==================== audio_sample_arbiter
audio_sample_arbiter/placement_by_type.png
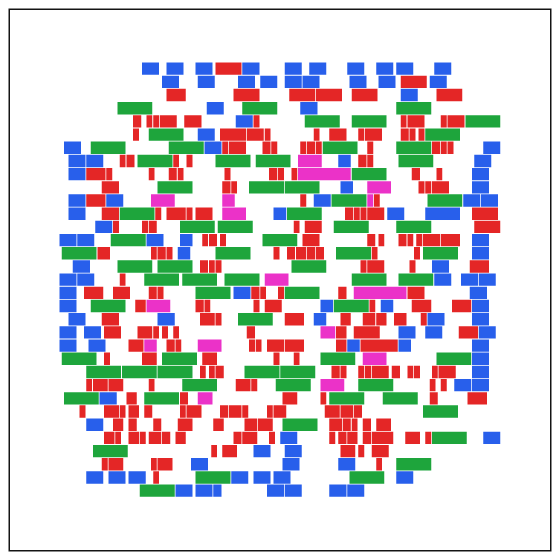
audio_sample_arbiter/sizes.png
Bar = 20 um.
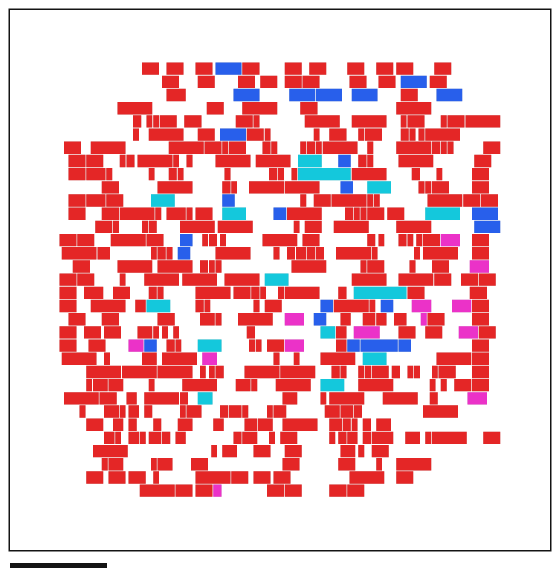
`src/rtl/audio_sample_arbiter.sv`:
```
// Round-robin arbiter feeding a single audio sink from NUM_REQ sample sources,
// issuing fill words when no source has a sample and the sink is asking.
//
// state  | meaning
// S_IDLE | no word pending; grant a requester, issue a fill word, or wait
// S_PEND | word held on out_sample with out_wreq high until out_ready
module audio_sample_arbiter #(
    parameter int AUDIO_BITS = 12,
    parameter int NUM_REQ    = 2,
    parameter int FILL_MODE  = 0
) (
    input  logic                            clk,
    input  logic                            sclr,
    input  logic                            enable,
    input  logic [NUM_REQ-1:0]              req_valid,
    input  logic [NUM_REQ*2*AUDIO_BITS-1:0] req_sample,
    output logic [NUM_REQ-1:0]              req_ack,
    input  logic                            out_ready,
    output logic                            out_wreq,
    output logic [2*AUDIO_BITS-1:0]         out_sample,
    output logic [15:0]                     underrun_cnt,
    output logic                            busy
);

    localparam int SW    = 2 * AUDIO_BITS;
    localparam int IDX_W = $clog2(NUM_REQ);

    typedef enum logic {
        S_IDLE,
        S_PEND
    } state_t;

    state_t           state;
    logic [IDX_W-1:0] rr_ptr;
    logic [IDX_W-1:0] grant_idx;
    logic             pend_fill;
    logic [SW-1:0]    last_sample;

    logic [IDX_W-1:0] rr_grant;
    logic             grant_found;
    logic [IDX_W:0]   search_sum;
    logic [IDX_W-1:0] search_idx;
    logic [SW-1:0]    grant_word;
    logic [IDX_W-1:0] rr_next;

    // Search upward from rr_ptr with wrap; the extra sum bit keeps the wrap
    // correct when NUM_REQ is not a power of two.
    always_comb begin
        grant_found = 1'b0;
        rr_grant    = rr_ptr;
        search_sum  = '0;
        search_idx  = '0;
        for (int k = 0; k < NUM_REQ; k++) begin
            search_sum = {1'b0, rr_ptr} + (IDX_W+1)'(k);
            if (search_sum >= (IDX_W+1)'(NUM_REQ)) begin
                search_sum = search_sum - (IDX_W+1)'(NUM_REQ);
            end
            search_idx = search_sum[IDX_W-1:0];
            if (!grant_found && req_valid[search_idx]) begin
                grant_found = 1'b1;
                rr_grant    = search_idx;
            end
        end
    end

    always_comb begin
        grant_word = '0;
        for (int k = 0; k < NUM_REQ; k++) begin
            if (IDX_W'(k) == rr_grant) begin
                grant_word = req_sample[k*SW +: SW];
            end
        end
    end

    assign rr_next = (grant_idx == IDX_W'(NUM_REQ - 1)) ? '0 : grant_idx + IDX_W'(1);

    // out_sample doubles as the hold register for the pending word.
    always_ff @(posedge clk) begin
        if (sclr) begin
            state        <= S_IDLE;
            out_wreq     <= 1'b0;
            out_sample   <= '0;
            req_ack      <= '0;
            busy         <= 1'b0;
            underrun_cnt <= '0;
            rr_ptr       <= '0;
            grant_idx    <= '0;
            pend_fill    <= 1'b0;
            last_sample  <= '0;
        end else begin
            req_ack <= '0;
            case (state)
                S_IDLE: begin
                    if (enable && grant_found) begin
                        state             <= S_PEND;
                        out_wreq          <= 1'b1;
                        busy              <= 1'b1;
                        out_sample        <= grant_word;
                        grant_idx         <= rr_grant;
                        pend_fill         <= 1'b0;
                        req_ack[rr_grant] <= 1'b1;
                    end else if (enable && out_ready) begin
                        state      <= S_PEND;
                        out_wreq   <= 1'b1;
                        busy       <= 1'b1;
                        out_sample <= (FILL_MODE != 0) ? '0 : last_sample;
                        pend_fill  <= 1'b1;
                        if (underrun_cnt != 16'hFFFF) begin
                            underrun_cnt <= underrun_cnt + 16'd1;
                        end
                    end
                end
                S_PEND: begin
                    if (out_ready) begin
                        state       <= S_IDLE;
                        out_wreq    <= 1'b0;
                        busy        <= 1'b0;
                        last_sample <= out_sample;
                        // fill words leave the fairness pointer alone
                        if (!pend_fill) begin
                            rr_ptr <= rr_next;
                        end
                    end
                end
                default: begin
                    state    <= S_IDLE;
                    out_wreq <= 1'b0;
                    busy     <= 1'b0;
                end
            endcase
        end
    end

endmodule

```
`config.mk`:
```
export PLATFORM = sky130hd
export DESIGN_NAME = audio_sample_arbiter
export DESIGN_NICKNAME = d
export VERILOG_FILES = /design/src/rtl/audio_sample_arbiter.sv
export SDC_FILE = /design/constraint.sdc
export NUM_CORES = 1
export LEC_CHECK = 0
export ABC_AREA = 0
export CELL_PAD_IN_SITES_DETAIL_PLACEMENT = 0
export CELL_PAD_IN_SITES_GLOBAL_PLACEMENT = 1
export CORE_MARGIN = 10
export CORE_UTILIZATION = 37
export DETAILED_ROUTE_END_ITERATION = 8
export GPL_ROUTABILITY_DRIVEN = 1
export MAX_ROUTING_LAYER = met4
export PLACE_DENSITY_LB_ADDON = 0.1
export SETUP_SLACK_MARGIN = 0.4
export SYNTH_ARGS = -nofsm -noshare
export SYNTH_HDL_FRONTEND = slang
export SYNTH_SLANG_ARGS = --single-unit
```
`constraint.sdc`:
```
create_clock -name clk -period 3.7 [get_ports clk]
set_input_delay 1.11 -clock clk [delete_from_list [all_inputs] [get_ports clk]]
set_output_delay 1.11 -clock clk [all_outputs]
set_load 0.01 [all_outputs]
```
==> run_summary.xml <==
<?xml version="1.0" encoding="UTF-8"?>
<metrics>
  <group name="detailed_routing">
    <metric name="routed_via_density" unit="">5.192</metric>
  </group>
  <group name="clocking">
    <metric name="cts.clk_slew.worst_paths" unit="ns">0.08</metric>
    <metric name="post_cts_resize_count" unit="">0</metric>
    <metric name="clk_sink_count" unit="">71</metric>
  </group>
  <group name="place">
    <metric name="io_buffer_count" unit="">97</metric>
  </group>
  <group name="status">
    <metric name="run_status" unit="">finished, final reports clean</metric>
  </group>
  <group name="final_timing">
    <metric name="final.min_clock_period" unit="ns">2.910</metric>
    <metric name="setup_viol" unit="">0</metric>
    <metric name="timing.setup.tns" unit="ns">0</metric>
  </group>
  <group name="yosys">
    <metric name="syn_area_per_cell" unit="um^2">9.033</metric>
    <metric name="synth_largest_type_area_fraction" unit="">0.4601</metric>
  </group>
  <group name="worst_setup_path">
    <metric name="crit_end" unit="">out_sample[11]</metric>
    <metric name="crit_arrival" unit="ns">3.14</metric>
    <metric name="crit_chain" unit="">clkdlybuf4s50_1 -&gt; inv_2 -&gt; maj3_2 -&gt; buf_12 -&gt; mux2_4 -&gt; a222oi_1 -&gt; nor2_1</metric>
  </group>
  <group name="power">
    <metric name="cell_internal_pwr" unit="W">0.001322</metric>
  </group>
  <group name="final_layout">
    <metric name="fill_cells" unit="">797</metric>
  </group>
</metrics>
## Picture notes: audio_sample_arbiter/placement_by_type.png
- sequential cells: green (cells 71)
- clock drivers and dummy loads: magenta (cells 16)
- combinational and other logic: red (cells 243)
- remaining buffers and delay cells: blue (cells 108)

## Picture notes: audio_sample_arbiter/sizes.png
- _0 and _1 cells: red (cells 388; most used clkdlybuf4s50_1)
- _3 and _4 cells: blue (cells 23)
- _6 and larger: cyan (cells 14; most used clkbuf_8)
- _2 cells: magenta (cells 13; most used mux2_2)
final worst-path setup slack: 0.7905 ns
Synth-to-Final Area Change: 41.92%


==================== fetch_seq
fetch_seq/clocks.png
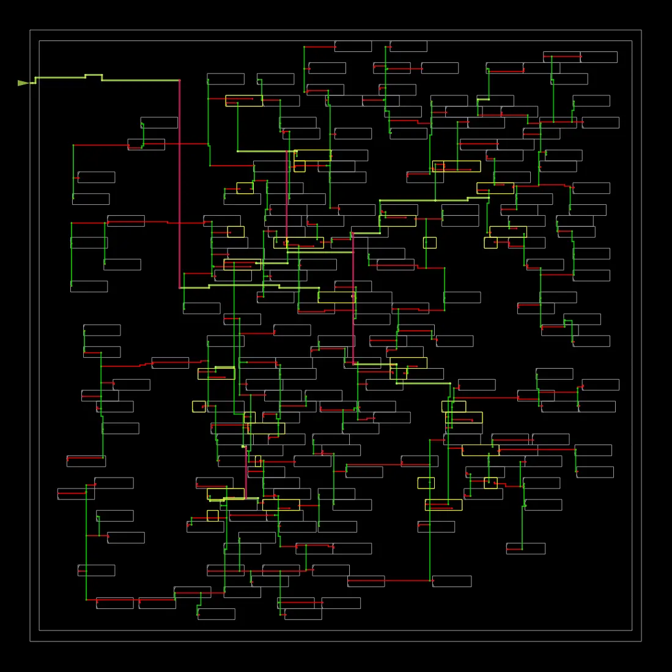
fetch_seq/io_fan.png
Bar = 50 um.
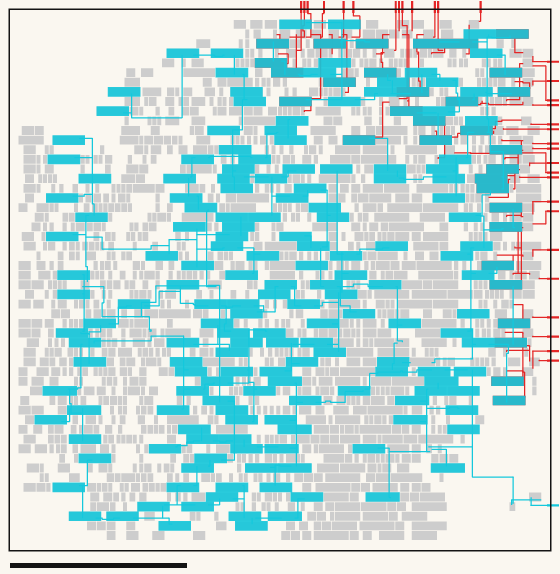
fetch_seq/sizes.png
Bar = 50 um.
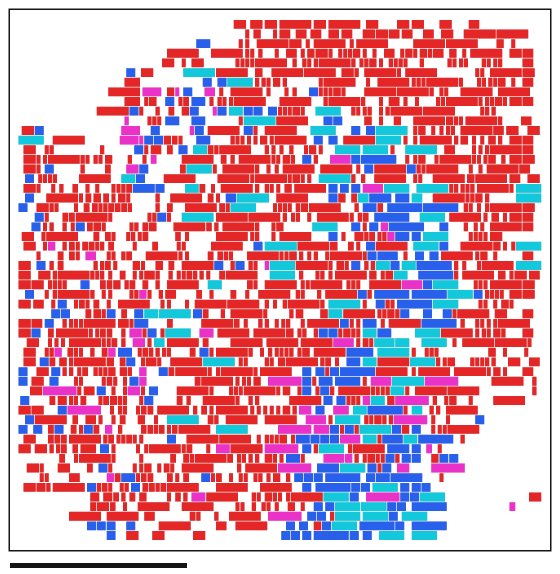
### src/rtl/fetch_pkg.sv
// Shared types and constants for the instruction-fetch sequencer.
// Latency: n/a (declarations only).
// Backpressure: n/a.
package fetch_pkg;

  typedef enum logic [1:0] {
    IDLE = 2'd0,
    REQ  = 2'd1,
    WAIT = 2'd2,
    HOLD = 2'd3
  } fetch_state_t;

  localparam logic [31:0] FETCH_RESET_PC = 32'h0000_3000;
  localparam logic [31:0] FETCH_PC_STEP  = 32'd4;

  // Sequential successor; wraps naturally at 32 bits.
  function automatic logic [31:0] fetch_next_pc(input logic [31:0] pc);
    return pc + FETCH_PC_STEP;
  endfunction

endpackage

### src/rtl/fetch_skid.sv
// One-entry {instr, pc} holding buffer used while decode is stalled.
// Latency: a load is visible on the outputs the cycle after i_load.
// Backpressure: none; the caller never loads while the entry is occupied.
//
// Ports: clk/reset (async active-low); i_load captures i_instr/i_pc;
// i_unload and i_flush both empty the entry; o_valid/o_instr/o_pc show it.
module fetch_skid (
  input  logic        clk,
  input  logic        reset,
  input  logic        i_load,
  input  logic        i_unload,
  input  logic        i_flush,
  input  logic [31:0] i_instr,
  input  logic [31:0] i_pc,
  output logic        o_valid,
  output logic [31:0] o_instr,
  output logic [31:0] o_pc
);

  logic        r_valid;
  logic [31:0] r_instr;
  logic [31:0] r_pc;

  always_ff @(posedge clk or negedge reset) begin
    if (!reset) begin
      r_valid <= 1'b0;
      r_instr <= '0;
      r_pc    <= '0;
    end else if (i_load) begin
      r_valid <= 1'b1;
      r_instr <= i_instr;
      r_pc    <= i_pc;
    end else if (i_unload || i_flush) begin
      r_valid <= 1'b0;
    end
  end

  assign o_valid = r_valid;
  assign o_instr = r_instr;
  assign o_pc    = r_pc;

endmodule

### src/rtl/fetch_seq.sv
// Instruction-fetch sequencer: owns PC, fetches words, fills the IF/ID slot.
// Latency: grant at N, rvalid at N+k, if_valid at N+k+1 (1 instr / 2 cycles peak).
// Backpressure: stall_d holds the slot; one response is parked in a skid entry.
//
// Ports: clk, reset (async active-low); im_req/im_addr/im_gnt request side,
// im_rvalid/im_rdata response side; stall_d and redir_valid/redir_pc from
// decode; if_valid/if_instr/if_pc/if_pc4 are the IF/ID slot.
// Build option: FETCH_DELAY_SLOT_EN keeps the instruction after a redirecting
// branch; without it every wrong-path fetch is squashed.
module fetch_seq
  import fetch_pkg::*;
#(
  parameter logic [31:0] RESET_PC = FETCH_RESET_PC
) (
  input  logic        clk,
  input  logic        reset,
  output logic        im_req,
  output logic [31:0] im_addr,
  input  logic        im_gnt,
  input  logic        im_rvalid,
  input  logic [31:0] im_rdata,
  input  logic        stall_d,
  input  logic        redir_valid,
  input  logic [31:0] redir_pc,
  output logic        if_valid,
  output logic [31:0] if_instr,
  output logic [31:0] if_pc,
  output logic [31:0] if_pc4
);

  fetch_state_t r_state, w_state_nxt;
  logic [31:0]  r_pc, w_pc_nxt;
  logic [31:0]  r_req_pc, w_req_pc_nxt;
  logic         r_kill, w_kill_nxt;
  logic         r_if_valid;
  logic [31:0]  r_if_instr, r_if_pc;
`ifdef FETCH_DELAY_SLOT_EN
  logic         r_pend_valid, w_pend_valid_nxt;
  logic [31:0]  r_pend_pc, w_pend_pc_nxt;
`endif

  logic         w_redir;
  logic         w_drop;
  logic         w_slot_load;
  logic [31:0]  w_slot_instr, w_slot_pc;
  logic         w_skid_load, w_skid_unload, w_skid_flush;
  logic         w_skid_valid;
  logic [31:0]  w_skid_instr, w_skid_pc;

  // Decode only presents a redirect it has computed in an unstalled cycle.
  assign w_redir = redir_valid && !stall_d && (r_state != IDLE);

  fetch_skid u_skid (
    .clk      (clk),
    .reset    (reset),
    .i_load   (w_skid_load),
    .i_unload (w_skid_unload),
    .i_flush  (w_skid_flush),
    .i_instr  (im_rdata),
    .i_pc     (r_req_pc),
    .o_valid  (w_skid_valid),
    .o_instr  (w_skid_instr),
    .o_pc     (w_skid_pc)
  );

  always_comb begin
    w_state_nxt   = r_state;
    w_pc_nxt      = r_pc;
    w_req_pc_nxt  = r_req_pc;
    w_kill_nxt    = r_kill;
    w_drop        = 1'b0;
    w_slot_load   = 1'b0;
    w_slot_instr  = im_rdata;
    w_slot_pc     = r_req_pc;
    w_skid_load   = 1'b0;
    w_skid_unload = 1'b0;
    w_skid_flush  = 1'b0;
`ifdef FETCH_DELAY_SLOT_EN
    w_pend_valid_nxt = r_pend_valid;
    w_pend_pc_nxt    = r_pend_pc;
`endif
    case (r_state)
      IDLE: w_state_nxt = REQ;
      REQ: begin
        if (im_gnt) begin
          w_req_pc_nxt = r_pc;
          w_pc_nxt     = fetch_next_pc(r_pc);
          w_state_nxt  = WAIT;
`ifdef FETCH_DELAY_SLOT_EN
          // The granted fetch is the delay slot; the target follows it.
          if (w_redir) w_pc_nxt = redir_pc;
          else if (r_pend_valid) w_pc_nxt = r_pend_pc;
          w_pend_valid_nxt = 1'b0;
`else
          if (w_redir) begin
            w_pc_nxt   = redir_pc;
            w_kill_nxt = 1'b1;
          end
`endif
        end else if (w_redir) begin
`ifdef FETCH_DELAY_SLOT_EN
          // Delay slot not yet fetched: park the target until the grant.
          w_pend_valid_nxt = 1'b1;
          w_pend_pc_nxt    = redir_pc;
`else
          w_pc_nxt = redir_pc;
`endif
        end
      end
      WAIT: begin
`ifdef FETCH_DELAY_SLOT_EN
        if (w_redir) w_pc_nxt = redir_pc;
        w_drop = r_kill;
`else
        if (w_redir) begin
          w_pc_nxt   = redir_pc;
          w_kill_nxt = 1'b1;
        end
        // A response coinciding with the redirect is wrong-path too.
        w_drop = r_kill || w_redir;
`endif
        if (im_rvalid) begin
          w_state_nxt = REQ;
          if (w_drop) begin
            w_kill_nxt = 1'b0;
          end else if (!r_if_valid || !stall_d) begin
            w_slot_load = 1'b1;
          end else begin
            w_skid_load = 1'b1;
            w_state_nxt = HOLD;
          end
        end
      end
      HOLD: begin
        if (!stall_d) begin
          w_state_nxt  = REQ;
          w_slot_instr = w_skid_instr;
          w_slot_pc    = w_skid_pc;
`ifdef FETCH_DELAY_SLOT_EN
          if (w_redir) w_pc_nxt = redir_pc;
          w_slot_load   = w_skid_valid;
          w_skid_unload = 1'b1;
`else
          if (w_redir) begin
            w_pc_nxt     = redir_pc;
            w_skid_flush = 1'b1;
          end else begin
            w_slot_load   = w_skid_valid;
            w_skid_unload = 1'b1;
          end
`endif
        end
      end
      default: w_state_nxt = IDLE;
    endcase
  end

  always_ff @(posedge clk or negedge reset) begin
    if (!reset) begin
      r_state    <= IDLE;
      r_pc       <= RESET_PC;
      r_req_pc   <= '0;
      r_kill     <= 1'b0;
      r_if_valid <= 1'b0;
      r_if_instr <= '0;
      r_if_pc    <= '0;
`ifdef FETCH_DELAY_SLOT_EN
      r_pend_valid <= 1'b0;
      r_pend_pc    <= '0;
`endif
    end else begin
      r_state  <= w_state_nxt;
      r_pc     <= w_pc_nxt;
      r_req_pc <= w_req_pc_nxt;
      r_kill   <= w_kill_nxt;
`ifdef FETCH_DELAY_SLOT_EN
      r_pend_valid <= w_pend_valid_nxt;
      r_pend_pc    <= w_pend_pc_nxt;
`endif
      // Instr/pc keep their last values when the slot drains.
      if (w_slot_load) begin
        r_if_valid <= 1'b1;
        r_if_instr <= w_slot_instr;
        r_if_pc    <= w_slot_pc;
      end else if (!stall_d) begin
        r_if_valid <= 1'b0;
      end
    end
  end

  assign im_req   = (r_state == REQ);
  assign im_addr  = r_pc;
  assign if_valid = r_if_valid;
  assign if_instr = r_if_instr;
  assign if_pc    = r_if_pc;
  assign if_pc4   = fetch_next_pc(r_if_pc);

endmodule

### config.mk
export PLATFORM = sky130hd
export DESIGN_NAME = fetch_seq
export DESIGN_NICKNAME = d
export VERILOG_FILES = /design/src/rtl/fetch_pkg.sv /design/src/rtl/fetch_skid.sv /design/src/rtl/fetch_seq.sv
export SDC_FILE = /design/constraint.sdc
export NUM_CORES = 1
export LEC_CHECK = 0
export ABC_AREA = 1
export CAP_MARGIN = 25
export CORE_MARGIN = 2
export CORE_UTILIZATION = 45
export DETAILED_ROUTE_END_ITERATION = 16
export PLACE_DENSITY = 0.74
export RECOVER_POWER = 50
export SYNTH_ARGS = -nofsm -noshare
export SYNTH_HDL_FRONTEND = slang
export SYNTH_HIERARCHICAL = 1
export SYNTH_SLANG_ARGS = --single-unit
export TNS_END_PERCENT = 20
### constraint.sdc
create_clock -name clk -period 1.97 [get_ports clk]
set_input_delay 0.394 -clock clk [delete_from_list [all_inputs] [get_ports clk]]
set_output_delay 0.394 -clock clk [all_outputs]
set_load 0.05 [all_outputs]
==> run_summary.xml <==
<?xml version="1.0" encoding="UTF-8"?>
<metrics>
  <group name="power">
    <metric name="netSwitchingFraction" unit="">0.4959</metric>
    <metric name="p_sw" unit="W">0.01223</metric>
    <metric name="sequentialPowerShare" unit="">0.278</metric>
    <metric name="pwr.group.sequential" unit="W">0.00685</metric>
  </group>
  <group name="detailed_routing">
    <metric name="wl_met2" unit="um">13450</metric>
    <metric name="routed-wl-met3" unit="um">1796</metric>
    <metric name="wl_met1" unit="um">12370</metric>
  </group>
  <group name="hold_path">
    <metric name="holdPathEnd" unit="">u_skid/o_pc[20]</metric>
  </group>
  <group name="status">
    <metric name="failed_checks" unit="">setup timing</metric>
    <metric name="run_status" unit="">finished, violations left</metric>
  </group>
  <group name="final_layout">
    <metric name="antenna_diode_count" unit="">0</metric>
    <metric name="layout_net_count" unit="">1617</metric>
    <metric name="flop_area" unit="um^2">4945</metric>
  </group>
  <group name="final_timing">
    <metric name="final_worst_path_setup_slack" unit="ns">-0.6895</metric>
    <metric name="timing.setup.tns" unit="ns">-12.45</metric>
    <metric name="setup_viol" unit="">29</metric>
  </group>
  <group name="grt">
    <metric name="grt_util_met3" unit="">0.04295</metric>
    <metric name="globalRouteOverflowTotal" unit="">0</metric>
  </group>
  <group name="yosys">
    <metric name="aoi_share" unit="">0.08927</metric>
    <metric name="synth_cell_type_count" unit="">41</metric>
  </group>
</metrics>
Notes on fetch_seq/clocks.png above:
TritonCTS Buffers: 17
clk sink count: 197
flip-flop and latch count: 197

Notes on fetch_seq/io_fan.png above:
- `reset`: cyan (bits 1; direction input; end cells 197; buffers 8; wire 1680 um)
- `if_instr`: red (bits 32; direction output; end cells 32; buffers 32; wire 703 um)

Notes on fetch_seq/sizes.png above:
- _0 and _1 cells: red (cells 1200; most used nand2_1)
- _3 and _4 cells: blue (cells 215; most used buf_4)
- _6 and larger: cyan (cells 81; most used buf_12)
- _2 cells: magenta (cells 57; most used dfrtp_2)
final worst-path setup slack: -0.6895 ns
Synth-to-Final Area Change: 44.52%
Non-Filler Cell Area, Final: 14300 um^2


==================== alu_issue_stage
alu_issue_stage/clocks.png
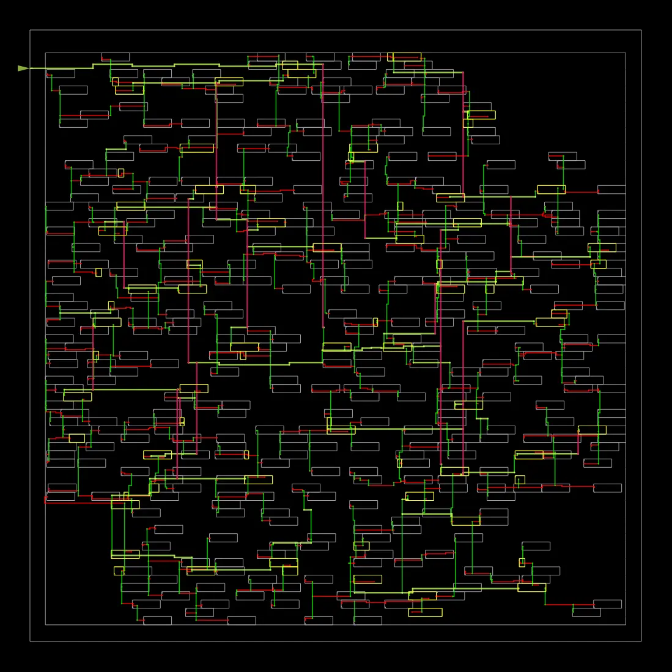
alu_issue_stage/placement_by_type.png
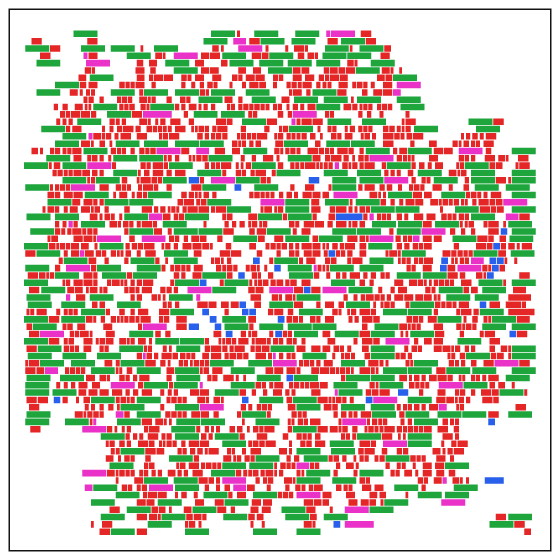
alu_issue_stage/flops_by_reg.png
Bar = 50 um.
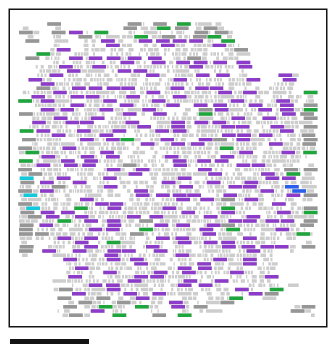
[config.mk]
export PLATFORM = sky130hd
export DESIGN_NAME = alu_issue_stage
export DESIGN_NICKNAME = d
export VERILOG_FILES = /design/src/rtl/alu_issue_stage.sv
export SDC_FILE = /design/constraint.sdc
export NUM_CORES = 1
export LEC_CHECK = 0
export CORE_MARGIN = 5
export CORE_UTILIZATION = 59
export DETAILED_ROUTE_END_ITERATION = 10
export DONT_BUFFER_PORTS = 1
export GPL_ROUTABILITY_DRIVEN = 0
export PLACE_DENSITY = 0.78
export SLEW_MARGIN = 30
export SYNTH_ARGS = -nofsm -noshare
export SYNTH_HDL_FRONTEND = slang
export SYNTH_SLANG_ARGS = --single-unit
[constraint.sdc]
create_clock -name CLK -period 11 [get_ports CLK]
set_input_delay 1.1 -clock CLK [delete_from_list [all_inputs] [get_ports CLK]]
set_output_delay 1.1 -clock CLK [all_outputs]
set_load 0.005 [all_outputs]
[src/rtl/alu_issue_stage.sv]
// alu_issue_stage: register-file issue and write-back stage wrapped around a combinational ALU.
// Optional macro ALU_ISSUE_FWD_EN: issue during WB with result/carry forwarding.
module alu_issue_stage #(
    parameter int DATA_W = 32,
    parameter int ADDR_W = 3
) (
    input  logic              CLK,
    input  logic              RST,
    input  logic              LdEn,
    input  logic [ADDR_W-1:0] LdAddr,
    input  logic [DATA_W-1:0] LdData,
    input  logic              InValid,
    output logic              InReady,
    input  logic [2:0]        Op,
    input  logic [ADDR_W-1:0] Rd,
    input  logic [ADDR_W-1:0] Rs1,
    input  logic [ADDR_W-1:0] Rs2,
    input  logic              UseCarry,
    output logic [DATA_W-1:0] ALU_In1,
    output logic [DATA_W-1:0] ALU_In2,
    output logic              ALU_CI,
    output logic [2:0]        ALU_A,
    input  logic [DATA_W-1:0] ALU_Out,
    input  logic              ALU_CO,
    output logic              OutValid,
    output logic [DATA_W-1:0] Result,
    output logic              CarryFlag
);

    localparam int DEPTH = 1 << ADDR_W;
    localparam logic [2:0] OP_ADD = 3'd4;

    typedef enum logic [1:0] {
        IDLE,
        EXEC,
        WB
    } state_t;

    state_t state, state_n;

    logic [DATA_W-1:0] rf [DEPTH];
    logic [ADDR_W-1:0] rd_q;

    logic              accept;
    logic              is_idle;
    logic              is_wb;
    logic [DATA_W-1:0] src1;
    logic [DATA_W-1:0] src2;
    logic              cflag_src;
    logic              cin;

    assign is_idle = (state == IDLE);
    assign is_wb   = (state == WB);
    assign accept  = InValid & InReady;

    always_ff @(posedge CLK or posedge RST) begin
        if (RST) begin
            state <= IDLE;
        end else begin
            state <= state_n;
        end
    end

    always_comb begin
        state_n  = state;
        InReady  = 1'b0;
        OutValid = 1'b0;
        unique case (state)
            IDLE: begin
                InReady = ~LdEn;
                if (InValid && !LdEn) begin
                    state_n = EXEC;
                end
            end
            EXEC: begin
                state_n = WB;
            end
            WB: begin
                OutValid = 1'b1;
`ifdef ALU_ISSUE_FWD_EN
                InReady = ~LdEn;
                state_n = (InValid && !LdEn) ? EXEC : IDLE;
`else
                state_n = IDLE;
`endif
            end
            default: begin
                state_n = IDLE;
            end
        endcase
    end

    // Operand and carry sources; in the forwarding build an op issued in WB
    // sees the in-flight result before it lands in the register file.
    always_comb begin
        src1      = rf[Rs1];
        src2      = rf[Rs2];
        cflag_src = CarryFlag;
`ifdef ALU_ISSUE_FWD_EN
        if (is_wb) begin
            if (Rs1 == rd_q) begin
                src1 = ALU_Out;
            end
            if (Rs2 == rd_q) begin
                src2 = ALU_Out;
            end
            if (ALU_A == OP_ADD) begin
                cflag_src = ALU_CO;
            end
        end
`endif
        cin = (Op == OP_ADD && UseCarry) ? cflag_src : 1'b0;
    end

    always_ff @(posedge CLK or posedge RST) begin
        if (RST) begin
            ALU_In1   <= '0;
            ALU_In2   <= '0;
            ALU_CI    <= 1'b0;
            ALU_A     <= 3'd0;
            rd_q      <= '0;
            Result    <= '0;
            CarryFlag <= 1'b0;
        end else begin
            if (is_wb) begin
                Result <= ALU_Out;
                if (ALU_A == OP_ADD) begin
                    CarryFlag <= ALU_CO;
                end
            end
            if (accept) begin
                ALU_In1 <= src1;
                ALU_In2 <= src2;
                ALU_CI  <= cin;
                ALU_A   <= Op;
                rd_q    <= Rd;
            end
        end
    end

    // Host loads only land in IDLE; write-back only in WB, so they never collide.
    always_ff @(posedge CLK or posedge RST) begin
        if (RST) begin
            for (int i = 0; i < DEPTH; i++) begin
                rf[i] <= '0;
            end
        end else begin
            if (is_idle && LdEn) begin
                rf[LdAddr] <= LdData;
            end
            if (is_wb) begin
                rf[rd_q] <= ALU_Out;
            end
        end
    end

endmodule

==> run_summary.xml <==
<?xml version="1.0" encoding="UTF-8"?>
<metrics>
  <group name="status">
    <metric name="run_status" unit="">finished, final reports clean</metric>
  </group>
  <group name="final_layout">
    <metric name="layout_net_count" unit="">2241</metric>
    <metric name="final_core_utilization" unit="">0.6303</metric>
    <metric name="areaGrowthSynthToFinish" unit="%">5.095</metric>
  </group>
  <group name="run">
    <metric name="timing.max_cap.violations" unit="">0</metric>
  </group>
  <group name="clocking">
    <metric name="htree_levels" unit="">2</metric>
    <metric name="cts_root_buf" unit="">sky130_fd_sc_hd__clkbuf_16</metric>
  </group>
  <group name="place">
    <metric name="detailedPlacementHpwl" unit="um">39870</metric>
  </group>
  <group name="power">
    <metric name="cell_internal_pwr" unit="W">0.003299</metric>
  </group>
  <group name="worst_setup_path">
    <metric name="timing.critical_path.fanout_max" unit="">80</metric>
    <metric name="critical_path.startpoint" unit="">state[0]</metric>
  </group>
  <group name="grt">
    <metric name="antenna_found_initial" unit="">1</metric>
    <metric name="globalRouteOverflowTotal" unit="">0</metric>
  </group>
  <group name="final_timing">
    <metric name="grt_setup_unrepaired" unit="">no</metric>
    <metric name="timing.setup.tns" unit="ns">0</metric>
    <metric name="final_worst_path_setup_slack" unit="ns">7.594</metric>
  </group>
  <group name="die">
    <metric name="chipHeight" unit="um">200.6</metric>
  </group>
  <group name="yosys">
    <metric name="synth_dominant_cell_count" unit="">sky130_fd_sc_hd__dfrtp_1</metric>
    <metric name="netlist_area" unit="um^2">21440</metric>
  </group>
</metrics>
## Picture notes: alu_issue_stage/clocks.png
clock network power: 0.00141 W
clk sink count: 362
clock buffer count: 57
largest clock skew in the final design: 0.03172 ns
flip-flop and latch count: 362

## Picture notes: alu_issue_stage/placement_by_type.png
- combinational and other logic: red (cells 1713)
- remaining buffers and delay cells: blue (cells 38)
- clock drivers and dummy loads: magenta (cells 75)
- sequential cells: green (cells 362)

## Picture notes: alu_issue_stage/flops_by_reg.png
- `rf`: purple (flops 256; where all over the die)
- `rd_q`: cyan (flops 3)
- `ALU_In2`: green (flops 32; where all over the die)
- `state`: blue (flops 2)
- not colored: 69


==================== id_stage_sb
id_stage_sb/placement_by_type.png
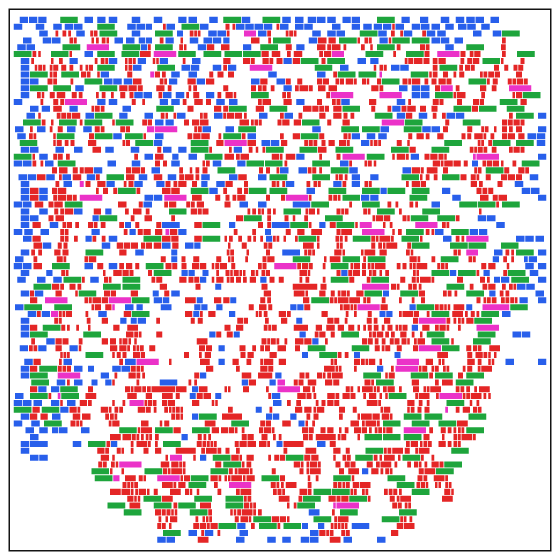
--- src/rtl/id_pkg.sv ---
// rtl/id_pkg.sv - decode constants, decoded-field struct and immediate helpers for id_stage_sb
package id_pkg;

  localparam logic [2:0] ALUSEL_ARITH  = 3'd0;
  localparam logic [2:0] ALUSEL_LOGIC  = 3'd1;
  localparam logic [2:0] ALUSEL_SHIFT  = 3'd2;
  localparam logic [2:0] ALUSEL_LOAD   = 3'd3;
  localparam logic [2:0] ALUSEL_SAVE   = 3'd4;
  localparam logic [2:0] ALUSEL_BRANCH = 3'd5;
  localparam logic [2:0] ALUSEL_NOP    = 3'd7;

  localparam logic [3:0] EX_ADD = 4'd0, EX_SUB = 4'd1, EX_SLT = 4'd2, EX_SLTU = 4'd3;
  localparam logic [3:0] EX_LUI = 4'd4, EX_AUIPC = 4'd5;
  localparam logic [3:0] EX_AND = 4'd0, EX_OR = 4'd1, EX_XOR = 4'd2;
  localparam logic [3:0] EX_SLL = 4'd0, EX_SRL = 4'd1, EX_SRA = 4'd2;
  // Load, store and branch aluops are the instruction funct3 zero-extended.
  localparam logic [3:0] EX_LB = 4'd0, EX_LH = 4'd1, EX_LW = 4'd2, EX_LBU = 4'd4, EX_LHU = 4'd5;
  localparam logic [3:0] EX_SB = 4'd0, EX_SH = 4'd1, EX_SW = 4'd2;
  localparam logic [3:0] EX_BEQ = 4'd0, EX_BNE = 4'd1, EX_BLT = 4'd4, EX_BGE = 4'd5;
  localparam logic [3:0] EX_BLTU = 4'd6, EX_BGEU = 4'd7, EX_JAL = 4'd8, EX_JALR = 4'd9;

  localparam logic [6:0] OPC_LUI    = 7'h37;
  localparam logic [6:0] OPC_AUIPC  = 7'h17;
  localparam logic [6:0] OPC_JAL    = 7'h6F;
  localparam logic [6:0] OPC_JALR   = 7'h67;
  localparam logic [6:0] OPC_BRANCH = 7'h63;
  localparam logic [6:0] OPC_LOAD   = 7'h03;
  localparam logic [6:0] OPC_STORE  = 7'h23;
  localparam logic [6:0] OPC_OPIMM  = 7'h13;
  localparam logic [6:0] OPC_OP     = 7'h33;

  typedef enum logic [1:0] {OP1_ZERO, OP1_RS1, OP1_IMM} op1_sel_e;
  typedef enum logic [1:0] {OP2_ZERO, OP2_RS2, OP2_IMM, OP2_PC} op2_sel_e;

  typedef struct packed {
    logic [2:0]  alusel;
    logic [3:0]  aluop;
    logic [31:0] imm;
    logic        wen;
    logic        illegal;
    logic        rs1_used;
    logic        rs2_used;
    op1_sel_e    op1_sel;
    op2_sel_e    op2_sel;
  } dec_t;

  function automatic logic [31:0] imm_i(input logic [31:0] i);
    return {{20{i[31]}}, i[31:20]};
  endfunction

  function automatic logic [31:0] imm_s(input logic [31:0] i);
    return {{20{i[31]}}, i[31:25], i[11:7]};
  endfunction

  function automatic logic [31:0] imm_b(input logic [31:0] i);
    return {{19{i[31]}}, i[31], i[7], i[30:25], i[11:8], 1'b0};
  endfunction

  function automatic logic [31:0] imm_u(input logic [31:0] i);
    return {i[31:12], 12'b0};
  endfunction

  function automatic logic [31:0] imm_j(input logic [31:0] i);
    return {{11{i[31]}}, i[31], i[19:12], i[20], i[30:21], 1'b0};
  endfunction

  // Shared OP / OP-IMM class mapping; alt selects SUB/SRA.
  function automatic logic [6:0] alu_map(input logic [2:0] f3, input logic alt);
    case (f3)
      3'd0:    return {ALUSEL_ARITH, alt ? EX_SUB : EX_ADD};
      3'd1:    return {ALUSEL_SHIFT, EX_SLL};
      3'd2:    return {ALUSEL_ARITH, EX_SLT};
      3'd3:    return {ALUSEL_ARITH, EX_SLTU};
      3'd4:    return {ALUSEL_LOGIC, EX_XOR};
      3'd5:    return {ALUSEL_SHIFT, alt ? EX_SRA : EX_SRL};
      3'd6:    return {ALUSEL_LOGIC, EX_OR};
      default: return {ALUSEL_LOGIC, EX_AND};
    endcase
  endfunction

endpackage

--- src/rtl/id_fwd_mux.sv ---
// rtl/id_fwd_mux.sv - resolves one source operand from x0, prioritised forward ports or the register file
module id_fwd_mux #(
  parameter int XLEN    = 32,
  parameter int REG_AW  = 5,
  parameter int NUM_FWD = 2
) (
  input  logic [REG_AW-1:0]         addr_i,
  input  logic [XLEN-1:0]           rf_data_i,
  input  logic [NUM_FWD-1:0]        fwd_valid_i,
  input  logic [NUM_FWD*REG_AW-1:0] fwd_addr_i,
  input  logic [NUM_FWD*XLEN-1:0]   fwd_data_i,
  output logic [XLEN-1:0]           data_o
);

  // Scan oldest to youngest so port 0 overrides everything else.
  always_comb begin
    data_o = rf_data_i;
    for (int i = NUM_FWD - 1; i >= 0; i--) begin
      if (fwd_valid_i[i] && (fwd_addr_i[i*REG_AW +: REG_AW] == addr_i))
        data_o = fwd_data_i[i*XLEN +: XLEN];
    end
    if (addr_i == '0)
      data_o = '0;
  end

endmodule

--- src/rtl/id_stage_sb.sv ---
// rtl/id_stage_sb.sv - RV32I decode stage with forwarding, load scoreboard and ID/EX output register
module id_stage_sb
  import id_pkg::*;
#(
  parameter int XLEN     = 32,
  parameter int REG_AW   = 5,
  parameter int NUM_FWD  = 2,
  parameter int LOAD_LAT = 2
) (
  input  logic                      clk,
  input  logic                      rst,
  input  logic                      flush,
  input  logic                      in_valid,
  output logic                      in_ready,
  input  logic [XLEN-1:0]           in_pc,
  input  logic [31:0]               in_instr,
  input  logic                      in_pred,
  output logic [REG_AW-1:0]         rs1_addr,
  output logic [REG_AW-1:0]         rs2_addr,
  input  logic [XLEN-1:0]           rs1_data,
  input  logic [XLEN-1:0]           rs2_data,
  input  logic [NUM_FWD-1:0]        fwd_valid,
  input  logic [NUM_FWD*REG_AW-1:0] fwd_addr,
  input  logic [NUM_FWD*XLEN-1:0]   fwd_data,
  output logic                      out_valid,
  input  logic                      out_ready,
  output logic [XLEN-1:0]           out_pc,
  output logic                      out_pred,
  output logic [2:0]                out_alusel,
  output logic [3:0]                out_aluop,
  output logic [XLEN-1:0]           out_op1,
  output logic [XLEN-1:0]           out_op2,
  output logic [XLEN-1:0]           out_imm,
  output logic                      out_wen,
  output logic [REG_AW-1:0]         out_rd,
  output logic                      out_illegal,
  output logic [31:0]               stall_cycles
);

  localparam int         NREG = 2**REG_AW;
  localparam logic [2:0] LAT  = 3'(LOAD_LAT);

  logic [6:0]        opcode, f7;
  logic [2:0]        f3;
  logic [REG_AW-1:0] rd;
  dec_t              dec;
  logic              bad;

  assign opcode = in_instr[6:0];
  assign f3     = in_instr[14:12];
  assign f7     = in_instr[31:25];
  assign rd     = REG_AW'(in_instr[11:7]);

  always_comb begin
    dec = '0;
    bad = 1'b0;
    case (opcode)
      OPC_LUI: begin
        {dec.alusel, dec.aluop} = {ALUSEL_ARITH, EX_LUI};
        dec.imm = imm_u(in_instr); dec.op1_sel = OP1_IMM; dec.wen = 1'b1;
      end
      OPC_AUIPC: begin
        {dec.alusel, dec.aluop} = {ALUSEL_ARITH, EX_AUIPC};
        dec.imm = imm_u(in_instr); dec.op1_sel = OP1_IMM; dec.op2_sel = OP2_PC; dec.wen = 1'b1;
      end
      OPC_JAL: begin
        {dec.alusel, dec.aluop} = {ALUSEL_BRANCH, EX_JAL};
        dec.imm = imm_j(in_instr); dec.wen = 1'b1;
      end
      OPC_JALR: begin
        {dec.alusel, dec.aluop} = {ALUSEL_BRANCH, EX_JALR};
        dec.imm = imm_i(in_instr); dec.wen = 1'b1;
        dec.rs1_used = 1'b1; dec.op1_sel = OP1_RS1;
        bad = (f3 != 3'd0);
      end
      OPC_BRANCH: begin
        {dec.alusel, dec.aluop} = {ALUSEL_BRANCH, 1'b0, f3};
        dec.imm = imm_b(in_instr);
        dec.rs1_used = 1'b1; dec.rs2_used = 1'b1; dec.op1_sel = OP1_RS1; dec.op2_sel = OP2_RS2;
        bad = (f3 == 3'd2) || (f3 == 3'd3);
      end
      OPC_LOAD: begin
        {dec.alusel, dec.aluop} = {ALUSEL_LOAD, 1'b0, f3};
        dec.imm = imm_i(in_instr); dec.wen = 1'b1;
        dec.rs1_used = 1'b1; dec.op1_sel = OP1_RS1;
        bad = (f3 == 3'd3) || (f3 >= 3'd6);
      end
      OPC_STORE: begin
        {dec.alusel, dec.aluop} = {ALUSEL_SAVE, 1'b0, f3};
        dec.imm = imm_s(in_instr);
        dec.rs1_used = 1'b1; dec.rs2_used = 1'b1; dec.op1_sel = OP1_RS1; dec.op2_sel = OP2_RS2;
        bad = (f3 >= 3'd3);
      end
      OPC_OPIMM: begin
        {dec.alusel, dec.aluop} = alu_map(f3, (f3 == 3'd5) && f7[5]);
        dec.imm = imm_i(in_instr); dec.wen = 1'b1;
        dec.rs1_used = 1'b1; dec.op1_sel = OP1_RS1; dec.op2_sel = OP2_IMM;
        bad = ((f3 == 3'd1) && (f7 != 7'h00)) ||
              ((f3 == 3'd5) && (f7 != 7'h00) && (f7 != 7'h20));
      end
      OPC_OP: begin
        {dec.alusel, dec.aluop} = alu_map(f3, f7[5]);
        dec.wen = 1'b1;
        dec.rs1_used = 1'b1; dec.rs2_used = 1'b1; dec.op1_sel = OP1_RS1; dec.op2_sel = OP2_RS2;
        bad = !((f7 == 7'h00) || ((f7 == 7'h20) && ((f3 == 3'd0) || (f3 == 3'd5))));
      end
      default: bad = 1'b1;
    endcase
    if (bad) begin
      dec         = '0;
      dec.alusel  = ALUSEL_NOP;
      dec.illegal = 1'b1;
    end
  end

  assign rs1_addr = dec.rs1_used ? REG_AW'(in_instr[19:15]) : '0;
  assign rs2_addr = dec.rs2_used ? REG_AW'(in_instr[24:20]) : '0;

  logic [XLEN-1:0] rs1_val, rs2_val, imm_x, op1, op2;

  id_fwd_mux #(.XLEN(XLEN), .REG_AW(REG_AW), .NUM_FWD(NUM_FWD)) u_fwd_rs1 (
    .addr_i(rs1_addr), .rf_data_i(rs1_data), .fwd_valid_i(fwd_valid),
    .fwd_addr_i(fwd_addr), .fwd_data_i(fwd_data), .data_o(rs1_val)
  );

  id_fwd_mux #(.XLEN(XLEN), .REG_AW(REG_AW), .NUM_FWD(NUM_FWD)) u_fwd_rs2 (
    .addr_i(rs2_addr), .rf_data_i(rs2_data), .fwd_valid_i(fwd_valid),
    .fwd_addr_i(fwd_addr), .fwd_data_i(fwd_data), .data_o(rs2_val)
  );

  assign imm_x = XLEN'($signed(dec.imm));

  always_comb begin
    case (dec.op1_sel)
      OP1_RS1: op1 = rs1_val;
      OP1_IMM: op1 = imm_x;
      default: op1 = '0;
    endcase
    case (dec.op2_sel)
      OP2_RS2: op2 = rs2_val;
      OP2_IMM: op2 = imm_x;
      OP2_PC:  op2 = in_pc;
      default: op2 = '0;
    endcase
  end

  logic [2:0]  cnt_q [NREG];
  logic [2:0]  cnt_d [NREG];
  logic [31:0] stall_q, stall_d;
  logic        out_valid_q;
  logic        hazard, adv, fire, ld_set;

  // The scoreboard blocks on a pending load even when a forward port could supply it.
  assign hazard   = in_valid && ((dec.rs1_used && (cnt_q[rs1_addr] != 3'd0)) ||
                                 (dec.rs2_used && (cnt_q[rs2_addr] != 3'd0)));
  assign adv      = !out_valid_q || out_ready;
  assign in_ready = rst && adv && !hazard && !flush;
  assign fire     = in_valid && in_ready;
  assign ld_set   = fire && (dec.alusel == ALUSEL_LOAD) && (rd != '0);

  always_comb begin
    for (int r = 0; r < NREG; r++) begin
      cnt_d[r] = cnt_q[r];
      if (adv) begin
        if (ld_set && (rd == REG_AW'(r)))
          cnt_d[r] = LAT;
        else if (cnt_q[r] != 3'd0)
          cnt_d[r] = cnt_q[r] - 3'd1;
      end
    end
    stall_d = stall_q;
    if (in_valid && adv && hazard && (stall_q != 32'hFFFF_FFFF))
      stall_d = stall_q + 32'd1;
  end

  always_ff @(posedge clk) begin
    if (!rst) begin
      for (int r = 0; r < NREG; r++) cnt_q[r] <= 3'd0;
      stall_q <= '0;
    end else begin
      for (int r = 0; r < NREG; r++) cnt_q[r] <= flush ? 3'd0 : cnt_d[r];
      stall_q <= stall_d;
    end
  end

  always_ff @(posedge clk) begin
    if (!rst) begin
      out_valid_q <= 1'b0;
      out_pc      <= '0;
      out_pred    <= 1'b0;
      out_alusel  <= '0;
      out_aluop   <= '0;
      out_op1     <= '0;
      out_op2     <= '0;
      out_imm     <= '0;
      out_wen     <= 1'b0;
      out_rd      <= '0;
      out_illegal <= 1'b0;
    end else if (flush) begin
      out_valid_q <= 1'b0;
    end else if (adv) begin
      out_valid_q <= fire;
      if (fire) begin
        out_pc      <= in_pc;
        out_pred    <= in_pred;
        out_alusel  <= dec.alusel;
        out_aluop   <= dec.aluop;
        out_op1     <= op1;
        out_op2     <= op2;
        out_imm     <= imm_x;
        out_wen     <= dec.wen && (rd != '0);
        out_rd      <= dec.wen ? rd : '0;
        out_illegal <= dec.illegal;
      end
    end
  end

  assign out_valid    = out_valid_q;
  assign stall_cycles = stall_q;

endmodule
--- config.mk ---
export PLATFORM = sky130hd
export DESIGN_NAME = id_stage_sb
export DESIGN_NICKNAME = d
export VERILOG_FILES = /design/src/rtl/id_pkg.sv /design/src/rtl/id_fwd_mux.sv /design/src/rtl/id_stage_sb.sv
export SDC_FILE = /design/constraint.sdc
export NUM_CORES = 1
export LEC_CHECK = 0
export CELL_PAD_IN_SITES_DETAIL_PLACEMENT = 0
export CELL_PAD_IN_SITES_GLOBAL_PLACEMENT = 1
export CORE_UTILIZATION = 36
export DETAILED_ROUTE_END_ITERATION = 8
export PLACE_DENSITY = 0.81
export SLEW_MARGIN = 25
export SYNTH_ARGS = -nofsm -noshare
export SYNTH_HDL_FRONTEND = slang
export SYNTH_SLANG_ARGS = --single-unit
--- constraint.sdc ---
create_clock -name clk -period 5.7 [get_ports clk]
set_input_delay 1.14 -clock clk [delete_from_list [all_inputs] [get_ports clk]]
set_output_delay 1.14 -clock clk [all_outputs]
set_load 0.005 [all_outputs]
==> run_summary.xml <==
<?xml version="1.0" encoding="UTF-8"?>
<metrics>
  <group name="status">
    <metric name="run_status" unit="">finished, final reports clean</metric>
  </group>
  <group name="final_timing">
    <metric name="final_worst_path_setup_slack" unit="ns">0.1396</metric>
    <metric name="final.period_utilization" unit="">0.9755</metric>
    <metric name="report.final.hold_viol_count" unit="">0</metric>
    <metric name="final_slew_violations" unit="">0</metric>
  </group>
  <group name="worst_setup_path">
    <metric name="crit_chain" unit="">clkdlybuf4s50_1 -&gt; or2_4 -&gt; or4_1 -&gt; o211ai_2 -&gt; a211oi_2 -&gt; buf_4 -&gt; buf_4 -&gt; and2_1 -&gt; o21a_1 -&gt; a21oi_4 -&gt; nor2b_1 -&gt; nor3_1 -&gt; clkdlybuf4s50_1</metric>
    <metric name="ff2ff_setup_slack" unit="ns">1.76</metric>
    <metric name="critPathRequiredTime" unit="ns">4.56</metric>
    <metric name="critPathMaxStageDelay" unit="ns">0.55</metric>
  </group>
  <group name="detailed_routing">
    <metric name="via_count" unit="">18280</metric>
    <metric name="dr.first_iter.drc_count" unit="">1734</metric>
    <metric name="routed_via_density" unit="">5.855</metric>
  </group>
  <group name="die">
    <metric name="die_width" unit="um">214.7</metric>
    <metric name="placementRows" unit="">77</metric>
  </group>
  <group name="final_layout">
    <metric name="num-nonclk-buffers" unit="">493</metric>
    <metric name="fill_cells" unit="">4271</metric>
    <metric name="mostFrequentLayoutCells" unit="">sky130_fd_sc_hd__clkdlybuf4s50_1 (392), sky130_fd_sc_hd__dfxtp_1 (272), sky130_fd_sc_hd__nand2_1 (251), sky130_fd_sc_hd__nor2_1 (169), sky130_fd_sc_hd__o21ai_0 (166)</metric>
    <metric name="areaGrowthSynthToFinish" unit="%">37.26</metric>
    <metric name="layout_net_count" unit="">2775</metric>
  </group>
  <group name="yosys">
    <metric name="synth_cell_type_count" unit="">84</metric>
    <metric name="yosys.stat.seqShare" unit="">0.3342</metric>
    <metric name="netlist_area" unit="um^2">16290</metric>
  </group>
  <group name="clocking">
    <metric name="cts_tree" unit="">built</metric>
    <metric name="htree_levels" unit="">2</metric>
  </group>
  <group name="grt">
    <metric name="grt_util_met3" unit="">0.06653</metric>
  </group>
  <group name="power">
    <metric name="largestPowerGroup" unit="">clock</metric>
    <metric name="power_density" unit="nW/um^2">239.1</metric>
    <metric name="pwr.group.sequential" unit="W">0.00204</metric>
  </group>
  <group name="place">
    <metric name="place_inst" unit="">3053</metric>
  </group>
</metrics>
About id_stage_sb/placement_by_type.png:
- clock drivers and dummy loads: magenta (cells 59)
- combinational and other logic: red (cells 1696)
- remaining buffers and delay cells: blue (cells 493)
- sequential cells: green (cells 272)


==================== ascon_out_framer
ascon_out_framer/flops_by_reg.png
Bar = 50 um.
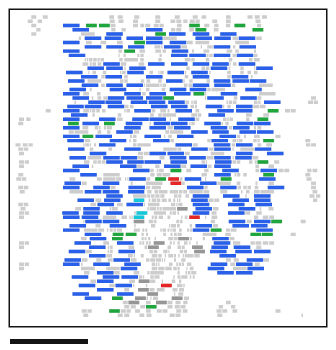
ascon_out_framer/clk_routes.png
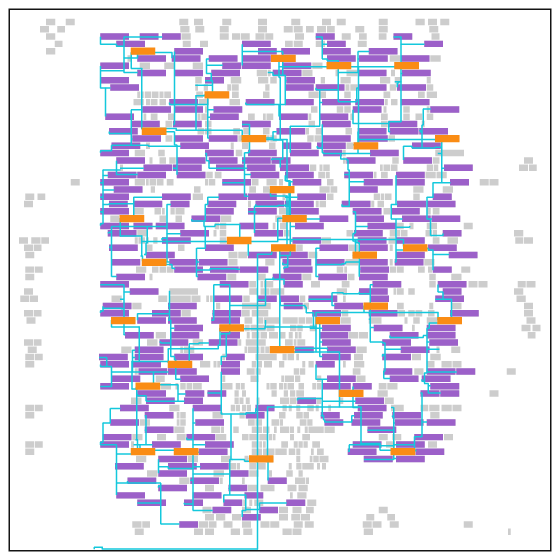
ascon_out_framer/sizes.png
Bar = 50 um.
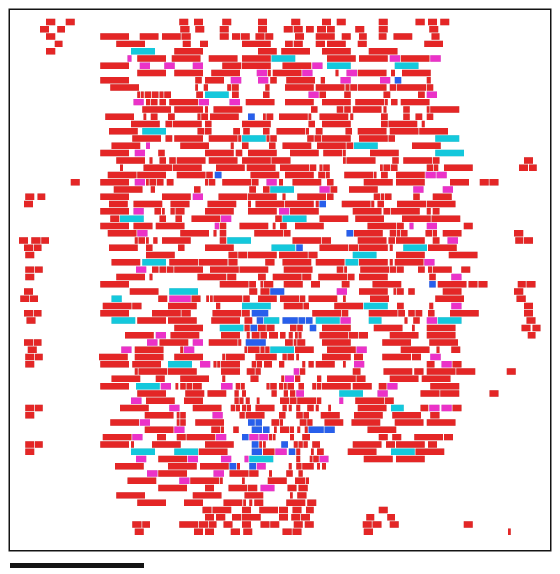
===== src/rtl/ascon_out_framer.sv =====
// Output framer for a masked Ascon core: unshares bdo words, buffers one segment
// frame and emits it as header + data words, or a two-word tag-verification frame.
// Optional: define FRAMER_TYPE_CHECK_EN to flag segment-type changes within a frame on err.
module ascon_out_framer #(
    parameter int NUM_SHARES = 2,
    parameter int CCW        = 32,
    parameter int DEPTH      = 8
) (
    input  logic                       clk,
    input  logic                       rst,
    input  logic [NUM_SHARES*CCW-1:0]  bdo,
    input  logic                       bdo_valid,
    output logic                       bdo_ready,
    input  logic [3:0]                 bdo_type,
    input  logic                       bdo_eot,
    input  logic                       auth,
    input  logic                       auth_valid,
    output logic                       auth_ready,
    output logic [CCW-1:0]             out_data,
    output logic                       out_valid,
    input  logic                       out_ready,
    output logic                       out_hdr,
    output logic                       err
);

    localparam int IDX_W = $clog2(DEPTH);
    localparam int CNT_W = $clog2(DEPTH + 1);

    if (CCW != 32) begin : g_bad_ccw
        $error("ascon_out_framer: CCW must be 32");
    end
    if (DEPTH < 2 || DEPTH > 16) begin : g_bad_depth
        $error("ascon_out_framer: DEPTH must be within 2..16");
    end

    typedef enum logic [2:0] {
        FILL  = 3'd0,
        HDR   = 3'd1,
        DRAIN = 3'd2,
        VHDR  = 3'd3,
        VDAT  = 3'd4
    } state_t;

    function automatic logic [CCW-1:0] unshare(input logic [NUM_SHARES*CCW-1:0] v);
        logic [CCW-1:0] acc;
        acc = {CCW{1'b0}};
        for (int i = 0; i < NUM_SHARES; i++) begin
            acc = acc ^ v[i*CCW +: CCW];
        end
        return acc;
    endfunction

    function automatic logic [31:0] hdr_word(input logic [3:0] t, input logic [3:0] f,
                                             input logic [CNT_W-1:0] n);
        return {t, f, {(22 - CNT_W){1'b0}}, n, 2'b00};
    endfunction

    state_t                 state_q, state_d;
    logic [CNT_W-1:0]       cnt_q, cnt_d;
    logic [IDX_W-1:0]       rd_q, rd_d;
    logic [3:0]             type_q, type_d;
    logic [3:0]             flags_q, flags_d;
    logic                   auth_q, auth_d;
    logic [CCW-1:0]         out_data_q, out_data_d;
    logic                   out_valid_q, out_valid_d;
    logic                   out_hdr_q, out_hdr_d;
    logic [CCW-1:0]         buf_q [DEPTH];
    logic [CCW-1:0]         word_s;
    logic [CNT_W-1:0]       cnt_inc_s;
    logic                   wr_en_s;
    logic                   bdo_ready_s;
    logic                   auth_ready_s;

    assign word_s     = unshare(bdo);
    assign cnt_inc_s  = cnt_q + CNT_W'(1);
    assign bdo_ready  = bdo_ready_s;
    assign auth_ready = auth_ready_s;
    assign out_data   = out_data_q;
    assign out_valid  = out_valid_q;
    assign out_hdr    = out_hdr_q;

    // Next-state, handshake and registered-output next values
    always_comb begin
        state_d      = state_q;
        cnt_d        = cnt_q;
        rd_d         = rd_q;
        type_d       = type_q;
        flags_d      = flags_q;
        auth_d       = auth_q;
        bdo_ready_s  = 1'b0;
        auth_ready_s = 1'b0;
        wr_en_s      = 1'b0;
        case (state_q)
            FILL: begin
                auth_ready_s = (cnt_q == {CNT_W{1'b0}});
                if (auth_valid && auth_ready_s) begin
                    auth_d  = auth;
                    state_d = VHDR;
                end else begin
                    bdo_ready_s = 1'b1;
                    if (bdo_valid) begin
                        wr_en_s = 1'b1;
                        cnt_d   = cnt_inc_s;
                        if (cnt_q == {CNT_W{1'b0}}) begin
                            type_d = bdo_type;
                        end else begin
                            type_d = type_q;
                        end
                        // a full buffer closes the frame even mid-segment (flags[0]=0)
                        if (bdo_eot || (cnt_inc_s == CNT_W'(DEPTH))) begin
                            flags_d = {3'b000, bdo_eot};
                            state_d = HDR;
                        end else begin
                            state_d = FILL;
                        end
                    end else begin
                        wr_en_s = 1'b0;
                    end
                end
            end
            HDR: begin
                if (out_ready) begin
                    rd_d    = {IDX_W{1'b0}};
                    state_d = DRAIN;
                end else begin
                    state_d = HDR;
                end
            end
            DRAIN: begin
                if (out_ready) begin
                    if ((CNT_W'(rd_q) + CNT_W'(1)) == cnt_q) begin
                        cnt_d   = {CNT_W{1'b0}};
                        rd_d    = {IDX_W{1'b0}};
                        state_d = FILL;
                    end else begin
                        rd_d    = rd_q + IDX_W'(1);
                        state_d = DRAIN;
                    end
                end else begin
                    state_d = DRAIN;
                end
            end
            VHDR: begin
                if (out_ready) begin
                    state_d = VDAT;
                end else begin
                    state_d = VHDR;
                end
            end
            VDAT: begin
                if (out_ready) begin
                    state_d = FILL;
                end else begin
                    state_d = VDAT;
                end
            end
            default: begin
                state_d = FILL;
                cnt_d   = {CNT_W{1'b0}};
                rd_d    = {IDX_W{1'b0}};
            end
        endcase

        out_valid_d = 1'b0;
        out_hdr_d   = 1'b0;
        out_data_d  = {CCW{1'b0}};
        case (state_d)
            FILL: begin
                out_valid_d = 1'b0;
            end
            HDR: begin
                out_valid_d = 1'b1;
                out_hdr_d   = 1'b1;
                out_data_d  = hdr_word(type_d, flags_d, cnt_d);
            end
            DRAIN: begin
                out_valid_d = 1'b1;
                out_data_d  = buf_q[rd_d];
            end
            VHDR: begin
                out_valid_d = 1'b1;
                out_hdr_d   = 1'b1;
                out_data_d  = {4'hF, 4'h1, 24'd4};
            end
            VDAT: begin
                out_valid_d = 1'b1;
                out_data_d  = {31'd0, auth_d};
            end
            default: begin
                out_valid_d = 1'b0;
            end
        endcase
    end

    // Control state and registered outputs
    always_ff @(posedge clk) begin
        if (rst) begin
            state_q     <= FILL;
            cnt_q       <= {CNT_W{1'b0}};
            rd_q        <= {IDX_W{1'b0}};
            type_q      <= 4'h0;
            flags_q     <= 4'h0;
            auth_q      <= 1'b0;
            out_data_q  <= {CCW{1'b0}};
            out_valid_q <= 1'b0;
            out_hdr_q   <= 1'b0;
        end else begin
            state_q     <= state_d;
            cnt_q       <= cnt_d;
            rd_q        <= rd_d;
            type_q      <= type_d;
            flags_q     <= flags_d;
            auth_q      <= auth_d;
            out_data_q  <= out_data_d;
            out_valid_q <= out_valid_d;
            out_hdr_q   <= out_hdr_d;
        end
    end

    // Segment buffer; contents need no reset because cnt gates every read
    always_ff @(posedge clk) begin
        if (wr_en_s) begin
            buf_q[cnt_q[IDX_W-1:0]] <= word_s;
        end
    end

`ifdef FRAMER_TYPE_CHECK_EN
    logic err_q, err_d;

    always_comb begin
        err_d = err_q;
        if (wr_en_s && (cnt_q != {CNT_W{1'b0}}) && (bdo_type != type_q)) begin
            err_d = 1'b1;
        end else begin
            err_d = err_q;
        end
    end

    // Sticky type-consistency flag
    always_ff @(posedge clk) begin
        if (rst) begin
            err_q <= 1'b0;
        end else begin
            err_q <= err_d;
        end
    end

    assign err = err_q;
`else
    assign err = 1'b0;
`endif

endmodule

===== config.mk =====
export PLATFORM = sky130hd
export DESIGN_NAME = ascon_out_framer
export DESIGN_NICKNAME = d
export VERILOG_FILES = /design/src/rtl/ascon_out_framer.sv
export SDC_FILE = /design/constraint.sdc
export NUM_CORES = 1
export LEC_CHECK = 0
export CAP_MARGIN = 20
export CORE_MARGIN = 3
export CORE_UTILIZATION = 33
export DETAILED_ROUTE_END_ITERATION = 7
export SLEW_MARGIN = 20
export SYNTH_ARGS = -nofsm -noshare
export SYNTH_HDL_FRONTEND = slang
export SYNTH_SLANG_ARGS = --single-unit

===== constraint.sdc =====
create_clock -name clk -period 6.55 [get_ports clk]
set_clock_uncertainty 0.05 [all_clocks]
set_input_delay 1.31 -clock clk [delete_from_list [all_inputs] [get_ports clk]]
set_output_delay 1.31 -clock clk [all_outputs]
set_load 0.005 [all_outputs]

==> run_summary.xml <==
<?xml version="1.0" encoding="UTF-8"?>
<metrics>
  <group name="final_layout">
    <metric name="largest_reg_flops" unit="">256</metric>
    <metric name="biggestCellCategory" unit="">registers</metric>
    <metric name="flop_area" unit="um^2">8748</metric>
  </group>
  <group name="final_timing">
    <metric name="grt_setup_unrepaired" unit="">no</metric>
  </group>
  <group name="detailed_routing">
    <metric name="routed_wire_length_per_instance" unit="um">19.03</metric>
  </group>
  <group name="clocking">
    <metric name="cts_root_buf" unit="">sky130_fd_sc_hd__clkbuf_16</metric>
    <metric name="ctsHoldBuffers" unit="">0</metric>
  </group>
  <group name="yosys">
    <metric name="yosys_cells" unit="">852</metric>
    <metric name="synth.comb.largest_family" unit="">AND-OR/OR-AND gates</metric>
    <metric name="synthesis_warning_total" unit="">0</metric>
    <metric name="synth-edff-count" unit="">256</metric>
  </group>
  <group name="worst_setup_path">
    <metric name="cp_common_cell" unit="">sky130_fd_sc_hd__buf_4</metric>
    <metric name="r2r-end" unit="">out_data[26]</metric>
  </group>
  <group name="hold_path">
    <metric name="timing.hold.worst_path_depth" unit="">1</metric>
  </group>
  <group name="die">
    <metric name="coreArea" unit="um^2">37670</metric>
  </group>
  <group name="grt">
    <metric name="use_met2" unit="">0.2416</metric>
  </group>
  <group name="power">
    <metric name="leakage_power_summed_over_all_cells" unit="nW">4.878</metric>
    <metric name="pwr.group.clock" unit="W">0.00171</metric>
  </group>
  <group name="status">
    <metric name="run_status" unit="">finished, final reports clean</metric>
  </group>
</metrics>
Notes on ascon_out_framer/flops_by_reg.png above:
- `buf_q`: blue (flops 256)
- `out_data`: green (flops 32)
- `rd_q`: cyan (flops 3)
- `flags_q`: red (flops 4; where center)
- not colored: 14

Notes on ascon_out_framer/clk_routes.png above:
- clock drivers: orange (count 30)
- clock wires: cyan (length 3430 um)
- flip-flops: purple (count 309)
- routed clock nets: 31

Notes on ascon_out_framer/sizes.png above:
- _6 and larger: cyan (cells 38; most used clkbuf_16)
- _3 and _4 cells: blue (cells 29; most used buf_4)
- _2 cells: magenta (cells 85; most used mux2_2)
- _0 and _1 cells: red (cells 829; most used edfxtp_1)
Plain + repair buffers: 129
Non-Filler Cell Area, Final: 15360 um^2
final worst-path setup slack: 2.222 ns
Synth-to-Final Area Change: 21.52%


==================== sliding_window_kxk
$ cat config.mk
export PLATFORM = sky130hd
export DESIGN_NAME = sliding_window_kxk
export DESIGN_NICKNAME = d
export VERILOG_FILES = /design/src/rtl/cnn_pkg.sv /design/src/rtl/sw_line_buffer.sv /design/src/rtl/sliding_window_kxk.sv
export SDC_FILE = /design/constraint.sdc
export NUM_CORES = 1
export LEC_CHECK = 0
export CAP_MARGIN = 20
export CORE_MARGIN = 2
export CORE_UTILIZATION = 55
export CTS_BUF_LIST = sky130_fd_sc_hd__clkbuf_4 sky130_fd_sc_hd__clkbuf_8 sky130_fd_sc_hd__clkbuf_16
export CTS_CLUSTER_SIZE = 12
export DETAILED_ROUTE_END_ITERATION = 12
export GPL_TIMING_DRIVEN = 0
export HOLD_SLACK_MARGIN = 0.05
export PLACE_DENSITY_LB_ADDON = 0.12
export SYNTH_ARGS = -nofsm -noshare
export SYNTH_HDL_FRONTEND = slang
export SYNTH_SLANG_ARGS = --single-unit
export TNS_END_PERCENT = 50
$ cat constraint.sdc
create_clock -name clk -period 4.7 [get_ports clk]
set_input_delay 1.175 -clock clk [delete_from_list [all_inputs] [get_ports clk]]
set_output_delay 1.175 -clock clk [all_outputs]
set_load 0.005 [all_outputs]
$ cat src/rtl/cnn_pkg.sv
// Shared constants and helpers for the CNN front-end blocks.
package cnn_pkg;

    localparam int DEF_DATA_WIDTH = 8;
    localparam int DEF_IMG_WIDTH  = 28;
    localparam int DEF_IMG_HEIGHT = 28;

    // Bits needed to hold values 0..v-1.
    function automatic int clog2(input int v);
        int r;
        int x;
        r = 0;
        x = v - 1;
        while (x > 0) begin
            r++;
            x = x >> 1;
        end
        return r;
    endfunction

endpackage

$ cat src/rtl/sw_line_buffer.sv
// One image row of storage: combinational read of the old entry, write on the clock edge.
module sw_line_buffer
    import cnn_pkg::*;
#(
    parameter int DATA_WIDTH = DEF_DATA_WIDTH,
    parameter int DEPTH      = DEF_IMG_WIDTH,
    parameter int ADDR_W     = clog2(DEF_IMG_WIDTH)
) (
    input  logic                  clk,
    input  logic                  we,
    input  logic [ADDR_W-1:0]     addr,
    input  logic [DATA_WIDTH-1:0] wr_data,
    output logic [DATA_WIDTH-1:0] rd_data
);

    logic [DATA_WIDTH-1:0] mem_q [DEPTH];

    // Read sees the previous contents, so the cascade shifts a column up per accept.
    assign rd_data = mem_q[addr];

    always_ff @(posedge clk) begin
        if (we) begin
            mem_q[addr] <= wr_data;
        end
    end

endmodule

$ cat src/rtl/sliding_window_kxk.sv
// KxK sliding window generator over a raster pixel stream with stride and ready/valid flow control.
module sliding_window_kxk
    import cnn_pkg::*;
#(
    parameter int DATA_WIDTH = DEF_DATA_WIDTH,
    parameter int IMG_WIDTH  = DEF_IMG_WIDTH,
    parameter int IMG_HEIGHT = DEF_IMG_HEIGHT,
    parameter int K          = 3,
    parameter int STRIDE     = 1
) (
    input  logic                      clk,
    input  logic                      rst,
    input  logic                      in_valid,
    output logic                      in_ready,
    input  logic                      in_sof,
    input  logic [DATA_WIDTH-1:0]     pixel_in,
    output logic                      out_valid,
    input  logic                      out_ready,
    output logic                      out_last,
    output logic [K*K*DATA_WIDTH-1:0] window
);

    localparam int CW = clog2(IMG_WIDTH);
    localparam int RW = clog2(IMG_HEIGHT);

    localparam logic [CW-1:0] C_MAX  = CW'(IMG_WIDTH - 1);
    localparam logic [CW-1:0] C_KM1  = CW'(K - 1);
    localparam logic [CW-1:0] C_SM1  = CW'(STRIDE - 1);
    localparam logic [CW-1:0] C_LAST = CW'(K - 1 + ((IMG_WIDTH - K) / STRIDE) * STRIDE);
    localparam logic [RW-1:0] R_MAX  = RW'(IMG_HEIGHT - 1);
    localparam logic [RW-1:0] R_KM1  = RW'(K - 1);
    localparam logic [RW-1:0] R_SM1  = RW'(STRIDE - 1);
    localparam logic [RW-1:0] R_LAST = RW'(K - 1 + ((IMG_HEIGHT - K) / STRIDE) * STRIDE);

    logic [RW-1:0] r_q, r_d, rph_q, rph_d, cur_r, cur_rph;
    logic [CW-1:0] c_q, c_d, cph_q, cph_d, cur_c, cur_cph;
    logic          out_valid_q, out_valid_d, out_last_q, out_last_d;
    logic          accept, emit, is_last;

    logic [K-1:0][K-1:0][DATA_WIDTH-1:0] win_q, win_d, out_win_q, out_win_d;
    logic [K-2:0][DATA_WIDTH-1:0]        lb_rd, lb_wr;
    logic [K-1:0][DATA_WIDTH-1:0]        col;

    assign in_ready = !out_valid_q || out_ready;
    assign accept   = in_valid && in_ready;

    // Buffer K-2 holds the previous row; each lower buffer receives the row evicted above it.
    for (genvar g = 0; g < K - 1; g++) begin : g_lb
        if (g == K - 2) begin : g_top
            assign lb_wr[g] = pixel_in;
        end else begin : g_mid
            assign lb_wr[g] = lb_rd[g+1];
        end
        sw_line_buffer #(
            .DATA_WIDTH(DATA_WIDTH),
            .DEPTH     (IMG_WIDTH),
            .ADDR_W    (CW)
        ) u_lb (
            .clk    (clk),
            .we     (accept),
            .addr   (cur_c),
            .wr_data(lb_wr[g]),
            .rd_data(lb_rd[g])
        );
    end

    always_comb begin
        cur_r   = in_sof ? '0 : r_q;
        cur_c   = in_sof ? '0 : c_q;
        cur_rph = in_sof ? '0 : rph_q;
        cur_cph = in_sof ? '0 : cph_q;

        for (int i = 0; i < K - 1; i++) begin
            col[i] = lb_rd[i];
        end
        col[K-1] = pixel_in;

        win_d = win_q;
        if (accept) begin
            for (int i = 0; i < K; i++) begin
                for (int j = 0; j < K - 1; j++) begin
                    win_d[i][j] = win_q[i][j+1];
                end
                win_d[i][K-1] = col[i];
            end
        end

        r_d   = r_q;
        c_d   = c_q;
        rph_d = rph_q;
        cph_d = cph_q;
        if (accept) begin
            r_d   = cur_r;
            rph_d = cur_rph;
            if (cur_c == C_MAX) begin
                c_d = '0;
                r_d = (cur_r == R_MAX) ? '0 : cur_r + 1'b1;
                // Phase stays 0 until the first full window row, then counts modulo STRIDE.
                if (r_d <= R_KM1) rph_d = '0;
                else              rph_d = (cur_rph == R_SM1) ? '0 : cur_rph + 1'b1;
            end else begin
                c_d = cur_c + 1'b1;
            end
            if (c_d <= C_KM1) cph_d = '0;
            else              cph_d = (cur_cph == C_SM1) ? '0 : cur_cph + 1'b1;
        end

        emit    = accept && (cur_r >= R_KM1) && (cur_c >= C_KM1) &&
                  (cur_rph == '0) && (cur_cph == '0);
        is_last = (cur_r == R_LAST) && (cur_c == C_LAST);

        out_valid_d = out_valid_q && !out_ready;
        out_last_d  = out_last_q && !out_ready;
        out_win_d   = out_win_q;
        if (emit) begin
            out_valid_d = 1'b1;
            out_last_d  = is_last;
            out_win_d   = win_d;
        end
    end

    always_ff @(posedge clk) begin
        if (rst) begin
            r_q         <= '0;
            c_q         <= '0;
            rph_q       <= '0;
            cph_q       <= '0;
            win_q       <= '0;
            out_win_q   <= '0;
            out_valid_q <= 1'b0;
            out_last_q  <= 1'b0;
        end else begin
            r_q         <= r_d;
            c_q         <= c_d;
            rph_q       <= rph_d;
            cph_q       <= cph_d;
            win_q       <= win_d;
            out_win_q   <= out_win_d;
            out_valid_q <= out_valid_d;
            out_last_q  <= out_last_d;
        end
    end

    assign out_valid = out_valid_q;
    assign out_last  = out_last_q;
    assign window    = out_win_q;

endmodule

sliding_window_kxk/clk_routes.png
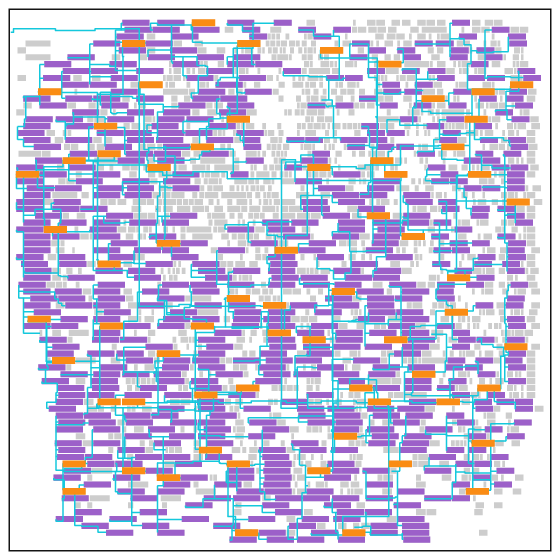
- clock wires: cyan (length 6830 um)
- clock drivers: orange (count 66)
- flip-flops: purple (count 614)
- routed clock nets: 67
- flops lie: all over the die

sliding_window_kxk/flops_by_reg.png
Bar = 50 um.
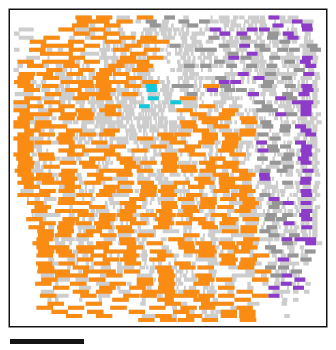
- `g_lb.u_lb.mem_q`: orange (flops 448)
- `c_q`: cyan (flops 5; where north)
- `window`: purple (flops 72; where a vertical strip on the right)
- not colored: 89

==> run_summary.xml <==
<?xml version="1.0" encoding="UTF-8"?>
<metrics>
  <group name="final_timing">
    <metric name="worst-slew-pin-transition" unit="ns">1.099</metric>
    <metric name="achievable-frequency" unit="MHz">211.8</metric>
    <metric name="final.period_utilization" unit="">1.004</metric>
    <metric name="final_slew_violations" unit="">0</metric>
    <metric name="timing.setup.tns" unit="ns">-0.2846</metric>
    <metric name="setup_viol" unit="">24</metric>
    <metric name="final_worst_path_setup_slack" unit="ns">-0.02062</metric>
    <metric name="fin_hold_ws" unit="ns">0.4708</metric>
  </group>
  <group name="clocking">
    <metric name="clock_insertion_delay_worst_skew" unit="ns">0.60</metric>
    <metric name="cts.clk_slew.worst_paths" unit="ns">0.06</metric>
  </group>
  <group name="final_layout">
    <metric name="comb_share" unit="">0.2384</metric>
    <metric name="areaGrowthSynthToFinish" unit="%">18.41</metric>
    <metric name="num-multi-input-gates" unit="">973</metric>
    <metric name="final_core_utilization" unit="">0.6612</metric>
  </group>
  <group name="detailed_routing">
    <metric name="wl_met2" unit="um">30840</metric>
    <metric name="final_antenna_net_count" unit="">0</metric>
    <metric name="routed-wl-met3" unit="um">5818</metric>
  </group>
  <group name="yosys">
    <metric name="synth.comb.largest_family" unit="">AND-OR/OR-AND gates</metric>
    <metric name="ys_top_cells_by_count" unit="">sky130_fd_sc_hd__edfxtp_1 (448), sky130_fd_sc_hd__nor2_1 (193), sky130_fd_sc_hd__dfxtp_1 (166)</metric>
    <metric name="post-synth-top-area-cell" unit="">sky130_fd_sc_hd__edfxtp_1</metric>
  </group>
  <group name="status">
    <metric name="failed_checks" unit="">setup timing</metric>
    <metric name="run_status" unit="">finished, violations left</metric>
  </group>
  <group name="grt">
    <metric name="grt_start_max_net_pins" unit="">30</metric>
    <metric name="grt-busiest-layer" unit="">met2</metric>
    <metric name="grt_pass1_vias" unit="">15140</metric>
  </group>
  <group name="worst_setup_path">
    <metric name="crit_end_element" unit="">flip-flop</metric>
  </group>
  <group name="hold_path">
    <metric name="worstHoldStart" unit="">cph_q[0]</metric>
  </group>
</metrics>

==================== mod_updown_counter
mod_updown_counter/clk_routes.png
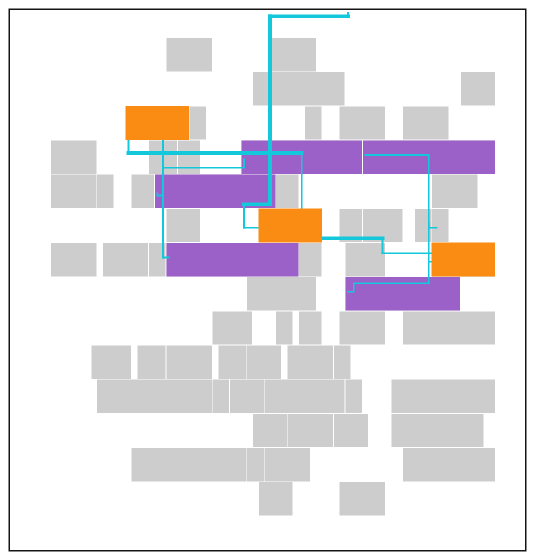
mod_updown_counter/sizes.png
Bar = 10 um.
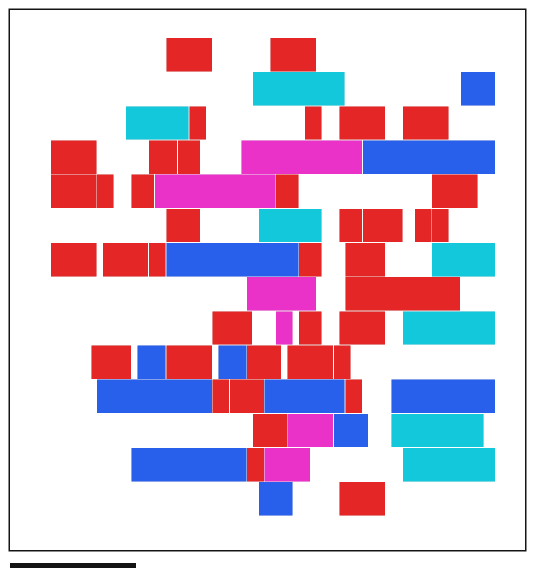
**src/rtl/mod_updown_counter.sv**
```systemverilog
// Synchronous up/down counter with a programmable terminal value. It supports
// wrap or saturate mode, a terminal-count flag and a registered wrap pulse.
module mod_updown_counter #(
  parameter int              WIDTH     = 4,
  parameter longint unsigned MAX_VALUE = (64'd1 << WIDTH) - 64'd1,
  parameter bit              SATURATE  = 1'b0
) (
  input  logic             clk,
  input  logic             reset,
  input  logic             clear,
  input  logic             load,
  input  logic [WIDTH-1:0] load_value,
  input  logic             en,
  input  logic             up,
  output logic [WIDTH-1:0] q,
  output logic             tc,
  output logic             wrap
);

  generate
    if (WIDTH < 1 || WIDTH > 32) begin : g_bad_width
      $error("mod_updown_counter: WIDTH must be in 1..32");
    end
    if (MAX_VALUE < 64'd1 || MAX_VALUE > ((64'd1 << WIDTH) - 64'd1)) begin : g_bad_max
      $error("mod_updown_counter: MAX_VALUE must be in 1..2**WIDTH-1");
    end
  endgenerate

  localparam logic [WIDTH-1:0] MaxQ = MAX_VALUE[WIDTH-1:0];
  localparam logic [WIDTH-1:0] One  = WIDTH'(1);

  logic [WIDTH-1:0] r_q;
  logic             r_wrap;

  logic             w_atMax;
  logic             w_atZero;
  logic             w_tc;
  logic [WIDTH-1:0] w_loadClamped;
  logic [WIDTH-1:0] w_stepValue;

  assign w_atMax       = (r_q == MaxQ);
  assign w_atZero      = (r_q == '0);
  assign w_tc          = up ? w_atMax : w_atZero;
  assign w_loadClamped = (load_value > MaxQ) ? MaxQ : load_value;

  // Saturation holds the terminal value; wrap mode jumps to the opposite end.
  always_comb begin
    w_stepValue = r_q;
    if (up) begin
      if (w_atMax) begin
        w_stepValue = SATURATE ? MaxQ : '0;
      end else begin
        w_stepValue = r_q + One;
      end
    end else begin
      if (w_atZero) begin
        w_stepValue = SATURATE ? '0 : MaxQ;
      end else begin
        w_stepValue = r_q - One;
      end
    end
  end

  always_ff @(posedge clk or negedge reset) begin
    if (!reset) begin
      r_q    <= '0;
      r_wrap <= 1'b0;
    end else if (clear) begin
      r_q    <= '0;
      r_wrap <= 1'b0;
    end else if (load) begin
      r_q    <= w_loadClamped;
      r_wrap <= 1'b0;
    end else if (en) begin
      r_q    <= w_stepValue;
      r_wrap <= w_tc;
    end else begin
      r_wrap <= 1'b0;
    end
  end

  assign q    = r_q;
  assign tc   = w_tc;
  assign wrap = r_wrap;

endmodule

```
**config.mk**
```make
export PLATFORM = sky130hd
export DESIGN_NAME = mod_updown_counter
export DESIGN_NICKNAME = d
export VERILOG_FILES = /design/src/rtl/mod_updown_counter.sv
export SDC_FILE = /design/constraint.sdc
export NUM_CORES = 1
export LEC_CHECK = 0
export CAP_MARGIN = 40
export CORE_AREA = 2 2 39 41
export CTS_BUF_LIST = sky130_fd_sc_hd__clkbuf_8 sky130_fd_sc_hd__clkbuf_16
export CTS_CLUSTER_SIZE = 20
export DETAILED_ROUTE_END_ITERATION = 6
export DIE_AREA = 0 0 41 43
export HOLD_SLACK_MARGIN = 0.05
export PLACE_DENSITY = 0.57
export SYNTH_ARGS = -nofsm -noshare
export SYNTH_HDL_FRONTEND = slang
export SYNTH_SLANG_ARGS = --single-unit
```
**constraint.sdc**
```tcl
create_clock -name clk -period 2 [get_ports clk]
set_input_delay 0.4 -clock clk [delete_from_list [all_inputs] [get_ports clk]]
set_output_delay 0.4 -clock clk [all_outputs]
set_load 0.1 [all_outputs]
```
==> run_summary.xml <==
<?xml version="1.0" encoding="UTF-8"?>
<metrics>
  <group name="status">
    <metric name="run_status" unit="">finished, final reports clean</metric>
  </group>
  <group name="final_timing">
    <metric name="grt_setup_unrepaired" unit="">no</metric>
  </group>
  <group name="worst_setup_path">
    <metric name="crit_end" unit="">tc</metric>
    <metric name="critPathMaxStageDelay" unit="ns">0.54</metric>
  </group>
  <group name="final_layout">
    <metric name="stdcell_area" unit="um^2">709.4</metric>
    <metric name="flop_area" unit="um^2">135.1</metric>
    <metric name="final_core_utilization" unit="">0.5127</metric>
    <metric name="areaGrowthSynthToFinish" unit="%">82.32</metric>
    <metric name="nClkBuffers" unit="">3</metric>
  </group>
  <group name="clocking">
    <metric name="clk_sink_count" unit="">5</metric>
  </group>
  <group name="yosys">
    <metric name="ys_dominant_reg_cell" unit="">sky130_fd_sc_hd__dfrtp_1</metric>
    <metric name="mappedNetlistNets" unit="">57</metric>
  </group>
  <group name="power">
    <metric name="share_comb_of_total_power" unit="">0.377</metric>
    <metric name="largestPowerGroup" unit="">combinational logic</metric>
  </group>
  <group name="die">
    <metric name="coreArea" unit="um^2">1384</metric>
    <metric name="initCoreUtil" unit="">0.2812</metric>
    <metric name="boundaryPins" unit="">16</metric>
  </group>
  <group name="run">
    <metric name="timing.max_cap.violations" unit="">0</metric>
  </group>
  <group name="grt">
    <metric name="grt_pass1_vias" unit="">432</metric>
    <metric name="grt_usage" unit="">0.1573</metric>
  </group>
</metrics>
About mod_updown_counter/clk_routes.png:
- clock wires: cyan (length 110 um)
- flip-flops: purple (count 5)
- clock drivers: orange (count 3)
- routed clock nets: 4
largest clock skew in the final design: 0.001886 ns
clock network power: 0.000183 W
worst skew pair latency: 0.22 ns

About mod_updown_counter/sizes.png:
- _3 and _4 cells: blue (cells 11; most used buf_4)
- _0 and _1 cells: red (cells 39; most used clkdlybuf4s50_1)
- _6 and larger: cyan (cells 7; most used buf_12)
- _2 cells: magenta (cells 6; most used dfrtp_2)


==================== apb_master_async_cdc_flat
--- config.mk ---
export PLATFORM = sky130hd
export DESIGN_NAME = apb_master_async_cdc_flat
export DESIGN_NICKNAME = d
export VERILOG_FILES = /design/src/rtl/apb_master_async_cdc_if.sv /design/src/rtl/apb_master_async_cdc.sv /design/src/flat_wrapper.sv
export SDC_FILE = /design/constraint.sdc
export NUM_CORES = 1
export LEC_CHECK = 0
export ABC_AREA = 1
export ABC_CLOCK_PERIOD_IN_PS = 1710
export CORE_MARGIN = 2
export CORE_UTILIZATION = 41
export CTS_CLUSTER_DIAMETER = 40
export CTS_CLUSTER_SIZE = 8
export DETAILED_ROUTE_END_ITERATION = 10
export PLACE_DENSITY_LB_ADDON = 0.15
export SYNTH_ARGS = -nofsm -noshare
export SYNTH_HDL_FRONTEND = slang
export SYNTH_SLANG_ARGS = --single-unit
--- constraint.sdc ---
create_clock -name clk -period 1.71 [get_ports clk]
set_input_delay 0.171 -clock clk [delete_from_list [all_inputs] [get_ports clk]]
set_output_delay 0.171 -clock clk [all_outputs]
set_load 0.005 [all_outputs]
--- src/rtl/apb_master_async_cdc_if.sv ---
// Bundles the local APB port and the asynchronous far-side port of apb_master_async_cdc.
// The master modport is the bridge's view and the slave modport is the surrounding environment's view.
interface apb_master_async_cdc_if #(
    parameter int APB_DATA_WIDTH = 32,
    parameter int APB_ADDR_WIDTH = 32
);
    localparam int STRB_W = APB_DATA_WIDTH / 8;

    logic [APB_ADDR_WIDTH-1:0] PADDR_i;
    logic [APB_DATA_WIDTH-1:0] PWDATA_i;
    logic                      PWRITE_i;
    logic [STRB_W-1:0]         PSTRB_i;
    logic [2:0]                PPROT_i;
    logic                      PSEL_i;
    logic                      PENABLE_i;
    logic [APB_DATA_WIDTH-1:0] PRDATA_o;
    logic                      PREADY_o;
    logic                      PSLVERR_o;
    logic                      asynch_req_o;
    logic                      asynch_ack_i;
    logic [APB_ADDR_WIDTH-1:0] async_PADDR_o;
    logic [APB_DATA_WIDTH-1:0] async_PWDATA_o;
    logic                      async_PWRITE_o;
    logic [STRB_W-1:0]         async_PSTRB_o;
    logic [2:0]                async_PPROT_o;
    logic                      async_PSEL_o;
    logic [APB_DATA_WIDTH-1:0] async_PRDATA_i;
    logic                      async_PSLVERR_i;
    logic                      timeout_o;
    logic                      timeout_clr_i;

    modport master (
        input  PADDR_i, PWDATA_i, PWRITE_i, PSTRB_i, PPROT_i, PSEL_i, PENABLE_i,
        output PRDATA_o, PREADY_o, PSLVERR_o,
        output asynch_req_o,
        input  asynch_ack_i,
        output async_PADDR_o, async_PWDATA_o, async_PWRITE_o, async_PSTRB_o, async_PPROT_o,
        output async_PSEL_o,
        input  async_PRDATA_i, async_PSLVERR_i,
        output timeout_o,
        input  timeout_clr_i
    );

    modport slave (
        output PADDR_i, PWDATA_i, PWRITE_i, PSTRB_i, PPROT_i, PSEL_i, PENABLE_i,
        input  PRDATA_o, PREADY_o, PSLVERR_o,
        input  asynch_req_o,
        output asynch_ack_i,
        input  async_PADDR_o, async_PWDATA_o, async_PWRITE_o, async_PSTRB_o, async_PPROT_o,
        input  async_PSEL_o,
        output async_PRDATA_i, async_PSLVERR_i,
        input  timeout_o,
        output timeout_clr_i
    );
endinterface

--- src/rtl/apb_master_async_cdc.sv ---
// APB master-side bridge into an asynchronous domain over a four-phase req/ack handshake,
// with a synchronized ack, registered payload/response, illegal-read rejection and optional timeout.
module apb_master_async_cdc #(
    parameter int APB_DATA_WIDTH = 32,
    parameter int APB_ADDR_WIDTH = 32,
    parameter int SYNC_STAGES    = 2,
    parameter int TIMEOUT_CYCLES = 0
) (
    input  logic                   clk,
    input  logic                   rst,
    apb_master_async_cdc_if.master bus
);
    localparam int STRB_W = APB_DATA_WIDTH / 8;
    localparam int CNT_W  = (TIMEOUT_CYCLES == 0) ? 1 : $clog2(TIMEOUT_CYCLES + 1);
    localparam logic [CNT_W-1:0] CNT_LAST = (TIMEOUT_CYCLES == 0) ? '0 : CNT_W'(TIMEOUT_CYCLES - 1);
    localparam logic [CNT_W-1:0] CNT_MAX  = '1;

    typedef enum logic [2:0] {IDLE, LERR, REQ, ABANDON, REQ_DOWN} state_t;

    state_t                    state;
    logic [SYNC_STAGES-1:0]    ack_sync_p;
    logic                      ack_sync;
    logic [CNT_W-1:0]          cnt;
    logic                      req;
    logic                      pready;
    logic                      pslverr;
    logic [APB_DATA_WIDTH-1:0] prdata;
    logic [APB_ADDR_WIDTH-1:0] paddr_q;
    logic [APB_DATA_WIDTH-1:0] pwdata_q;
    logic                      pwrite_q;
    logic [STRB_W-1:0]         pstrb_q;
    logic [2:0]                pprot_q;
    logic                      timeout_q;
    logic                      access;

    // Ack synchronizer: the FSM only ever looks at the last stage.
    always_ff @(posedge clk) begin
        if (rst) ack_sync_p <= '0;
        else     ack_sync_p <= {ack_sync_p[SYNC_STAGES-2:0], bus.asynch_ack_i};
    end

    assign ack_sync = ack_sync_p[SYNC_STAGES-1];
    // A stale ack from the previous handshake blocks acceptance until it has dropped.
    assign access   = bus.PSEL_i & bus.PENABLE_i & ~ack_sync;

    always_ff @(posedge clk) begin
        if (rst) begin
            state     <= IDLE;
            req       <= 1'b0;
            pready    <= 1'b0;
            pslverr   <= 1'b0;
            prdata    <= '0;
            paddr_q   <= '0;
            pwdata_q  <= '0;
            pwrite_q  <= 1'b0;
            pstrb_q   <= '0;
            pprot_q   <= '0;
            cnt       <= '0;
            timeout_q <= 1'b0;
        end else begin
            pready  <= 1'b0;
            pslverr <= 1'b0;
            // Assigned before the FSM so a timeout in the same cycle overrides the clear.
            if (bus.timeout_clr_i) timeout_q <= 1'b0;
            case (state)
                IDLE: begin
                    if (access) begin
                        if (!bus.PWRITE_i && (bus.PSTRB_i != '0)) begin
                            pready  <= 1'b1;
                            pslverr <= 1'b1;
                            prdata  <= '0;
                            state   <= LERR;
                        end else begin
                            paddr_q  <= bus.PADDR_i;
                            pwdata_q <= bus.PWDATA_i;
                            pwrite_q <= bus.PWRITE_i;
                            pstrb_q  <= bus.PSTRB_i;
                            pprot_q  <= bus.PPROT_i;
                            cnt      <= '0;
                            req      <= 1'b1;
                            state    <= REQ;
                        end
                    end
                end
                LERR: state <= IDLE;
                REQ: begin
                    if (cnt != CNT_MAX) cnt <= cnt + 1'b1;
                    if (ack_sync) begin
                        prdata  <= bus.async_PRDATA_i;
                        pslverr <= bus.async_PSLVERR_i;
                        pready  <= 1'b1;
                        req     <= 1'b0;
                        state   <= REQ_DOWN;
                    end else if ((TIMEOUT_CYCLES != 0) && (cnt == CNT_LAST)) begin
                        pready    <= 1'b1;
                        pslverr   <= 1'b1;
                        prdata    <= '0;
                        timeout_q <= 1'b1;
                        state     <= ABANDON;
                    end
                end
                // Keep req up until the far side answers so the handshake stays four-phase.
                ABANDON: begin
                    if (ack_sync) begin
                        req   <= 1'b0;
                        state <= REQ_DOWN;
                    end
                end
                REQ_DOWN: if (!ack_sync) state <= IDLE;
                default:  state <= IDLE;
            endcase
        end
    end

    assign bus.PRDATA_o       = prdata;
    assign bus.PREADY_o       = pready;
    assign bus.PSLVERR_o      = pslverr;
    assign bus.asynch_req_o   = req;
    assign bus.async_PSEL_o   = req;
    assign bus.async_PADDR_o  = paddr_q;
    assign bus.async_PWDATA_o = pwdata_q;
    assign bus.async_PWRITE_o = pwrite_q;
    assign bus.async_PSTRB_o  = pstrb_q;
    assign bus.async_PPROT_o  = pprot_q;
    assign bus.timeout_o      = timeout_q;
endmodule
--- src/flat_wrapper.sv ---
// flat-port wrapper written by rule: the top's interface ports become plain ports
module apb_master_async_cdc_flat 
#(
    parameter int APB_DATA_WIDTH = 32,
    parameter int APB_ADDR_WIDTH = 32,
    parameter int SYNC_STAGES    = 2,
    parameter int TIMEOUT_CYCLES = 0
)
  (clk, rst, bus_PADDR_i, bus_PWDATA_i, bus_PWRITE_i, bus_PSTRB_i, bus_PPROT_i, bus_PSEL_i, bus_PENABLE_i, bus_PRDATA_o, bus_PREADY_o, bus_PSLVERR_o, bus_asynch_req_o, bus_asynch_ack_i, bus_async_PADDR_o, bus_async_PWDATA_o, bus_async_PWRITE_o, bus_async_PSTRB_o, bus_async_PPROT_o, bus_async_PSEL_o, bus_async_PRDATA_i, bus_async_PSLVERR_i, bus_timeout_o, bus_timeout_clr_i);
  apb_master_async_cdc_if #(.APB_DATA_WIDTH(APB_DATA_WIDTH), .APB_ADDR_WIDTH(APB_ADDR_WIDTH)) bus_i ();
  input  logic clk;
  input  logic rst;
  input wire logic [$bits(bus_i.PADDR_i)-1:0] bus_PADDR_i;
  input wire logic [$bits(bus_i.PWDATA_i)-1:0] bus_PWDATA_i;
  input wire logic [$bits(bus_i.PWRITE_i)-1:0] bus_PWRITE_i;
  input wire logic [$bits(bus_i.PSTRB_i)-1:0] bus_PSTRB_i;
  input wire logic [$bits(bus_i.PPROT_i)-1:0] bus_PPROT_i;
  input wire logic [$bits(bus_i.PSEL_i)-1:0] bus_PSEL_i;
  input wire logic [$bits(bus_i.PENABLE_i)-1:0] bus_PENABLE_i;
  output wire logic [$bits(bus_i.PRDATA_o)-1:0] bus_PRDATA_o;
  output wire logic [$bits(bus_i.PREADY_o)-1:0] bus_PREADY_o;
  output wire logic [$bits(bus_i.PSLVERR_o)-1:0] bus_PSLVERR_o;
  output wire logic [$bits(bus_i.asynch_req_o)-1:0] bus_asynch_req_o;
  input wire logic [$bits(bus_i.asynch_ack_i)-1:0] bus_asynch_ack_i;
  output wire logic [$bits(bus_i.async_PADDR_o)-1:0] bus_async_PADDR_o;
  output wire logic [$bits(bus_i.async_PWDATA_o)-1:0] bus_async_PWDATA_o;
  output wire logic [$bits(bus_i.async_PWRITE_o)-1:0] bus_async_PWRITE_o;
  output wire logic [$bits(bus_i.async_PSTRB_o)-1:0] bus_async_PSTRB_o;
  output wire logic [$bits(bus_i.async_PPROT_o)-1:0] bus_async_PPROT_o;
  output wire logic [$bits(bus_i.async_PSEL_o)-1:0] bus_async_PSEL_o;
  input wire logic [$bits(bus_i.async_PRDATA_i)-1:0] bus_async_PRDATA_i;
  input wire logic [$bits(bus_i.async_PSLVERR_i)-1:0] bus_async_PSLVERR_i;
  output wire logic [$bits(bus_i.timeout_o)-1:0] bus_timeout_o;
  input wire logic [$bits(bus_i.timeout_clr_i)-1:0] bus_timeout_clr_i;
  assign bus_i.PADDR_i = bus_PADDR_i;
  assign bus_i.PWDATA_i = bus_PWDATA_i;
  assign bus_i.PWRITE_i = bus_PWRITE_i;
  assign bus_i.PSTRB_i = bus_PSTRB_i;
  assign bus_i.PPROT_i = bus_PPROT_i;
  assign bus_i.PSEL_i = bus_PSEL_i;
  assign bus_i.PENABLE_i = bus_PENABLE_i;
  assign bus_PRDATA_o = bus_i.PRDATA_o;
  assign bus_PREADY_o = bus_i.PREADY_o;
  assign bus_PSLVERR_o = bus_i.PSLVERR_o;
  assign bus_asynch_req_o = bus_i.asynch_req_o;
  assign bus_i.asynch_ack_i = bus_asynch_ack_i;
  assign bus_async_PADDR_o = bus_i.async_PADDR_o;
  assign bus_async_PWDATA_o = bus_i.async_PWDATA_o;
  assign bus_async_PWRITE_o = bus_i.async_PWRITE_o;
  assign bus_async_PSTRB_o = bus_i.async_PSTRB_o;
  assign bus_async_PPROT_o = bus_i.async_PPROT_o;
  assign bus_async_PSEL_o = bus_i.async_PSEL_o;
  assign bus_i.async_PRDATA_i = bus_async_PRDATA_i;
  assign bus_i.async_PSLVERR_i = bus_async_PSLVERR_i;
  assign bus_timeout_o = bus_i.timeout_o;
  assign bus_i.timeout_clr_i = bus_timeout_clr_i;
  apb_master_async_cdc #(.APB_DATA_WIDTH(APB_DATA_WIDTH), .APB_ADDR_WIDTH(APB_ADDR_WIDTH), .SYNC_STAGES(SYNC_STAGES), .TIMEOUT_CYCLES(TIMEOUT_CYCLES)) u_core (.clk(clk), .rst(rst), .bus(bus_i));
endmodule
==> run_summary.xml <==
<?xml version="1.0" encoding="UTF-8"?>
<metrics>
  <group name="grt">
    <metric name="antenna_found_initial" unit="">0</metric>
    <metric name="gr-usage-met1" unit="">0.2755</metric>
    <metric name="grt_util_met3" unit="">0.07172</metric>
  </group>
  <group name="worst_setup_path">
    <metric name="ff2ff_setup_slack" unit="ns">0.13</metric>
    <metric name="critical_path_buf_inv_count" unit="">3</metric>
    <metric name="crit_end" unit="">u_core.bus.PRDATA_o[6]</metric>
    <metric name="crit_chain" unit="">inv_1 -&gt; nand2_2 -&gt; nor2_4 -&gt; nand4_1 -&gt; buf_4 -&gt; buf_4 -&gt; nand3_1 -&gt; nand2_1 -&gt; nor2_1</metric>
  </group>
  <group name="yosys">
    <metric name="synth_dominant_cell_count" unit="">sky130_fd_sc_hd__nand2_1</metric>
    <metric name="syn_area_per_cell" unit="um^2">7.577</metric>
    <metric name="synth_cell_type_count" unit="">22</metric>
    <metric name="aoi_share" unit="">0.08474</metric>
    <metric name="synthesis_warning_total" unit="">0</metric>
    <metric name="topCellsByArea" unit="">sky130_fd_sc_hd__dfxtp_1 (49%), sky130_fd_sc_hd__nand4_1 (13%), sky130_fd_sc_hd__nand2_1 (11%)</metric>
  </group>
  <group name="die">
    <metric name="chipArea" unit="um^2">12100</metric>
  </group>
  <group name="detailed_routing">
    <metric name="drc_errors" unit="">0</metric>
    <metric name="wl_met1" unit="um">5647</metric>
  </group>
  <group name="place">
    <metric name="gp_congestion" unit="">0.7918</metric>
  </group>
  <group name="final_layout">
    <metric name="biggestCellCategory" unit="">buffers</metric>
    <metric name="layout_net_count" unit="">919</metric>
    <metric name="antenna_diode_count" unit="">0</metric>
  </group>
  <group name="hold_path">
    <metric name="holdPathEnd" unit="">u_core.bus.async_PWDATA_o[14]</metric>
  </group>
  <group name="power">
    <metric name="p_sw" unit="W">0.001442</metric>
    <metric name="leakage_power_summed_over_all_cells" unit="nW">2.670</metric>
  </group>
  <group name="status">
    <metric name="run_status" unit="">finished, final reports clean</metric>
  </group>
  <group name="run">
    <metric name="tool_warnings" unit="">27</metric>
  </group>
  <group name="clocking">
    <metric name="post_cts_buffers" unit="">0</metric>
  </group>
</metrics>
apb_master_async_cdc_flat/flops_by_reg.png
Bar = 20 um.
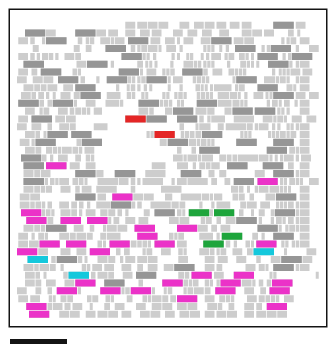
- `u_core.bus.async_PSTRB_o`: green (flops 4)
- `u_core.ack_sync_p`: red (flops 2)
- `u_core.bus.async_PWDATA_o`: magenta (flops 32)
- `u_core.bus.async_PPROT_o`: cyan (flops 3)
storage element area: 2242 um^2
total sequential power: 0.00278 W
Seq/total area: 0.3117
core utilization of the finished layout: 0.6607

apb_master_async_cdc_flat/clocks.png
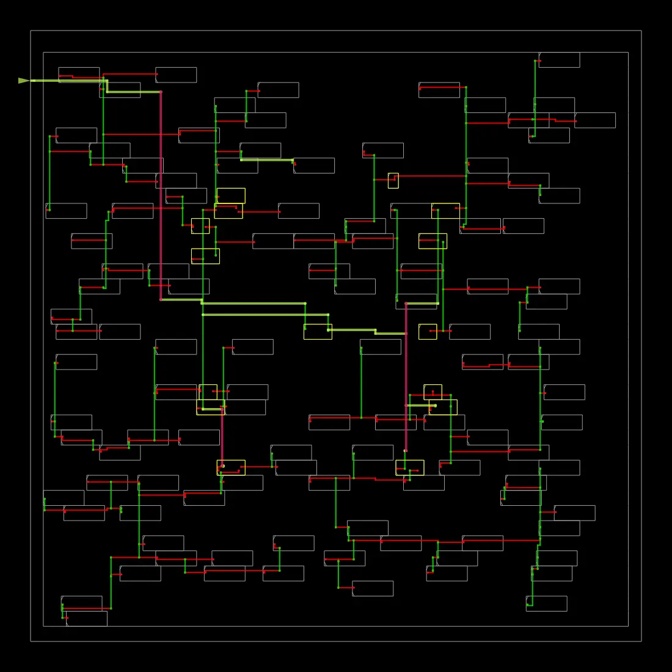
flip-flop and latch count: 112
worst skew pair latency: 0.36 ns
TritonCTS Buffers: 9


==================== asyn_fifo_wr_arb_flat
asyn_fifo_wr_arb_flat/sizes.png
Bar = 20 um.
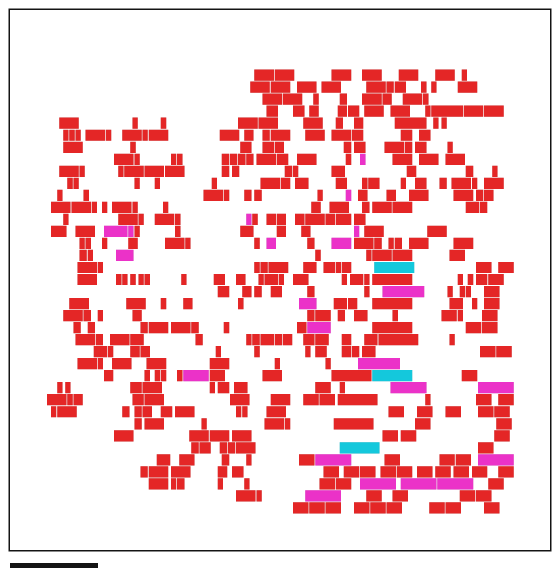
asyn_fifo_wr_arb_flat/clk_routes.png
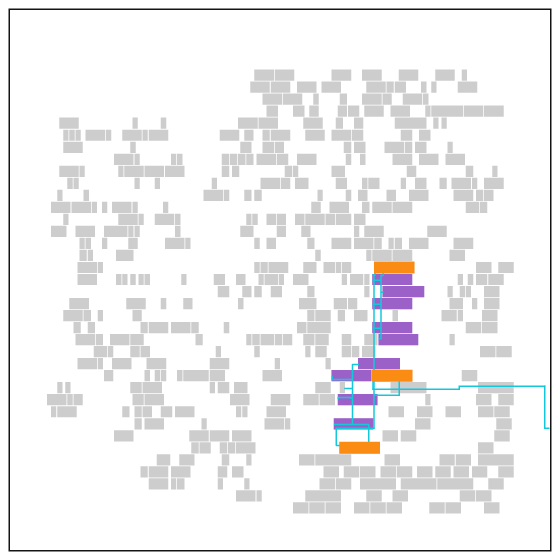
[src/rtl/asyn_fifo_wr_arb_if.sv]
// Shared write-port bundle between the requesters/FIFO side (master) and the
// round-robin write arbiter (slave).
interface asyn_fifo_wr_arb_if #(
    parameter int DSIZE = 8,
    parameter int NREQ  = 4
);
    localparam int ID_W = (NREQ > 1) ? $clog2(NREQ) : 1;

    logic [NREQ-1:0]       req;
    logic [NREQ*DSIZE-1:0] req_data;
    logic                  wfull;
    logic [NREQ-1:0]       gnt;
    logic [ID_W-1:0]       gnt_id;
    logic [NREQ-1:0]       ack;
    logic                  winc;
    logic [DSIZE-1:0]      wdata;

    modport master (
        output req, req_data, wfull,
        input  gnt, gnt_id, ack, winc, wdata
    );

    modport slave (
        input  req, req_data, wfull,
        output gnt, gnt_id, ack, winc, wdata
    );
endinterface

[src/rtl/asyn_fifo_wr_arb.sv]
// Round-robin arbiter sharing the async FIFO write port between NREQ requesters.
// Define ASYN_FIFO_WR_ARB_BURST_EN to let an owner keep the port for up to BURST words.
module asyn_fifo_wr_arb #(
    parameter int DSIZE = 8,
    parameter int NREQ  = 4,
    parameter int BURST = 4
) (
    input  logic               clk,
    input  logic               rst,
    asyn_fifo_wr_arb_if.slave  bus
);
    localparam int ID_W = $clog2(NREQ);

    if (BURST < 1 || NREQ < 2 || NREQ > 16) begin : g_param_chk
        $error("asyn_fifo_wr_arb: NREQ must be 2..16 and BURST >= 1");
    end

    typedef enum logic {IDLE, OWN} state_t;

    state_t          state;
    logic [NREQ-1:0] gnt;
    logic [ID_W-1:0] gnt_id;
    logic [ID_W-1:0] last;
    logic [ID_W-1:0] win;
    logic [NREQ-1:0] ack;
    logic            any_req;
    logic            own_req;
    logic            own_ack;
    logic            last_beat;
    logic            release_now;
    logic [DSIZE-1:0] wdata;

    // Nearest requester after prev (wrapping); prev itself is considered last.
    function automatic logic [ID_W-1:0] rr_pick(input logic [NREQ-1:0] r,
                                                 input logic [ID_W-1:0] prev);
        logic [ID_W-1:0] sel;
        int              best;
        int              d;
        sel  = prev;
        best = NREQ;
        for (int j = 0; j < NREQ; j++) begin
            d = j - int'(prev) - 1;
            if (d < 0) d = d + NREQ;
            if (r[j] && d < best) begin
                best = d;
                sel  = ID_W'(j);
            end
        end
        return sel;
    endfunction

    assign win     = rr_pick(bus.req, last);
    assign any_req = |bus.req;
    assign ack     = gnt & bus.req & {NREQ{~bus.wfull}};
    assign own_req = |(gnt & bus.req);
    assign own_ack = |ack;

`ifdef ASYN_FIFO_WR_ARB_BURST_EN
    localparam int              CNT_W    = $clog2(BURST) + 1;
    localparam logic [CNT_W-1:0] CNT_LAST = CNT_W'(BURST - 1);
    logic [CNT_W-1:0] cnt;
    assign last_beat = (cnt == CNT_LAST);
`else
    assign last_beat = 1'b1;
`endif

    // Idle is treated as "released" so a fresh request arbitrates the same way.
    assign release_now = (state == IDLE) || !own_req || (own_ack && last_beat);

    always_ff @(posedge clk or posedge rst) begin
        if (rst) begin
            state  <= IDLE;
            gnt    <= '0;
            gnt_id <= '0;
            last   <= ID_W'(NREQ - 1);
`ifdef ASYN_FIFO_WR_ARB_BURST_EN
            cnt    <= '0;
`endif
        end else if (release_now) begin
            if (any_req) begin
                state  <= OWN;
                gnt    <= {{(NREQ-1){1'b0}}, 1'b1} << win;
                gnt_id <= win;
                last   <= win;
            end else begin
                state  <= IDLE;
                gnt    <= '0;
                gnt_id <= '0;
            end
`ifdef ASYN_FIFO_WR_ARB_BURST_EN
            cnt <= '0;
`endif
        end else if (own_ack) begin
`ifdef ASYN_FIFO_WR_ARB_BURST_EN
            cnt <= cnt + CNT_W'(1);
`endif
        end
    end

    always_comb begin
        wdata = bus.req_data[DSIZE-1:0];
        for (int j = 1; j < NREQ; j++) begin
            if (gnt_id == ID_W'(j)) wdata = bus.req_data[j*DSIZE +: DSIZE];
        end
    end

    assign bus.gnt    = gnt;
    assign bus.gnt_id = gnt_id;
    assign bus.ack    = ack;
    assign bus.winc   = own_ack;
    assign bus.wdata  = wdata;
endmodule

[src/flat_wrapper.sv]
// flat-port wrapper written by rule: the top's interface ports become plain ports
module asyn_fifo_wr_arb_flat 
#(
    parameter int DSIZE = 8,
    parameter int NREQ  = 4,
    parameter int BURST = 4
)
  (clk, rst, bus_req, bus_req_data, bus_wfull, bus_gnt, bus_gnt_id, bus_ack, bus_winc, bus_wdata);
  asyn_fifo_wr_arb_if #(.DSIZE(DSIZE), .NREQ(NREQ)) bus_i ();
  input  logic clk;
  input  logic rst;
  input wire logic [$bits(bus_i.req)-1:0] bus_req;
  input wire logic [$bits(bus_i.req_data)-1:0] bus_req_data;
  input wire logic [$bits(bus_i.wfull)-1:0] bus_wfull;
  output wire logic [$bits(bus_i.gnt)-1:0] bus_gnt;
  output wire logic [$bits(bus_i.gnt_id)-1:0] bus_gnt_id;
  output wire logic [$bits(bus_i.ack)-1:0] bus_ack;
  output wire logic [$bits(bus_i.winc)-1:0] bus_winc;
  output wire logic [$bits(bus_i.wdata)-1:0] bus_wdata;
  assign bus_i.req = bus_req;
  assign bus_i.req_data = bus_req_data;
  assign bus_i.wfull = bus_wfull;
  assign bus_gnt = bus_i.gnt;
  assign bus_gnt_id = bus_i.gnt_id;
  assign bus_ack = bus_i.ack;
  assign bus_winc = bus_i.winc;
  assign bus_wdata = bus_i.wdata;
  asyn_fifo_wr_arb #(.DSIZE(DSIZE), .NREQ(NREQ), .BURST(BURST)) u_core (.clk(clk), .rst(rst), .bus(bus_i));
endmodule
[config.mk]
export PLATFORM = sky130hd
export DESIGN_NAME = asyn_fifo_wr_arb_flat
export DESIGN_NICKNAME = d
export VERILOG_FILES = /design/src/rtl/asyn_fifo_wr_arb_if.sv /design/src/rtl/asyn_fifo_wr_arb.sv /design/src/flat_wrapper.sv
export SDC_FILE = /design/constraint.sdc
export NUM_CORES = 1
export LEC_CHECK = 0
export CAP_MARGIN = 25
export CELL_PAD_IN_SITES_DETAIL_PLACEMENT = 0
export CELL_PAD_IN_SITES_GLOBAL_PLACEMENT = 2
export CORE_MARGIN = 8
export CORE_UTILIZATION = 27
export CTS_CLUSTER_DIAMETER = 50
export DETAILED_ROUTE_END_ITERATION = 8
export PLACE_DENSITY_LB_ADDON = 0.1
export SYNTH_ARGS = -nofsm -noshare
export SYNTH_HDL_FRONTEND = slang
export SYNTH_SLANG_ARGS = --single-unit
[constraint.sdc]
create_clock -name clk -period 16.41 [get_ports clk]
set_clock_uncertainty 0.1 [all_clocks]
set_input_delay 2.4615 -clock clk [delete_from_list [all_inputs] [get_ports clk]]
set_output_delay 2.4615 -clock clk [all_outputs]
set_load 0.02 [all_outputs]
==> run_summary.xml <==
<?xml version="1.0" encoding="UTF-8"?>
<metrics>
  <group name="status">
    <metric name="run_status" unit="">finished, final reports clean</metric>
  </group>
  <group name="clocking">
    <metric name="htree_levels" unit="">1</metric>
    <metric name="cts_root_buf" unit="">sky130_fd_sc_hd__clkbuf_16</metric>
  </group>
  <group name="final_timing">
    <metric name="final_slew_violations" unit="">0</metric>
    <metric name="final.period_utilization" unit="">0.6113</metric>
    <metric name="worst_slew_margin_relative_to_its_limit" unit="">0.5071</metric>
  </group>
  <group name="yosys">
    <metric name="synthAdderAreaFrac" unit="">0.4283</metric>
    <metric name="synth.cellmix.xorXnorShare" unit="">0.002877</metric>
  </group>
  <group name="final_layout">
    <metric name="mostFrequentLayoutCells" unit="">sky130_fd_sc_hd__ha_1 (101), sky130_fd_sc_hd__clkdlybuf4s50_1 (57), sky130_fd_sc_hd__conb_1 (42), sky130_fd_sc_hd__nand2_1 (30), sky130_fd_sc_hd__a21oi_1 (26)</metric>
    <metric name="layout.buffer.nonclock.area_share" unit="">0.1437</metric>
    <metric name="largest_reg_flops" unit="">4</metric>
    <metric name="biggestCellCategory" unit="">multi-input combinational cells</metric>
    <metric name="flops" unit="">9</metric>
    <metric name="nClkBuffers" unit="">4</metric>
    <metric name="seqAreaFraction" unit="">0.05736</metric>
  </group>
  <group name="worst_setup_path">
    <metric name="reg2regPathDepth" unit="">27</metric>
    <metric name="crit_end_element" unit="">flip-flop</metric>
  </group>
  <group name="detailed_routing">
    <metric name="final_antenna_net_count" unit="">0</metric>
  </group>
  <group name="die">
    <metric name="initCoreUtil" unit="">0.2784</metric>
  </group>
  <group name="place">
    <metric name="placed_area" unit="um^2">3891</metric>
  </group>
</metrics>
About asyn_fifo_wr_arb_flat/sizes.png:
- _6 and larger: cyan (cells 3; most used clkbuf_16)
- _0 and _1 cells: red (cells 416; most used ha_1)
- _2 cells: magenta (cells 22; most used mux4_2)
Non-Filler Cell Area, Final: 3970 um^2
final worst-path setup slack: 6.378 ns

About asyn_fifo_wr_arb_flat/clk_routes.png:
- flip-flops: purple (count 9)
- clock drivers: orange (count 3)
- clock wires: cyan (length 179 um)
- routed clock nets: 4
worst skew pair latency: 0.24 ns
clock network power: 0.0000426 W
portion of total power attributed to the clock network: 0.055


==================== hcm_access_arbiter
hcm_access_arbiter/clk_routes.png
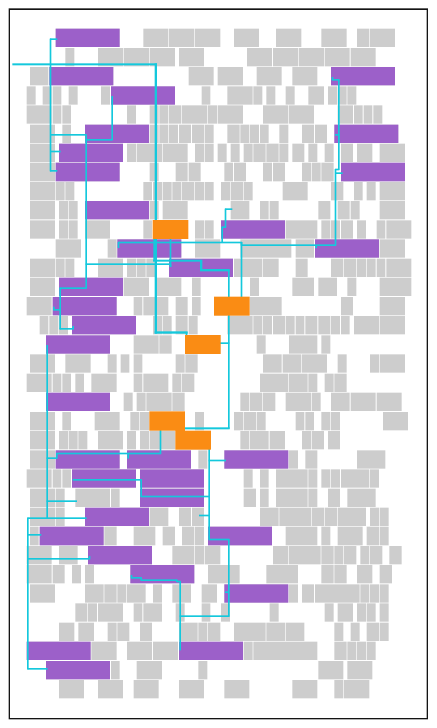
## src/rtl/hcm_access_arbiter.sv

```systemverilog
// hcm_access_arbiter
// Sequences one HCM event (IDLE -> FILL -> DRAIN -> READOUT -> CLEAR).
// During FILL it round-robin arbitrates hit writes from NREQ requesters.
// During READOUT it forwards read requests to the HCM.
// All HCM command strobes and addresses are registered one cycle after acceptance.
// Optional feature macro: HCM_ARB_STALLCNT_EN adds a 16-bit saturating stallCount
// output, which counts FILL cycles in which a valid requester was left waiting.
module hcm_access_arbiter #(
    parameter int NREQ             = 4,
    parameter int ROWINDEXBITS_HCM = 10,
    parameter int DRAIN_CYCLES     = 4
) (
    input  logic                             clk,
    input  logic                             reset,
    input  logic                             eventStart,
    input  logic                             eventDone,
    input  logic                             readoutDone,
    input  logic [NREQ-1:0]                  hitValid,
    input  logic [NREQ*ROWINDEXBITS_HCM-1:0] hitRow,
    input  logic [NREQ-1:0]                  hitSSIDIsNew,
    output logic [NREQ-1:0]                  hitAccept,
    input  logic                             rdValid,
    input  logic [ROWINDEXBITS_HCM-1:0]      rdRow,
    output logic                             rdAccept,
    input  logic                             hcmReadReady,
    output logic                             hcmWriteRow,
    output logic                             hcmSSIDIsNew,
    output logic                             hcmReadRow,
    output logic [ROWINDEXBITS_HCM-1:0]      hcmRowToWrite,
    output logic [ROWINDEXBITS_HCM-1:0]      hcmRowToRead,
    output logic                             hcmReset,
    output logic [2:0]                       phase,
    output logic                             seqError
`ifdef HCM_ARB_STALLCNT_EN
    ,
    output logic [15:0]                      stallCount
`endif
);

    localparam int PTRW = (NREQ > 1) ? $clog2(NREQ) : 1;

    typedef enum logic [2:0] {
        IDLE    = 3'd0,
        FILL    = 3'd1,
        DRAIN   = 3'd2,
        READOUT = 3'd3,
        CLEAR   = 3'd4
    } phaseT;

    phaseT                       state;
    logic [PTRW-1:0]             rrPtr;
    logic [3:0]                  drainCnt;
    logic [NREQ-1:0]             grantVec;
    logic                        grantAny;
    logic [PTRW-1:0]             grantIdx;
    logic [ROWINDEXBITS_HCM-1:0] selRow;
    logic                        selNew;
    logic                        seqViolation;

    // First requester at or after ptr, scanning with wrap-around; one-hot result.
    function automatic logic [NREQ-1:0] pickGrant(input logic [NREQ-1:0] req,
                                                  input logic [PTRW-1:0] ptr);
        logic [NREQ-1:0] onehot;
        logic            found;
        int              idx;
        onehot = '0;
        found  = 1'b0;
        for (int k = 0; k < NREQ; k++) begin
            idx = int'(ptr) + k;
            idx = (idx >= NREQ) ? (idx - NREQ) : idx;
            if (!found && req[idx[PTRW-1:0]]) begin
                onehot[idx[PTRW-1:0]] = 1'b1;
                found                 = 1'b1;
            end else begin
                found = found;
            end
        end
        return onehot;
    endfunction

    // Arbitration is only open in FILL; the winner's row/flag are muxed out here.
    always_comb begin
        grantVec = '0;
        grantIdx = '0;
        selRow   = '0;
        selNew   = 1'b0;
        if (state == FILL) begin
            grantVec = pickGrant(hitValid, rrPtr);
        end else begin
            grantVec = '0;
        end
        for (int k = 0; k < NREQ; k++) begin
            if (grantVec[k]) begin
                grantIdx = PTRW'(k);
                selRow   = hitRow[k*ROWINDEXBITS_HCM +: ROWINDEXBITS_HCM];
                selNew   = hitSSIDIsNew[k];
            end else begin
                grantIdx = grantIdx;
            end
        end
    end

    assign grantAny  = |grantVec;
    assign hitAccept = grantVec;
    assign rdAccept  = rdValid & hcmReadReady & (state == READOUT);
    assign phase     = state;

    assign seqViolation = (eventStart  && (state != IDLE))
                        || (eventDone   && (state != FILL))
                        || (readoutDone && (state != READOUT));

    // Phase sequencing, round-robin pointer, and the registered HCM command outputs.
    always_ff @(posedge clk or negedge reset) begin
        if (!reset) begin
            state         <= IDLE;
            rrPtr         <= '0;
            drainCnt      <= 4'd0;
            hcmWriteRow   <= 1'b0;
            hcmSSIDIsNew  <= 1'b0;
            hcmReadRow    <= 1'b0;
            hcmRowToWrite <= '0;
            hcmRowToRead  <= '0;
            hcmReset      <= 1'b0;
            seqError      <= 1'b0;
        end else begin
            hcmWriteRow  <= grantAny;
            hcmSSIDIsNew <= grantAny & selNew;
            hcmReadRow   <= rdAccept;
            hcmReset     <= 1'b0;
            if (grantAny) begin
                hcmRowToWrite <= selRow;
                rrPtr         <= (grantIdx == PTRW'(NREQ - 1)) ? '0 : (grantIdx + PTRW'(1));
            end
            if (rdAccept) begin
                hcmRowToRead <= rdRow;
            end
            if (seqViolation) begin
                seqError <= 1'b1;
            end
            case (state)
                IDLE: begin
                    if (eventStart) begin
                        state <= FILL;
                    end
                end
                FILL: begin
                    if (eventDone) begin
                        state    <= DRAIN;
                        drainCnt <= 4'(DRAIN_CYCLES);
                    end
                end
                DRAIN: begin
                    if (drainCnt == 4'd0) begin
                        state <= READOUT;
                    end else begin
                        drainCnt <= drainCnt - 4'd1;
                    end
                end
                READOUT: begin
                    if (readoutDone) begin
                        state    <= CLEAR;
                        hcmReset <= 1'b1;
                    end
                end
                CLEAR: begin
                    state <= IDLE;
                end
                default: begin
                    state <= IDLE;
                end
            endcase
        end
    end

`ifdef HCM_ARB_STALLCNT_EN
    logic stallNow;
    assign stallNow = (state == FILL) && (|(hitValid & ~grantVec));

    // Saturating count of FILL cycles where some valid requester was not served.
    always_ff @(posedge clk or negedge reset) begin
        if (!reset) begin
            stallCount <= 16'd0;
        end else if (state == CLEAR) begin
            stallCount <= 16'd0;
        end else if (stallNow && (stallCount != 16'hFFFF)) begin
            stallCount <= stallCount + 16'd1;
        end else begin
            stallCount <= stallCount;
        end
    end
`endif

endmodule

```

## config.mk

```make
export PLATFORM = sky130hd
export DESIGN_NAME = hcm_access_arbiter
export DESIGN_NICKNAME = d
export VERILOG_FILES = /design/src/rtl/hcm_access_arbiter.sv
export SDC_FILE = /design/constraint.sdc
export NUM_CORES = 1
export LEC_CHECK = 0
export ABC_AREA = 1
export CAP_MARGIN = 0
export CORE_ASPECT_RATIO = 1.75
export CORE_MARGIN = 2
export CORE_UTILIZATION = 44
export CTS_BUF_LIST = sky130_fd_sc_hd__clkbuf_8
export DETAILED_ROUTE_END_ITERATION = 10
export GPL_ROUTABILITY_DRIVEN = 0
export PLACE_DENSITY_LB_ADDON = 0.15
export SLEW_MARGIN = 20
export SYNTH_ARGS = -nofsm -noshare
export SYNTH_HDL_FRONTEND = slang
export SYNTH_SLANG_ARGS = --single-unit
```

## constraint.sdc

```tcl
create_clock -name clk -period 2.9 [get_ports clk]
set_input_delay 0.435 -clock clk [delete_from_list [all_inputs] [get_ports clk]]
set_output_delay 0.435 -clock clk [all_outputs]
set_load 0.01 [all_outputs]
```

==> run_summary.xml <==
<?xml version="1.0" encoding="UTF-8"?>
<metrics>
  <group name="final_timing">
    <metric name="setup_viol" unit="">0</metric>
    <metric name="final.min_clock_period" unit="ns">2.469</metric>
    <metric name="report.final.hold_viol_count" unit="">0</metric>
  </group>
  <group name="worst_setup_path">
    <metric name="reg2regPathDepth" unit="">17</metric>
    <metric name="critPathMaxStageDelay" unit="ns">0.53</metric>
    <metric name="cp_common_cell" unit="">sky130_fd_sc_hd__inv_1</metric>
    <metric name="critical_path.startpoint" unit="">phase[1]</metric>
  </group>
  <group name="die">
    <metric name="coreArea" unit="um^2">5211</metric>
  </group>
  <group name="grt">
    <metric name="antenna_found_initial" unit="">0</metric>
    <metric name="globalRouteOverflowTotal" unit="">0</metric>
    <metric name="grt_first_pass_wirelength" unit="um">10920</metric>
    <metric name="grt-busiest-layer" unit="">met2</metric>
    <metric name="grt_start_max_net_pins" unit="">35</metric>
  </group>
  <group name="detailed_routing">
    <metric name="routed_wire_length_per_instance" unit="um">12.85</metric>
    <metric name="drc_errors" unit="">0</metric>
  </group>
  <group name="yosys">
    <metric name="synthesis_warning_total" unit="">0</metric>
    <metric name="post_synth_and_or_nand_nor_area_fraction" unit="">0.4332</metric>
    <metric name="post-synth-top-area-cell" unit="">sky130_fd_sc_hd__dfrtp_1</metric>
    <metric name="yosys.stat.chipArea" unit="um^2">2342</metric>
    <metric name="synth_async_sr_flop_share" unit="">1.000</metric>
    <metric name="yosys_cells" unit="">339</metric>
    <metric name="synth-edff-count" unit="">0</metric>
  </group>
  <group name="place">
    <metric name="placed_area" unit="um^2">3412</metric>
  </group>
  <group name="clocking">
    <metric name="ctsHoldBuffers" unit="">0</metric>
    <metric name="htree_levels" unit="">2</metric>
    <metric name="cts_root_buf" unit="">sky130_fd_sc_hd__clkbuf_8</metric>
  </group>
  <group name="status">
    <metric name="run_status" unit="">finished, final reports clean</metric>
  </group>
</metrics>
## Picture notes: hcm_access_arbiter/clk_routes.png
- clock wires: cyan (length 458 um)
- clock drivers: orange (count 5)
- flip-flops: purple (count 34)
- routed clock nets: 6
portion of total power attributed to the clock network: 0.106
worst skew pair latency: 0.28 ns
clock network power: 0.000363 W


==================== rtc_calendar
File: src/rtl/rtc_calendar.sv
// Real-time clock/calendar (sec..year) with prescaler, Gregorian leap rule, field set mode; RTC_ALARM_EN adds an hh:mm alarm.
// Latency: registers update on the tick edge, BCD outputs follow combinationally, sec_tick/alarm registered with the update.
// Backpressure: none; set_inc is consumed on every edge it is high, no flow control on outputs.
module rtc_calendar #(
    parameter int TICK_DIV = 50000000,
    parameter int RST_YEAR = 2024
) (
    input  logic        clk,
    input  logic        rst_n,
    input  logic        mode,
    input  logic [2:0]  set_field,
    input  logic        set_inc,
`ifdef RTC_ALARM_EN
    input  logic [4:0]  alarm_hour,
    input  logic [5:0]  alarm_min,
    input  logic        alarm_arm,
    output logic        alarm,
`endif
    output logic        sec_tick,
    output logic [7:0]  sec_bcd,
    output logic [7:0]  min_bcd,
    output logic [7:0]  hour_bcd,
    output logic [7:0]  day_bcd,
    output logic [7:0]  month_bcd,
    output logic [15:0] year_bcd
);
    // TICK_DIV=1 would give a zero-width prescaler; keep one bit that simply stays 0.
    localparam int            PW        = (TICK_DIV > 1) ? $clog2(TICK_DIV) : 1;
    localparam logic [PW-1:0] PRESC_MAX = PW'(TICK_DIV - 1);

    logic [5:0]    sec, min, sec_n, min_n;
    logic [4:0]    hour, day, hour_n, day_n;
    logic [3:0]    month, month_n;
    logic [13:0]   year, year_n;
    logic [PW-1:0] presc, presc_n;
    logic          tick_n;
    logic [4:0]    dim_cur, dim_new;
`ifdef RTC_ALARM_EN
    logic          alarm_n;
`endif

    function automatic logic [4:0] days_in_month(input logic [3:0] m, input logic [13:0] y);
        logic leap;
        leap = ((y[1:0] == 2'd0) && (y % 14'd100 != 14'd0)) || (y % 14'd400 == 14'd0);
        case (m)
            4'd4, 4'd6, 4'd9, 4'd11: days_in_month = 5'd30;
            4'd2:                    days_in_month = leap ? 5'd29 : 5'd28;
            default:                 days_in_month = 5'd31;
        endcase
    endfunction

    function automatic logic [7:0] bcd2(input logic [6:0] v);
        bcd2 = {4'(v / 7'd10), 4'(v % 7'd10)};
    endfunction

    function automatic logic [15:0] bcd4(input logic [13:0] v);
        bcd4 = {4'(v / 14'd1000), 4'((v / 14'd100) % 14'd10),
                4'((v / 14'd10) % 14'd10), 4'(v % 14'd10)};
    endfunction

    // Next-state: set-mode field edits (with day clamp) or run-mode prescaler and full carry cascade.
    always_comb begin
        sec_n   = sec;
        min_n   = min;
        hour_n  = hour;
        day_n   = day;
        month_n = month;
        year_n  = year;
        presc_n = presc;
        tick_n  = 1'b0;
        dim_cur = days_in_month(month, year);
        dim_new = dim_cur;
        if (mode) begin
            presc_n = '0;
            if (set_inc) begin
                case (set_field)
                    3'd0: sec_n  = (sec  == 6'd59) ? 6'd0 : sec  + 6'd1;
                    3'd1: min_n  = (min  == 6'd59) ? 6'd0 : min  + 6'd1;
                    3'd2: hour_n = (hour == 5'd23) ? 5'd0 : hour + 5'd1;
                    3'd3: day_n  = (day >= dim_cur) ? 5'd1 : day + 5'd1;
                    3'd4: begin
                        month_n = (month == 4'd12) ? 4'd1 : month + 4'd1;
                        dim_new = days_in_month(month_n, year);
                        if (day > dim_new) day_n = dim_new;
                    end
                    3'd5: begin
                        year_n  = (year == 14'd9999) ? 14'd0 : year + 14'd1;
                        dim_new = days_in_month(month, year_n);
                        if (day > dim_new) day_n = dim_new;
                    end
                    default: ;
                endcase
            end
        end else if (presc == PRESC_MAX) begin
            presc_n = '0;
            tick_n  = 1'b1;
            if (sec == 6'd59) begin
                sec_n = 6'd0;
                if (min == 6'd59) begin
                    min_n = 6'd0;
                    if (hour == 5'd23) begin
                        hour_n = 5'd0;
                        if (day >= dim_cur) begin
                            day_n = 5'd1;
                            if (month == 4'd12) begin
                                month_n = 4'd1;
                                year_n  = (year == 14'd9999) ? 14'd0 : year + 14'd1;
                            end else begin
                                month_n = month + 4'd1;
                            end
                        end else begin
                            day_n = day + 5'd1;
                        end
                    end else begin
                        hour_n = hour + 5'd1;
                    end
                end else begin
                    min_n = min + 6'd1;
                end
            end else begin
                sec_n = sec + 6'd1;
            end
        end else begin
            presc_n = presc + PW'(1);
        end
`ifdef RTC_ALARM_EN
        // Match against the values the tick lands on, so the pulse marks hh:mm:00 itself.
        alarm_n = tick_n && alarm_arm && (hour_n == alarm_hour) && (min_n == alarm_min) && (sec_n == 6'd0);
`endif
    end

    // State registers with synchronous reset to 00:00:00 01/01/RST_YEAR.
    always_ff @(posedge clk) begin
        if (!rst_n) begin
            sec      <= 6'd0;
            min      <= 6'd0;
            hour     <= 5'd0;
            day      <= 5'd1;
            month    <= 4'd1;
            year     <= 14'(RST_YEAR);
            presc    <= '0;
            sec_tick <= 1'b0;
`ifdef RTC_ALARM_EN
            alarm    <= 1'b0;
`endif
        end else begin
            sec      <= sec_n;
            min      <= min_n;
            hour     <= hour_n;
            day      <= day_n;
            month    <= month_n;
            year     <= year_n;
            presc    <= presc_n;
            sec_tick <= tick_n;
`ifdef RTC_ALARM_EN
            alarm    <= alarm_n;
`endif
        end
    end

    // Display conversion is combinational so digits move in the same cycle as the registers.
    always_comb begin
        sec_bcd   = bcd2(7'(sec));
        min_bcd   = bcd2(7'(min));
        hour_bcd  = bcd2(7'(hour));
        day_bcd   = bcd2(7'(day));
        month_bcd = bcd2(7'(month));
        year_bcd  = bcd4(year);
    end
endmodule

File: config.mk
export PLATFORM = sky130hd
export DESIGN_NAME = rtc_calendar
export DESIGN_NICKNAME = d
export VERILOG_FILES = /design/src/rtl/rtc_calendar.sv
export SDC_FILE = /design/constraint.sdc
export NUM_CORES = 1
export LEC_CHECK = 0
export CORE_MARGIN = 2
export CORE_UTILIZATION = 55
export CTS_BUF_LIST = sky130_fd_sc_hd__clkbuf_8
export CTS_CLUSTER_SIZE = 10
export DETAILED_ROUTE_END_ITERATION = 10
export GPL_TIMING_DRIVEN = 0
export PLACE_DENSITY = 0.74
export SYNTH_ARGS = -nofsm -noshare
export SYNTH_HDL_FRONTEND = slang
export SYNTH_SLANG_ARGS = --single-unit
File: constraint.sdc
create_clock -name clk -period 7.9 [get_ports clk]
set_input_delay 1.185 -clock clk [delete_from_list [all_inputs] [get_ports clk]]
set_output_delay 1.185 -clock clk [all_outputs]
set_load 0.02 [all_outputs]
==> run_summary.xml <==
<?xml version="1.0" encoding="UTF-8"?>
<metrics>
  <group name="status">
    <metric name="run_status" unit="">finished, violations left</metric>
    <metric name="failed_checks" unit="">setup timing</metric>
  </group>
  <group name="detailed_routing">
    <metric name="first_pass_iters" unit="">7</metric>
    <metric name="routed-wl-met3" unit="um">2946</metric>
  </group>
  <group name="worst_setup_path">
    <metric name="crit_slowest_cell" unit="">sky130_fd_sc_hd__dfxtp_1</metric>
    <metric name="critPathMaxStageDelay" unit="ns">0.45</metric>
    <metric name="family_of_cells_with_the_greatest_summed_delay_on_the_critical_path" unit="">AND-OR/OR-AND gates</metric>
    <metric name="critical_path.startpoint" unit="">year[10]</metric>
  </group>
  <group name="yosys">
    <metric name="netlist_instances" unit="">1513</metric>
    <metric name="synth.cellmix.xorXnorShare" unit="">0.08588</metric>
    <metric name="syn_area_per_cell" unit="um^2">7.145</metric>
  </group>
  <group name="power">
    <metric name="largestPowerGroup" unit="">registers</metric>
    <metric name="pwr.group.clock" unit="W">0.000342</metric>
  </group>
  <group name="grt">
    <metric name="grt_pass1_vias" unit="">10490</metric>
    <metric name="grt_util_met3" unit="">0.03278</metric>
  </group>
  <group name="clocking">
    <metric name="ctsHoldBuffers" unit="">0</metric>
  </group>
  <group name="final_layout">
    <metric name="seqAreaFraction" unit="">0.09868</metric>
  </group>
  <group name="die">
    <metric name="boundaryPins" unit="">64</metric>
  </group>
  <group name="final_timing">
    <metric name="final_worst_path_setup_slack" unit="ns">-0.01365</metric>
    <metric name="fin_hold_ws" unit="ns">0.4681</metric>
    <metric name="setup_viol" unit="">1</metric>
    <metric name="achievable-frequency" unit="MHz">126.4</metric>
    <metric name="final.min_clock_period" unit="ns">7.914</metric>
    <metric name="report.final.hold_viol_count" unit="">0</metric>
  </group>
  <group name="place">
    <metric name="detailedPlacementHpwl" unit="um">23190</metric>
    <metric name="place_inst" unit="">1837</metric>
  </group>
</metrics>
rtc_calendar/placement_by_type.png
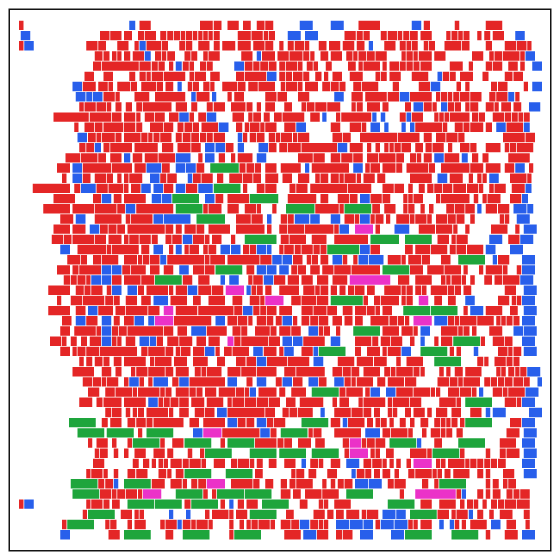
- remaining buffers and delay cells: blue (cells 244)
- combinational and other logic: red (cells 1357)
- clock drivers and dummy loads: magenta (cells 16)
- sequential cells: green (cells 67)

rtc_calendar/clocks.png
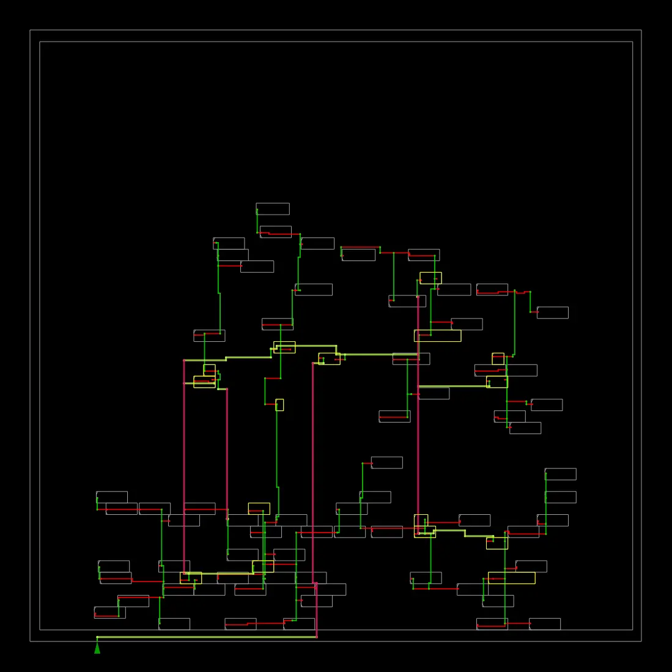
largest clock skew in the final design: 0.01551 ns
TritonCTS Buffers: 9
clock buffer count: 10


==================== prog_loader
prog_loader/sizes.png
Bar = 20 um.
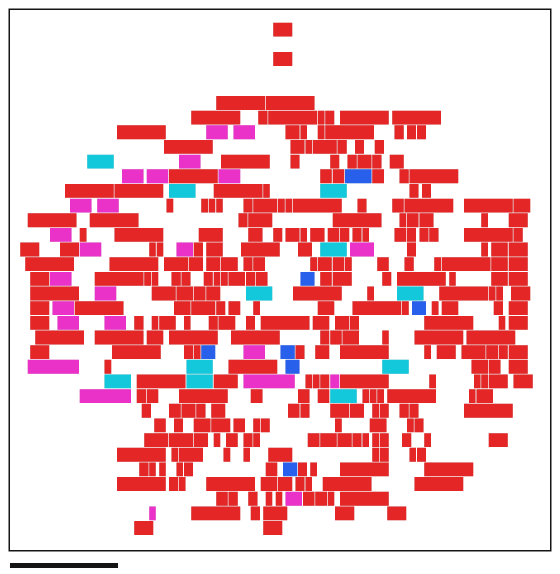
prog_loader/flops_by_reg.png
Bar = 20 um.
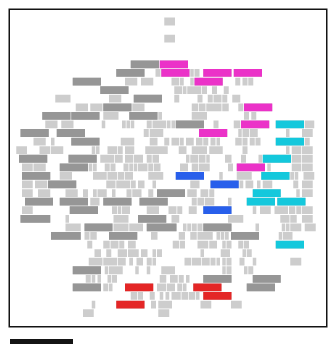
`config.mk`:
```
export PLATFORM = sky130hd
export DESIGN_NAME = prog_loader
export DESIGN_NICKNAME = d
export VERILOG_FILES = /design/src/rtl/prog_loader.sv
export SDC_FILE = /design/constraint.sdc
export NUM_CORES = 1
export LEC_CHECK = 0
export ABC_CLOCK_PERIOD_IN_PS = 2900
export CORE_UTILIZATION = 33
export CTS_BUF_LIST = sky130_fd_sc_hd__clkbuf_8 sky130_fd_sc_hd__clkbuf_16
export DETAILED_ROUTE_END_ITERATION = 7
export SYNTH_ARGS = -nofsm -noshare
export SYNTH_HDL_FRONTEND = slang
export SYNTH_SLANG_ARGS = --single-unit
```
`constraint.sdc`:
```
create_clock -name clk -period 2.9 [get_ports clk]
set_input_delay 0.58 -clock clk [delete_from_list [all_inputs] [get_ports clk]]
set_output_delay 0.58 -clock clk [all_outputs]
set_load 0.02 [all_outputs]
```
`src/rtl/prog_loader.sv`:
```
// rtl/prog_loader.sv - UART boot loader that writes a framed program image into program memory
// and holds the core in reset until the image checks out.
module prog_loader #(
  parameter int CLK_DIV = 16,
  parameter int ADDR_W  = 8,
  parameter int DATA_W  = 8
) (
  input  logic              clk,
  input  logic              rst,
  input  logic              rxd,
  input  logic              load_req,
  output logic              pm_we,
  output logic [ADDR_W-1:0] pm_addr,
  output logic [DATA_W-1:0] pm_wdata,
  output logic              cpu_rst,
  output logic              busy,
  output logic              done,
  output logic              err
);
  localparam int CNT_W = $clog2(CLK_DIV);
  localparam logic [CNT_W-1:0] HALF = CNT_W'(CLK_DIV / 2 - 1);
  localparam logic [CNT_W-1:0] FULL = CNT_W'(CLK_DIV - 1);

  typedef enum logic [2:0] {S_IDLE, S_HDR, S_LEN, S_DATA, S_CSUM, S_DONE, S_ERR} state_t;
  state_t state, state_nx;

  logic             rxd_m, rxd_s, rxd_d;
  logic             rx_act;
  logic [CNT_W-1:0] rx_cnt;
  logic [3:0]       rx_bit;
  logic [7:0]       rx_shift;
  logic             rx_tick, byte_valid, frame_err;
  logic [8:0]       remain;
  logic [7:0]       acc, csum_sum;
  logic             start_load, latch_len, write_byte;

  always_ff @(posedge clk or posedge rst) begin
    if (rst) begin
      rxd_m <= 1'b1;
      rxd_s <= 1'b1;
      rxd_d <= 1'b1;
    end else begin
      rxd_m <= rxd;
      rxd_s <= rxd_m;
      rxd_d <= rxd_s;
    end
  end

  // rx_bit: 0 = start re-check, 1..8 = data LSB first, 9 = stop
  assign rx_tick    = rx_act && (rx_cnt == '0);
  assign byte_valid = rx_tick && (rx_bit == 4'd9) && rxd_s;
  assign frame_err  = rx_tick && (rx_bit == 4'd9) && !rxd_s;
  assign csum_sum   = acc + rx_shift;

  always_ff @(posedge clk or posedge rst) begin
    if (rst) begin
      rx_act   <= 1'b0;
      rx_cnt   <= '0;
      rx_bit   <= '0;
      rx_shift <= '0;
    end else if (!rx_act) begin
      if (rxd_d && !rxd_s) begin
        rx_act <= 1'b1;
        rx_cnt <= HALF;
        rx_bit <= '0;
      end
    end else if (rx_cnt != '0) begin
      rx_cnt <= rx_cnt - CNT_W'(1);
    end else begin
      rx_cnt <= FULL;
      if (rx_bit == 4'd0) begin
        if (rxd_s) rx_act <= 1'b0;
        else       rx_bit <= 4'd1;
      end else if (rx_bit == 4'd9) begin
        rx_act <= 1'b0;
      end else begin
        rx_shift <= {rxd_s, rx_shift[7:1]};
        rx_bit   <= rx_bit + 4'd1;
      end
    end
  end

  always_ff @(posedge clk or posedge rst) begin
    if (rst) state <= S_IDLE;
    else     state <= state_nx;
  end

  // DATA is left only once the final write strobe has gone out, so pm_we never leaks into CSUM
  always_comb begin
    state_nx = state;
    case (state)
      S_IDLE: if (load_req) state_nx = S_HDR;
      S_HDR:  if (frame_err) state_nx = S_ERR;
              else if (byte_valid && rx_shift == 8'hA5) state_nx = S_LEN;
      S_LEN:  if (frame_err) state_nx = S_ERR;
              else if (byte_valid) state_nx = S_DATA;
      S_DATA: if (frame_err) state_nx = S_ERR;
              else if (pm_we && remain == 9'd0) state_nx = S_CSUM;
      S_CSUM: if (frame_err) state_nx = S_ERR;
              else if (byte_valid) state_nx = (csum_sum == 8'd0) ? S_DONE : S_ERR;
      S_DONE: state_nx = S_IDLE;
      S_ERR:  state_nx = S_IDLE;
      default: state_nx = S_IDLE;
    endcase
  end

  always_comb begin
    start_load = 1'b0;
    latch_len  = 1'b0;
    write_byte = 1'b0;
    case (state)
      S_IDLE: start_load = load_req;
      S_LEN:  latch_len  = byte_valid;
      S_DATA: write_byte = byte_valid;
      default: ;
    endcase
  end

  always_ff @(posedge clk or posedge rst) begin
    if (rst) begin
      pm_we    <= 1'b0;
      pm_addr  <= '0;
      pm_wdata <= '0;
      cpu_rst  <= 1'b0;
      busy     <= 1'b0;
      done     <= 1'b0;
      err      <= 1'b0;
      remain   <= '0;
      acc      <= '0;
    end else begin
      pm_we <= write_byte;
      if (pm_we) pm_addr <= pm_addr + ADDR_W'(1);
      if (write_byte) begin
        pm_wdata <= DATA_W'(rx_shift);
        acc      <= csum_sum;
        remain   <= remain - 9'd1;
      end
      if (latch_len) begin
        remain <= (rx_shift == 8'd0) ? 9'd256 : {1'b0, rx_shift};
        acc    <= '0;
      end
      if (start_load) begin
        cpu_rst <= 1'b1;
        busy    <= 1'b1;
        done    <= 1'b0;
        err     <= 1'b0;
        pm_addr <= '0;
      end
      if (state == S_DONE) begin
        cpu_rst <= 1'b0;
        busy    <= 1'b0;
        done    <= 1'b1;
      end
      if (state == S_ERR) begin
        busy <= 1'b0;
        err  <= 1'b1;
      end
    end
  end
endmodule

```
==> run_summary.xml <==
<?xml version="1.0" encoding="UTF-8"?>
<metrics>
  <group name="status">
    <metric name="run_status" unit="">finished, final reports clean</metric>
  </group>
  <group name="grt">
    <metric name="grt-busiest-layer" unit="">met2</metric>
  </group>
  <group name="yosys">
    <metric name="ys_dominant_reg_cell" unit="">sky130_fd_sc_hd__dfrtp_1</metric>
    <metric name="yosys.stat.seqShare" unit="">0.4807</metric>
    <metric name="synth_cell_type_count" unit="">50</metric>
  </group>
  <group name="place">
    <metric name="gp_congestion" unit="">0.8901</metric>
    <metric name="placed_area" unit="um^2">3585</metric>
  </group>
  <group name="final_timing">
    <metric name="final.period_utilization" unit="">0.8407</metric>
    <metric name="achievable-frequency" unit="MHz">410.2</metric>
    <metric name="timing.setup.tns" unit="ns">0</metric>
  </group>
  <group name="final_layout">
    <metric name="final_core_utilization" unit="">0.4046</metric>
    <metric name="comb_share" unit="">0.4141</metric>
    <metric name="layout.cells.non_filler" unit="">487</metric>
  </group>
  <group name="worst_setup_path">
    <metric name="reg2regPathDepth" unit="">9</metric>
    <metric name="cp-start-kind" unit="">flip-flop</metric>
    <metric name="ff2ff_setup_slack" unit="ns">0.46</metric>
  </group>
  <group name="detailed_routing">
    <metric name="wl_met1" unit="um">3356</metric>
    <metric name="topRoutingLayerUsed" unit="">met4</metric>
  </group>
  <group name="power">
    <metric name="power_frac_clock" unit="">0.231</metric>
    <metric name="share_comb_of_total_power" unit="">0.325</metric>
  </group>
  <group name="hold_path">
    <metric name="worstHoldStart" unit="">rxd_m</metric>
  </group>
  <group name="clocking">
    <metric name="cts_root_buf" unit="">sky130_fd_sc_hd__clkbuf_8</metric>
  </group>
</metrics>
About prog_loader/sizes.png:
- _0 and _1 cells: red (cells 316; most used dfrtp_1)
- _6 and larger: cyan (cells 11; most used clkbuf_8)
- _2 cells: magenta (cells 24; most used mux2_2)
- _3 and _4 cells: blue (cells 7; most used buf_4)
Plain + repair buffers: 30
final worst-path setup slack: 0.4621 ns

About prog_loader/flops_by_reg.png:
- `remain`: magenta (flops 9)
- `state`: blue (flops 3)
- `rx_cnt`: red (flops 4; where south)
- `pm_addr`: cyan (flops 8; where east)


==================== plru_victim_selector
plru_victim_selector/clocks.png
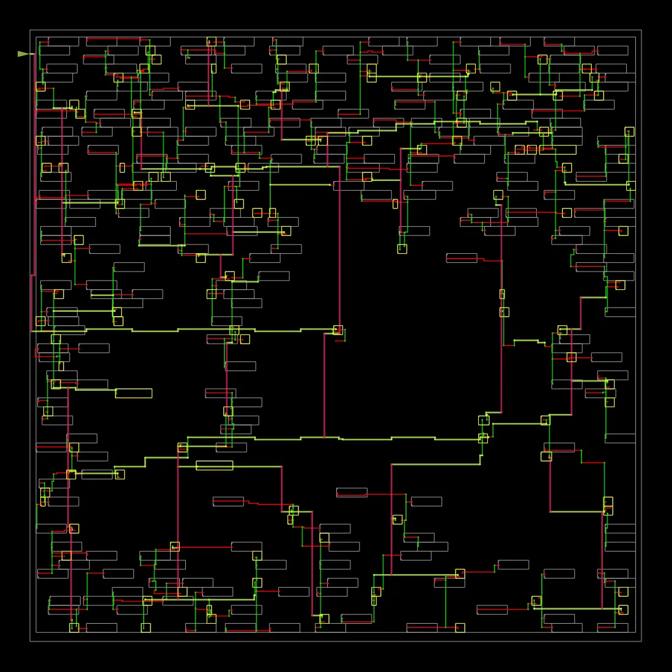
plru_victim_selector/flops_by_reg.png
Bar = 50 um.
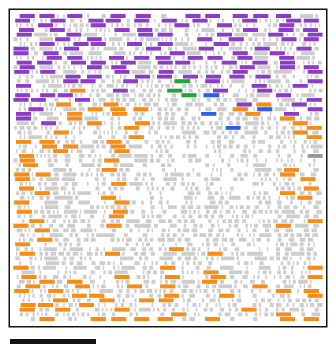
plru_victim_selector/placement_by_type.png
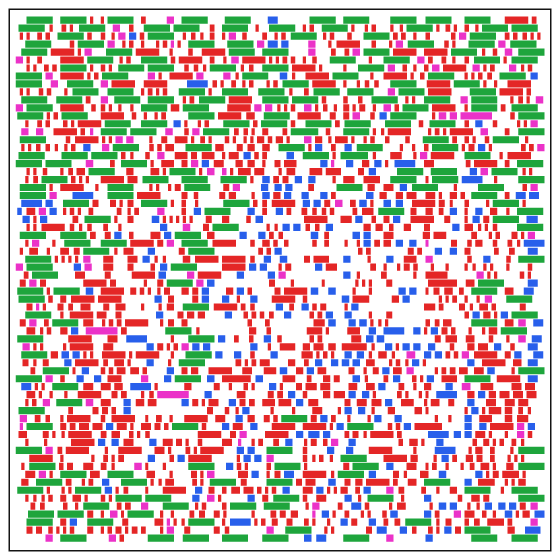
--- src/rtl/plru_victim_selector.sv ---
// Per-set tree pseudo-LRU victim selector with per-way valid tracking.
// A request is captured in IDLE and the chosen way is held stable in HOLD until the fill is acknowledged.
`default_nettype none

module plru_victim_selector #(
  parameter int WAY_BITS = 3,
  parameter int SET_BITS = 4
) (
  input  logic                clk,
  input  logic                rst_n,
  input  logic                flush,
  input  logic                touch_valid,
  input  logic [SET_BITS-1:0] touch_set,
  input  logic [WAY_BITS-1:0] touch_way,
  input  logic                victim_req,
  input  logic [SET_BITS-1:0] victim_set,
  output logic                victim_ready,
  output logic                victim_valid,
  output logic [WAY_BITS-1:0] victim_way,
  input  logic                victim_ack
);

  localparam int WAYS      = 2 ** WAY_BITS;
  localparam int SETS      = 2 ** SET_BITS;
  localparam int TREE_BITS = WAYS - 1;

  localparam logic [0:0] S_IDLE = 1'b0;
  localparam logic [0:0] S_HOLD = 1'b1;

  logic [WAYS-1:0]      valid_q [SETS];
  logic [WAYS-1:0]      valid_d [SETS];
  logic [TREE_BITS-1:0] plru_q  [SETS];
  logic [TREE_BITS-1:0] plru_d  [SETS];
  logic [0:0]           state_q, state_d;
  logic [WAY_BITS-1:0]  victim_way_q, victim_way_d;
  logic [SET_BITS-1:0]  held_set_q, held_set_d;

  // Walk root-to-leaf along the way index (MSB first), pointing each node away from it.
  function automatic logic [TREE_BITS-1:0] plru_update(
    input logic [TREE_BITS-1:0] tree,
    input logic [WAY_BITS-1:0]  way
  );
    logic [TREE_BITS-1:0] upd;
    logic [WAY_BITS-1:0]  node;
    logic [WAY_BITS-1:0]  rem;
    logic                 dir;
    upd  = tree;
    node = '0;
    rem  = way;
    for (int lvl = 0; lvl < WAY_BITS; lvl++) begin
      dir       = rem[WAY_BITS-1];
      upd[node] = ~dir;
      node      = {node[WAY_BITS-2:0], 1'b0} + WAY_BITS'(1) + {{(WAY_BITS-1){1'b0}}, dir};
      rem       = rem << 1;
    end
    return upd;
  endfunction

  function automatic logic [WAY_BITS-1:0] plru_select(
    input logic [WAYS-1:0]      valid,
    input logic [TREE_BITS-1:0] tree
  );
    logic [WAY_BITS-1:0] sel;
    logic [WAY_BITS-1:0] node;
    logic                dir;
    sel  = '0;
    node = '0;
    for (int lvl = 0; lvl < WAY_BITS; lvl++) begin
      dir  = tree[node];
      sel  = {sel[WAY_BITS-2:0], dir};
      node = {node[WAY_BITS-2:0], 1'b0} + WAY_BITS'(1) + {{(WAY_BITS-1){1'b0}}, dir};
    end
    // Descending scan so the lowest-indexed invalid way overrides the tree choice.
    for (int i = WAYS - 1; i >= 0; i--) begin
      if (!valid[i]) sel = WAY_BITS'(i);
    end
    return sel;
  endfunction

  always_comb begin
    valid_d      = valid_q;
    plru_d       = plru_q;
    state_d      = state_q;
    victim_way_d = victim_way_q;
    held_set_d   = held_set_q;

    if (flush) begin
      for (int s = 0; s < SETS; s++) begin
        valid_d[s] = '0;
        plru_d[s]  = '0;
      end
      state_d      = S_IDLE;
      victim_way_d = '0;
    end else begin
      case (state_q)
        S_IDLE: begin
          if (victim_req) begin
            victim_way_d = plru_select(valid_q[victim_set], plru_q[victim_set]);
            held_set_d   = victim_set;
            state_d      = S_HOLD;
          end
        end
        S_HOLD: begin
          if (victim_ack) begin
            valid_d[held_set_q][victim_way_q] = 1'b1;
            plru_d[held_set_q] = plru_update(plru_d[held_set_q], victim_way_q);
            state_d = S_IDLE;
          end
        end
        default: state_d = S_IDLE;
      endcase

      // Applied after the ack update so a same-set touch owns the shared path bits.
      if (touch_valid) begin
        plru_d[touch_set] = plru_update(plru_d[touch_set], touch_way);
      end
    end
  end

  always_ff @(posedge clk or negedge rst_n) begin
    if (!rst_n) begin
      for (int s = 0; s < SETS; s++) begin
        valid_q[s] <= '0;
        plru_q[s]  <= '0;
      end
      state_q      <= S_IDLE;
      victim_way_q <= '0;
      held_set_q   <= '0;
    end else begin
      valid_q      <= valid_d;
      plru_q       <= plru_d;
      state_q      <= state_d;
      victim_way_q <= victim_way_d;
      held_set_q   <= held_set_d;
    end
  end

  assign victim_ready = (state_q == S_IDLE);
  assign victim_valid = (state_q == S_HOLD);
  assign victim_way   = victim_way_q;

endmodule

`default_nettype wire

--- config.mk ---
export PLATFORM = sky130hd
export DESIGN_NAME = plru_victim_selector
export DESIGN_NICKNAME = d
export VERILOG_FILES = /design/src/rtl/plru_victim_selector.sv
export SDC_FILE = /design/constraint.sdc
export NUM_CORES = 1
export LEC_CHECK = 0
export CELL_PAD_IN_SITES_DETAIL_PLACEMENT = 1
export CELL_PAD_IN_SITES_GLOBAL_PLACEMENT = 1
export CORE_MARGIN = 1.5
export CORE_UTILIZATION = 47
export CTS_BUF_LIST = sky130_fd_sc_hd__clkbuf_4
export DETAILED_ROUTE_END_ITERATION = 16
export HOLD_SLACK_MARGIN = 0.06
export PLACE_DENSITY_LB_ADDON = 0.12
export SLEW_MARGIN = 20
export SYNTH_ARGS = -nofsm -noshare
export SYNTH_HDL_FRONTEND = slang
export SYNTH_SLANG_ARGS = --single-unit
--- constraint.sdc ---
create_clock -name clk -period 3.25 [get_ports clk]
set_input_delay 0.4875 -clock clk [delete_from_list [all_inputs] [get_ports clk]]
set_output_delay 0.4875 -clock clk [all_outputs]
set_load 0.02 [all_outputs]
==> run_summary.xml <==
<?xml version="1.0" encoding="UTF-8"?>
<metrics>
  <group name="final_layout">
    <metric name="biggestCellCategory" unit="">multi-input combinational cells</metric>
    <metric name="comb_share" unit="">0.4597</metric>
    <metric name="layout_top_registers" unit="">valid_q: 128 flops, plru_q: 112 flops, held_set_q: 4 flops</metric>
    <metric name="final_core_utilization" unit="">0.5774</metric>
    <metric name="layout_net_count" unit="">1883</metric>
    <metric name="most_flops_register" unit="">valid_q</metric>
  </group>
  <group name="grt">
    <metric name="grt_start_max_net_pins" unit="">141</metric>
    <metric name="grt_util_met3" unit="">0.1051</metric>
  </group>
  <group name="clocking">
    <metric name="cts_tree" unit="">built</metric>
  </group>
  <group name="yosys">
    <metric name="synthesized_flop_and_latch_total" unit="">248</metric>
    <metric name="yosys.stat.seqShare" unit="">0.4014</metric>
    <metric name="synth-edff-count" unit="">0</metric>
    <metric name="post_synth_mux_area_share" unit="">0.1789</metric>
    <metric name="netlist_area" unit="um^2">15460</metric>
  </group>
  <group name="final_timing">
    <metric name="final_worst_path_setup_slack" unit="ns">0.02474</metric>
    <metric name="achievable-frequency" unit="MHz">310.1</metric>
    <metric name="finClkSkew" unit="ns">0.08250</metric>
  </group>
  <group name="worst_setup_path">
    <metric name="ff2ff_setup_slack" unit="ns">0.02</metric>
    <metric name="timing.critical_path.fanout_max" unit="">10</metric>
    <metric name="family_of_cells_with_the_greatest_summed_delay_on_the_critical_path" unit="">AND-OR/OR-AND gates</metric>
  </group>
  <group name="detailed_routing">
    <metric name="routed-wl-met3" unit="um">6192</metric>
    <metric name="routed_via_density" unit="">6.650</metric>
  </group>
  <group name="power">
    <metric name="netSwitchingFraction" unit="">0.3100</metric>
    <metric name="p_sw" unit="W">0.002421</metric>
    <metric name="power" unit="W">0.007808</metric>
    <metric name="irDropWorstVdd" unit="uV">329.3</metric>
  </group>
  <group name="status">
    <metric name="run_status" unit="">finished, final reports clean</metric>
  </group>
</metrics>
## Picture notes: plru_victim_selector/clocks.png
clock buffer count: 109
TritonCTS Buffers: 72
clock network power: 0.00328 W
worst skew pair latency: 0.84 ns
clk sink count: 248

## Picture notes: plru_victim_selector/flops_by_reg.png
- `victim_way`: green (flops 3)
- `valid_q`: purple (flops 128; where a band across the top)
- `held_set_q`: blue (flops 4)
- `plru_q`: orange (flops 112; where all over the die)
- not colored: 1

## Picture notes: plru_victim_selector/placement_by_type.png
- remaining buffers and delay cells: blue (cells 281)
- combinational and other logic: red (cells 1249)
- clock drivers and dummy loads: magenta (cells 125)
- sequential cells: green (cells 248)


==================== riscv_lsu
`config.mk`:
```
export PLATFORM = sky130hd
export DESIGN_NAME = riscv_lsu
export DESIGN_NICKNAME = d
export VERILOG_FILES = /design/src/rtl/riscv_lsu.sv
export SDC_FILE = /design/constraint.sdc
export NUM_CORES = 1
export LEC_CHECK = 0
export CORE_MARGIN = 5
export CORE_UTILIZATION = 45
export CTS_BUF_LIST = sky130_fd_sc_hd__clkbuf_16
export DETAILED_ROUTE_END_ITERATION = 6
export GPL_TIMING_DRIVEN = 1
export HOLD_SLACK_MARGIN = 0.06
export PLACE_DENSITY = 0.82
export SETUP_SLACK_MARGIN = 0.15
export SYNTH_ARGS = -nofsm -noshare
export SYNTH_HDL_FRONTEND = slang
export SYNTH_SLANG_ARGS = --single-unit
```
`constraint.sdc`:
```
create_clock -name i_clk -period 4.5 [get_ports i_clk]
set_clock_uncertainty 0.2 [all_clocks]
set_input_delay 0.45 -clock i_clk [delete_from_list [all_inputs] [get_ports i_clk]]
set_output_delay 0.45 -clock i_clk [all_outputs]
set_load 0.05 [all_outputs]
```
`src/rtl/riscv_lsu.sv`:
```
// Load/store unit: one req/gnt/rvalid data-memory transaction per execute-stage load/store.
// Handles lane alignment, load extension, misalignment trap and bus timeout; stalls core until retire.
module riscv_lsu #(
  parameter int TIMEOUT = 16,
  parameter int CNT_W   = 8
) (
  input  logic        i_clk,
  input  logic        i_rstn,
  input  logic        i_lsu_valid,
  input  logic        i_lsu_wr_en,
  input  logic [3:0]  i_lsu_byte_sel,
  input  logic [2:0]  i_lsu_funct3,
  input  logic [31:0] i_lsu_addr,
  input  logic [31:0] i_lsu_wdata,
  output logic        o_lsu_stall,
  output logic        o_lsu_done,
  output logic [31:0] o_lsu_rdata,
  output logic        o_lsu_misaligned,
  output logic        o_lsu_err,
  output logic        o_lsu_mem_req,
  output logic        o_lsu_mem_we,
  output logic [31:0] o_lsu_mem_addr,
  output logic [3:0]  o_lsu_mem_be,
  output logic [31:0] o_lsu_mem_wdata,
  input  logic        i_lsu_mem_gnt,
  input  logic        i_lsu_mem_rvalid,
  input  logic [31:0] i_lsu_mem_rdata
);

  typedef enum logic [1:0] {S_IDLE, S_REQ, S_WAIT, S_DONE} state_t;

  localparam bit               TO_EN   = (TIMEOUT != 0);
  localparam logic [CNT_W-1:0] TO_LAST = CNT_W'(TIMEOUT - 1);

  state_t            r_state;
  logic [CNT_W-1:0]  r_cnt;
  logic [1:0]        r_offset;
  logic [2:0]        r_funct3;
  logic              r_req, r_we, r_done, r_misaligned, r_err;
  logic [31:0]       r_addr, r_wdata, r_rdata;
  logic [3:0]        r_be;

  logic [1:0]  w_off;
  logic        w_misaligned;
  logic [3:0]  w_be;
  logic [31:0] w_wdata;
  logic [31:0] w_shift;
  logic [31:0] w_ext;
  logic        w_timeout;

  assign w_off   = i_lsu_addr[1:0];
  assign w_be    = i_lsu_byte_sel << w_off;
  assign w_wdata = i_lsu_wdata << {w_off, 3'b000};
  // funct3[1:0]: 00 byte, 01 half, anything else (incl. illegal encodings) is a word.
  assign w_misaligned = ((i_lsu_funct3[1:0] == 2'b01) && w_off[0]) ||
                        ((i_lsu_funct3[1:0] >= 2'b10) && (w_off != 2'b00));

  assign w_shift   = i_lsu_mem_rdata >> {r_offset, 3'b000};
  assign w_timeout = TO_EN && (r_cnt == TO_LAST);

  always_comb begin
    w_ext = w_shift;
    case (r_funct3[1:0])
      2'b00:   w_ext = r_funct3[2] ? {24'b0, w_shift[7:0]}  : {{24{w_shift[7]}},  w_shift[7:0]};
      2'b01:   w_ext = r_funct3[2] ? {16'b0, w_shift[15:0]} : {{16{w_shift[15]}}, w_shift[15:0]};
      default: w_ext = w_shift;
    endcase
  end

  always_ff @(posedge i_clk) begin
    if (!i_rstn) begin
      r_state      <= S_IDLE;
      r_cnt        <= '0;
      r_offset     <= '0;
      r_funct3     <= '0;
      r_req        <= 1'b0;
      r_we         <= 1'b0;
      r_addr       <= '0;
      r_be         <= '0;
      r_wdata      <= '0;
      r_done       <= 1'b0;
      r_rdata      <= '0;
      r_misaligned <= 1'b0;
      r_err        <= 1'b0;
    end else begin
      r_done       <= 1'b0;
      r_rdata      <= '0;
      r_misaligned <= 1'b0;
      r_err        <= 1'b0;
      case (r_state)
        S_IDLE: begin
          if (i_lsu_valid) begin
            r_offset <= w_off;
            r_funct3 <= i_lsu_funct3;
            r_we     <= i_lsu_wr_en;
            r_addr   <= {i_lsu_addr[31:2], 2'b00};
            r_be     <= w_be;
            r_wdata  <= w_wdata;
            r_cnt    <= '0;
            if (w_misaligned) begin
              r_state      <= S_DONE;
              r_done       <= 1'b1;
              r_misaligned <= 1'b1;
            end else begin
              r_state <= S_REQ;
              r_req   <= 1'b1;
            end
          end
        end
        S_REQ: begin
          r_cnt <= r_cnt + 1'b1;
          if (i_lsu_mem_gnt) begin
            r_req <= 1'b0;
            if (r_we) begin
              r_state <= S_DONE;
              r_done  <= 1'b1;
            end else begin
              r_state <= S_WAIT;
            end
          end else if (w_timeout) begin
            r_req   <= 1'b0;
            r_state <= S_DONE;
            r_done  <= 1'b1;
            r_err   <= 1'b1;
          end
        end
        S_WAIT: begin
          // Timeout budget spans REQ and WAIT together; the counter is not cleared on gnt.
          r_cnt <= r_cnt + 1'b1;
          if (i_lsu_mem_rvalid) begin
            r_state <= S_DONE;
            r_done  <= 1'b1;
            r_rdata <= w_ext;
          end else if (w_timeout) begin
            r_state <= S_DONE;
            r_done  <= 1'b1;
            r_err   <= 1'b1;
          end
        end
        default: r_state <= S_IDLE;
      endcase
    end
  end

  assign o_lsu_stall      = i_lsu_valid & ~r_done;
  assign o_lsu_done       = r_done;
  assign o_lsu_rdata      = r_rdata;
  assign o_lsu_misaligned = r_misaligned;
  assign o_lsu_err        = r_err;
  assign o_lsu_mem_req    = r_req;
  assign o_lsu_mem_we     = r_we;
  assign o_lsu_mem_addr   = r_addr;
  assign o_lsu_mem_be     = r_be;
  assign o_lsu_mem_wdata  = r_wdata;

endmodule

```
==> run_summary.xml <==
<?xml version="1.0" encoding="UTF-8"?>
<metrics>
  <group name="worst_setup_path">
    <metric name="timing.critical_path.fanout_max" unit="">49</metric>
    <metric name="cp_num_cells" unit="">6</metric>
  </group>
  <group name="die">
    <metric name="die_width" unit="um">116.0</metric>
  </group>
  <group name="final_layout">
    <metric name="antenna_diode_count" unit="">0</metric>
    <metric name="num-multi-input-gates" unit="">413</metric>
    <metric name="flops" unit="">118</metric>
  </group>
  <group name="detailed_routing">
    <metric name="routed_via_density" unit="">5.412</metric>
    <metric name="wl_met2" unit="um">7989</metric>
    <metric name="routed_wire_length_per_instance" unit="um">17.62</metric>
  </group>
  <group name="clocking">
    <metric name="ctsHoldBuffers" unit="">0</metric>
  </group>
  <group name="power">
    <metric name="power_frac_clock" unit="">0.329</metric>
    <metric name="irDropWorstVdd" unit="uV">355.1</metric>
    <metric name="cell_internal_pwr" unit="W">0.002548</metric>
    <metric name="share_comb_of_total_power" unit="">0.353</metric>
  </group>
  <group name="final_timing">
    <metric name="final_slew_violations" unit="">0</metric>
    <metric name="worst-slew-pin-transition" unit="ns">0.9273</metric>
    <metric name="worst_slew_margin_relative_to_its_limit" unit="">0.3809</metric>
  </group>
  <group name="place">
    <metric name="place_inst" unit="">893</metric>
  </group>
  <group name="status">
    <metric name="run_status" unit="">finished, final reports clean</metric>
  </group>
  <group name="yosys">
    <metric name="synthesis_warning_total" unit="">0</metric>
  </group>
</metrics>
riscv_lsu/sizes.png
Bar = 20 um.
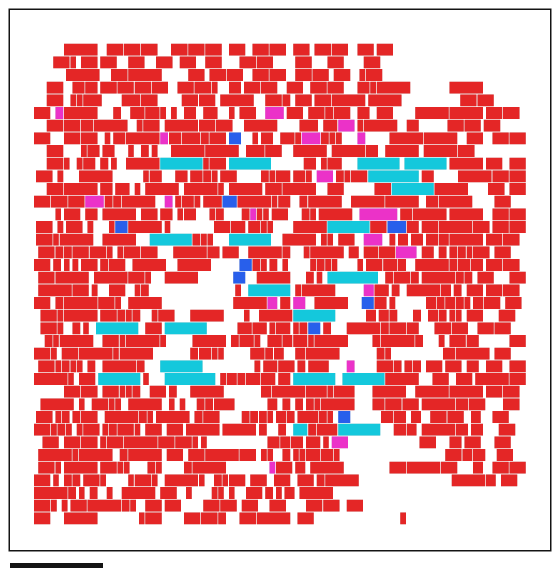
- _6 and larger: cyan (cells 21; most used clkbuf_16)
- _2 cells: magenta (cells 19)
- _0 and _1 cells: red (cells 736; most used clkdlybuf4s50_1)
- _3 and _4 cells: blue (cells 9; most used buf_4)
Plain + repair buffers: 216
Synth-to-Final Area Change: 54.14%
Non-Filler Cell Area, Final: 7787 um^2
final worst-path setup slack: 1.783 ns

riscv_lsu/placement_by_type.png
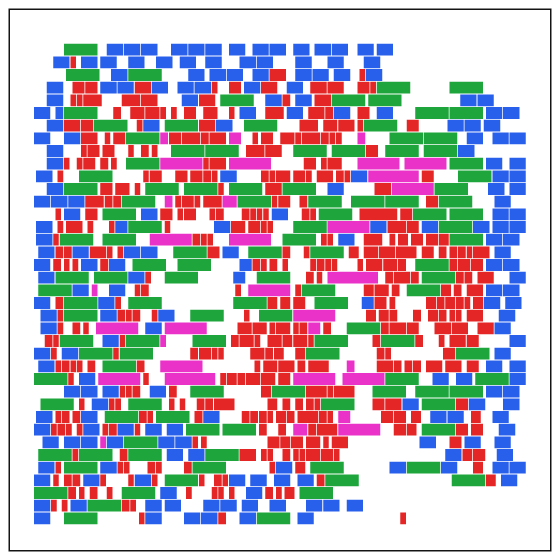
- combinational and other logic: red (cells 419)
- sequential cells: green (cells 118)
- remaining buffers and delay cells: blue (cells 216)
- clock drivers and dummy loads: magenta (cells 32)
Seq/total area: 0.3033
core utilization of the finished layout: 0.7121
core region area: 10940 um^2


==================== mem_loader
mem_loader/placement_by_type.png
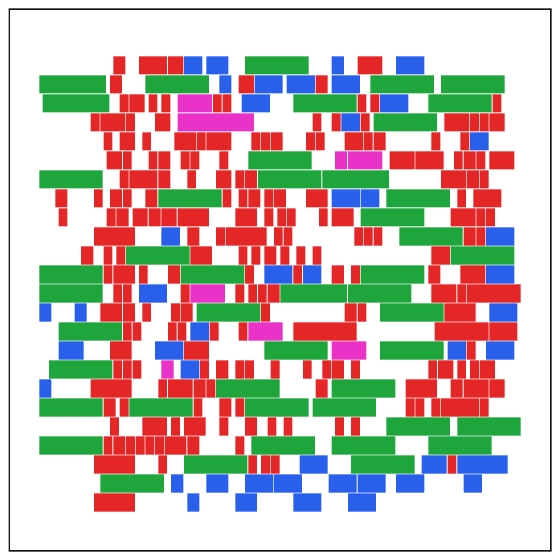
### config.mk
export PLATFORM = sky130hd
export DESIGN_NAME = mem_loader
export DESIGN_NICKNAME = d
export VERILOG_FILES = /design/src/rtl/loader_pkg.sv /design/src/rtl/timeout_counter.sv /design/src/rtl/mem_loader.sv
export SDC_FILE = /design/constraint.sdc
export NUM_CORES = 1
export LEC_CHECK = 0
export ABC_AREA = 1
export CAP_MARGIN = 20
export CORE_MARGIN = 4
export CORE_UTILIZATION = 47
export CTS_BUF_LIST = sky130_fd_sc_hd__clkbuf_8
export CTS_CLUSTER_SIZE = 14
export DETAILED_ROUTE_END_ITERATION = 10
export GPL_TIMING_DRIVEN = 0
export MAX_ROUTING_LAYER = met4
export PLACE_DENSITY = 0.66
export SETUP_SLACK_MARGIN = 0.2
export SLEW_MARGIN = 20
export SYNTH_ARGS = -nofsm -noshare
export SYNTH_HDL_FRONTEND = slang
export SYNTH_SLANG_ARGS = --single-unit
### constraint.sdc
create_clock -name i_clk -period 1.57 [get_ports i_clk]
set_input_delay 0.2355 -clock i_clk [delete_from_list [all_inputs] [get_ports i_clk]]
set_output_delay 0.2355 -clock i_clk [all_outputs]
set_load 0.05 [all_outputs]
### src/rtl/loader_pkg.sv
// rtl/loader_pkg.sv - shared frame definitions for the memory loader and debug unit
package loader_pkg;

  // Frame decoder states
  typedef enum logic [1:0] {
    IDLE = 2'd0,
    LEN  = 2'd1,
    DATA = 2'd2,
    CHK  = 2'd3
  } loader_state_t;

  // Frame delimiter used by both the loader and the frame builder
  localparam logic [7:0] LOADER_START_BYTE = 8'hA5;

  // Running XOR checksum over the DATA bytes of a frame
  function automatic logic [7:0] xor_checksum(input logic [7:0] acc, input logic [7:0] b);
    return acc ^ b;
  endfunction

endpackage

### src/rtl/timeout_counter.sv
// rtl/timeout_counter.sv - inter-byte idle watchdog for the memory loader
module timeout_counter #(
  parameter int TIMEOUT_CYCLES = 1000
) (
  input  logic i_clk,
  input  logic i_rst,
  input  logic i_en,
  input  logic i_clear,
  output logic o_expired
);

  localparam int NB_CNT = $clog2(TIMEOUT_CYCLES + 1);
  localparam logic [NB_CNT-1:0] LAST_IDLE = NB_CNT'(TIMEOUT_CYCLES - 1);

  logic [NB_CNT-1:0] r_cnt;
  logic              w_hit;

  // The edge that would complete TIMEOUT_CYCLES idle cycles is the expiry
  // edge; an accepted byte on that same edge (i_clear) cancels it.
  assign w_hit     = (r_cnt == LAST_IDLE);
  assign o_expired = i_en && !i_clear && w_hit;

  // Count idle cycles while enabled; restart on a byte, on expiry, or when disabled
  always_ff @(posedge i_clk or posedge i_rst) begin
    if (i_rst) begin
      r_cnt <= '0;
    end else if (!i_en || i_clear || w_hit) begin
      r_cnt <= '0;
    end else begin
      r_cnt <= r_cnt + 1'b1;
    end
  end

endmodule

### src/rtl/mem_loader.sv
// rtl/mem_loader.sv - framed byte-stream loader driving the memory write port
module mem_loader
  import loader_pkg::*;
#(
  parameter int                NB_DATA        = 8,
  parameter int                NB_ADDRESS     = 3,
  parameter int                N_ADDRESS      = 8,
  parameter logic [NB_DATA-1:0] START_BYTE    = NB_DATA'(LOADER_START_BYTE),
  parameter int                TIMEOUT_CYCLES = 1000
) (
  input  logic                  i_clk,
  input  logic                  i_rst,
  input  logic [NB_DATA-1:0]    i_rx_data,
  input  logic                  i_rx_valid,
  output logic [NB_DATA-1:0]    o_w_data,
  output logic [NB_ADDRESS-1:0] o_w_addr,
  output logic                  o_w_en,
  output logic                  o_busy,
  output logic                  o_done,
  output logic                  o_error,
  output logic [NB_ADDRESS:0]   o_count
);

  localparam logic [NB_DATA-1:0] MAX_LEN = NB_DATA'(N_ADDRESS);

  loader_state_t         r_state;
  logic [NB_ADDRESS:0]   r_len;
  logic [NB_ADDRESS:0]   r_addr;
  logic [NB_DATA-1:0]    r_chk;
  logic [NB_DATA-1:0]    r_w_data;
  logic [NB_ADDRESS-1:0] r_w_addr;
  logic                  r_w_en;
  logic                  r_done;
  logic                  r_error;
  logic [NB_ADDRESS:0]   r_count;

  logic                  w_expired;
  logic                  w_len_ok;
  logic [NB_ADDRESS:0]   w_addr_next;

  assign w_len_ok    = (i_rx_data != '0) && (i_rx_data <= MAX_LEN);
  assign w_addr_next = r_addr + 1'b1;

  timeout_counter #(
    .TIMEOUT_CYCLES(TIMEOUT_CYCLES)
  ) u_timeout (
    .i_clk     (i_clk),
    .i_rst     (i_rst),
    .i_en      (r_state != IDLE),
    .i_clear   (i_rx_valid),
    .o_expired (w_expired)
  );

  // Frame decoder: parses START/LEN/DATA/CHK and registers every output
  always_ff @(posedge i_clk or posedge i_rst) begin
    if (i_rst) begin
      r_state  <= IDLE;
      r_len    <= '0;
      r_addr   <= '0;
      r_chk    <= '0;
      r_w_data <= '0;
      r_w_addr <= '0;
      r_w_en   <= 1'b0;
      r_done   <= 1'b0;
      r_error  <= 1'b0;
      r_count  <= '0;
    end else begin
      r_w_en  <= 1'b0;
      r_done  <= 1'b0;
      r_error <= 1'b0;
      if (w_expired) begin
        // Idle too long inside a frame: abort, keeping what was written
        r_state <= IDLE;
        r_error <= 1'b1;
        r_count <= r_addr;
      end else if (i_rx_valid) begin
        case (r_state)
          IDLE: begin
            if (i_rx_data == START_BYTE) begin
              r_state <= LEN;
              r_addr  <= '0;
              r_chk   <= '0;
            end
          end
          LEN: begin
            if (w_len_ok) begin
              r_len   <= i_rx_data[NB_ADDRESS:0];
              r_addr  <= '0;
              r_chk   <= '0;
              r_state <= DATA;
            end else begin
              r_error <= 1'b1;
              r_count <= '0;
              r_state <= IDLE;
            end
          end
          DATA: begin
            r_w_en   <= 1'b1;
            r_w_data <= i_rx_data;
            r_w_addr <= r_addr[NB_ADDRESS-1:0];
            r_chk    <= xor_checksum(r_chk, i_rx_data);
            r_addr   <= w_addr_next;
            if (w_addr_next == r_len) begin
              r_state <= CHK;
            end
          end
          CHK: begin
            if (i_rx_data == r_chk) begin
              r_done <= 1'b1;
            end else begin
              r_error <= 1'b1;
            end
            r_count <= r_addr;
            r_state <= IDLE;
          end
          default: r_state <= IDLE;
        endcase
      end
    end
  end

  assign o_w_data = r_w_data;
  assign o_w_addr = r_w_addr;
  assign o_w_en   = r_w_en;
  assign o_busy   = (r_state != IDLE);
  assign o_done   = r_done;
  assign o_error  = r_error;
  assign o_count  = r_count;

endmodule

==> run_summary.xml <==
<?xml version="1.0" encoding="UTF-8"?>
<metrics>
  <group name="power">
    <metric name="pwr.group.clock" unit="W">0.000878</metric>
    <metric name="sequentialPowerShare" unit="">0.389</metric>
  </group>
  <group name="worst_setup_path">
    <metric name="timing.critical_path.fanout_max" unit="">5</metric>
    <metric name="cp_common_cell" unit="">sky130_fd_sc_hd__nand2_1</metric>
    <metric name="reg2regPathDepth" unit="">7</metric>
    <metric name="critPathRequiredTime" unit="ns">1.81</metric>
    <metric name="critical_path_buf_inv_count" unit="">1</metric>
  </group>
  <group name="yosys">
    <metric name="synthesis_warning_total" unit="">0</metric>
    <metric name="netlist_instances" unit="">273</metric>
  </group>
  <group name="hold_path">
    <metric name="holdPathEnd" unit="">r_len[1]</metric>
    <metric name="worstHoldStart" unit="">i_rx_data[1]</metric>
  </group>
  <group name="final_layout">
    <metric name="nonClockInverterCount" unit="">30</metric>
    <metric name="layout_net_count" unit="">332</metric>
    <metric name="comb_share" unit="">0.3775</metric>
  </group>
  <group name="status">
    <metric name="run_status" unit="">finished, final reports clean</metric>
  </group>
  <group name="place">
    <metric name="io_buffer_count" unit="">28</metric>
  </group>
  <group name="die">
    <metric name="num_tap_cells" unit="">52</metric>
  </group>
  <group name="final_timing">
    <metric name="worst_slew_margin_relative_to_its_limit" unit="">0.6923</metric>
    <metric name="timing.setup.tns" unit="ns">0</metric>
    <metric name="grt_setup_unrepaired" unit="">yes</metric>
  </group>
  <group name="grt">
    <metric name="globalRouteOverflowTotal" unit="">0</metric>
  </group>
  <group name="clocking">
    <metric name="post_cts_buffers" unit="">5</metric>
  </group>
</metrics>
About mem_loader/placement_by_type.png:
- remaining buffers and delay cells: blue (cells 45)
- clock drivers and dummy loads: magenta (cells 8)
- sequential cells: green (cells 46)
- combinational and other logic: red (cells 221)
core region area: 4504 um^2
core utilization of the finished layout: 0.6667
Placement Rows: 24
Non-Filler Cell Area, Final: 3003 um^2


==================== counter_sequencer
counter_sequencer/clocks.png
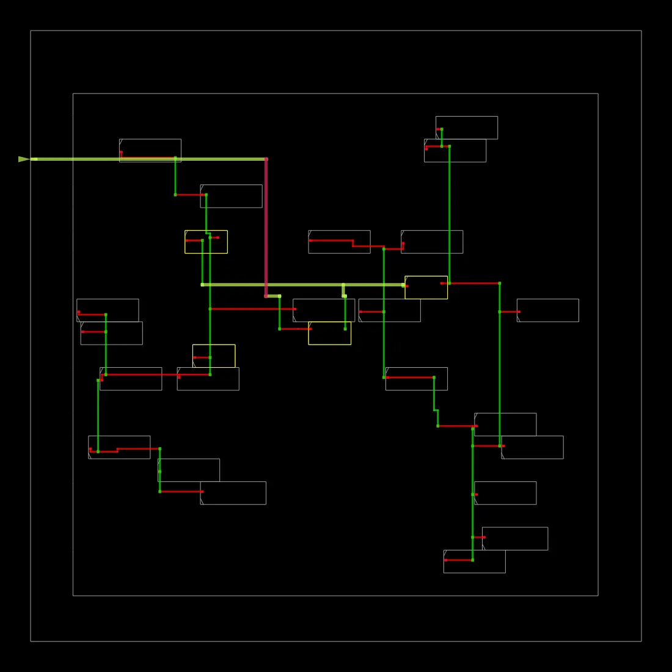
counter_sequencer/clk_routes.png
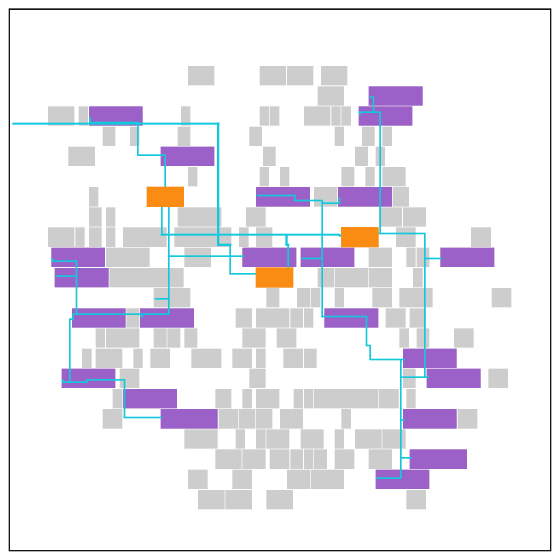
`src/rtl/counter_sequencer.sv`:
```
// Prescaled up-counter sequencer with run/pause/done control and one-shot or auto-reload modes.
// All outputs come straight from registers; control priority is reset > clear > stop > start.
module counter_sequencer #(
    parameter int WIDTH  = 4,
    parameter int PWIDTH = 4
) (
    input  logic              clk,
    input  logic              reset,
    input  logic              start,
    input  logic              stop,
    input  logic              clear,
    input  logic              reload,
    input  logic [WIDTH-1:0]  tc_value,
    input  logic [PWIDTH-1:0] prescale,
    output logic [WIDTH-1:0]  count,
    output logic [1:0]        state,
    output logic              busy,
    output logic              tick,
    output logic              done
);

    typedef enum logic [1:0] {
        S_IDLE  = 2'b00,
        S_RUN   = 2'b01,
        S_PAUSE = 2'b10,
        S_DONE  = 2'b11
    } state_t;

    state_t            state_q, state_d;
    logic [WIDTH-1:0]  count_q, count_d;
    logic [WIDTH-1:0]  tc_q, tc_d;
    logic [PWIDTH-1:0] pcnt_q, pcnt_d;
    logic [PWIDTH-1:0] ps_q, ps_d;
    logic              reload_q, reload_d;
    logic              tick_q, tick_d;
    logic              done_q, done_d;
    logic              busy_q, busy_d;

    always_ff @(posedge clk) begin
        if (reset) begin
            state_q  <= S_IDLE;
            count_q  <= '0;
            tc_q     <= '0;
            pcnt_q   <= '0;
            ps_q     <= '0;
            reload_q <= 1'b0;
            tick_q   <= 1'b0;
            done_q   <= 1'b0;
            busy_q   <= 1'b0;
        end else begin
            state_q  <= state_d;
            count_q  <= count_d;
            tc_q     <= tc_d;
            pcnt_q   <= pcnt_d;
            ps_q     <= ps_d;
            reload_q <= reload_d;
            tick_q   <= tick_d;
            done_q   <= done_d;
            busy_q   <= busy_d;
        end
    end

    always_comb begin
        state_d  = state_q;
        count_d  = count_q;
        tc_d     = tc_q;
        pcnt_d   = pcnt_q;
        ps_d     = ps_q;
        reload_d = reload_q;
        tick_d   = 1'b0;
        done_d   = 1'b0;

        if (clear) begin
            // Clear wins even over a coinciding terminal tick, so no done escapes.
            state_d = S_IDLE;
            count_d = '0;
            pcnt_d  = '0;
        end else begin
            unique case (state_q)
                S_IDLE, S_DONE: begin
                    if (start) begin
                        tc_d     = tc_value;
                        ps_d     = prescale;
                        reload_d = reload;
                        count_d  = '0;
                        pcnt_d   = '0;
                        state_d  = S_RUN;
                    end
                end
                S_RUN: begin
                    if (stop) begin
                        state_d = S_PAUSE;
                    end else if (pcnt_q != ps_q) begin
                        pcnt_d = pcnt_q + 1'b1;
                    end else begin
                        pcnt_d = '0;
                        tick_d = 1'b1;
                        if (count_q != tc_q) begin
                            count_d = count_q + 1'b1;
                        end else begin
                            done_d = 1'b1;
                            if (reload_q) begin
                                count_d = '0;
                            end else begin
                                state_d = S_DONE;
                            end
                        end
                    end
                end
                S_PAUSE: begin
                    if (!stop && start) begin
                        state_d = S_RUN;
                    end
                end
                default: state_d = S_IDLE;
            endcase
        end

        busy_d = (state_d == S_RUN) || (state_d == S_PAUSE);
    end

    assign count = count_q;
    assign state = state_q;
    assign busy  = busy_q;
    assign tick  = tick_q;
    assign done  = done_q;

endmodule
```
`config.mk`:
```
export PLATFORM = sky130hd
export DESIGN_NAME = counter_sequencer
export DESIGN_NICKNAME = d
export VERILOG_FILES = /design/src/rtl/counter_sequencer.sv
export SDC_FILE = /design/constraint.sdc
export NUM_CORES = 1
export LEC_CHECK = 0
export CAP_MARGIN = 20
export CORE_MARGIN = 5
export CORE_UTILIZATION = 30
export CTS_CLUSTER_DIAMETER = 120
export DETAILED_ROUTE_END_ITERATION = 8
export PLACE_DENSITY_LB_ADDON = 0.12
export SLEW_MARGIN = 30
export SYNTH_ARGS = -nofsm -noshare
export SYNTH_HDL_FRONTEND = slang
export SYNTH_SLANG_ARGS = --single-unit
```
`constraint.sdc`:
```
create_clock -name clk -period 2.4 [get_ports clk]
set_input_delay 0.72 -clock clk [delete_from_list [all_inputs] [get_ports clk]]
set_output_delay 0.72 -clock clk [all_outputs]
set_load 0.1 [all_outputs]
```
==> run_summary.xml <==
<?xml version="1.0" encoding="UTF-8"?>
<metrics>
  <group name="place">
    <metric name="gp_congestion" unit="">0.7740</metric>
    <metric name="dp_slack" unit="ns">0.05930</metric>
    <metric name="placed_area" unit="um^2">1480</metric>
  </group>
  <group name="yosys">
    <metric name="post_synth_and_or_nand_nor_area_fraction" unit="">0.2561</metric>
    <metric name="synth_largest_type_area_fraction" unit="">0.3725</metric>
    <metric name="yosys.stat.seqShare" unit="">0.3725</metric>
    <metric name="synth.comb.largest_family" unit="">simple AND/OR/NAND/NOR gates</metric>
  </group>
  <group name="worst_setup_path">
    <metric name="cp-start-kind" unit="">input pin</metric>
    <metric name="ff2ff_setup_slack" unit="ns">0.51</metric>
  </group>
  <group name="clocking">
    <metric name="maximum_root_to_sink_buffer_count" unit="">2</metric>
  </group>
  <group name="detailed_routing">
    <metric name="postRouteWirelength" unit="um">2690</metric>
    <metric name="first_pass_iters" unit="">4</metric>
  </group>
  <group name="final_timing">
    <metric name="report.final.hold_viol_count" unit="">0</metric>
    <metric name="final.min_clock_period" unit="ns">2.077</metric>
    <metric name="timing.setup.tns" unit="ns">0</metric>
  </group>
  <group name="final_layout">
    <metric name="seqAreaFraction" unit="">0.2885</metric>
    <metric name="layout.cells.most_common" unit="">sky130_fd_sc_hd__nand2_1</metric>
    <metric name="layout_net_count" unit="">181</metric>
  </group>
  <group name="die">
    <metric name="placementRows" unit="">22</metric>
  </group>
  <group name="grt">
    <metric name="grt_start_max_net_pins" unit="">13</metric>
  </group>
  <group name="power">
    <metric name="power_frac_clock" unit="">0.331</metric>
  </group>
  <group name="status">
    <metric name="run_status" unit="">finished, final reports clean</metric>
  </group>
</metrics>
## Picture notes: counter_sequencer/clocks.png
clk sink count: 22
clock network power: 0.000268 W
largest clock skew in the final design: 0.005604 ns
TritonCTS Buffers: 3

## Picture notes: counter_sequencer/clk_routes.png
- clock drivers: orange (count 3)
- clock wires: cyan (length 319 um)
- flip-flops: purple (count 22)
- routed clock nets: 4


==================== expr_eval_flat
File: config.mk
export PLATFORM = sky130hd
export DESIGN_NAME = expr_eval_flat
export DESIGN_NICKNAME = d
export VERILOG_FILES = /design/src/rtl/expr_eval_if.sv /design/src/rtl/expr_eval.sv /design/src/flat_wrapper.sv
export SDC_FILE = /design/constraint.sdc
export NUM_CORES = 1
export LEC_CHECK = 0
export CORE_MARGIN = 2
export CORE_UTILIZATION = 35
export DETAILED_ROUTE_END_ITERATION = 10
export PLACE_DENSITY = 0.57
export SLEW_MARGIN = 40
export SYNTH_ARGS = -nofsm -noshare
export SYNTH_HDL_FRONTEND = slang
export SYNTH_SLANG_ARGS = --single-unit
File: constraint.sdc
create_clock -name clk -period 10.65 [get_ports clk]
set_clock_uncertainty 0.1 [all_clocks]
set_input_delay 3.195 -clock clk [delete_from_list [all_inputs] [get_ports clk]]
set_output_delay 3.195 -clock clk [all_outputs]
set_load 0.01 [all_outputs]
File: src/rtl/expr_eval_if.sv
// expr_eval_if: character-in / result-out handshake bundle for expr_eval
interface expr_eval_if #(parameter int W = 16);
  logic [7:0]   in;
  logic         in_valid;
  logic         in_last;
  logic         in_ready;
  logic         out_valid;
  logic [W-1:0] result;
  logic         err;
  modport master (output in, in_valid, in_last, input in_ready, out_valid, result, err);
  modport slave  (input in, in_valid, in_last, output in_ready, out_valid, result, err);
endinterface

File: src/rtl/expr_eval.sv
// expr_eval: checks digit (op digit)* syntax and evaluates it with * above +
module expr_eval #(parameter int W = 16) (
  input logic        clk,
  input logic        clr_n,
  expr_eval_if.slave bus
);
  typedef enum logic [1:0] {EXP_NUM, EXP_OP, ERR, DONE} state_e;
  state_e       state_q;
  logic [W-1:0] acc_q, prod_q, result_q, d, prod_d;
  logic         pend_q, err_q, out_valid_q;
  logic         is_dig, is_add, is_mul, fire, ok;
  // decode the character and form the term value a digit would produce
  always_comb begin
    is_dig = bus.in >= 8'd48 && bus.in <= 8'd57;
    is_add = bus.in == 8'd43;
    is_mul = bus.in == 8'd42;
    d      = W'(bus.in - 8'd48);
    prod_d = pend_q ? W'(prod_q * d) : d;
    fire   = bus.in_valid && state_q != DONE;
    ok     = state_q == EXP_NUM && is_dig;
  end
  // sequencing FSM; the final beat of an expression loads result/err for the DONE cycle
  always_ff @(posedge clk) begin
    if (!clr_n) begin
      state_q     <= EXP_NUM;
      acc_q       <= '0;
      prod_q      <= '0;
      pend_q      <= 1'b0;
      result_q    <= '0;
      err_q       <= 1'b0;
      out_valid_q <= 1'b0;
    end else if (state_q == DONE) begin
      state_q     <= EXP_NUM;
      acc_q       <= '0;
      prod_q      <= '0;
      pend_q      <= 1'b0;
      out_valid_q <= 1'b0;
    end else if (fire) begin
      if (ok) begin
        prod_q <= prod_d;
        pend_q <= 1'b0;
      end
      if (state_q == EXP_OP && is_add) acc_q <= acc_q + prod_q;
      if (state_q == EXP_OP && is_mul) pend_q <= 1'b1;
      if (bus.in_last) begin
        state_q     <= DONE;
        out_valid_q <= 1'b1;
        result_q    <= ok ? acc_q + prod_d : '0;
        err_q       <= !ok;
      end else begin
        state_q <= state_q == EXP_NUM ? (is_dig ? EXP_OP : ERR) :
                   state_q == EXP_OP  ? (is_add || is_mul ? EXP_NUM : ERR) : ERR;
      end
    end
  end
  assign bus.in_ready  = state_q != DONE;
  assign bus.out_valid = out_valid_q;
  assign bus.result    = result_q;
  assign bus.err       = err_q;
endmodule

File: src/flat_wrapper.sv
// flat-port wrapper written by rule: the top's interface ports become plain ports
module expr_eval_flat 
#(parameter int W = 16)
  (clk, clr_n, bus_in, bus_in_valid, bus_in_last, bus_in_ready, bus_out_valid, bus_result, bus_err);
  expr_eval_if #(.W(W)) bus_i ();
  input logic clk;
  input logic clr_n;
  input wire logic [$bits(bus_i.in)-1:0] bus_in;
  input wire logic [$bits(bus_i.in_valid)-1:0] bus_in_valid;
  input wire logic [$bits(bus_i.in_last)-1:0] bus_in_last;
  output wire logic [$bits(bus_i.in_ready)-1:0] bus_in_ready;
  output wire logic [$bits(bus_i.out_valid)-1:0] bus_out_valid;
  output wire logic [$bits(bus_i.result)-1:0] bus_result;
  output wire logic [$bits(bus_i.err)-1:0] bus_err;
  assign bus_i.in = bus_in;
  assign bus_i.in_valid = bus_in_valid;
  assign bus_i.in_last = bus_in_last;
  assign bus_in_ready = bus_i.in_ready;
  assign bus_out_valid = bus_i.out_valid;
  assign bus_result = bus_i.result;
  assign bus_err = bus_i.err;
  expr_eval #(.W(W)) u_core (.clk(clk), .clr_n(clr_n), .bus(bus_i));
endmodule
expr_eval_flat/placement_by_type.png
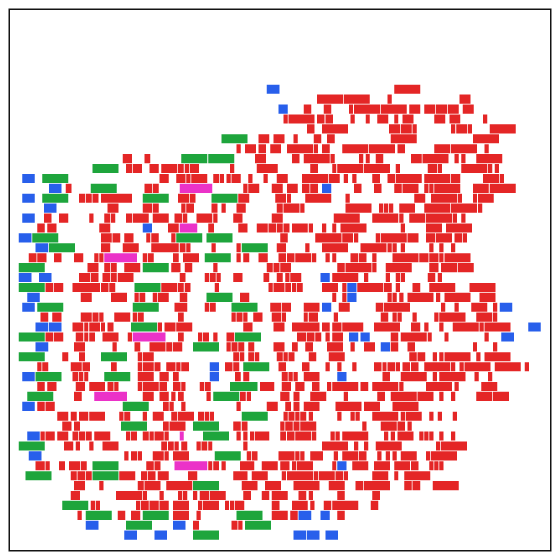
- combinational and other logic: red (cells 781)
- sequential cells: green (cells 53)
- clock drivers and dummy loads: magenta (cells 7)
- remaining buffers and delay cells: blue (cells 45)

==> run_summary.xml <==
<?xml version="1.0" encoding="UTF-8"?>
<metrics>
  <group name="status">
    <metric name="run_status" unit="">finished, final reports clean</metric>
  </group>
  <group name="clocking">
    <metric name="maximum_root_to_sink_buffer_count" unit="">2</metric>
    <metric name="ctsHoldBuffers" unit="">0</metric>
  </group>
  <group name="detailed_routing">
    <metric name="drc_errors" unit="">0</metric>
    <metric name="dr.first_iter.drc_count" unit="">290</metric>
    <metric name="first_pass_iters" unit="">4</metric>
  </group>
  <group name="power">
    <metric name="share_comb_of_total_power" unit="">0.255</metric>
    <metric name="pwr.group.clock" unit="W">0.000162</metric>
  </group>
  <group name="hold_path">
    <metric name="holdPathEnd" unit="">u_core.bus.result[3]</metric>
  </group>
  <group name="yosys">
    <metric name="ys_dominant_reg_cell" unit="">sky130_fd_sc_hd__dfxtp_1</metric>
    <metric name="synth.comb.largest_family" unit="">adder cells</metric>
  </group>
  <group name="final_timing">
    <metric name="worst-slew-pin-transition" unit="ns">0.7276</metric>
  </group>
  <group name="final_layout">
    <metric name="clock_cell_area_share" unit="">0.01776</metric>
  </group>
  <group name="die">
    <metric name="boundaryPins" unit="">31</metric>
    <metric name="die_width" unit="um">148.2</metric>
  </group>
</metrics>
expr_eval_flat/flops_by_reg.png
Bar = 50 um.
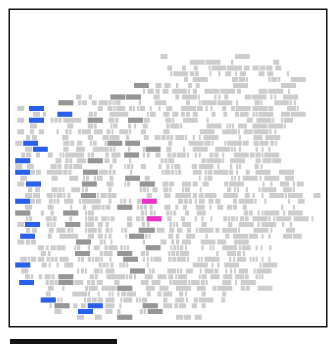
- `u_core.state_q`: magenta (flops 2)
- `u_core.bus.result`: blue (flops 16)
- not colored: 35


==================== uram_readout_sched
uram_readout_sched/clocks.png
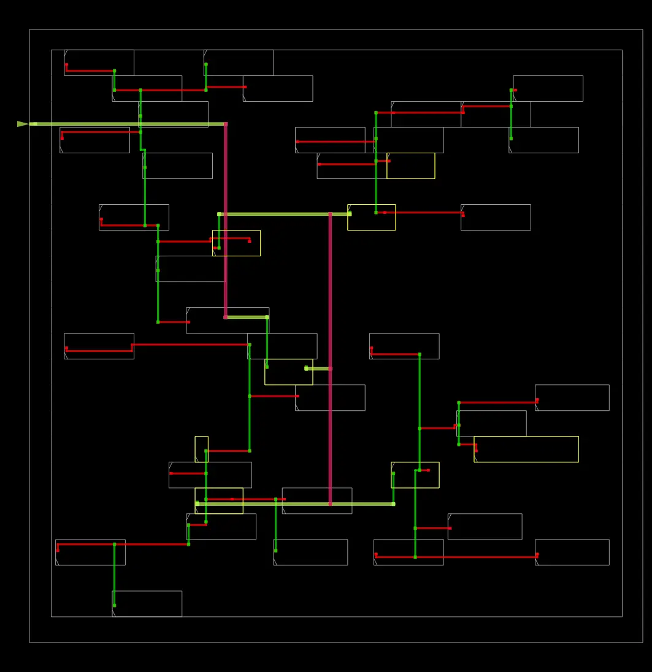
==> config.mk <==
export PLATFORM = sky130hd
export DESIGN_NAME = uram_readout_sched
export DESIGN_NICKNAME = d
export VERILOG_FILES = /design/src/rtl/uram_readout_sched.sv
export SDC_FILE = /design/constraint.sdc
export NUM_CORES = 1
export LEC_CHECK = 0
export CAP_MARGIN = 40
export CORE_MARGIN = 2
export CORE_UTILIZATION = 45
export CTS_CLUSTER_DIAMETER = 60
export DETAILED_ROUTE_END_ITERATION = 12
export PLACE_DENSITY = 0.7
export SYNTH_ARGS = -nofsm -noshare
export SYNTH_HDL_FRONTEND = slang
export SYNTH_SLANG_ARGS = --single-unit
==> constraint.sdc <==
create_clock -name clk_i -period 2 [get_ports clk_i]
set_input_delay 0.3 -clock clk_i [delete_from_list [all_inputs] [get_ports clk_i]]
set_output_delay 0.3 -clock clk_i [all_outputs]
set_load 0.01 [all_outputs]
==> src/rtl/uram_readout_sched.sv <==
// URAM event-buffer scheduler: tracks the slot ring shared by the event writer and the readout SM,
// and hands the buffer to the firmware-load path only between events, with a clean exit back.
module uram_readout_sched #(
  parameter int SLOT_BITS   = 2,
  parameter int FW_PRIORITY = 0,
  parameter int EXIT_CE     = 2,
  parameter int TIMEOUT_CE  = 4096
) (
  input  logic                 clk_i,
  input  logic                 rst_i,
  input  logic                 clk_ce_i,
  input  logic                 ev_done_i,
  output logic [SLOT_BITS-1:0] wr_slot_o,
  output logic                 full_o,
  output logic                 data_available_o,
  output logic [SLOT_BITS-1:0] rd_slot_o,
  input  logic                 complete_i,
  output logic [SLOT_BITS:0]   count_o,
  input  logic                 fw_req_i,
  output logic                 fw_loading_o,
  output logic                 busy_o,
  output logic                 overflow_o,
  output logic                 underflow_o,
  output logic                 timeout_o,
  input  logic                 clr_err_i
);

  localparam logic [SLOT_BITS:0] FULL_CNT  = (SLOT_BITS+1)'(1 << SLOT_BITS);
  localparam logic [15:0]        TMO_MAX   = 16'(TIMEOUT_CE);
  localparam logic [15:0]        TMO_LAST  = 16'(TIMEOUT_CE - 1);
  localparam logic [3:0]         EXIT_LAST = 4'(EXIT_CE - 1);
  localparam logic               FW_PRIO   = (FW_PRIORITY != 0);

  typedef enum logic [1:0] {
    S_IDLE,
    S_READOUT,
    S_FW_ACTIVE,
    S_FW_EXIT
  } state_e;

  state_e               state_q, state_d;
  logic [SLOT_BITS-1:0] wr_ptr_q, wr_ptr_d, rd_ptr_q, rd_ptr_d;
  logic [SLOT_BITS:0]   count_q, count_d;
  logic [15:0]          tmo_cnt_q, tmo_cnt_d;
  logic [3:0]           exit_cnt_q, exit_cnt_d;
  logic                 fw_loading_q, overflow_q, underflow_q, timeout_q;
  logic                 empty, ev_ok, cmp_ok, timeout_set;

  assign empty  = (count_q == '0);
  assign full_o = (count_q == FULL_CNT);
  // A full buffer rejects the write even if a read frees a slot on the same edge.
  assign ev_ok  = ev_done_i && !full_o;
  assign cmp_ok = complete_i && !empty;

  always_comb begin
    wr_ptr_d = wr_ptr_q + SLOT_BITS'(ev_ok);
    rd_ptr_d = rd_ptr_q + SLOT_BITS'(cmp_ok);
    count_d  = count_q;
    if (ev_ok && !cmp_ok)      count_d = count_q + 1'b1;
    else if (!ev_ok && cmp_ok) count_d = count_q - 1'b1;
  end

  // Firmware priority masks pending events at IDLE so the readout SM never sees both grants.
  assign data_available_o = !empty &&
      (state_q == S_READOUT || (state_q == S_IDLE && !(fw_req_i && FW_PRIO)));

  // NOTE: every always_comb output gets a default first so no path can infer a latch.
  always_comb begin
    state_d     = state_q;
    tmo_cnt_d   = tmo_cnt_q;
    exit_cnt_d  = exit_cnt_q;
    timeout_set = 1'b0;
    unique case (state_q)
      S_IDLE: begin
        if (clk_ce_i) begin
          if (fw_req_i && (empty || FW_PRIO)) state_d = S_FW_ACTIVE;
          else if (data_available_o)          state_d = S_READOUT;
        end
      end
      S_READOUT: begin
        if (complete_i) begin
          state_d   = S_IDLE;
          tmo_cnt_d = '0;
        end else if (clk_ce_i && tmo_cnt_q != TMO_MAX) begin
          tmo_cnt_d   = tmo_cnt_q + 1'b1;
          timeout_set = (tmo_cnt_q == TMO_LAST);
        end
      end
      S_FW_ACTIVE: begin
        if (!fw_req_i) state_d = S_FW_EXIT;
      end
      S_FW_EXIT: begin
        if (clk_ce_i) begin
          if (exit_cnt_q == EXIT_LAST) begin
            state_d    = S_IDLE;
            exit_cnt_d = '0;
          end else begin
            exit_cnt_d = exit_cnt_q + 1'b1;
          end
        end
      end
      default: state_d = S_IDLE;
    endcase
  end

  // NOTE: sequential state uses non-blocking assignments so all registers sample pre-edge values.
  always_ff @(posedge clk_i) begin
    if (rst_i) begin
      state_q      <= S_IDLE;
      wr_ptr_q     <= '0;
      rd_ptr_q     <= '0;
      count_q      <= '0;
      tmo_cnt_q    <= '0;
      exit_cnt_q   <= '0;
      fw_loading_q <= 1'b0;
      overflow_q   <= 1'b0;
      underflow_q  <= 1'b0;
      timeout_q    <= 1'b0;
    end else begin
      state_q      <= state_d;
      wr_ptr_q     <= wr_ptr_d;
      rd_ptr_q     <= rd_ptr_d;
      count_q      <= count_d;
      tmo_cnt_q    <= tmo_cnt_d;
      exit_cnt_q   <= exit_cnt_d;
      fw_loading_q <= (state_d == S_FW_ACTIVE);
      overflow_q   <= (ev_done_i && full_o) || (overflow_q && !clr_err_i);
      underflow_q  <= (complete_i && empty) || (underflow_q && !clr_err_i);
      timeout_q    <= timeout_set || (timeout_q && !clr_err_i);
    end
  end

  assign wr_slot_o    = wr_ptr_q;
  assign rd_slot_o    = rd_ptr_q;
  assign count_o      = count_q;
  assign fw_loading_o = fw_loading_q;
  assign busy_o       = (state_q == S_READOUT);
  assign overflow_o   = overflow_q;
  assign underflow_o  = underflow_q;
  assign timeout_o    = timeout_q;

endmodule

==> run_summary.xml <==
<?xml version="1.0" encoding="UTF-8"?>
<metrics>
  <group name="final_timing">
    <metric name="grt_setup_unrepaired" unit="">yes</metric>
    <metric name="setup_viol" unit="">1</metric>
    <metric name="timing.setup.tns" unit="ns">-0.08932</metric>
    <metric name="final_worst_path_setup_slack" unit="ns">-0.08932</metric>
    <metric name="final.min_clock_period" unit="ns">2.089</metric>
  </group>
  <group name="final_layout">
    <metric name="flop_area" unit="um^2">673.1</metric>
  </group>
  <group name="worst_setup_path">
    <metric name="reg2regPathDepth" unit="">9</metric>
    <metric name="timing.critical_path.fanout_max" unit="">2</metric>
    <metric name="family_of_cells_with_the_greatest_summed_delay_on_the_critical_path" unit="">simple AND/OR/NAND/NOR gates</metric>
  </group>
  <group name="detailed_routing">
    <metric name="wl_met1" unit="um">1658</metric>
    <metric name="first_pass_iters" unit="">4</metric>
  </group>
  <group name="status">
    <metric name="run_status" unit="">finished, violations left</metric>
    <metric name="failed_checks" unit="">setup timing</metric>
  </group>
  <group name="place">
    <metric name="placed_area" unit="um^2">2038</metric>
  </group>
  <group name="die">
    <metric name="die_width" unit="um">64.72</metric>
    <metric name="chipArea" unit="um^2">4189</metric>
  </group>
  <group name="grt">
    <metric name="grt_usage" unit="">0.2003</metric>
  </group>
</metrics>
About uram_readout_sched/clocks.png:
clk sink count: 33
worst skew pair latency: 0.28 ns
TritonCTS Buffers: 5
clock network power: 0.000647 W


==================== bus_arbiter
bus_arbiter/clocks.png
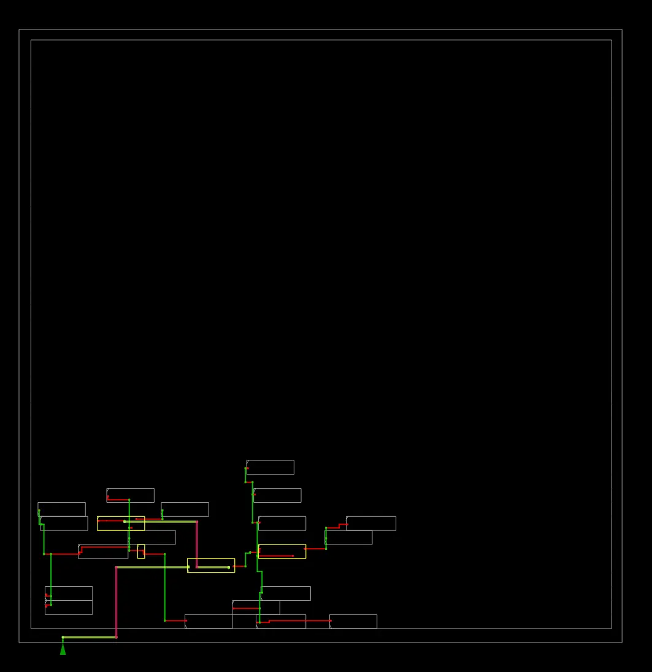
**src/rtl/bus_arbiter.sv**
```systemverilog
// Round-robin arbiter for the 8-bit internal bus with bounded hold time.
// Define ARB_LOCK_EN to add the lock port (owner may extend past MAX_HOLD).
module bus_arbiter #(
  parameter int MAX_HOLD = 4,
  parameter int HOLD_W   = 3
) (
  input  logic       clk,
  input  logic       rst_n,
  input  logic [4:0] req,
`ifdef ARB_LOCK_EN
  input  logic       lock,
`endif
  output logic [4:0] grant,
  output logic [2:0] bus_sel,
  output logic       bus_busy
);

  // Source index doubles as the bus mux code; 3'b111 parks the mux.
  localparam logic [2:0] SEL_IDLE = 3'b111;
  localparam logic [2:0] LAST_RST = 3'd4;

  localparam logic [HOLD_W-1:0] HOLD_LAST = HOLD_W'(MAX_HOLD - 1);
  localparam logic [HOLD_W-1:0] HOLD_MAX  = HOLD_W'(MAX_HOLD);

  typedef enum logic {
    S_IDLE,
    S_GRANT
  } state_e;

  state_e            state_q, state_d;
  logic [2:0]        owner_q, owner_d;
  logic [2:0]        last_q, last_d;
  logic [HOLD_W-1:0] hold_q, hold_d;
  logic [4:0]        grant_q, grant_d;
  logic [2:0]        sel_q, sel_d;
  logic              busy_q, busy_d;

  logic              lock_on;
  logic              own_req;
  logic [4:0]        others;
  logic [3:0]        pick_idle;
  logic [3:0]        pick_next;
  logic              take;
  logic [2:0]        take_idx;
  logic              drop;

`ifdef ARB_LOCK_EN
  assign lock_on = lock;
`else
  assign lock_on = 1'b0;
`endif

  // First requester after base, scanning base+1 .. base+5 mod 5.
  // Returns {found, index}.
  function automatic logic [3:0] rr_pick(
    input logic [4:0] r,
    input logic [2:0] base
  );
    logic [3:0] res;
    logic [2:0] k;
    res = 4'b0;
    for (int i = 5; i >= 1; i--) begin
      k = 3'((int'(base) + i) % 5);
      if (r[k]) res = {1'b1, k};
    end
    return res;
  endfunction

  assign own_req   = req[owner_q];
  assign others    = req & ~(5'b1 << owner_q);
  assign pick_idle = rr_pick(req, last_q);
  assign pick_next = rr_pick(others, owner_q);

  // Next-state: arbitration, release, preemption, hold counting.
  always_comb begin
    state_d  = state_q;
    owner_d  = owner_q;
    last_d   = last_q;
    hold_d   = hold_q;
    grant_d  = grant_q;
    sel_d    = sel_q;
    busy_d   = busy_q;
    take     = 1'b0;
    take_idx = owner_q;
    drop     = 1'b0;

    unique case (state_q)
      S_IDLE: begin
        if (pick_idle[3]) begin
          take     = 1'b1;
          take_idx = pick_idle[2:0];
        end
      end
      S_GRANT: begin
        if (!own_req) begin
          // Release wins over a same-edge preemption.
          last_d = owner_q;
          if (pick_next[3]) begin
            take     = 1'b1;
            take_idx = pick_next[2:0];
          end else begin
            drop = 1'b1;
          end
        end else if (|others && hold_q >= HOLD_LAST && !lock_on) begin
          // >= so an owner saturated while alone still yields.
          last_d   = owner_q;
          take     = 1'b1;
          take_idx = pick_next[2:0];
        end else if (hold_q != HOLD_MAX) begin
          hold_d = hold_q + 1'b1;
        end
      end
      default: drop = 1'b1;
    endcase

    if (take) begin
      state_d = S_GRANT;
      owner_d = take_idx;
      hold_d  = '0;
      grant_d = 5'b1 << take_idx;
      sel_d   = take_idx;
      busy_d  = 1'b1;
    end else if (drop) begin
      state_d = S_IDLE;
      hold_d  = '0;
      grant_d = '0;
      sel_d   = SEL_IDLE;
      busy_d  = 1'b0;
    end
  end

  // State and registered outputs; reset drops ownership at once.
  always_ff @(posedge clk or negedge rst_n) begin
    if (!rst_n) begin
      state_q <= S_IDLE;
      owner_q <= '0;
      last_q  <= LAST_RST;
      hold_q  <= '0;
      grant_q <= '0;
      sel_q   <= SEL_IDLE;
      busy_q  <= 1'b0;
    end else begin
      state_q <= state_d;
      owner_q <= owner_d;
      last_q  <= last_d;
      hold_q  <= hold_d;
      grant_q <= grant_d;
      sel_q   <= sel_d;
      busy_q  <= busy_d;
    end
  end

  assign grant    = grant_q;
  assign bus_sel  = sel_q;
  assign bus_busy = busy_q;

endmodule

```
**config.mk**
```make
export PLATFORM = sky130hd
export DESIGN_NAME = bus_arbiter
export DESIGN_NICKNAME = d
export VERILOG_FILES = /design/src/rtl/bus_arbiter.sv
export SDC_FILE = /design/constraint.sdc
export NUM_CORES = 1
export LEC_CHECK = 0
export ABC_AREA = 1
export CELL_PAD_IN_SITES_DETAIL_PLACEMENT = 2
export CELL_PAD_IN_SITES_GLOBAL_PLACEMENT = 2
export CORE_AREA = 2 2 115 117
export CTS_CLUSTER_DIAMETER = 30
export DETAILED_ROUTE_END_ITERATION = 16
export DIE_AREA = 0 0 117 119
export PLACE_DENSITY_LB_ADDON = 0.1
export SYNTH_ARGS = -nofsm -noshare
export SYNTH_HDL_FRONTEND = slang
export SYNTH_SLANG_ARGS = --single-unit
```
**constraint.sdc**
```tcl
create_clock -name clk -period 5.88 [get_ports clk]
set_input_delay 0.882 -clock clk [delete_from_list [all_inputs] [get_ports clk]]
set_output_delay 0.882 -clock clk [all_outputs]
set_load 0.01 [all_outputs]
```
==> run_summary.xml <==
<?xml version="1.0" encoding="UTF-8"?>
<metrics>
  <group name="status">
    <metric name="run_status" unit="">finished, final reports clean</metric>
  </group>
  <group name="detailed_routing">
    <metric name="wl_met1" unit="um">6313</metric>
    <metric name="via_count" unit="">4474</metric>
    <metric name="wl_met2" unit="um">7927</metric>
  </group>
  <group name="clocking">
    <metric name="post_cts_buffers" unit="">0</metric>
  </group>
  <group name="grt">
    <metric name="grt-busiest-layer" unit="">met2</metric>
  </group>
  <group name="final_timing">
    <metric name="achievable-frequency" unit="MHz">197.7</metric>
    <metric name="final.period_utilization" unit="">0.8601</metric>
  </group>
  <group name="yosys">
    <metric name="synth_dominant_cell_count" unit="">sky130_fd_sc_hd__nand2_1</metric>
    <metric name="synthAdderAreaFrac" unit="">0.1710</metric>
    <metric name="post_synth_mux_area_share" unit="">0</metric>
    <metric name="synth_largest_type_area_fraction" unit="">0.1710</metric>
  </group>
  <group name="die">
    <metric name="initCoreUtil" unit="">0.3354</metric>
  </group>
</metrics>
Notes on bus_arbiter/clocks.png above:
worst skew pair latency: 0.25 ns
largest clock skew in the final design: 0.003482 ns


==================== uart_rx_fifo_flat
uart_rx_fifo_flat/flops_by_reg.png
Bar = 20 um.
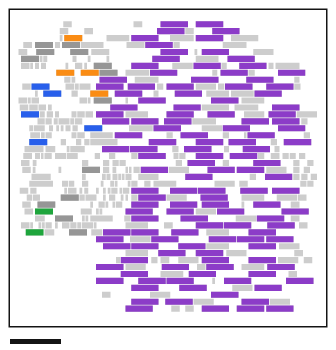
uart_rx_fifo_flat/clocks.png
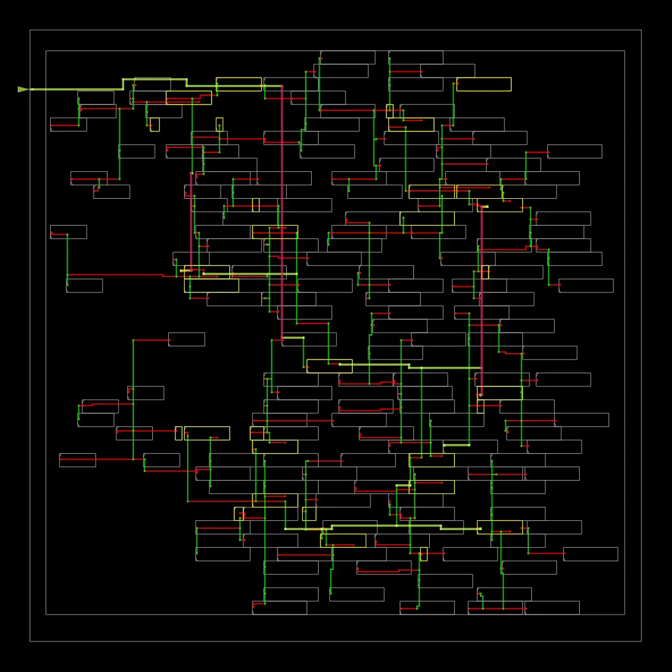
$ cat config.mk
export PLATFORM = sky130hd
export DESIGN_NAME = uart_rx_fifo_flat
export DESIGN_NICKNAME = d
export VERILOG_FILES = /design/src/rtl/uart_rx_fifo_if.sv /design/src/rtl/uart_rx_fifo.sv /design/src/flat_wrapper.sv
export SDC_FILE = /design/constraint.sdc
export NUM_CORES = 1
export LEC_CHECK = 0
export CORE_MARGIN = 3
export CORE_UTILIZATION = 45
export CTS_BUF_LIST = sky130_fd_sc_hd__clkbuf_16
export CTS_CLUSTER_DIAMETER = 100
export CTS_CLUSTER_SIZE = 28
export DETAILED_ROUTE_END_ITERATION = 8
export SLEW_MARGIN = 20
export SYNTH_ARGS = -nofsm -noshare
export SYNTH_HDL_FRONTEND = slang
export SYNTH_SLANG_ARGS = --single-unit
export TNS_END_PERCENT = 20
$ cat constraint.sdc
create_clock -name CLOCK -period 3.4 [get_ports CLOCK]
set_clock_uncertainty 0.05 [all_clocks]
set_input_delay 0.34 -clock CLOCK [delete_from_list [all_inputs] [get_ports CLOCK]]
set_output_delay 0.34 -clock CLOCK [all_outputs]
set_load 0.05 [all_outputs]
$ cat src/rtl/uart_rx_fifo_if.sv
// Handshake and status bundle between the UART receiver, the drain/FIFO stage and the core.
// Signal names follow the receiver's existing port names.
interface uart_rx_fifo_if #(
  parameter int AW = 4
);
  logic          d_valid;
  logic [7:0]    rx_data_out;
  logic          overflow;
  logic          SFE;
  logic          Rd_en;
  logic          clr_ovrflw;
  logic          pop;
  logic [7:0]    dout;
  logic          empty;
  logic          full;
  logic [AW:0]   count;
  logic          ovr_err;
  logic          frm_err;
  logic          clr_err;

  modport slave (
    input  d_valid, rx_data_out, overflow, SFE, pop, clr_err,
    output Rd_en, clr_ovrflw, dout, empty, full, count, ovr_err, frm_err
  );

  modport master (
    output d_valid, rx_data_out, overflow, SFE, pop, clr_err,
    input  Rd_en, clr_ovrflw, dout, empty, full, count, ovr_err, frm_err
  );
endinterface

$ cat src/rtl/uart_rx_fifo.sv
// Drains bytes from the UART receiver holding buffer into a first-word-fall-through FIFO
// and keeps sticky overflow / framing error status.
//
// state | meaning
// IDLE  | ready; accept the held byte when there is room (or a pop frees a slot)
// ACK   | Rd_en high for this single cycle
// WAIT  | byte taken; hold until the receiver drops d_valid
module uart_rx_fifo #(
  parameter int AW = 4
) (
  input  logic            CLOCK,
  input  logic            reset,
  uart_rx_fifo_if.slave   bus
);
  localparam int            DEPTH    = 2 ** AW;
  localparam logic [AW:0]   FULL_CNT = (AW + 1)'(DEPTH);

  typedef enum logic [1:0] {IDLE, ACK, WAIT} state_t;

  state_t          state;
  logic [7:0]      mem [DEPTH];
  logic [AW-1:0]   wr_ptr;
  logic [AW-1:0]   rd_ptr;
  logic [AW:0]     count;
  logic            rd_en_q;
  logic            clr_ovrflw_q;
  logic            ovf_q;
  logic            ovr_err_q;
  logic            frm_err_q;
  logic            empty_c;
  logic            full_c;
  logic            do_wr;
  logic            do_rd;

  assign empty_c = (count == '0);
  assign full_c  = (count == FULL_CNT);
  // A pop in the same cycle frees the head slot, so a full FIFO may still accept.
  assign do_wr   = (state == IDLE) && bus.d_valid && (!full_c || bus.pop);
  assign do_rd   = bus.pop && !empty_c;

  always_ff @(posedge CLOCK) begin
    if (!reset) begin
      state   <= IDLE;
      rd_en_q <= 1'b0;
    end else begin
      rd_en_q <= 1'b0;
      case (state)
        IDLE: begin
          if (do_wr) begin
            state   <= ACK;
            rd_en_q <= 1'b1;
          end
        end
        ACK:     state <= WAIT;
        WAIT:    if (!bus.d_valid) state <= IDLE;
        default: state <= IDLE;
      endcase
    end
  end

  always_ff @(posedge CLOCK) begin
    if (reset && do_wr) mem[wr_ptr] <= bus.rx_data_out;
  end

  always_ff @(posedge CLOCK) begin
    if (!reset) begin
      wr_ptr <= '0;
      rd_ptr <= '0;
      count  <= '0;
    end else begin
      if (do_wr) wr_ptr <= wr_ptr + AW'(1);
      if (do_rd) rd_ptr <= rd_ptr + AW'(1);
      case ({do_wr, do_rd})
        2'b10:   count <= count + (AW + 1)'(1);
        2'b01:   count <= count - (AW + 1)'(1);
        default: count <= count;
      endcase
    end
  end

  // clr_ovrflw fires on the rising edge of overflow only; set beats clear on the sticky bits.
  always_ff @(posedge CLOCK) begin
    if (!reset) begin
      ovf_q        <= 1'b0;
      clr_ovrflw_q <= 1'b0;
      ovr_err_q    <= 1'b0;
      frm_err_q    <= 1'b0;
    end else begin
      ovf_q        <= bus.overflow;
      clr_ovrflw_q <= bus.overflow && !ovf_q;
      if (bus.overflow)     ovr_err_q <= 1'b1;
      else if (bus.clr_err) ovr_err_q <= 1'b0;
      if (bus.SFE)          frm_err_q <= 1'b1;
      else if (bus.clr_err) frm_err_q <= 1'b0;
    end
  end

  assign bus.Rd_en      = rd_en_q;
  assign bus.clr_ovrflw = clr_ovrflw_q;
  assign bus.dout       = empty_c ? 8'h00 : mem[rd_ptr];
  assign bus.empty      = empty_c;
  assign bus.full       = full_c;
  assign bus.count      = count;
  assign bus.ovr_err    = ovr_err_q;
  assign bus.frm_err    = frm_err_q;
endmodule
$ cat src/flat_wrapper.sv
// flat-port wrapper written by rule: the top's interface ports become plain ports
module uart_rx_fifo_flat 
#(
  parameter int AW = 4
)
  (CLOCK, reset, bus_d_valid, bus_rx_data_out, bus_overflow, bus_SFE, bus_pop, bus_clr_err, bus_Rd_en, bus_clr_ovrflw, bus_dout, bus_empty, bus_full, bus_count, bus_ovr_err, bus_frm_err);
  uart_rx_fifo_if #(.AW(AW)) bus_i ();
  input  logic CLOCK;
  input  logic reset;
  input wire logic [$bits(bus_i.d_valid)-1:0] bus_d_valid;
  input wire logic [$bits(bus_i.rx_data_out)-1:0] bus_rx_data_out;
  input wire logic [$bits(bus_i.overflow)-1:0] bus_overflow;
  input wire logic [$bits(bus_i.SFE)-1:0] bus_SFE;
  input wire logic [$bits(bus_i.pop)-1:0] bus_pop;
  input wire logic [$bits(bus_i.clr_err)-1:0] bus_clr_err;
  output wire logic [$bits(bus_i.Rd_en)-1:0] bus_Rd_en;
  output wire logic [$bits(bus_i.clr_ovrflw)-1:0] bus_clr_ovrflw;
  output wire logic [$bits(bus_i.dout)-1:0] bus_dout;
  output wire logic [$bits(bus_i.empty)-1:0] bus_empty;
  output wire logic [$bits(bus_i.full)-1:0] bus_full;
  output wire logic [$bits(bus_i.count)-1:0] bus_count;
  output wire logic [$bits(bus_i.ovr_err)-1:0] bus_ovr_err;
  output wire logic [$bits(bus_i.frm_err)-1:0] bus_frm_err;
  assign bus_i.d_valid = bus_d_valid;
  assign bus_i.rx_data_out = bus_rx_data_out;
  assign bus_i.overflow = bus_overflow;
  assign bus_i.SFE = bus_SFE;
  assign bus_i.pop = bus_pop;
  assign bus_i.clr_err = bus_clr_err;
  assign bus_Rd_en = bus_i.Rd_en;
  assign bus_clr_ovrflw = bus_i.clr_ovrflw;
  assign bus_dout = bus_i.dout;
  assign bus_empty = bus_i.empty;
  assign bus_full = bus_i.full;
  assign bus_count = bus_i.count;
  assign bus_ovr_err = bus_i.ovr_err;
  assign bus_frm_err = bus_i.frm_err;
  uart_rx_fifo #(.AW(AW)) u_core (.CLOCK(CLOCK), .reset(reset), .bus(bus_i));
endmodule
==> run_summary.xml <==
<?xml version="1.0" encoding="UTF-8"?>
<metrics>
  <group name="status">
    <metric name="run_status" unit="">finished, final reports clean</metric>
  </group>
  <group name="power">
    <metric name="irDropWorstVdd" unit="uV">613.0</metric>
    <metric name="largestPowerGroup" unit="">registers</metric>
  </group>
  <group name="detailed_routing">
    <metric name="via_count" unit="">3243</metric>
    <metric name="drc_errors" unit="">0</metric>
  </group>
  <group name="run">
    <metric name="timing.max_cap.violations" unit="">0</metric>
  </group>
  <group name="worst_setup_path">
    <metric name="critical_path.startpoint" unit="">u_core.bus.count[0]</metric>
    <metric name="family_of_cells_with_the_greatest_summed_delay_on_the_critical_path" unit="">simple AND/OR/NAND/NOR gates</metric>
    <metric name="crit_end_element" unit="">flip-flop</metric>
    <metric name="worstSetupPathType" unit="">flip-flop to flip-flop</metric>
    <metric name="cp_num_cells" unit="">9</metric>
    <metric name="crit_chain" unit="">or4_4 -&gt; o21ai_4 -&gt; inv_1 -&gt; ha_1 -&gt; ha_1 -&gt; o21ai_0 -&gt; or3_1 -&gt; a2111oi_0 -&gt; nand4b_1</metric>
  </group>
  <group name="yosys">
    <metric name="synthesized_flop_and_latch_total" unit="">152</metric>
    <metric name="synthAdderAreaFrac" unit="">0.01800</metric>
    <metric name="yosys.stat.chipArea" unit="um^2">6255</metric>
    <metric name="yosys_cells" unit="">354</metric>
  </group>
  <group name="grt">
    <metric name="grt_first_pass_wirelength" unit="um">18740</metric>
    <metric name="grt_start_max_net_pins" unit="">33</metric>
  </group>
  <group name="final_layout">
    <metric name="seqAreaFraction" unit="">0.5823</metric>
    <metric name="stdcell_area" unit="um^2">7426</metric>
    <metric name="post_route_cells_drive_above_1_share" unit="">0.2109</metric>
  </group>
  <group name="place">
    <metric name="detailedPlacementHpwl" unit="um">7717</metric>
    <metric name="place_inst" unit="">567</metric>
  </group>
  <group name="final_timing">
    <metric name="worst-slew-pin-transition" unit="ns">0.7096</metric>
  </group>
  <group name="clocking">
    <metric name="cts_tree" unit="">built</metric>
  </group>
</metrics>
## Picture notes: uart_rx_fifo_flat/flops_by_reg.png
- `u_core.mem`: purple (flops 128)
- `u_core.rd_ptr`: orange (flops 4; where north-west)
- `u_core.bus.count`: blue (flops 5)
- `u_core.state`: green (flops 2)
- not colored: 13

## Picture notes: uart_rx_fifo_flat/clocks.png
worst skew pair latency: 0.42 ns
TritonCTS Buffers: 17
clock network power: 0.00180 W
clock buffer count: 17
clk sink count: 152


==================== hazard_scoreboard
hazard_scoreboard/clk_routes.png
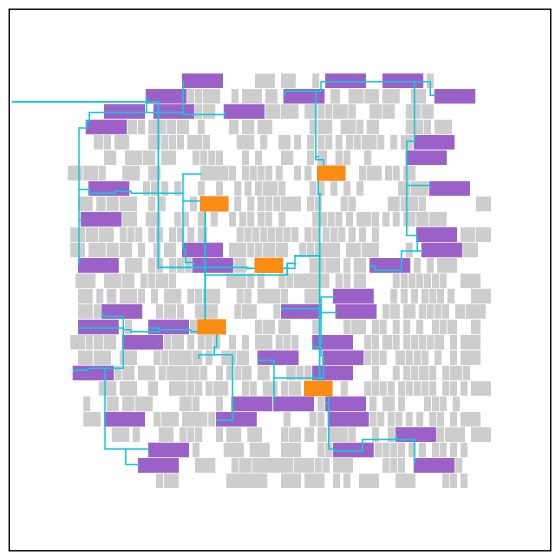
hazard_scoreboard/placement_by_type.png
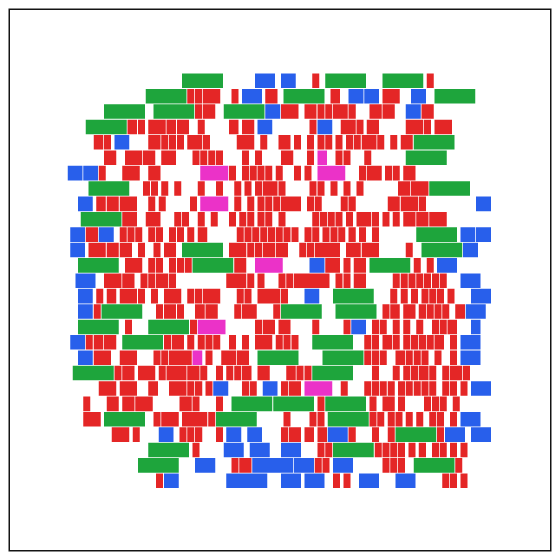
hazard_scoreboard/sizes.png
Bar = 20 um.
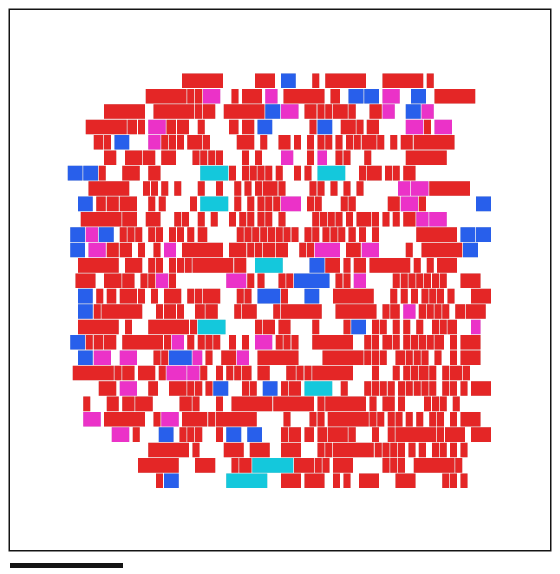
File: config.mk
export PLATFORM = sky130hd
export DESIGN_NAME = hazard_scoreboard
export DESIGN_NICKNAME = d
export VERILOG_FILES = /design/src/rtl/hazard_scoreboard_pkg.sv /design/src/rtl/hazard_scoreboard_sb_match.sv /design/src/rtl/hazard_scoreboard.sv
export SDC_FILE = /design/constraint.sdc
export NUM_CORES = 1
export LEC_CHECK = 0
export ABC_AREA = 1
export ABC_CLOCK_PERIOD_IN_PS = 3500
export CAP_MARGIN = 5
export CORE_MARGIN = 10
export CORE_UTILIZATION = 55
export CTS_CLUSTER_DIAMETER = 50
export CTS_CLUSTER_SIZE = 10
export DETAILED_ROUTE_END_ITERATION = 16
export HOLD_SLACK_MARGIN = 0.03
export MAX_ROUTING_LAYER = met4
export PLACE_DENSITY = 0.85
export SLEW_MARGIN = 20
export SYNTH_ARGS = -nofsm -noshare
export SYNTH_HDL_FRONTEND = slang
export SYNTH_SLANG_ARGS = --single-unit
File: constraint.sdc
create_clock -name clk -period 3.5 [get_ports clk]
set_clock_uncertainty 0.15 [all_clocks]
set_input_delay 0.525 -clock clk [delete_from_list [all_inputs] [get_ports clk]]
set_output_delay 0.525 -clock clk [all_outputs]
set_load 0.1 [all_outputs]
File: src/rtl/hazard_scoreboard_pkg.sv
// rtl/hazard_scoreboard_pkg.sv - shared widths, forwarding select encodings and stall causes
package hazard_scoreboard_pkg;

    localparam int REG_ADDR_W_DEF = 5;
    localparam int CNT_W_DEF      = 32;

    localparam int SEL_RF  = 0;
    localparam int SEL_MEM = 1;
    localparam int SEL_WB  = 2;

    typedef enum logic [1:0] {
        CAUSE_NONE,
        CAUSE_LOAD_USE,
        CAUSE_BRANCH,
        CAUSE_RAW
    } stall_cause_e;

endpackage

File: src/rtl/hazard_scoreboard_sb_match.sv
// rtl/hazard_scoreboard_sb_match.sv - nearest-entry priority finder for one source operand
module sb_match
    import hazard_scoreboard_pkg::*;
#(
    parameter int REG_ADDR_W = REG_ADDR_W_DEF,
    parameter int DEPTH      = 3,
    parameter int SEL_W      = $clog2(DEPTH)
) (
    input  logic [REG_ADDR_W-1:0]       src,
    input  logic                        src_used,
    input  logic [DEPTH-1:0]            ent_valid,
    input  logic [DEPTH*REG_ADDR_W-1:0] ent_dst,
    input  logic [DEPTH-1:0]            ent_is_load,
    output logic                        hit,
    output logic [SEL_W-1:0]            index,
    output logic                        is_load
);

    // Scan from the oldest entry down so the youngest (lowest index) producer wins.
    always_comb begin
        hit     = 1'b0;
        index   = '0;
        is_load = 1'b0;
        if (src_used && (src != '0)) begin
            for (int i = DEPTH - 1; i >= 0; i--) begin
                if (ent_valid[i] && (ent_dst[i*REG_ADDR_W +: REG_ADDR_W] == src)) begin
                    hit     = 1'b1;
                    index   = SEL_W'(i);
                    is_load = ent_is_load[i];
                end
            end
        end
    end

endmodule

File: src/rtl/hazard_scoreboard.sv
// rtl/hazard_scoreboard.sv - hazard scoreboard and stall/flush/forward control; HAZARD_FWD_EN enables EXE forwarding
module hazard_scoreboard
    import hazard_scoreboard_pkg::*;
#(
    parameter int REG_ADDR_W = REG_ADDR_W_DEF,
    parameter int DEPTH      = 3,
    parameter int SEL_W      = $clog2(DEPTH),
    parameter int CNT_W      = CNT_W_DEF
) (
    input  logic                  clk,
    input  logic                  rst,
    input  logic                  id_valid,
    input  logic [REG_ADDR_W-1:0] id_src1,
    input  logic [REG_ADDR_W-1:0] id_src2,
    input  logic                  id_use1,
    input  logic                  id_use2,
    input  logic [REG_ADDR_W-1:0] id_dst,
    input  logic                  id_wb_en,
    input  logic                  id_is_load,
    input  logic                  id_is_br,
    input  logic                  br_taken,
    output logic                  stall,
    output logic                  flush,
    output logic [SEL_W-1:0]      fwd_sel1,
    output logic [SEL_W-1:0]      fwd_sel2,
    output logic [CNT_W-1:0]      stall_cnt
);

    localparam int LAST = DEPTH - 1;

    logic [DEPTH-1:0]            sb_valid;
    logic [DEPTH-1:0]            sb_is_load;
    logic [DEPTH*REG_ADDR_W-1:0] sb_dst;

    logic             hit1, hit2, ld1, ld2;
    logic [SEL_W-1:0] idx1, idx2;
    logic             act1, act2, load_use, push;
    stall_cause_e     cause;

    sb_match #(.REG_ADDR_W(REG_ADDR_W), .DEPTH(DEPTH), .SEL_W(SEL_W)) u_match1 (
        .src(id_src1), .src_used(id_use1),
        .ent_valid(sb_valid), .ent_dst(sb_dst), .ent_is_load(sb_is_load),
        .hit(hit1), .index(idx1), .is_load(ld1)
    );

    sb_match #(.REG_ADDR_W(REG_ADDR_W), .DEPTH(DEPTH), .SEL_W(SEL_W)) u_match2 (
        .src(id_src2), .src_used(id_use2),
        .ent_valid(sb_valid), .ent_dst(sb_dst), .ent_is_load(sb_is_load),
        .hit(hit2), .index(idx2), .is_load(ld2)
    );

    // A producer in the last entry writes the register file this cycle, which ID reads through.
    assign act1     = hit1 && (idx1 != SEL_W'(LAST));
    assign act2     = hit2 && (idx2 != SEL_W'(LAST));
    assign load_use = (act1 && (idx1 == '0) && ld1) || (act2 && (idx2 == '0) && ld2);

`ifdef HAZARD_FWD_EN
    always_comb begin
        cause = CAUSE_NONE;
        if (id_valid) begin
            if (load_use)
                cause = CAUSE_LOAD_USE;
            else if (id_is_br && (act1 || act2))
                cause = CAUSE_BRANCH;
        end
    end
`else
    // Without forwarding every live dependency waits for the write-through stage.
    always_comb begin
        cause = CAUSE_NONE;
        if (id_valid && (act1 || act2)) begin
            if (load_use)
                cause = CAUSE_LOAD_USE;
            else if (id_is_br)
                cause = CAUSE_BRANCH;
            else
                cause = CAUSE_RAW;
        end
    end
`endif

    assign stall = (cause != CAUSE_NONE);
    assign flush = br_taken && !stall && id_valid;
    assign push  = id_valid && !stall && id_wb_en && (id_dst != '0);

    always_ff @(posedge clk) begin
        if (rst) begin
            sb_valid   <= '0;
            sb_is_load <= '0;
            sb_dst     <= '0;
        end else begin
            sb_valid   <= {sb_valid[DEPTH-2:0], push};
            sb_is_load <= {sb_is_load[DEPTH-2:0], push && id_is_load};
            sb_dst     <= {sb_dst[(DEPTH-1)*REG_ADDR_W-1:0], {REG_ADDR_W{push}} & id_dst};
        end
    end

    always_ff @(posedge clk) begin
        if (rst)
            stall_cnt <= '0;
        else if (stall && (stall_cnt != '1))
            stall_cnt <= stall_cnt + 1'b1;
    end

`ifdef HAZARD_FWD_EN
    logic [SEL_W-1:0] fwd_next1, fwd_next2;

    // Entry i moves one stage on as the consumer enters EXE, so its result comes from stage i+1.
    assign fwd_next1 = (id_valid && !stall && act1) ? SEL_W'(idx1 + SEL_W'(1)) : SEL_W'(SEL_RF);
    assign fwd_next2 = (id_valid && !stall && act2) ? SEL_W'(idx2 + SEL_W'(1)) : SEL_W'(SEL_RF);

    always_ff @(posedge clk) begin
        if (rst) begin
            fwd_sel1 <= '0;
            fwd_sel2 <= '0;
        end else begin
            fwd_sel1 <= fwd_next1;
            fwd_sel2 <= fwd_next2;
        end
    end
`else
    assign fwd_sel1 = '0;
    assign fwd_sel2 = '0;
`endif

endmodule
==> run_summary.xml <==
<?xml version="1.0" encoding="UTF-8"?>
<metrics>
  <group name="status">
    <metric name="run_status" unit="">finished, final reports clean</metric>
  </group>
  <group name="worst_setup_path">
    <metric name="cp-start-kind" unit="">input pin</metric>
    <metric name="crit_chain" unit="">clkdlybuf4s50_1 -&gt; inv_1 -&gt; nand2_1 -&gt; nand2_1 -&gt; nor2_1 -&gt; nand3_1 -&gt; nand2_1 -&gt; nand2_1 -&gt; nand2_2 -&gt; nand2_1 -&gt; and3_1 -&gt; buf_12</metric>
    <metric name="crit_slowest_cell" unit="">sky130_fd_sc_hd__clkdlybuf4s50_1</metric>
    <metric name="cp_common_cell" unit="">sky130_fd_sc_hd__nand2_1</metric>
  </group>
  <group name="yosys">
    <metric name="synth_dominant_cell_count" unit="">sky130_fd_sc_hd__nand2_1</metric>
    <metric name="synthesis_warning_total" unit="">0</metric>
    <metric name="yosys.stat.seqShare" unit="">0.2812</metric>
    <metric name="netlist_instances" unit="">504</metric>
    <metric name="post_synth_and_or_nand_nor_area_fraction" unit="">0.4936</metric>
    <metric name="aoi_share" unit="">0.07308</metric>
    <metric name="post_synth_mux_area_share" unit="">0</metric>
    <metric name="synth.cellmix.xorXnorShare" unit="">0.03914</metric>
    <metric name="synthAdderAreaFrac" unit="">0.003994</metric>
  </group>
  <group name="place">
    <metric name="io_buffer_count" unit="">55</metric>
  </group>
  <group name="final_layout">
    <metric name="antenna_diode_count" unit="">0</metric>
    <metric name="comb_share" unit="">0.5233</metric>
    <metric name="layout.cells.non_filler" unit="">624</metric>
  </group>
  <group name="hold_path">
    <metric name="holdPathEnd" unit="">sb_valid[1]</metric>
  </group>
  <group name="power">
    <metric name="power_frac_clock" unit="">0.355</metric>
    <metric name="sequentialPowerShare" unit="">0.533</metric>
    <metric name="p_sw" unit="W">0.0002519</metric>
    <metric name="cell_internal_pwr" unit="W">0.0006977</metric>
  </group>
  <group name="clocking">
    <metric name="post_cts_resize_count" unit="">0</metric>
  </group>
  <group name="die">
    <metric name="initCoreUtil" unit="">0.5690</metric>
    <metric name="chipArea" unit="um^2">9115</metric>
  </group>
  <group name="detailed_routing">
    <metric name="routed_via_density" unit="">5.252</metric>
  </group>
  <group name="grt">
    <metric name="gr-usage-met1" unit="">0.2544</metric>
    <metric name="grt_first_pass_wirelength" unit="um">14950</metric>
  </group>
</metrics>
## Picture notes: hazard_scoreboard/clk_routes.png
- flip-flops: purple (count 44)
- clock wires: cyan (length 571 um)
- clock drivers: orange (count 5)
- routed clock nets: 6
- flops lie: all over the die

## Picture notes: hazard_scoreboard/placement_by_type.png
- sequential cells: green (cells 44)
- remaining buffers and delay cells: blue (cells 59)
- clock drivers and dummy loads: magenta (cells 8)
- combinational and other logic: red (cells 441)
Placement Rows: 27
Non-Filler Cell Area, Final: 3680 um^2
Seq/total area: 0.2394
core region area: 5507 um^2
core utilization of the finished layout: 0.6683

## Picture notes: hazard_scoreboard/sizes.png
- _2 cells: magenta (cells 40; most used a21oi_2)
- _3 and _4 cells: blue (cells 35; most used buf_4)
- _6 and larger: cyan (cells 8; most used clkbuf_8)
- _0 and _1 cells: red (cells 469; most used nand2_1)
final worst-path setup slack: 0.3742 ns
Synth-to-Final Area Change: 17.45%
Plain + repair buffers: 59


==================== pc_sequencer
File: src/rtl/pc_sequencer.sv
// MIPS fetch PC owner and run-mode sequencer (IDLE/RUN/STEP/DRAIN/HALTED); PC_SEQ_CYCLE_COUNTER_EN adds o_cycle_count.
// Latency: PC updates one clock after an active cycle; o_pipe_en, o_if_flush, o_pc_plus4 are combinational.
// Backpressure: i_stall holds the PC; o_pipe_en low freezes the whole pipeline outside active cycles.
module pc_sequencer #(
    parameter int             LEN          = 32,
    parameter logic [LEN-1:0] RESET_PC     = '0,
    parameter int             DRAIN_CYCLES = 4,
    parameter int             CNT_LEN      = 32
) (
    input  logic               i_clk,
    input  logic               i_rst,
    input  logic               i_start,
    input  logic               i_continuous,
    input  logic               i_step,
    input  logic               i_clear,
    input  logic               i_stall,
    input  logic               i_branch_taken,
    input  logic [LEN-1:0]     i_branch_target,
    input  logic               i_jump,
    input  logic [LEN-1:0]     i_jump_target,
    input  logic               i_halt_instr,
    output logic [LEN-1:0]     o_pc,
    output logic [LEN-1:0]     o_pc_plus4,
    output logic               o_pipe_en,
    output logic               o_if_flush,
    output logic               o_halted,
    output logic [2:0]         o_state,
    output logic [CNT_LEN-1:0] o_cycle_count
);

    localparam int DW = (DRAIN_CYCLES > 1) ? $clog2(DRAIN_CYCLES) : 1;

    typedef enum logic [2:0] {
        ST_IDLE   = 3'd0,
        ST_RUN    = 3'd1,
        ST_STEP   = 3'd2,
        ST_DRAIN  = 3'd3,
        ST_HALTED = 3'd4
    } state_t;

    state_t          state;
    logic [LEN-1:0]  pc;
    logic [DW-1:0]   drain_cnt;
    logic            fetch_active;
    logic            active;
    logic            redirect;

    // Fetch cycles are the ones where the next-PC mux is allowed to act.
    assign fetch_active = (state == ST_RUN) || ((state == ST_STEP) && i_step);
    assign active       = fetch_active || (state == ST_DRAIN);
    assign redirect     = fetch_active && (i_branch_taken || i_jump);

    assign o_pc       = pc;
    assign o_pc_plus4 = pc + LEN'(4);
    assign o_pipe_en  = active;
    assign o_if_flush = redirect;
    assign o_halted   = (state == ST_HALTED);
    assign o_state    = state;

    always_ff @(posedge i_clk or negedge i_rst) begin
        if (!i_rst) begin
            state     <= ST_IDLE;
            pc        <= RESET_PC;
            drain_cnt <= '0;
        end else begin
            case (state)
                ST_IDLE: begin
                    if (i_start) begin
                        state <= i_continuous ? ST_RUN : ST_STEP;
                    end
                end
                ST_RUN, ST_STEP: begin
                    if (fetch_active) begin
                        // Redirects squash a HALT sitting in IF, so they win over it.
                        if (i_branch_taken) begin
                            pc <= i_branch_target;
                        end else if (i_jump) begin
                            pc <= i_jump_target;
                        end else if (i_halt_instr) begin
                            state     <= ST_DRAIN;
                            drain_cnt <= DW'(DRAIN_CYCLES - 1);
                        end else if (!i_stall) begin
                            pc <= o_pc_plus4;
                        end
                    end
                end
                ST_DRAIN: begin
                    if (drain_cnt == '0) begin
                        state <= ST_HALTED;
                    end else begin
                        drain_cnt <= drain_cnt - DW'(1);
                    end
                end
                ST_HALTED: begin
                    if (i_clear) begin
                        state <= ST_IDLE;
                        pc    <= RESET_PC;
                    end
                end
                default: begin
                    state <= ST_IDLE;
                end
            endcase
        end
    end

`ifdef PC_SEQ_CYCLE_COUNTER_EN
    logic [CNT_LEN-1:0] cycle_cnt;

    always_ff @(posedge i_clk or negedge i_rst) begin
        if (!i_rst) begin
            cycle_cnt <= '0;
        end else if ((state == ST_HALTED) && i_clear) begin
            cycle_cnt <= '0;
        end else if (active) begin
            cycle_cnt <= cycle_cnt + CNT_LEN'(1);
        end
    end

    assign o_cycle_count = cycle_cnt;
`else
    assign o_cycle_count = '0;
`endif

endmodule

File: config.mk
export PLATFORM = sky130hd
export DESIGN_NAME = pc_sequencer
export DESIGN_NICKNAME = d
export VERILOG_FILES = /design/src/rtl/pc_sequencer.sv
export SDC_FILE = /design/constraint.sdc
export NUM_CORES = 1
export LEC_CHECK = 0
export CAP_MARGIN = 15
export CORE_MARGIN = 2
export CORE_UTILIZATION = 38
export DETAILED_ROUTE_END_ITERATION = 10
export GPL_TIMING_DRIVEN = 0
export PLACE_DENSITY = 0.74
export RECOVER_POWER = 100
export SYNTH_ARGS = -nofsm -noshare
export SYNTH_HDL_FRONTEND = slang
export SYNTH_SLANG_ARGS = --single-unit
File: constraint.sdc
create_clock -name i_clk -period 6.05 [get_ports i_clk]
set_clock_uncertainty 0.15 [all_clocks]
set_input_delay 1.21 -clock i_clk [delete_from_list [all_inputs] [get_ports i_clk]]
set_output_delay 1.21 -clock i_clk [all_outputs]
set_load 0.02 [all_outputs]
pc_sequencer/clk_routes.png
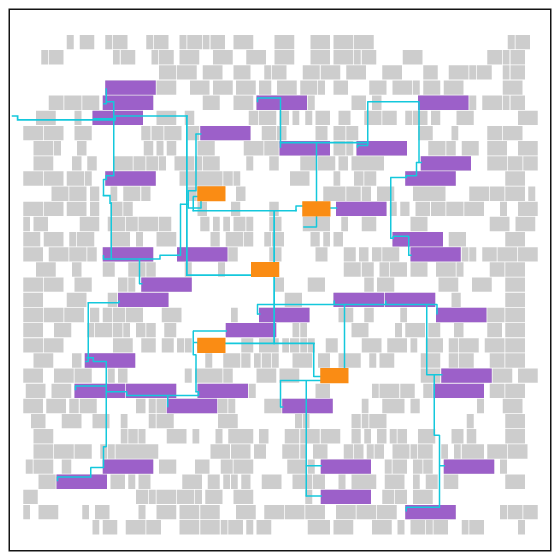
- clock wires: cyan (length 594 um)
- clock drivers: orange (count 5)
- flip-flops: purple (count 37)
- flops lie: all over the die
- routed clock nets: 6

pc_sequencer/flops_by_reg.png
Bar = 20 um.
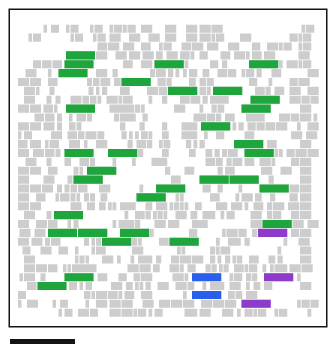
- `o_pc`: green (flops 32)
- `drain_cnt`: blue (flops 2)
- `o_state`: purple (flops 3)
storage element area: 925.9 um^2
Seq/total area: 0.1866
total sequential power: 0.000533 W
core utilization of the finished layout: 0.5979

pc_sequencer/clocks.png
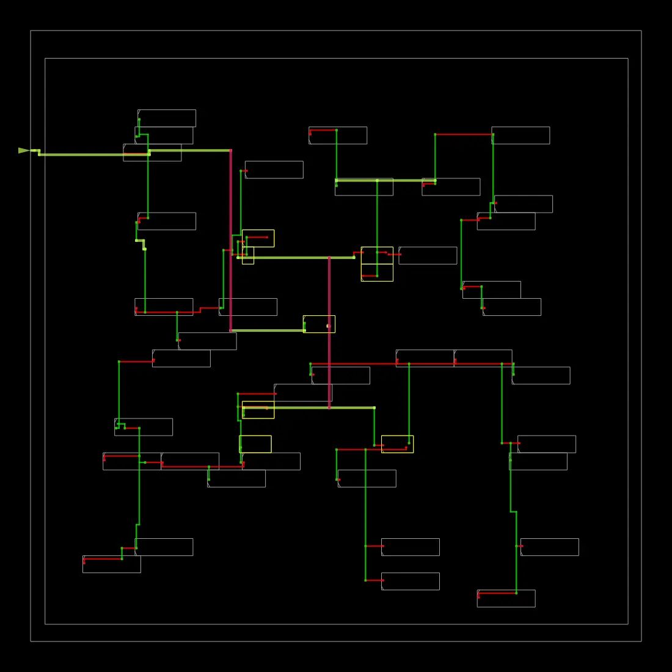
clk sink count: 37
TritonCTS Buffers: 5
clock buffer count: 7
flip-flop and latch count: 37

==> run_summary.xml <==
<?xml version="1.0" encoding="UTF-8"?>
<metrics>
  <group name="status">
    <metric name="run_status" unit="">finished, violations left</metric>
    <metric name="failed_checks" unit="">capacitance limit, slew limit</metric>
  </group>
  <group name="yosys">
    <metric name="topCellsByArea" unit="">sky130_fd_sc_hd__dfrtp_1 (28%), sky130_fd_sc_hd__buf_4 (8.0%), sky130_fd_sc_hd__o21ai_0 (4.3%)</metric>
  </group>
  <group name="clocking">
    <metric name="maximum_root_to_sink_buffer_count" unit="">2</metric>
  </group>
  <group name="worst_setup_path">
    <metric name="critPathRequiredTime" unit="ns">4.69</metric>
    <metric name="r2r-end" unit="">o_pc[31]</metric>
    <metric name="crit_end" unit="">o_if_flush</metric>
  </group>
  <group name="final_layout">
    <metric name="biggestCellCategory" unit="">multi-input combinational cells</metric>
    <metric name="comb_area" unit="um^2">1969</metric>
    <metric name="layout.cells.most_common" unit="">sky130_fd_sc_hd__clkdlybuf4s50_1</metric>
    <metric name="largest_reg_flops" unit="">32</metric>
  </group>
  <group name="grt">
    <metric name="grt_usage" unit="">0.2452</metric>
  </group>
  <group name="final_timing">
    <metric name="final_worst_path_setup_slack" unit="ns">1.368</metric>
    <metric name="final_slew_violations" unit="">38</metric>
  </group>
  <group name="run">
    <metric name="timing.max_cap.violations" unit="">1</metric>
  </group>
  <group name="die">
    <metric name="die_width" unit="um">96.88</metric>
  </group>
  <group name="power">
    <metric name="power" unit="W">0.002048</metric>
  </group>
</metrics>

==================== mandel_render_scheduler_flat
mandel_render_scheduler_flat/placement_by_type.png
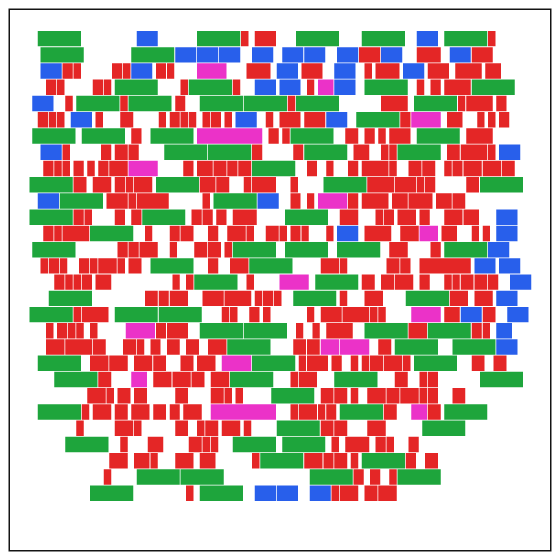
### config.mk
export PLATFORM = sky130hd
export DESIGN_NAME = mandel_render_scheduler_flat
export DESIGN_NICKNAME = d
export VERILOG_FILES = /design/src/rtl/mandel_pkg.sv /design/src/rtl/mandel_render_scheduler_if.sv /design/src/rtl/mandel_result_slot.sv /design/src/rtl/mandel_render_scheduler.sv /design/src/flat_wrapper.sv
export SDC_FILE = /design/constraint.sdc
export NUM_CORES = 1
export LEC_CHECK = 0
export CORE_MARGIN = 3
export CORE_UTILIZATION = 55
export DETAILED_ROUTE_END_ITERATION = 6
export PLACE_DENSITY = 0.78
export SLEW_MARGIN = 15
export SYNTH_ARGS = -nofsm -noshare
export SYNTH_HDL_FRONTEND = slang
export SYNTH_SLANG_ARGS = --single-unit
### constraint.sdc
create_clock -name clk -period 6.05 [get_ports clk]
set_input_delay 0.9075 -clock clk [delete_from_list [all_inputs] [get_ports clk]]
set_output_delay 0.9075 -clock clk [all_outputs]
set_load 0.05 [all_outputs]
### src/rtl/mandel_pkg.sv
// Shared types for the mandelbrot render scheduler: controller and slot states,
// default result width and pointer-width helper.
package mandel_pkg;

    localparam int DEFAULT_CTR_WIDTH = 4;

    typedef enum logic [2:0] {
        IDLE,
        CLEAR,
        RUN,
        DONE,
        ABORT
    } state_t;

    typedef enum logic [1:0] {
        EMPTY,
        ISSUED,
        ACTIVE,
        FULL
    } slot_t;

    // Pointers keep at least one bit so a single-engine build still has a legal vector.
    function automatic int ptr_width(input int n);
        return (n > 1) ? $clog2(n) : 1;
    endfunction

endpackage

### src/rtl/mandel_render_scheduler_if.sv
// Engine dispatch/result bus plus framebuffer write port of the render scheduler.
// master = scheduler side, slave = engines and framebuffer side.
interface mandel_render_scheduler_if
    import mandel_pkg::*;
#(
    parameter int NUM_ENGINES = 2,
    parameter int CTR_WIDTH   = DEFAULT_CTR_WIDTH,
    parameter int XW          = 8,
    parameter int YW          = 7
);
    logic [NUM_ENGINES-1:0]           eng_run;
    logic [XW-1:0]                    disp_x;
    logic [YW-1:0]                    disp_y;
    logic [NUM_ENGINES-1:0]           eng_running;
    logic [NUM_ENGINES*CTR_WIDTH-1:0] eng_ctr;
    logic                             write_mode;
    logic                             reset_write_ptr;
    logic                             fb_ready;
    logic                             fb_valid;
    logic [CTR_WIDTH-1:0]             fb_data;

    modport master (
        output eng_run, disp_x, disp_y, write_mode, reset_write_ptr, fb_valid, fb_data,
        input  eng_running, eng_ctr, fb_ready
    );

    modport slave (
        input  eng_run, disp_x, disp_y, write_mode, reset_write_ptr, fb_valid, fb_data,
        output eng_running, eng_ctr, fb_ready
    );
endinterface

### src/rtl/mandel_result_slot.sv
// One engine's result slot: follows the engine from issue through its busy period,
// captures the result on the busy falling edge and holds it until written out.
module mandel_result_slot
    import mandel_pkg::*;
#(
    parameter int CTR_WIDTH = DEFAULT_CTR_WIDTH
) (
    input  logic                 clk,
    input  logic                 reset,
    input  logic                 clear,
    input  logic                 issue,
    input  logic                 running,
    input  logic [CTR_WIDTH-1:0] ctr,
    input  logic                 accept,
    output logic                 full,
    output logic                 empty,
    output logic [CTR_WIDTH-1:0] data
);
    slot_t                slot_reg, slot_next;
    logic                 running_prev_reg;
    logic [CTR_WIDTH-1:0] data_reg;
    logic                 running_fall;

    assign running_fall = running_prev_reg & ~running;

    always_comb begin
        slot_next = slot_reg;
        if (clear) begin
            slot_next = EMPTY;
        end else begin
            case (slot_reg)
                EMPTY:   if (issue)        slot_next = ISSUED;
                ISSUED:  if (running)      slot_next = ACTIVE;
                ACTIVE:  if (running_fall) slot_next = FULL;
                FULL:    if (accept)       slot_next = EMPTY;
                default:                   slot_next = EMPTY;
            endcase
        end
    end

    always_ff @(posedge clk) begin
        if (reset) begin
            slot_reg         <= EMPTY;
            running_prev_reg <= 1'b0;
            data_reg         <= '0;
        end else begin
            slot_reg         <= slot_next;
            running_prev_reg <= running;
            if (!clear && slot_reg == ACTIVE && running_fall)
                data_reg <= ctr;
        end
    end

    assign full  = (slot_reg == FULL);
    assign empty = (slot_reg == EMPTY);
    assign data  = data_reg;
endmodule

### src/rtl/mandel_render_scheduler.sv
// Raster-order render controller: round-robin dispatch of pixels to engines and
// in-order write-back of their results to the framebuffer.
module mandel_render_scheduler
    import mandel_pkg::*;
#(
    parameter int NUM_ENGINES = 2,
    parameter int CTR_WIDTH   = DEFAULT_CTR_WIDTH,
    parameter int H_PIXELS    = 160,
    parameter int V_PIXELS    = 120,
    parameter int XW          = 8,
    parameter int YW          = 7
) (
    input  logic clk,
    input  logic reset,
    input  logic start,
    input  logic abort,
    input  logic continuous,
    output logic busy,
    output logic frame_done,
    mandel_render_scheduler_if.master bus
);
    localparam int TOTAL = H_PIXELS * V_PIXELS;
    localparam int CNT_W = $clog2(TOTAL + 1);
    localparam int PTR_W = ptr_width(NUM_ENGINES);

    state_t                 state_reg, state_next;
    logic                   start_meta_reg, start_sync_reg, start_prev_reg;
    logic [XW-1:0]          x_reg, disp_x_reg;
    logic [YW-1:0]          y_reg, disp_y_reg;
    logic [PTR_W-1:0]       d_reg, w_reg;
    logic [CNT_W-1:0]       issued_reg, written_reg;
    logic [NUM_ENGINES-1:0] eng_run_reg;
    logic [NUM_ENGINES-1:0] sel_d, sel_w, slot_full, slot_empty;
    logic [CTR_WIDTH-1:0]   slot_data [NUM_ENGINES];
    logic [CTR_WIDTH-1:0]   fb_data_mux;
    logic                   start_rise, run_ok, dispatch, accept, slot_clear;

    assign start_rise = start_sync_reg & ~start_prev_reg;
    assign run_ok     = (state_reg == RUN) && !abort;
    assign slot_clear = (state_reg == ABORT) || (state_reg == CLEAR);

    // Only the engine at the dispatch pointer is considered: pixel k must land on
    // engine k mod NUM_ENGINES so that write order equals raster order.
    assign dispatch = run_ok && (issued_reg != CNT_W'(TOTAL))
                      && |(sel_d & slot_empty & ~bus.eng_running);
    assign accept   = run_ok && |(sel_w & slot_full) && bus.fb_ready;

    generate
        for (genvar gi = 0; gi < NUM_ENGINES; gi++) begin : g_slot
            assign sel_d[gi] = (d_reg == PTR_W'(gi));
            assign sel_w[gi] = (w_reg == PTR_W'(gi));

            mandel_result_slot #(.CTR_WIDTH(CTR_WIDTH)) u_slot (
                .clk     (clk),
                .reset   (reset),
                .clear   (slot_clear),
                .issue   (dispatch && sel_d[gi]),
                .running (bus.eng_running[gi]),
                .ctr     (bus.eng_ctr[gi*CTR_WIDTH +: CTR_WIDTH]),
                .accept  (accept && sel_w[gi]),
                .full    (slot_full[gi]),
                .empty   (slot_empty[gi]),
                .data    (slot_data[gi])
            );
        end
    endgenerate

    always_comb begin
        fb_data_mux = '0;
        for (int i = 0; i < NUM_ENGINES; i++)
            if (sel_w[i]) fb_data_mux = slot_data[i];
    end

    always_comb begin
        state_next          = state_reg;
        busy                = 1'b1;
        frame_done          = 1'b0;
        bus.write_mode      = 1'b0;
        bus.reset_write_ptr = 1'b0;
        case (state_reg)
            IDLE: begin
                busy = 1'b0;
                if (start_rise) state_next = CLEAR;
            end
            CLEAR: begin
                bus.write_mode      = 1'b1;
                bus.reset_write_ptr = 1'b1;
                state_next          = abort ? ABORT : RUN;
            end
            RUN: begin
                bus.write_mode = 1'b1;
                if (abort)                               state_next = ABORT;
                else if (written_reg == CNT_W'(TOTAL))   state_next = DONE;
            end
            DONE: begin
                bus.write_mode = 1'b1;
                frame_done     = 1'b1;
                state_next     = continuous ? CLEAR : IDLE;
            end
            ABORT: begin
                if (bus.eng_running == '0) state_next = IDLE;
            end
            default: state_next = IDLE;
        endcase
    end

    always_ff @(posedge clk) begin
        if (reset) begin
            state_reg      <= IDLE;
            start_meta_reg <= 1'b0;
            start_sync_reg <= 1'b0;
            start_prev_reg <= 1'b0;
            x_reg          <= '0;
            y_reg          <= '0;
            disp_x_reg     <= '0;
            disp_y_reg     <= '0;
            d_reg          <= '0;
            w_reg          <= '0;
            issued_reg     <= '0;
            written_reg    <= '0;
            eng_run_reg    <= '0;
        end else begin
            state_reg      <= state_next;
            start_meta_reg <= start;
            start_sync_reg <= start_meta_reg;
            start_prev_reg <= start_sync_reg;
            eng_run_reg    <= dispatch ? sel_d : '0;
            if (state_reg == CLEAR) begin
                x_reg       <= '0;
                y_reg       <= '0;
                d_reg       <= '0;
                w_reg       <= '0;
                issued_reg  <= '0;
                written_reg <= '0;
            end else begin
                if (dispatch) begin
                    disp_x_reg <= x_reg;
                    disp_y_reg <= y_reg;
                    issued_reg <= issued_reg + 1'b1;
                    if (x_reg == XW'(H_PIXELS - 1)) begin
                        x_reg <= '0;
                        y_reg <= y_reg + 1'b1;
                    end else begin
                        x_reg <= x_reg + 1'b1;
                    end
                    d_reg <= (d_reg == PTR_W'(NUM_ENGINES - 1)) ? '0 : d_reg + 1'b1;
                end
                if (accept) begin
                    written_reg <= written_reg + 1'b1;
                    w_reg       <= (w_reg == PTR_W'(NUM_ENGINES - 1)) ? '0 : w_reg + 1'b1;
                end
            end
        end
    end

    assign bus.eng_run  = eng_run_reg;
    assign bus.disp_x   = disp_x_reg;
    assign bus.disp_y   = disp_y_reg;
    assign bus.fb_valid = accept;
    assign bus.fb_data  = fb_data_mux;
endmodule

### src/flat_wrapper.sv
// flat-port wrapper written by rule: the top's interface ports become plain ports
module mandel_render_scheduler_flat import mandel_pkg::*;
#(
    parameter int NUM_ENGINES = 2,
    parameter int CTR_WIDTH   = DEFAULT_CTR_WIDTH,
    parameter int H_PIXELS    = 160,
    parameter int V_PIXELS    = 120,
    parameter int XW          = 8,
    parameter int YW          = 7
)
  (clk, reset, start, abort, continuous, busy, frame_done, bus_eng_run, bus_disp_x, bus_disp_y, bus_write_mode, bus_reset_write_ptr, bus_fb_valid, bus_fb_data, bus_eng_running, bus_eng_ctr, bus_fb_ready);
  mandel_render_scheduler_if #(.NUM_ENGINES(NUM_ENGINES), .CTR_WIDTH(CTR_WIDTH), .XW(XW), .YW(YW)) bus_i ();
  input  logic clk;
  input  logic reset;
  input  logic start;
  input  logic abort;
  input  logic continuous;
  output logic busy;
  output logic frame_done;
  output wire logic [$bits(bus_i.eng_run)-1:0] bus_eng_run;
  output wire logic [$bits(bus_i.disp_x)-1:0] bus_disp_x;
  output wire logic [$bits(bus_i.disp_y)-1:0] bus_disp_y;
  output wire logic [$bits(bus_i.write_mode)-1:0] bus_write_mode;
  output wire logic [$bits(bus_i.reset_write_ptr)-1:0] bus_reset_write_ptr;
  output wire logic [$bits(bus_i.fb_valid)-1:0] bus_fb_valid;
  output wire logic [$bits(bus_i.fb_data)-1:0] bus_fb_data;
  input wire logic [$bits(bus_i.eng_running)-1:0] bus_eng_running;
  input wire logic [$bits(bus_i.eng_ctr)-1:0] bus_eng_ctr;
  input wire logic [$bits(bus_i.fb_ready)-1:0] bus_fb_ready;
  assign bus_eng_run = bus_i.eng_run;
  assign bus_disp_x = bus_i.disp_x;
  assign bus_disp_y = bus_i.disp_y;
  assign bus_write_mode = bus_i.write_mode;
  assign bus_reset_write_ptr = bus_i.reset_write_ptr;
  assign bus_fb_valid = bus_i.fb_valid;
  assign bus_fb_data = bus_i.fb_data;
  assign bus_i.eng_running = bus_eng_running;
  assign bus_i.eng_ctr = bus_eng_ctr;
  assign bus_i.fb_ready = bus_fb_ready;
  mandel_render_scheduler #(.NUM_ENGINES(NUM_ENGINES), .CTR_WIDTH(CTR_WIDTH), .H_PIXELS(H_PIXELS), .V_PIXELS(V_PIXELS), .XW(XW), .YW(YW)) u_core (.clk(clk), .reset(reset), .start(start), .abort(abort), .continuous(continuous), .busy(busy), .frame_done(frame_done), .bus(bus_i));
endmodule
==> run_summary.xml <==
<?xml version="1.0" encoding="UTF-8"?>
<metrics>
  <group name="status">
    <metric name="run_status" unit="">finished, final reports clean</metric>
  </group>
  <group name="yosys">
    <metric name="netlist_area" unit="um^2">3925</metric>
    <metric name="post-synth-top-area-cell" unit="">sky130_fd_sc_hd__dfxtp_1</metric>
    <metric name="synth-edff-count" unit="">0</metric>
    <metric name="topCellsByArea" unit="">sky130_fd_sc_hd__dfxtp_1 (43%), sky130_fd_sc_hd__nand2_1 (5.4%), sky130_fd_sc_hd__ha_1 (5.1%)</metric>
    <metric name="syn_area_per_cell" unit="um^2">8.626</metric>
  </group>
  <group name="final_timing">
    <metric name="grt_setup_unrepaired" unit="">no</metric>
    <metric name="final_worst_path_setup_slack" unit="ns">1.908</metric>
  </group>
  <group name="final_layout">
    <metric name="antenna_diode_count" unit="">0</metric>
  </group>
  <group name="worst_setup_path">
    <metric name="critical_path.startpoint" unit="">abort</metric>
    <metric name="timing.critical_path.fanout_max" unit="">11</metric>
  </group>
  <group name="hold_path">
    <metric name="holdPathEnd" unit="">u_core.bus.disp_x[6]</metric>
  </group>
  <group name="detailed_routing">
    <metric name="routed_via_density" unit="">5.504</metric>
  </group>
  <group name="clocking">
    <metric name="post_cts_buffers" unit="">0</metric>
    <metric name="clock_insertion_delay_worst_skew" unit="ns">0.36</metric>
  </group>
  <group name="power">
    <metric name="netSwitchingFraction" unit="">0.2387</metric>
  </group>
</metrics>
Notes on mandel_render_scheduler_flat/placement_by_type.png above:
- clock drivers and dummy loads: magenta (cells 16)
- combinational and other logic: red (cells 351)
- remaining buffers and delay cells: blue (cells 42)
- sequential cells: green (cells 84)
core utilization of the finished layout: 0.6699
Seq/total area: 0.3654
core region area: 6869 um^2
Non-Filler Cell Area, Final: 4602 um^2
Placement Rows: 30


==================== dot_product_engine
## src/rtl/dot_product_engine.sv

```systemverilog
// Matrix-vector dot-product sequencer: streams A rows and B from
// registered-read memories, MACs each row, writes one word per row.
module dot_product_engine #(
  parameter int DATA_WIDTH = 8,
  parameter int RES_WIDTH  = 8,
  parameter int ADDR_WIDTH = 4,
  parameter int VEC_LEN    = 4,
  parameter int NUM_ROWS   = 4,
  parameter int SATURATE   = 0
) (
  input  logic                  clk,
  input  logic                  rst_n,
  input  logic                  start,
  output logic                  busy,
  output logic                  done,
  output logic                  a_rd_en,
  output logic [ADDR_WIDTH-1:0] a_rd_addr,
  input  logic [DATA_WIDTH-1:0] a_rd_data,
  output logic                  b_rd_en,
  output logic [ADDR_WIDTH-1:0] b_rd_addr,
  input  logic [DATA_WIDTH-1:0] b_rd_data,
  output logic                  res_wr_en,
  output logic [ADDR_WIDTH-1:0] res_wr_addr,
  output logic [RES_WIDTH-1:0]  res_wr_data
);

  localparam int PROD_W = 2 * DATA_WIDTH;
  localparam int ACC_W  = PROD_W + $clog2(VEC_LEN);

  localparam logic [ADDR_WIDTH-1:0] K_LAST =
    ADDR_WIDTH'(VEC_LEN - 1);
  localparam logic [ADDR_WIDTH-1:0] ROW_LAST =
    ADDR_WIDTH'(NUM_ROWS - 1);
  localparam logic [ADDR_WIDTH-1:0] VL =
    ADDR_WIDTH'(VEC_LEN);
  localparam logic [ACC_W-1:0] RES_MAX =
    ACC_W'((64'd1 << RES_WIDTH) - 64'd1);

  typedef enum logic [2:0] {
    IDLE,
    RUN,
    ACC,
    WR,
    DONE
  } state_t;

  state_t                state;
  logic [ADDR_WIDTH-1:0] row;
  logic [ADDR_WIDTH-1:0] k;
  logic [ACC_W-1:0]      acc;
  logic                  rd_vld;
  logic [PROD_W-1:0]     prod;
  logic [ACC_W-1:0]      prod_ext;
  logic [RES_WIDTH-1:0]  res_word;

  assign prod     = PROD_W'(a_rd_data) * PROD_W'(b_rd_data);
  assign prod_ext = ACC_W'(prod);

  always_comb begin
    res_word = RES_WIDTH'(acc);
    if (SATURATE != 0 && acc > RES_MAX)
      res_word = '1;
  end

  // Outputs are pure decodes of the registered state and counters.
  assign busy        = (state != IDLE);
  assign done        = (state == DONE);
  assign a_rd_en     = (state == RUN);
  assign b_rd_en     = (state == RUN);
  assign res_wr_en   = (state == WR);
  assign a_rd_addr   = a_rd_en ? row * VL + k : '0;
  assign b_rd_addr   = b_rd_en ? k : '0;
  assign res_wr_addr = res_wr_en ? row : '0;
  assign res_wr_data = res_wr_en ? res_word : '0;

  always_ff @(posedge clk) begin
    if (!rst_n) begin
      state  <= IDLE;
      row    <= '0;
      k      <= '0;
      acc    <= '0;
      rd_vld <= 1'b0;
    end else begin
      // Read data lands one cycle after a RUN cycle.
      rd_vld <= (state == RUN);
      unique case (state)
        IDLE: begin
          if (start) begin
            state <= RUN;
            row   <= '0;
            k     <= '0;
            acc   <= '0;
          end
        end
        RUN: begin
          if (rd_vld)
            acc <= acc + prod_ext;
          if (k == K_LAST)
            state <= ACC;
          else
            k <= k + 1'b1;
        end
        ACC: begin
          acc   <= acc + prod_ext;
          state <= WR;
        end
        WR: begin
          acc <= '0;
          k   <= '0;
          if (row == ROW_LAST) begin
            state <= DONE;
          end else begin
            row   <= row + 1'b1;
            state <= RUN;
          end
        end
        DONE: state <= IDLE;
        default: state <= IDLE;
      endcase
    end
  end

endmodule
```

## config.mk

```make
export PLATFORM = sky130hd
export DESIGN_NAME = dot_product_engine
export DESIGN_NICKNAME = d
export VERILOG_FILES = /design/src/rtl/dot_product_engine.sv
export SDC_FILE = /design/constraint.sdc
export NUM_CORES = 1
export LEC_CHECK = 0
export ABC_AREA = 1
export CELL_PAD_IN_SITES_DETAIL_PLACEMENT = 0
export CELL_PAD_IN_SITES_GLOBAL_PLACEMENT = 1
export CORE_UTILIZATION = 40
export DETAILED_ROUTE_END_ITERATION = 12
export PLACE_DENSITY_LB_ADDON = 0.1
export SLEW_MARGIN = 20
export SYNTH_ARGS = -nofsm -noshare
export SYNTH_HDL_FRONTEND = slang
export SYNTH_SLANG_ARGS = --single-unit
export TNS_END_PERCENT = 1
```

## constraint.sdc

```tcl
create_clock -name clk -period 6.9 [get_ports clk]
set_clock_uncertainty 0.15 [all_clocks]
set_input_delay 1.38 -clock clk [delete_from_list [all_inputs] [get_ports clk]]
set_output_delay 1.38 -clock clk [all_outputs]
set_load 0.02 [all_outputs]
```

dot_product_engine/clk_routes.png
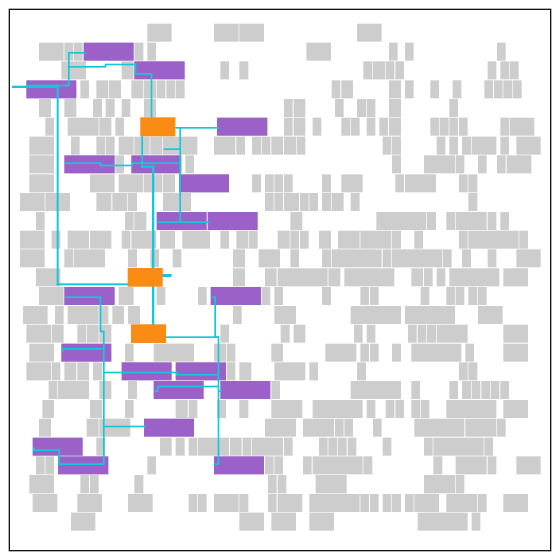
- flip-flops: purple (count 20)
- clock drivers: orange (count 3)
- clock wires: cyan (length 287 um)
- routed clock nets: 4

dot_product_engine/sizes.png
Bar = 20 um.
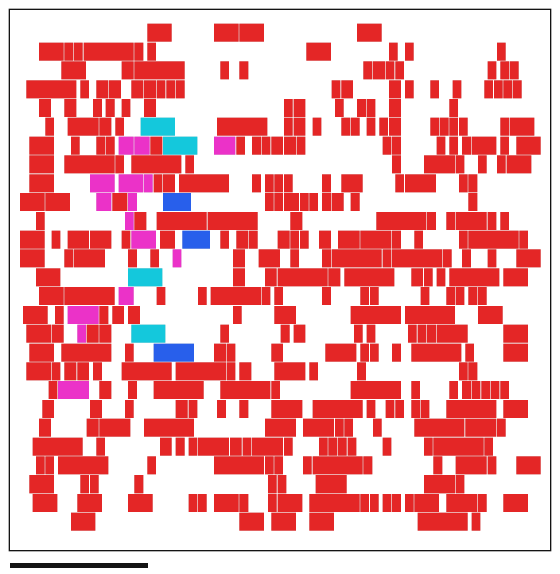
- _2 cells: magenta (cells 15; most used inv_2)
- _0 and _1 cells: red (cells 365; most used nand2_1)
- _6 and larger: cyan (cells 4; most used clkbuf_8)
- _3 and _4 cells: blue (cells 3; most used nor2_4)
Plain + repair buffers: 43
Synth-to-Final Area Change: 21.93%

==> run_summary.xml <==
<?xml version="1.0" encoding="UTF-8"?>
<metrics>
  <group name="yosys">
    <metric name="synth.cellmix.xorXnorShare" unit="">0.02269</metric>
    <metric name="synth_largest_type_area_fraction" unit="">0.1729</metric>
    <metric name="aoi_share" unit="">0.05835</metric>
    <metric name="synthesis_warning_total" unit="">0</metric>
    <metric name="synthesized_flop_and_latch_total" unit="">20</metric>
  </group>
  <group name="final_timing">
    <metric name="report.final.hold_viol_count" unit="">0</metric>
    <metric name="final_slew_violations" unit="">0</metric>
    <metric name="fin_hold_ws" unit="ns">0.3217</metric>
  </group>
  <group name="grt">
    <metric name="grt_usage" unit="">0.1767</metric>
    <metric name="grt_start_max_net_pins" unit="">14</metric>
    <metric name="globalRouteOverflowTotal" unit="">0</metric>
    <metric name="gr-usage-met1" unit="">0.2266</metric>
  </group>
  <group name="power">
    <metric name="pwr.group.sequential" unit="W">0.000135</metric>
  </group>
  <group name="final_layout">
    <metric name="layout.cells.most_common" unit="">sky130_fd_sc_hd__nand2_1</metric>
    <metric name="flops" unit="">20</metric>
    <metric name="comb_share" unit="">0.5467</metric>
  </group>
  <group name="worst_setup_path">
    <metric name="ff2ff_setup_slack" unit="ns">2.82</metric>
    <metric name="critPathRequiredTime" unit="ns">6.94</metric>
  </group>
  <group name="status">
    <metric name="run_status" unit="">finished, final reports clean</metric>
  </group>
</metrics>


==> notes/layouts.md <==
Pictures saved along the way, in no particular order.

Clock wiring as the flow saved it.
picture 1
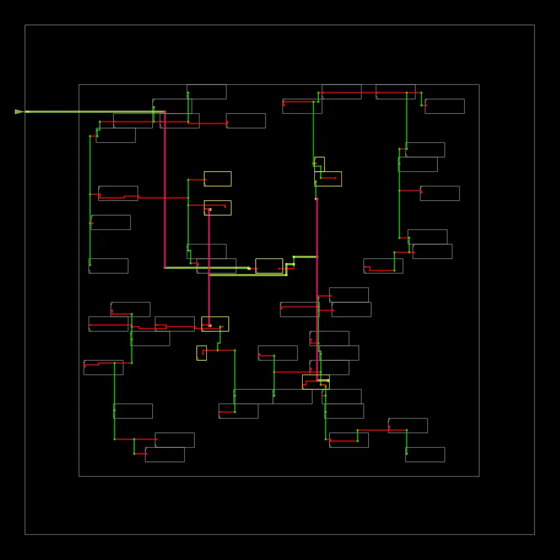
picture 2
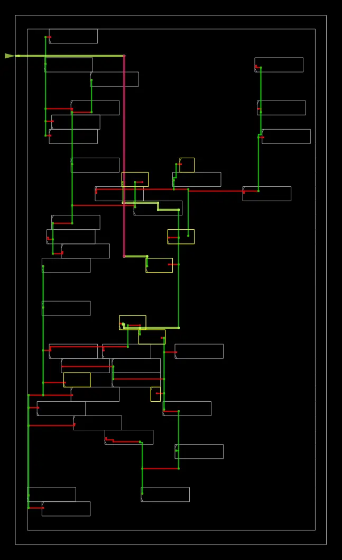
picture 3
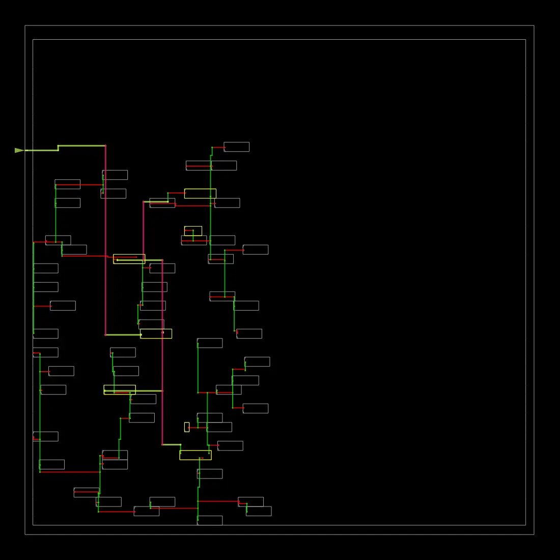
picture 4
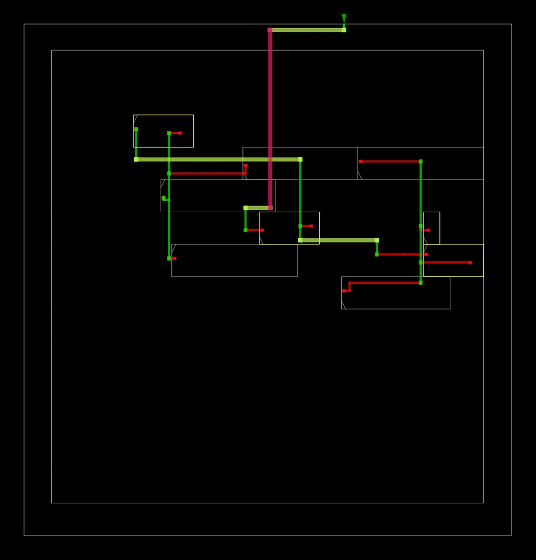
picture 5
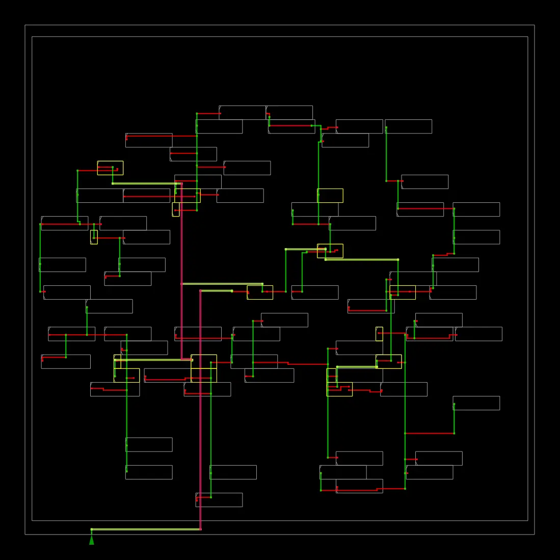
picture 6
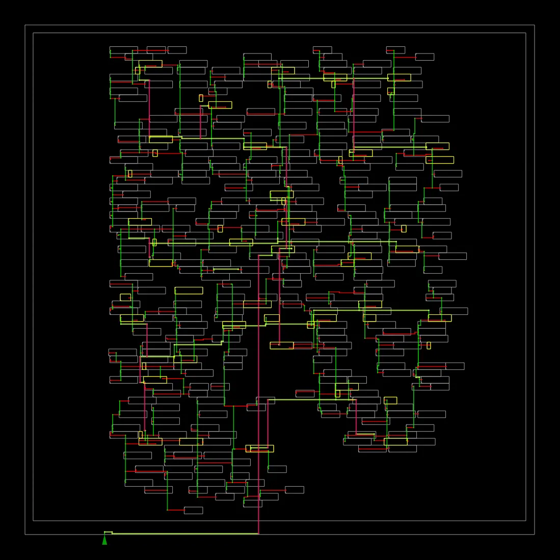
Picture 4 is mod_updown_counter.
Picture 6 is ascon_out_framer.
Picture 2 is hcm_access_arbiter.
Picture 5 is prog_loader.
Picture 1 is hazard_scoreboard.
Picture 3 is expr_eval_flat.
Of these, most clock buffers: picture 6


==> notes/layouts.md <==
Pictures saved along the way, in no particular order.

Clock network drawn from the DEF.
Plate I
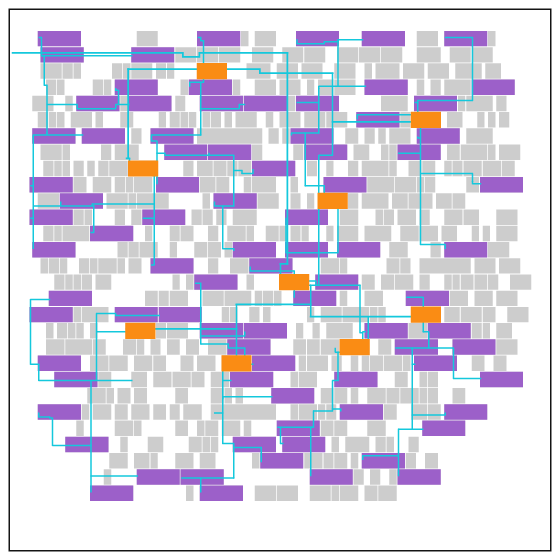
Plate II
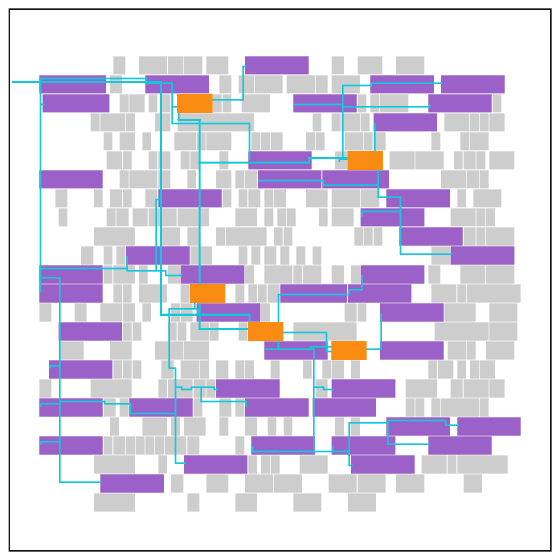
Plate III
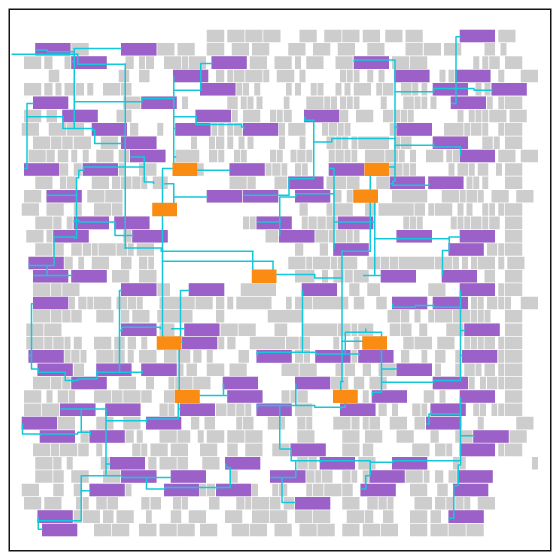
Plate IV
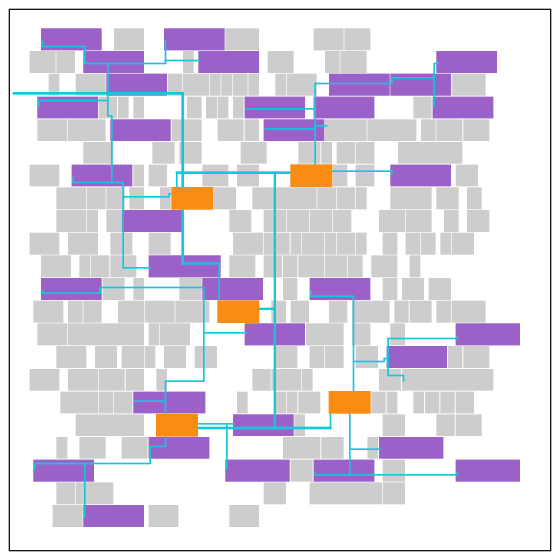
Plate II: mem_loader
Plate III: apb_master_async_cdc_flat
Plate I: mandel_render_scheduler_flat
Plate IV: uram_readout_sched

Key to Plate III:
- clock drivers: orange (count 9)
- flip-flops: purple (count 112)
- clock wires: cyan (length 1240 um)
- flops lie: all over the die
- routed clock nets: 10

Power and IR drop assume default switching activity.
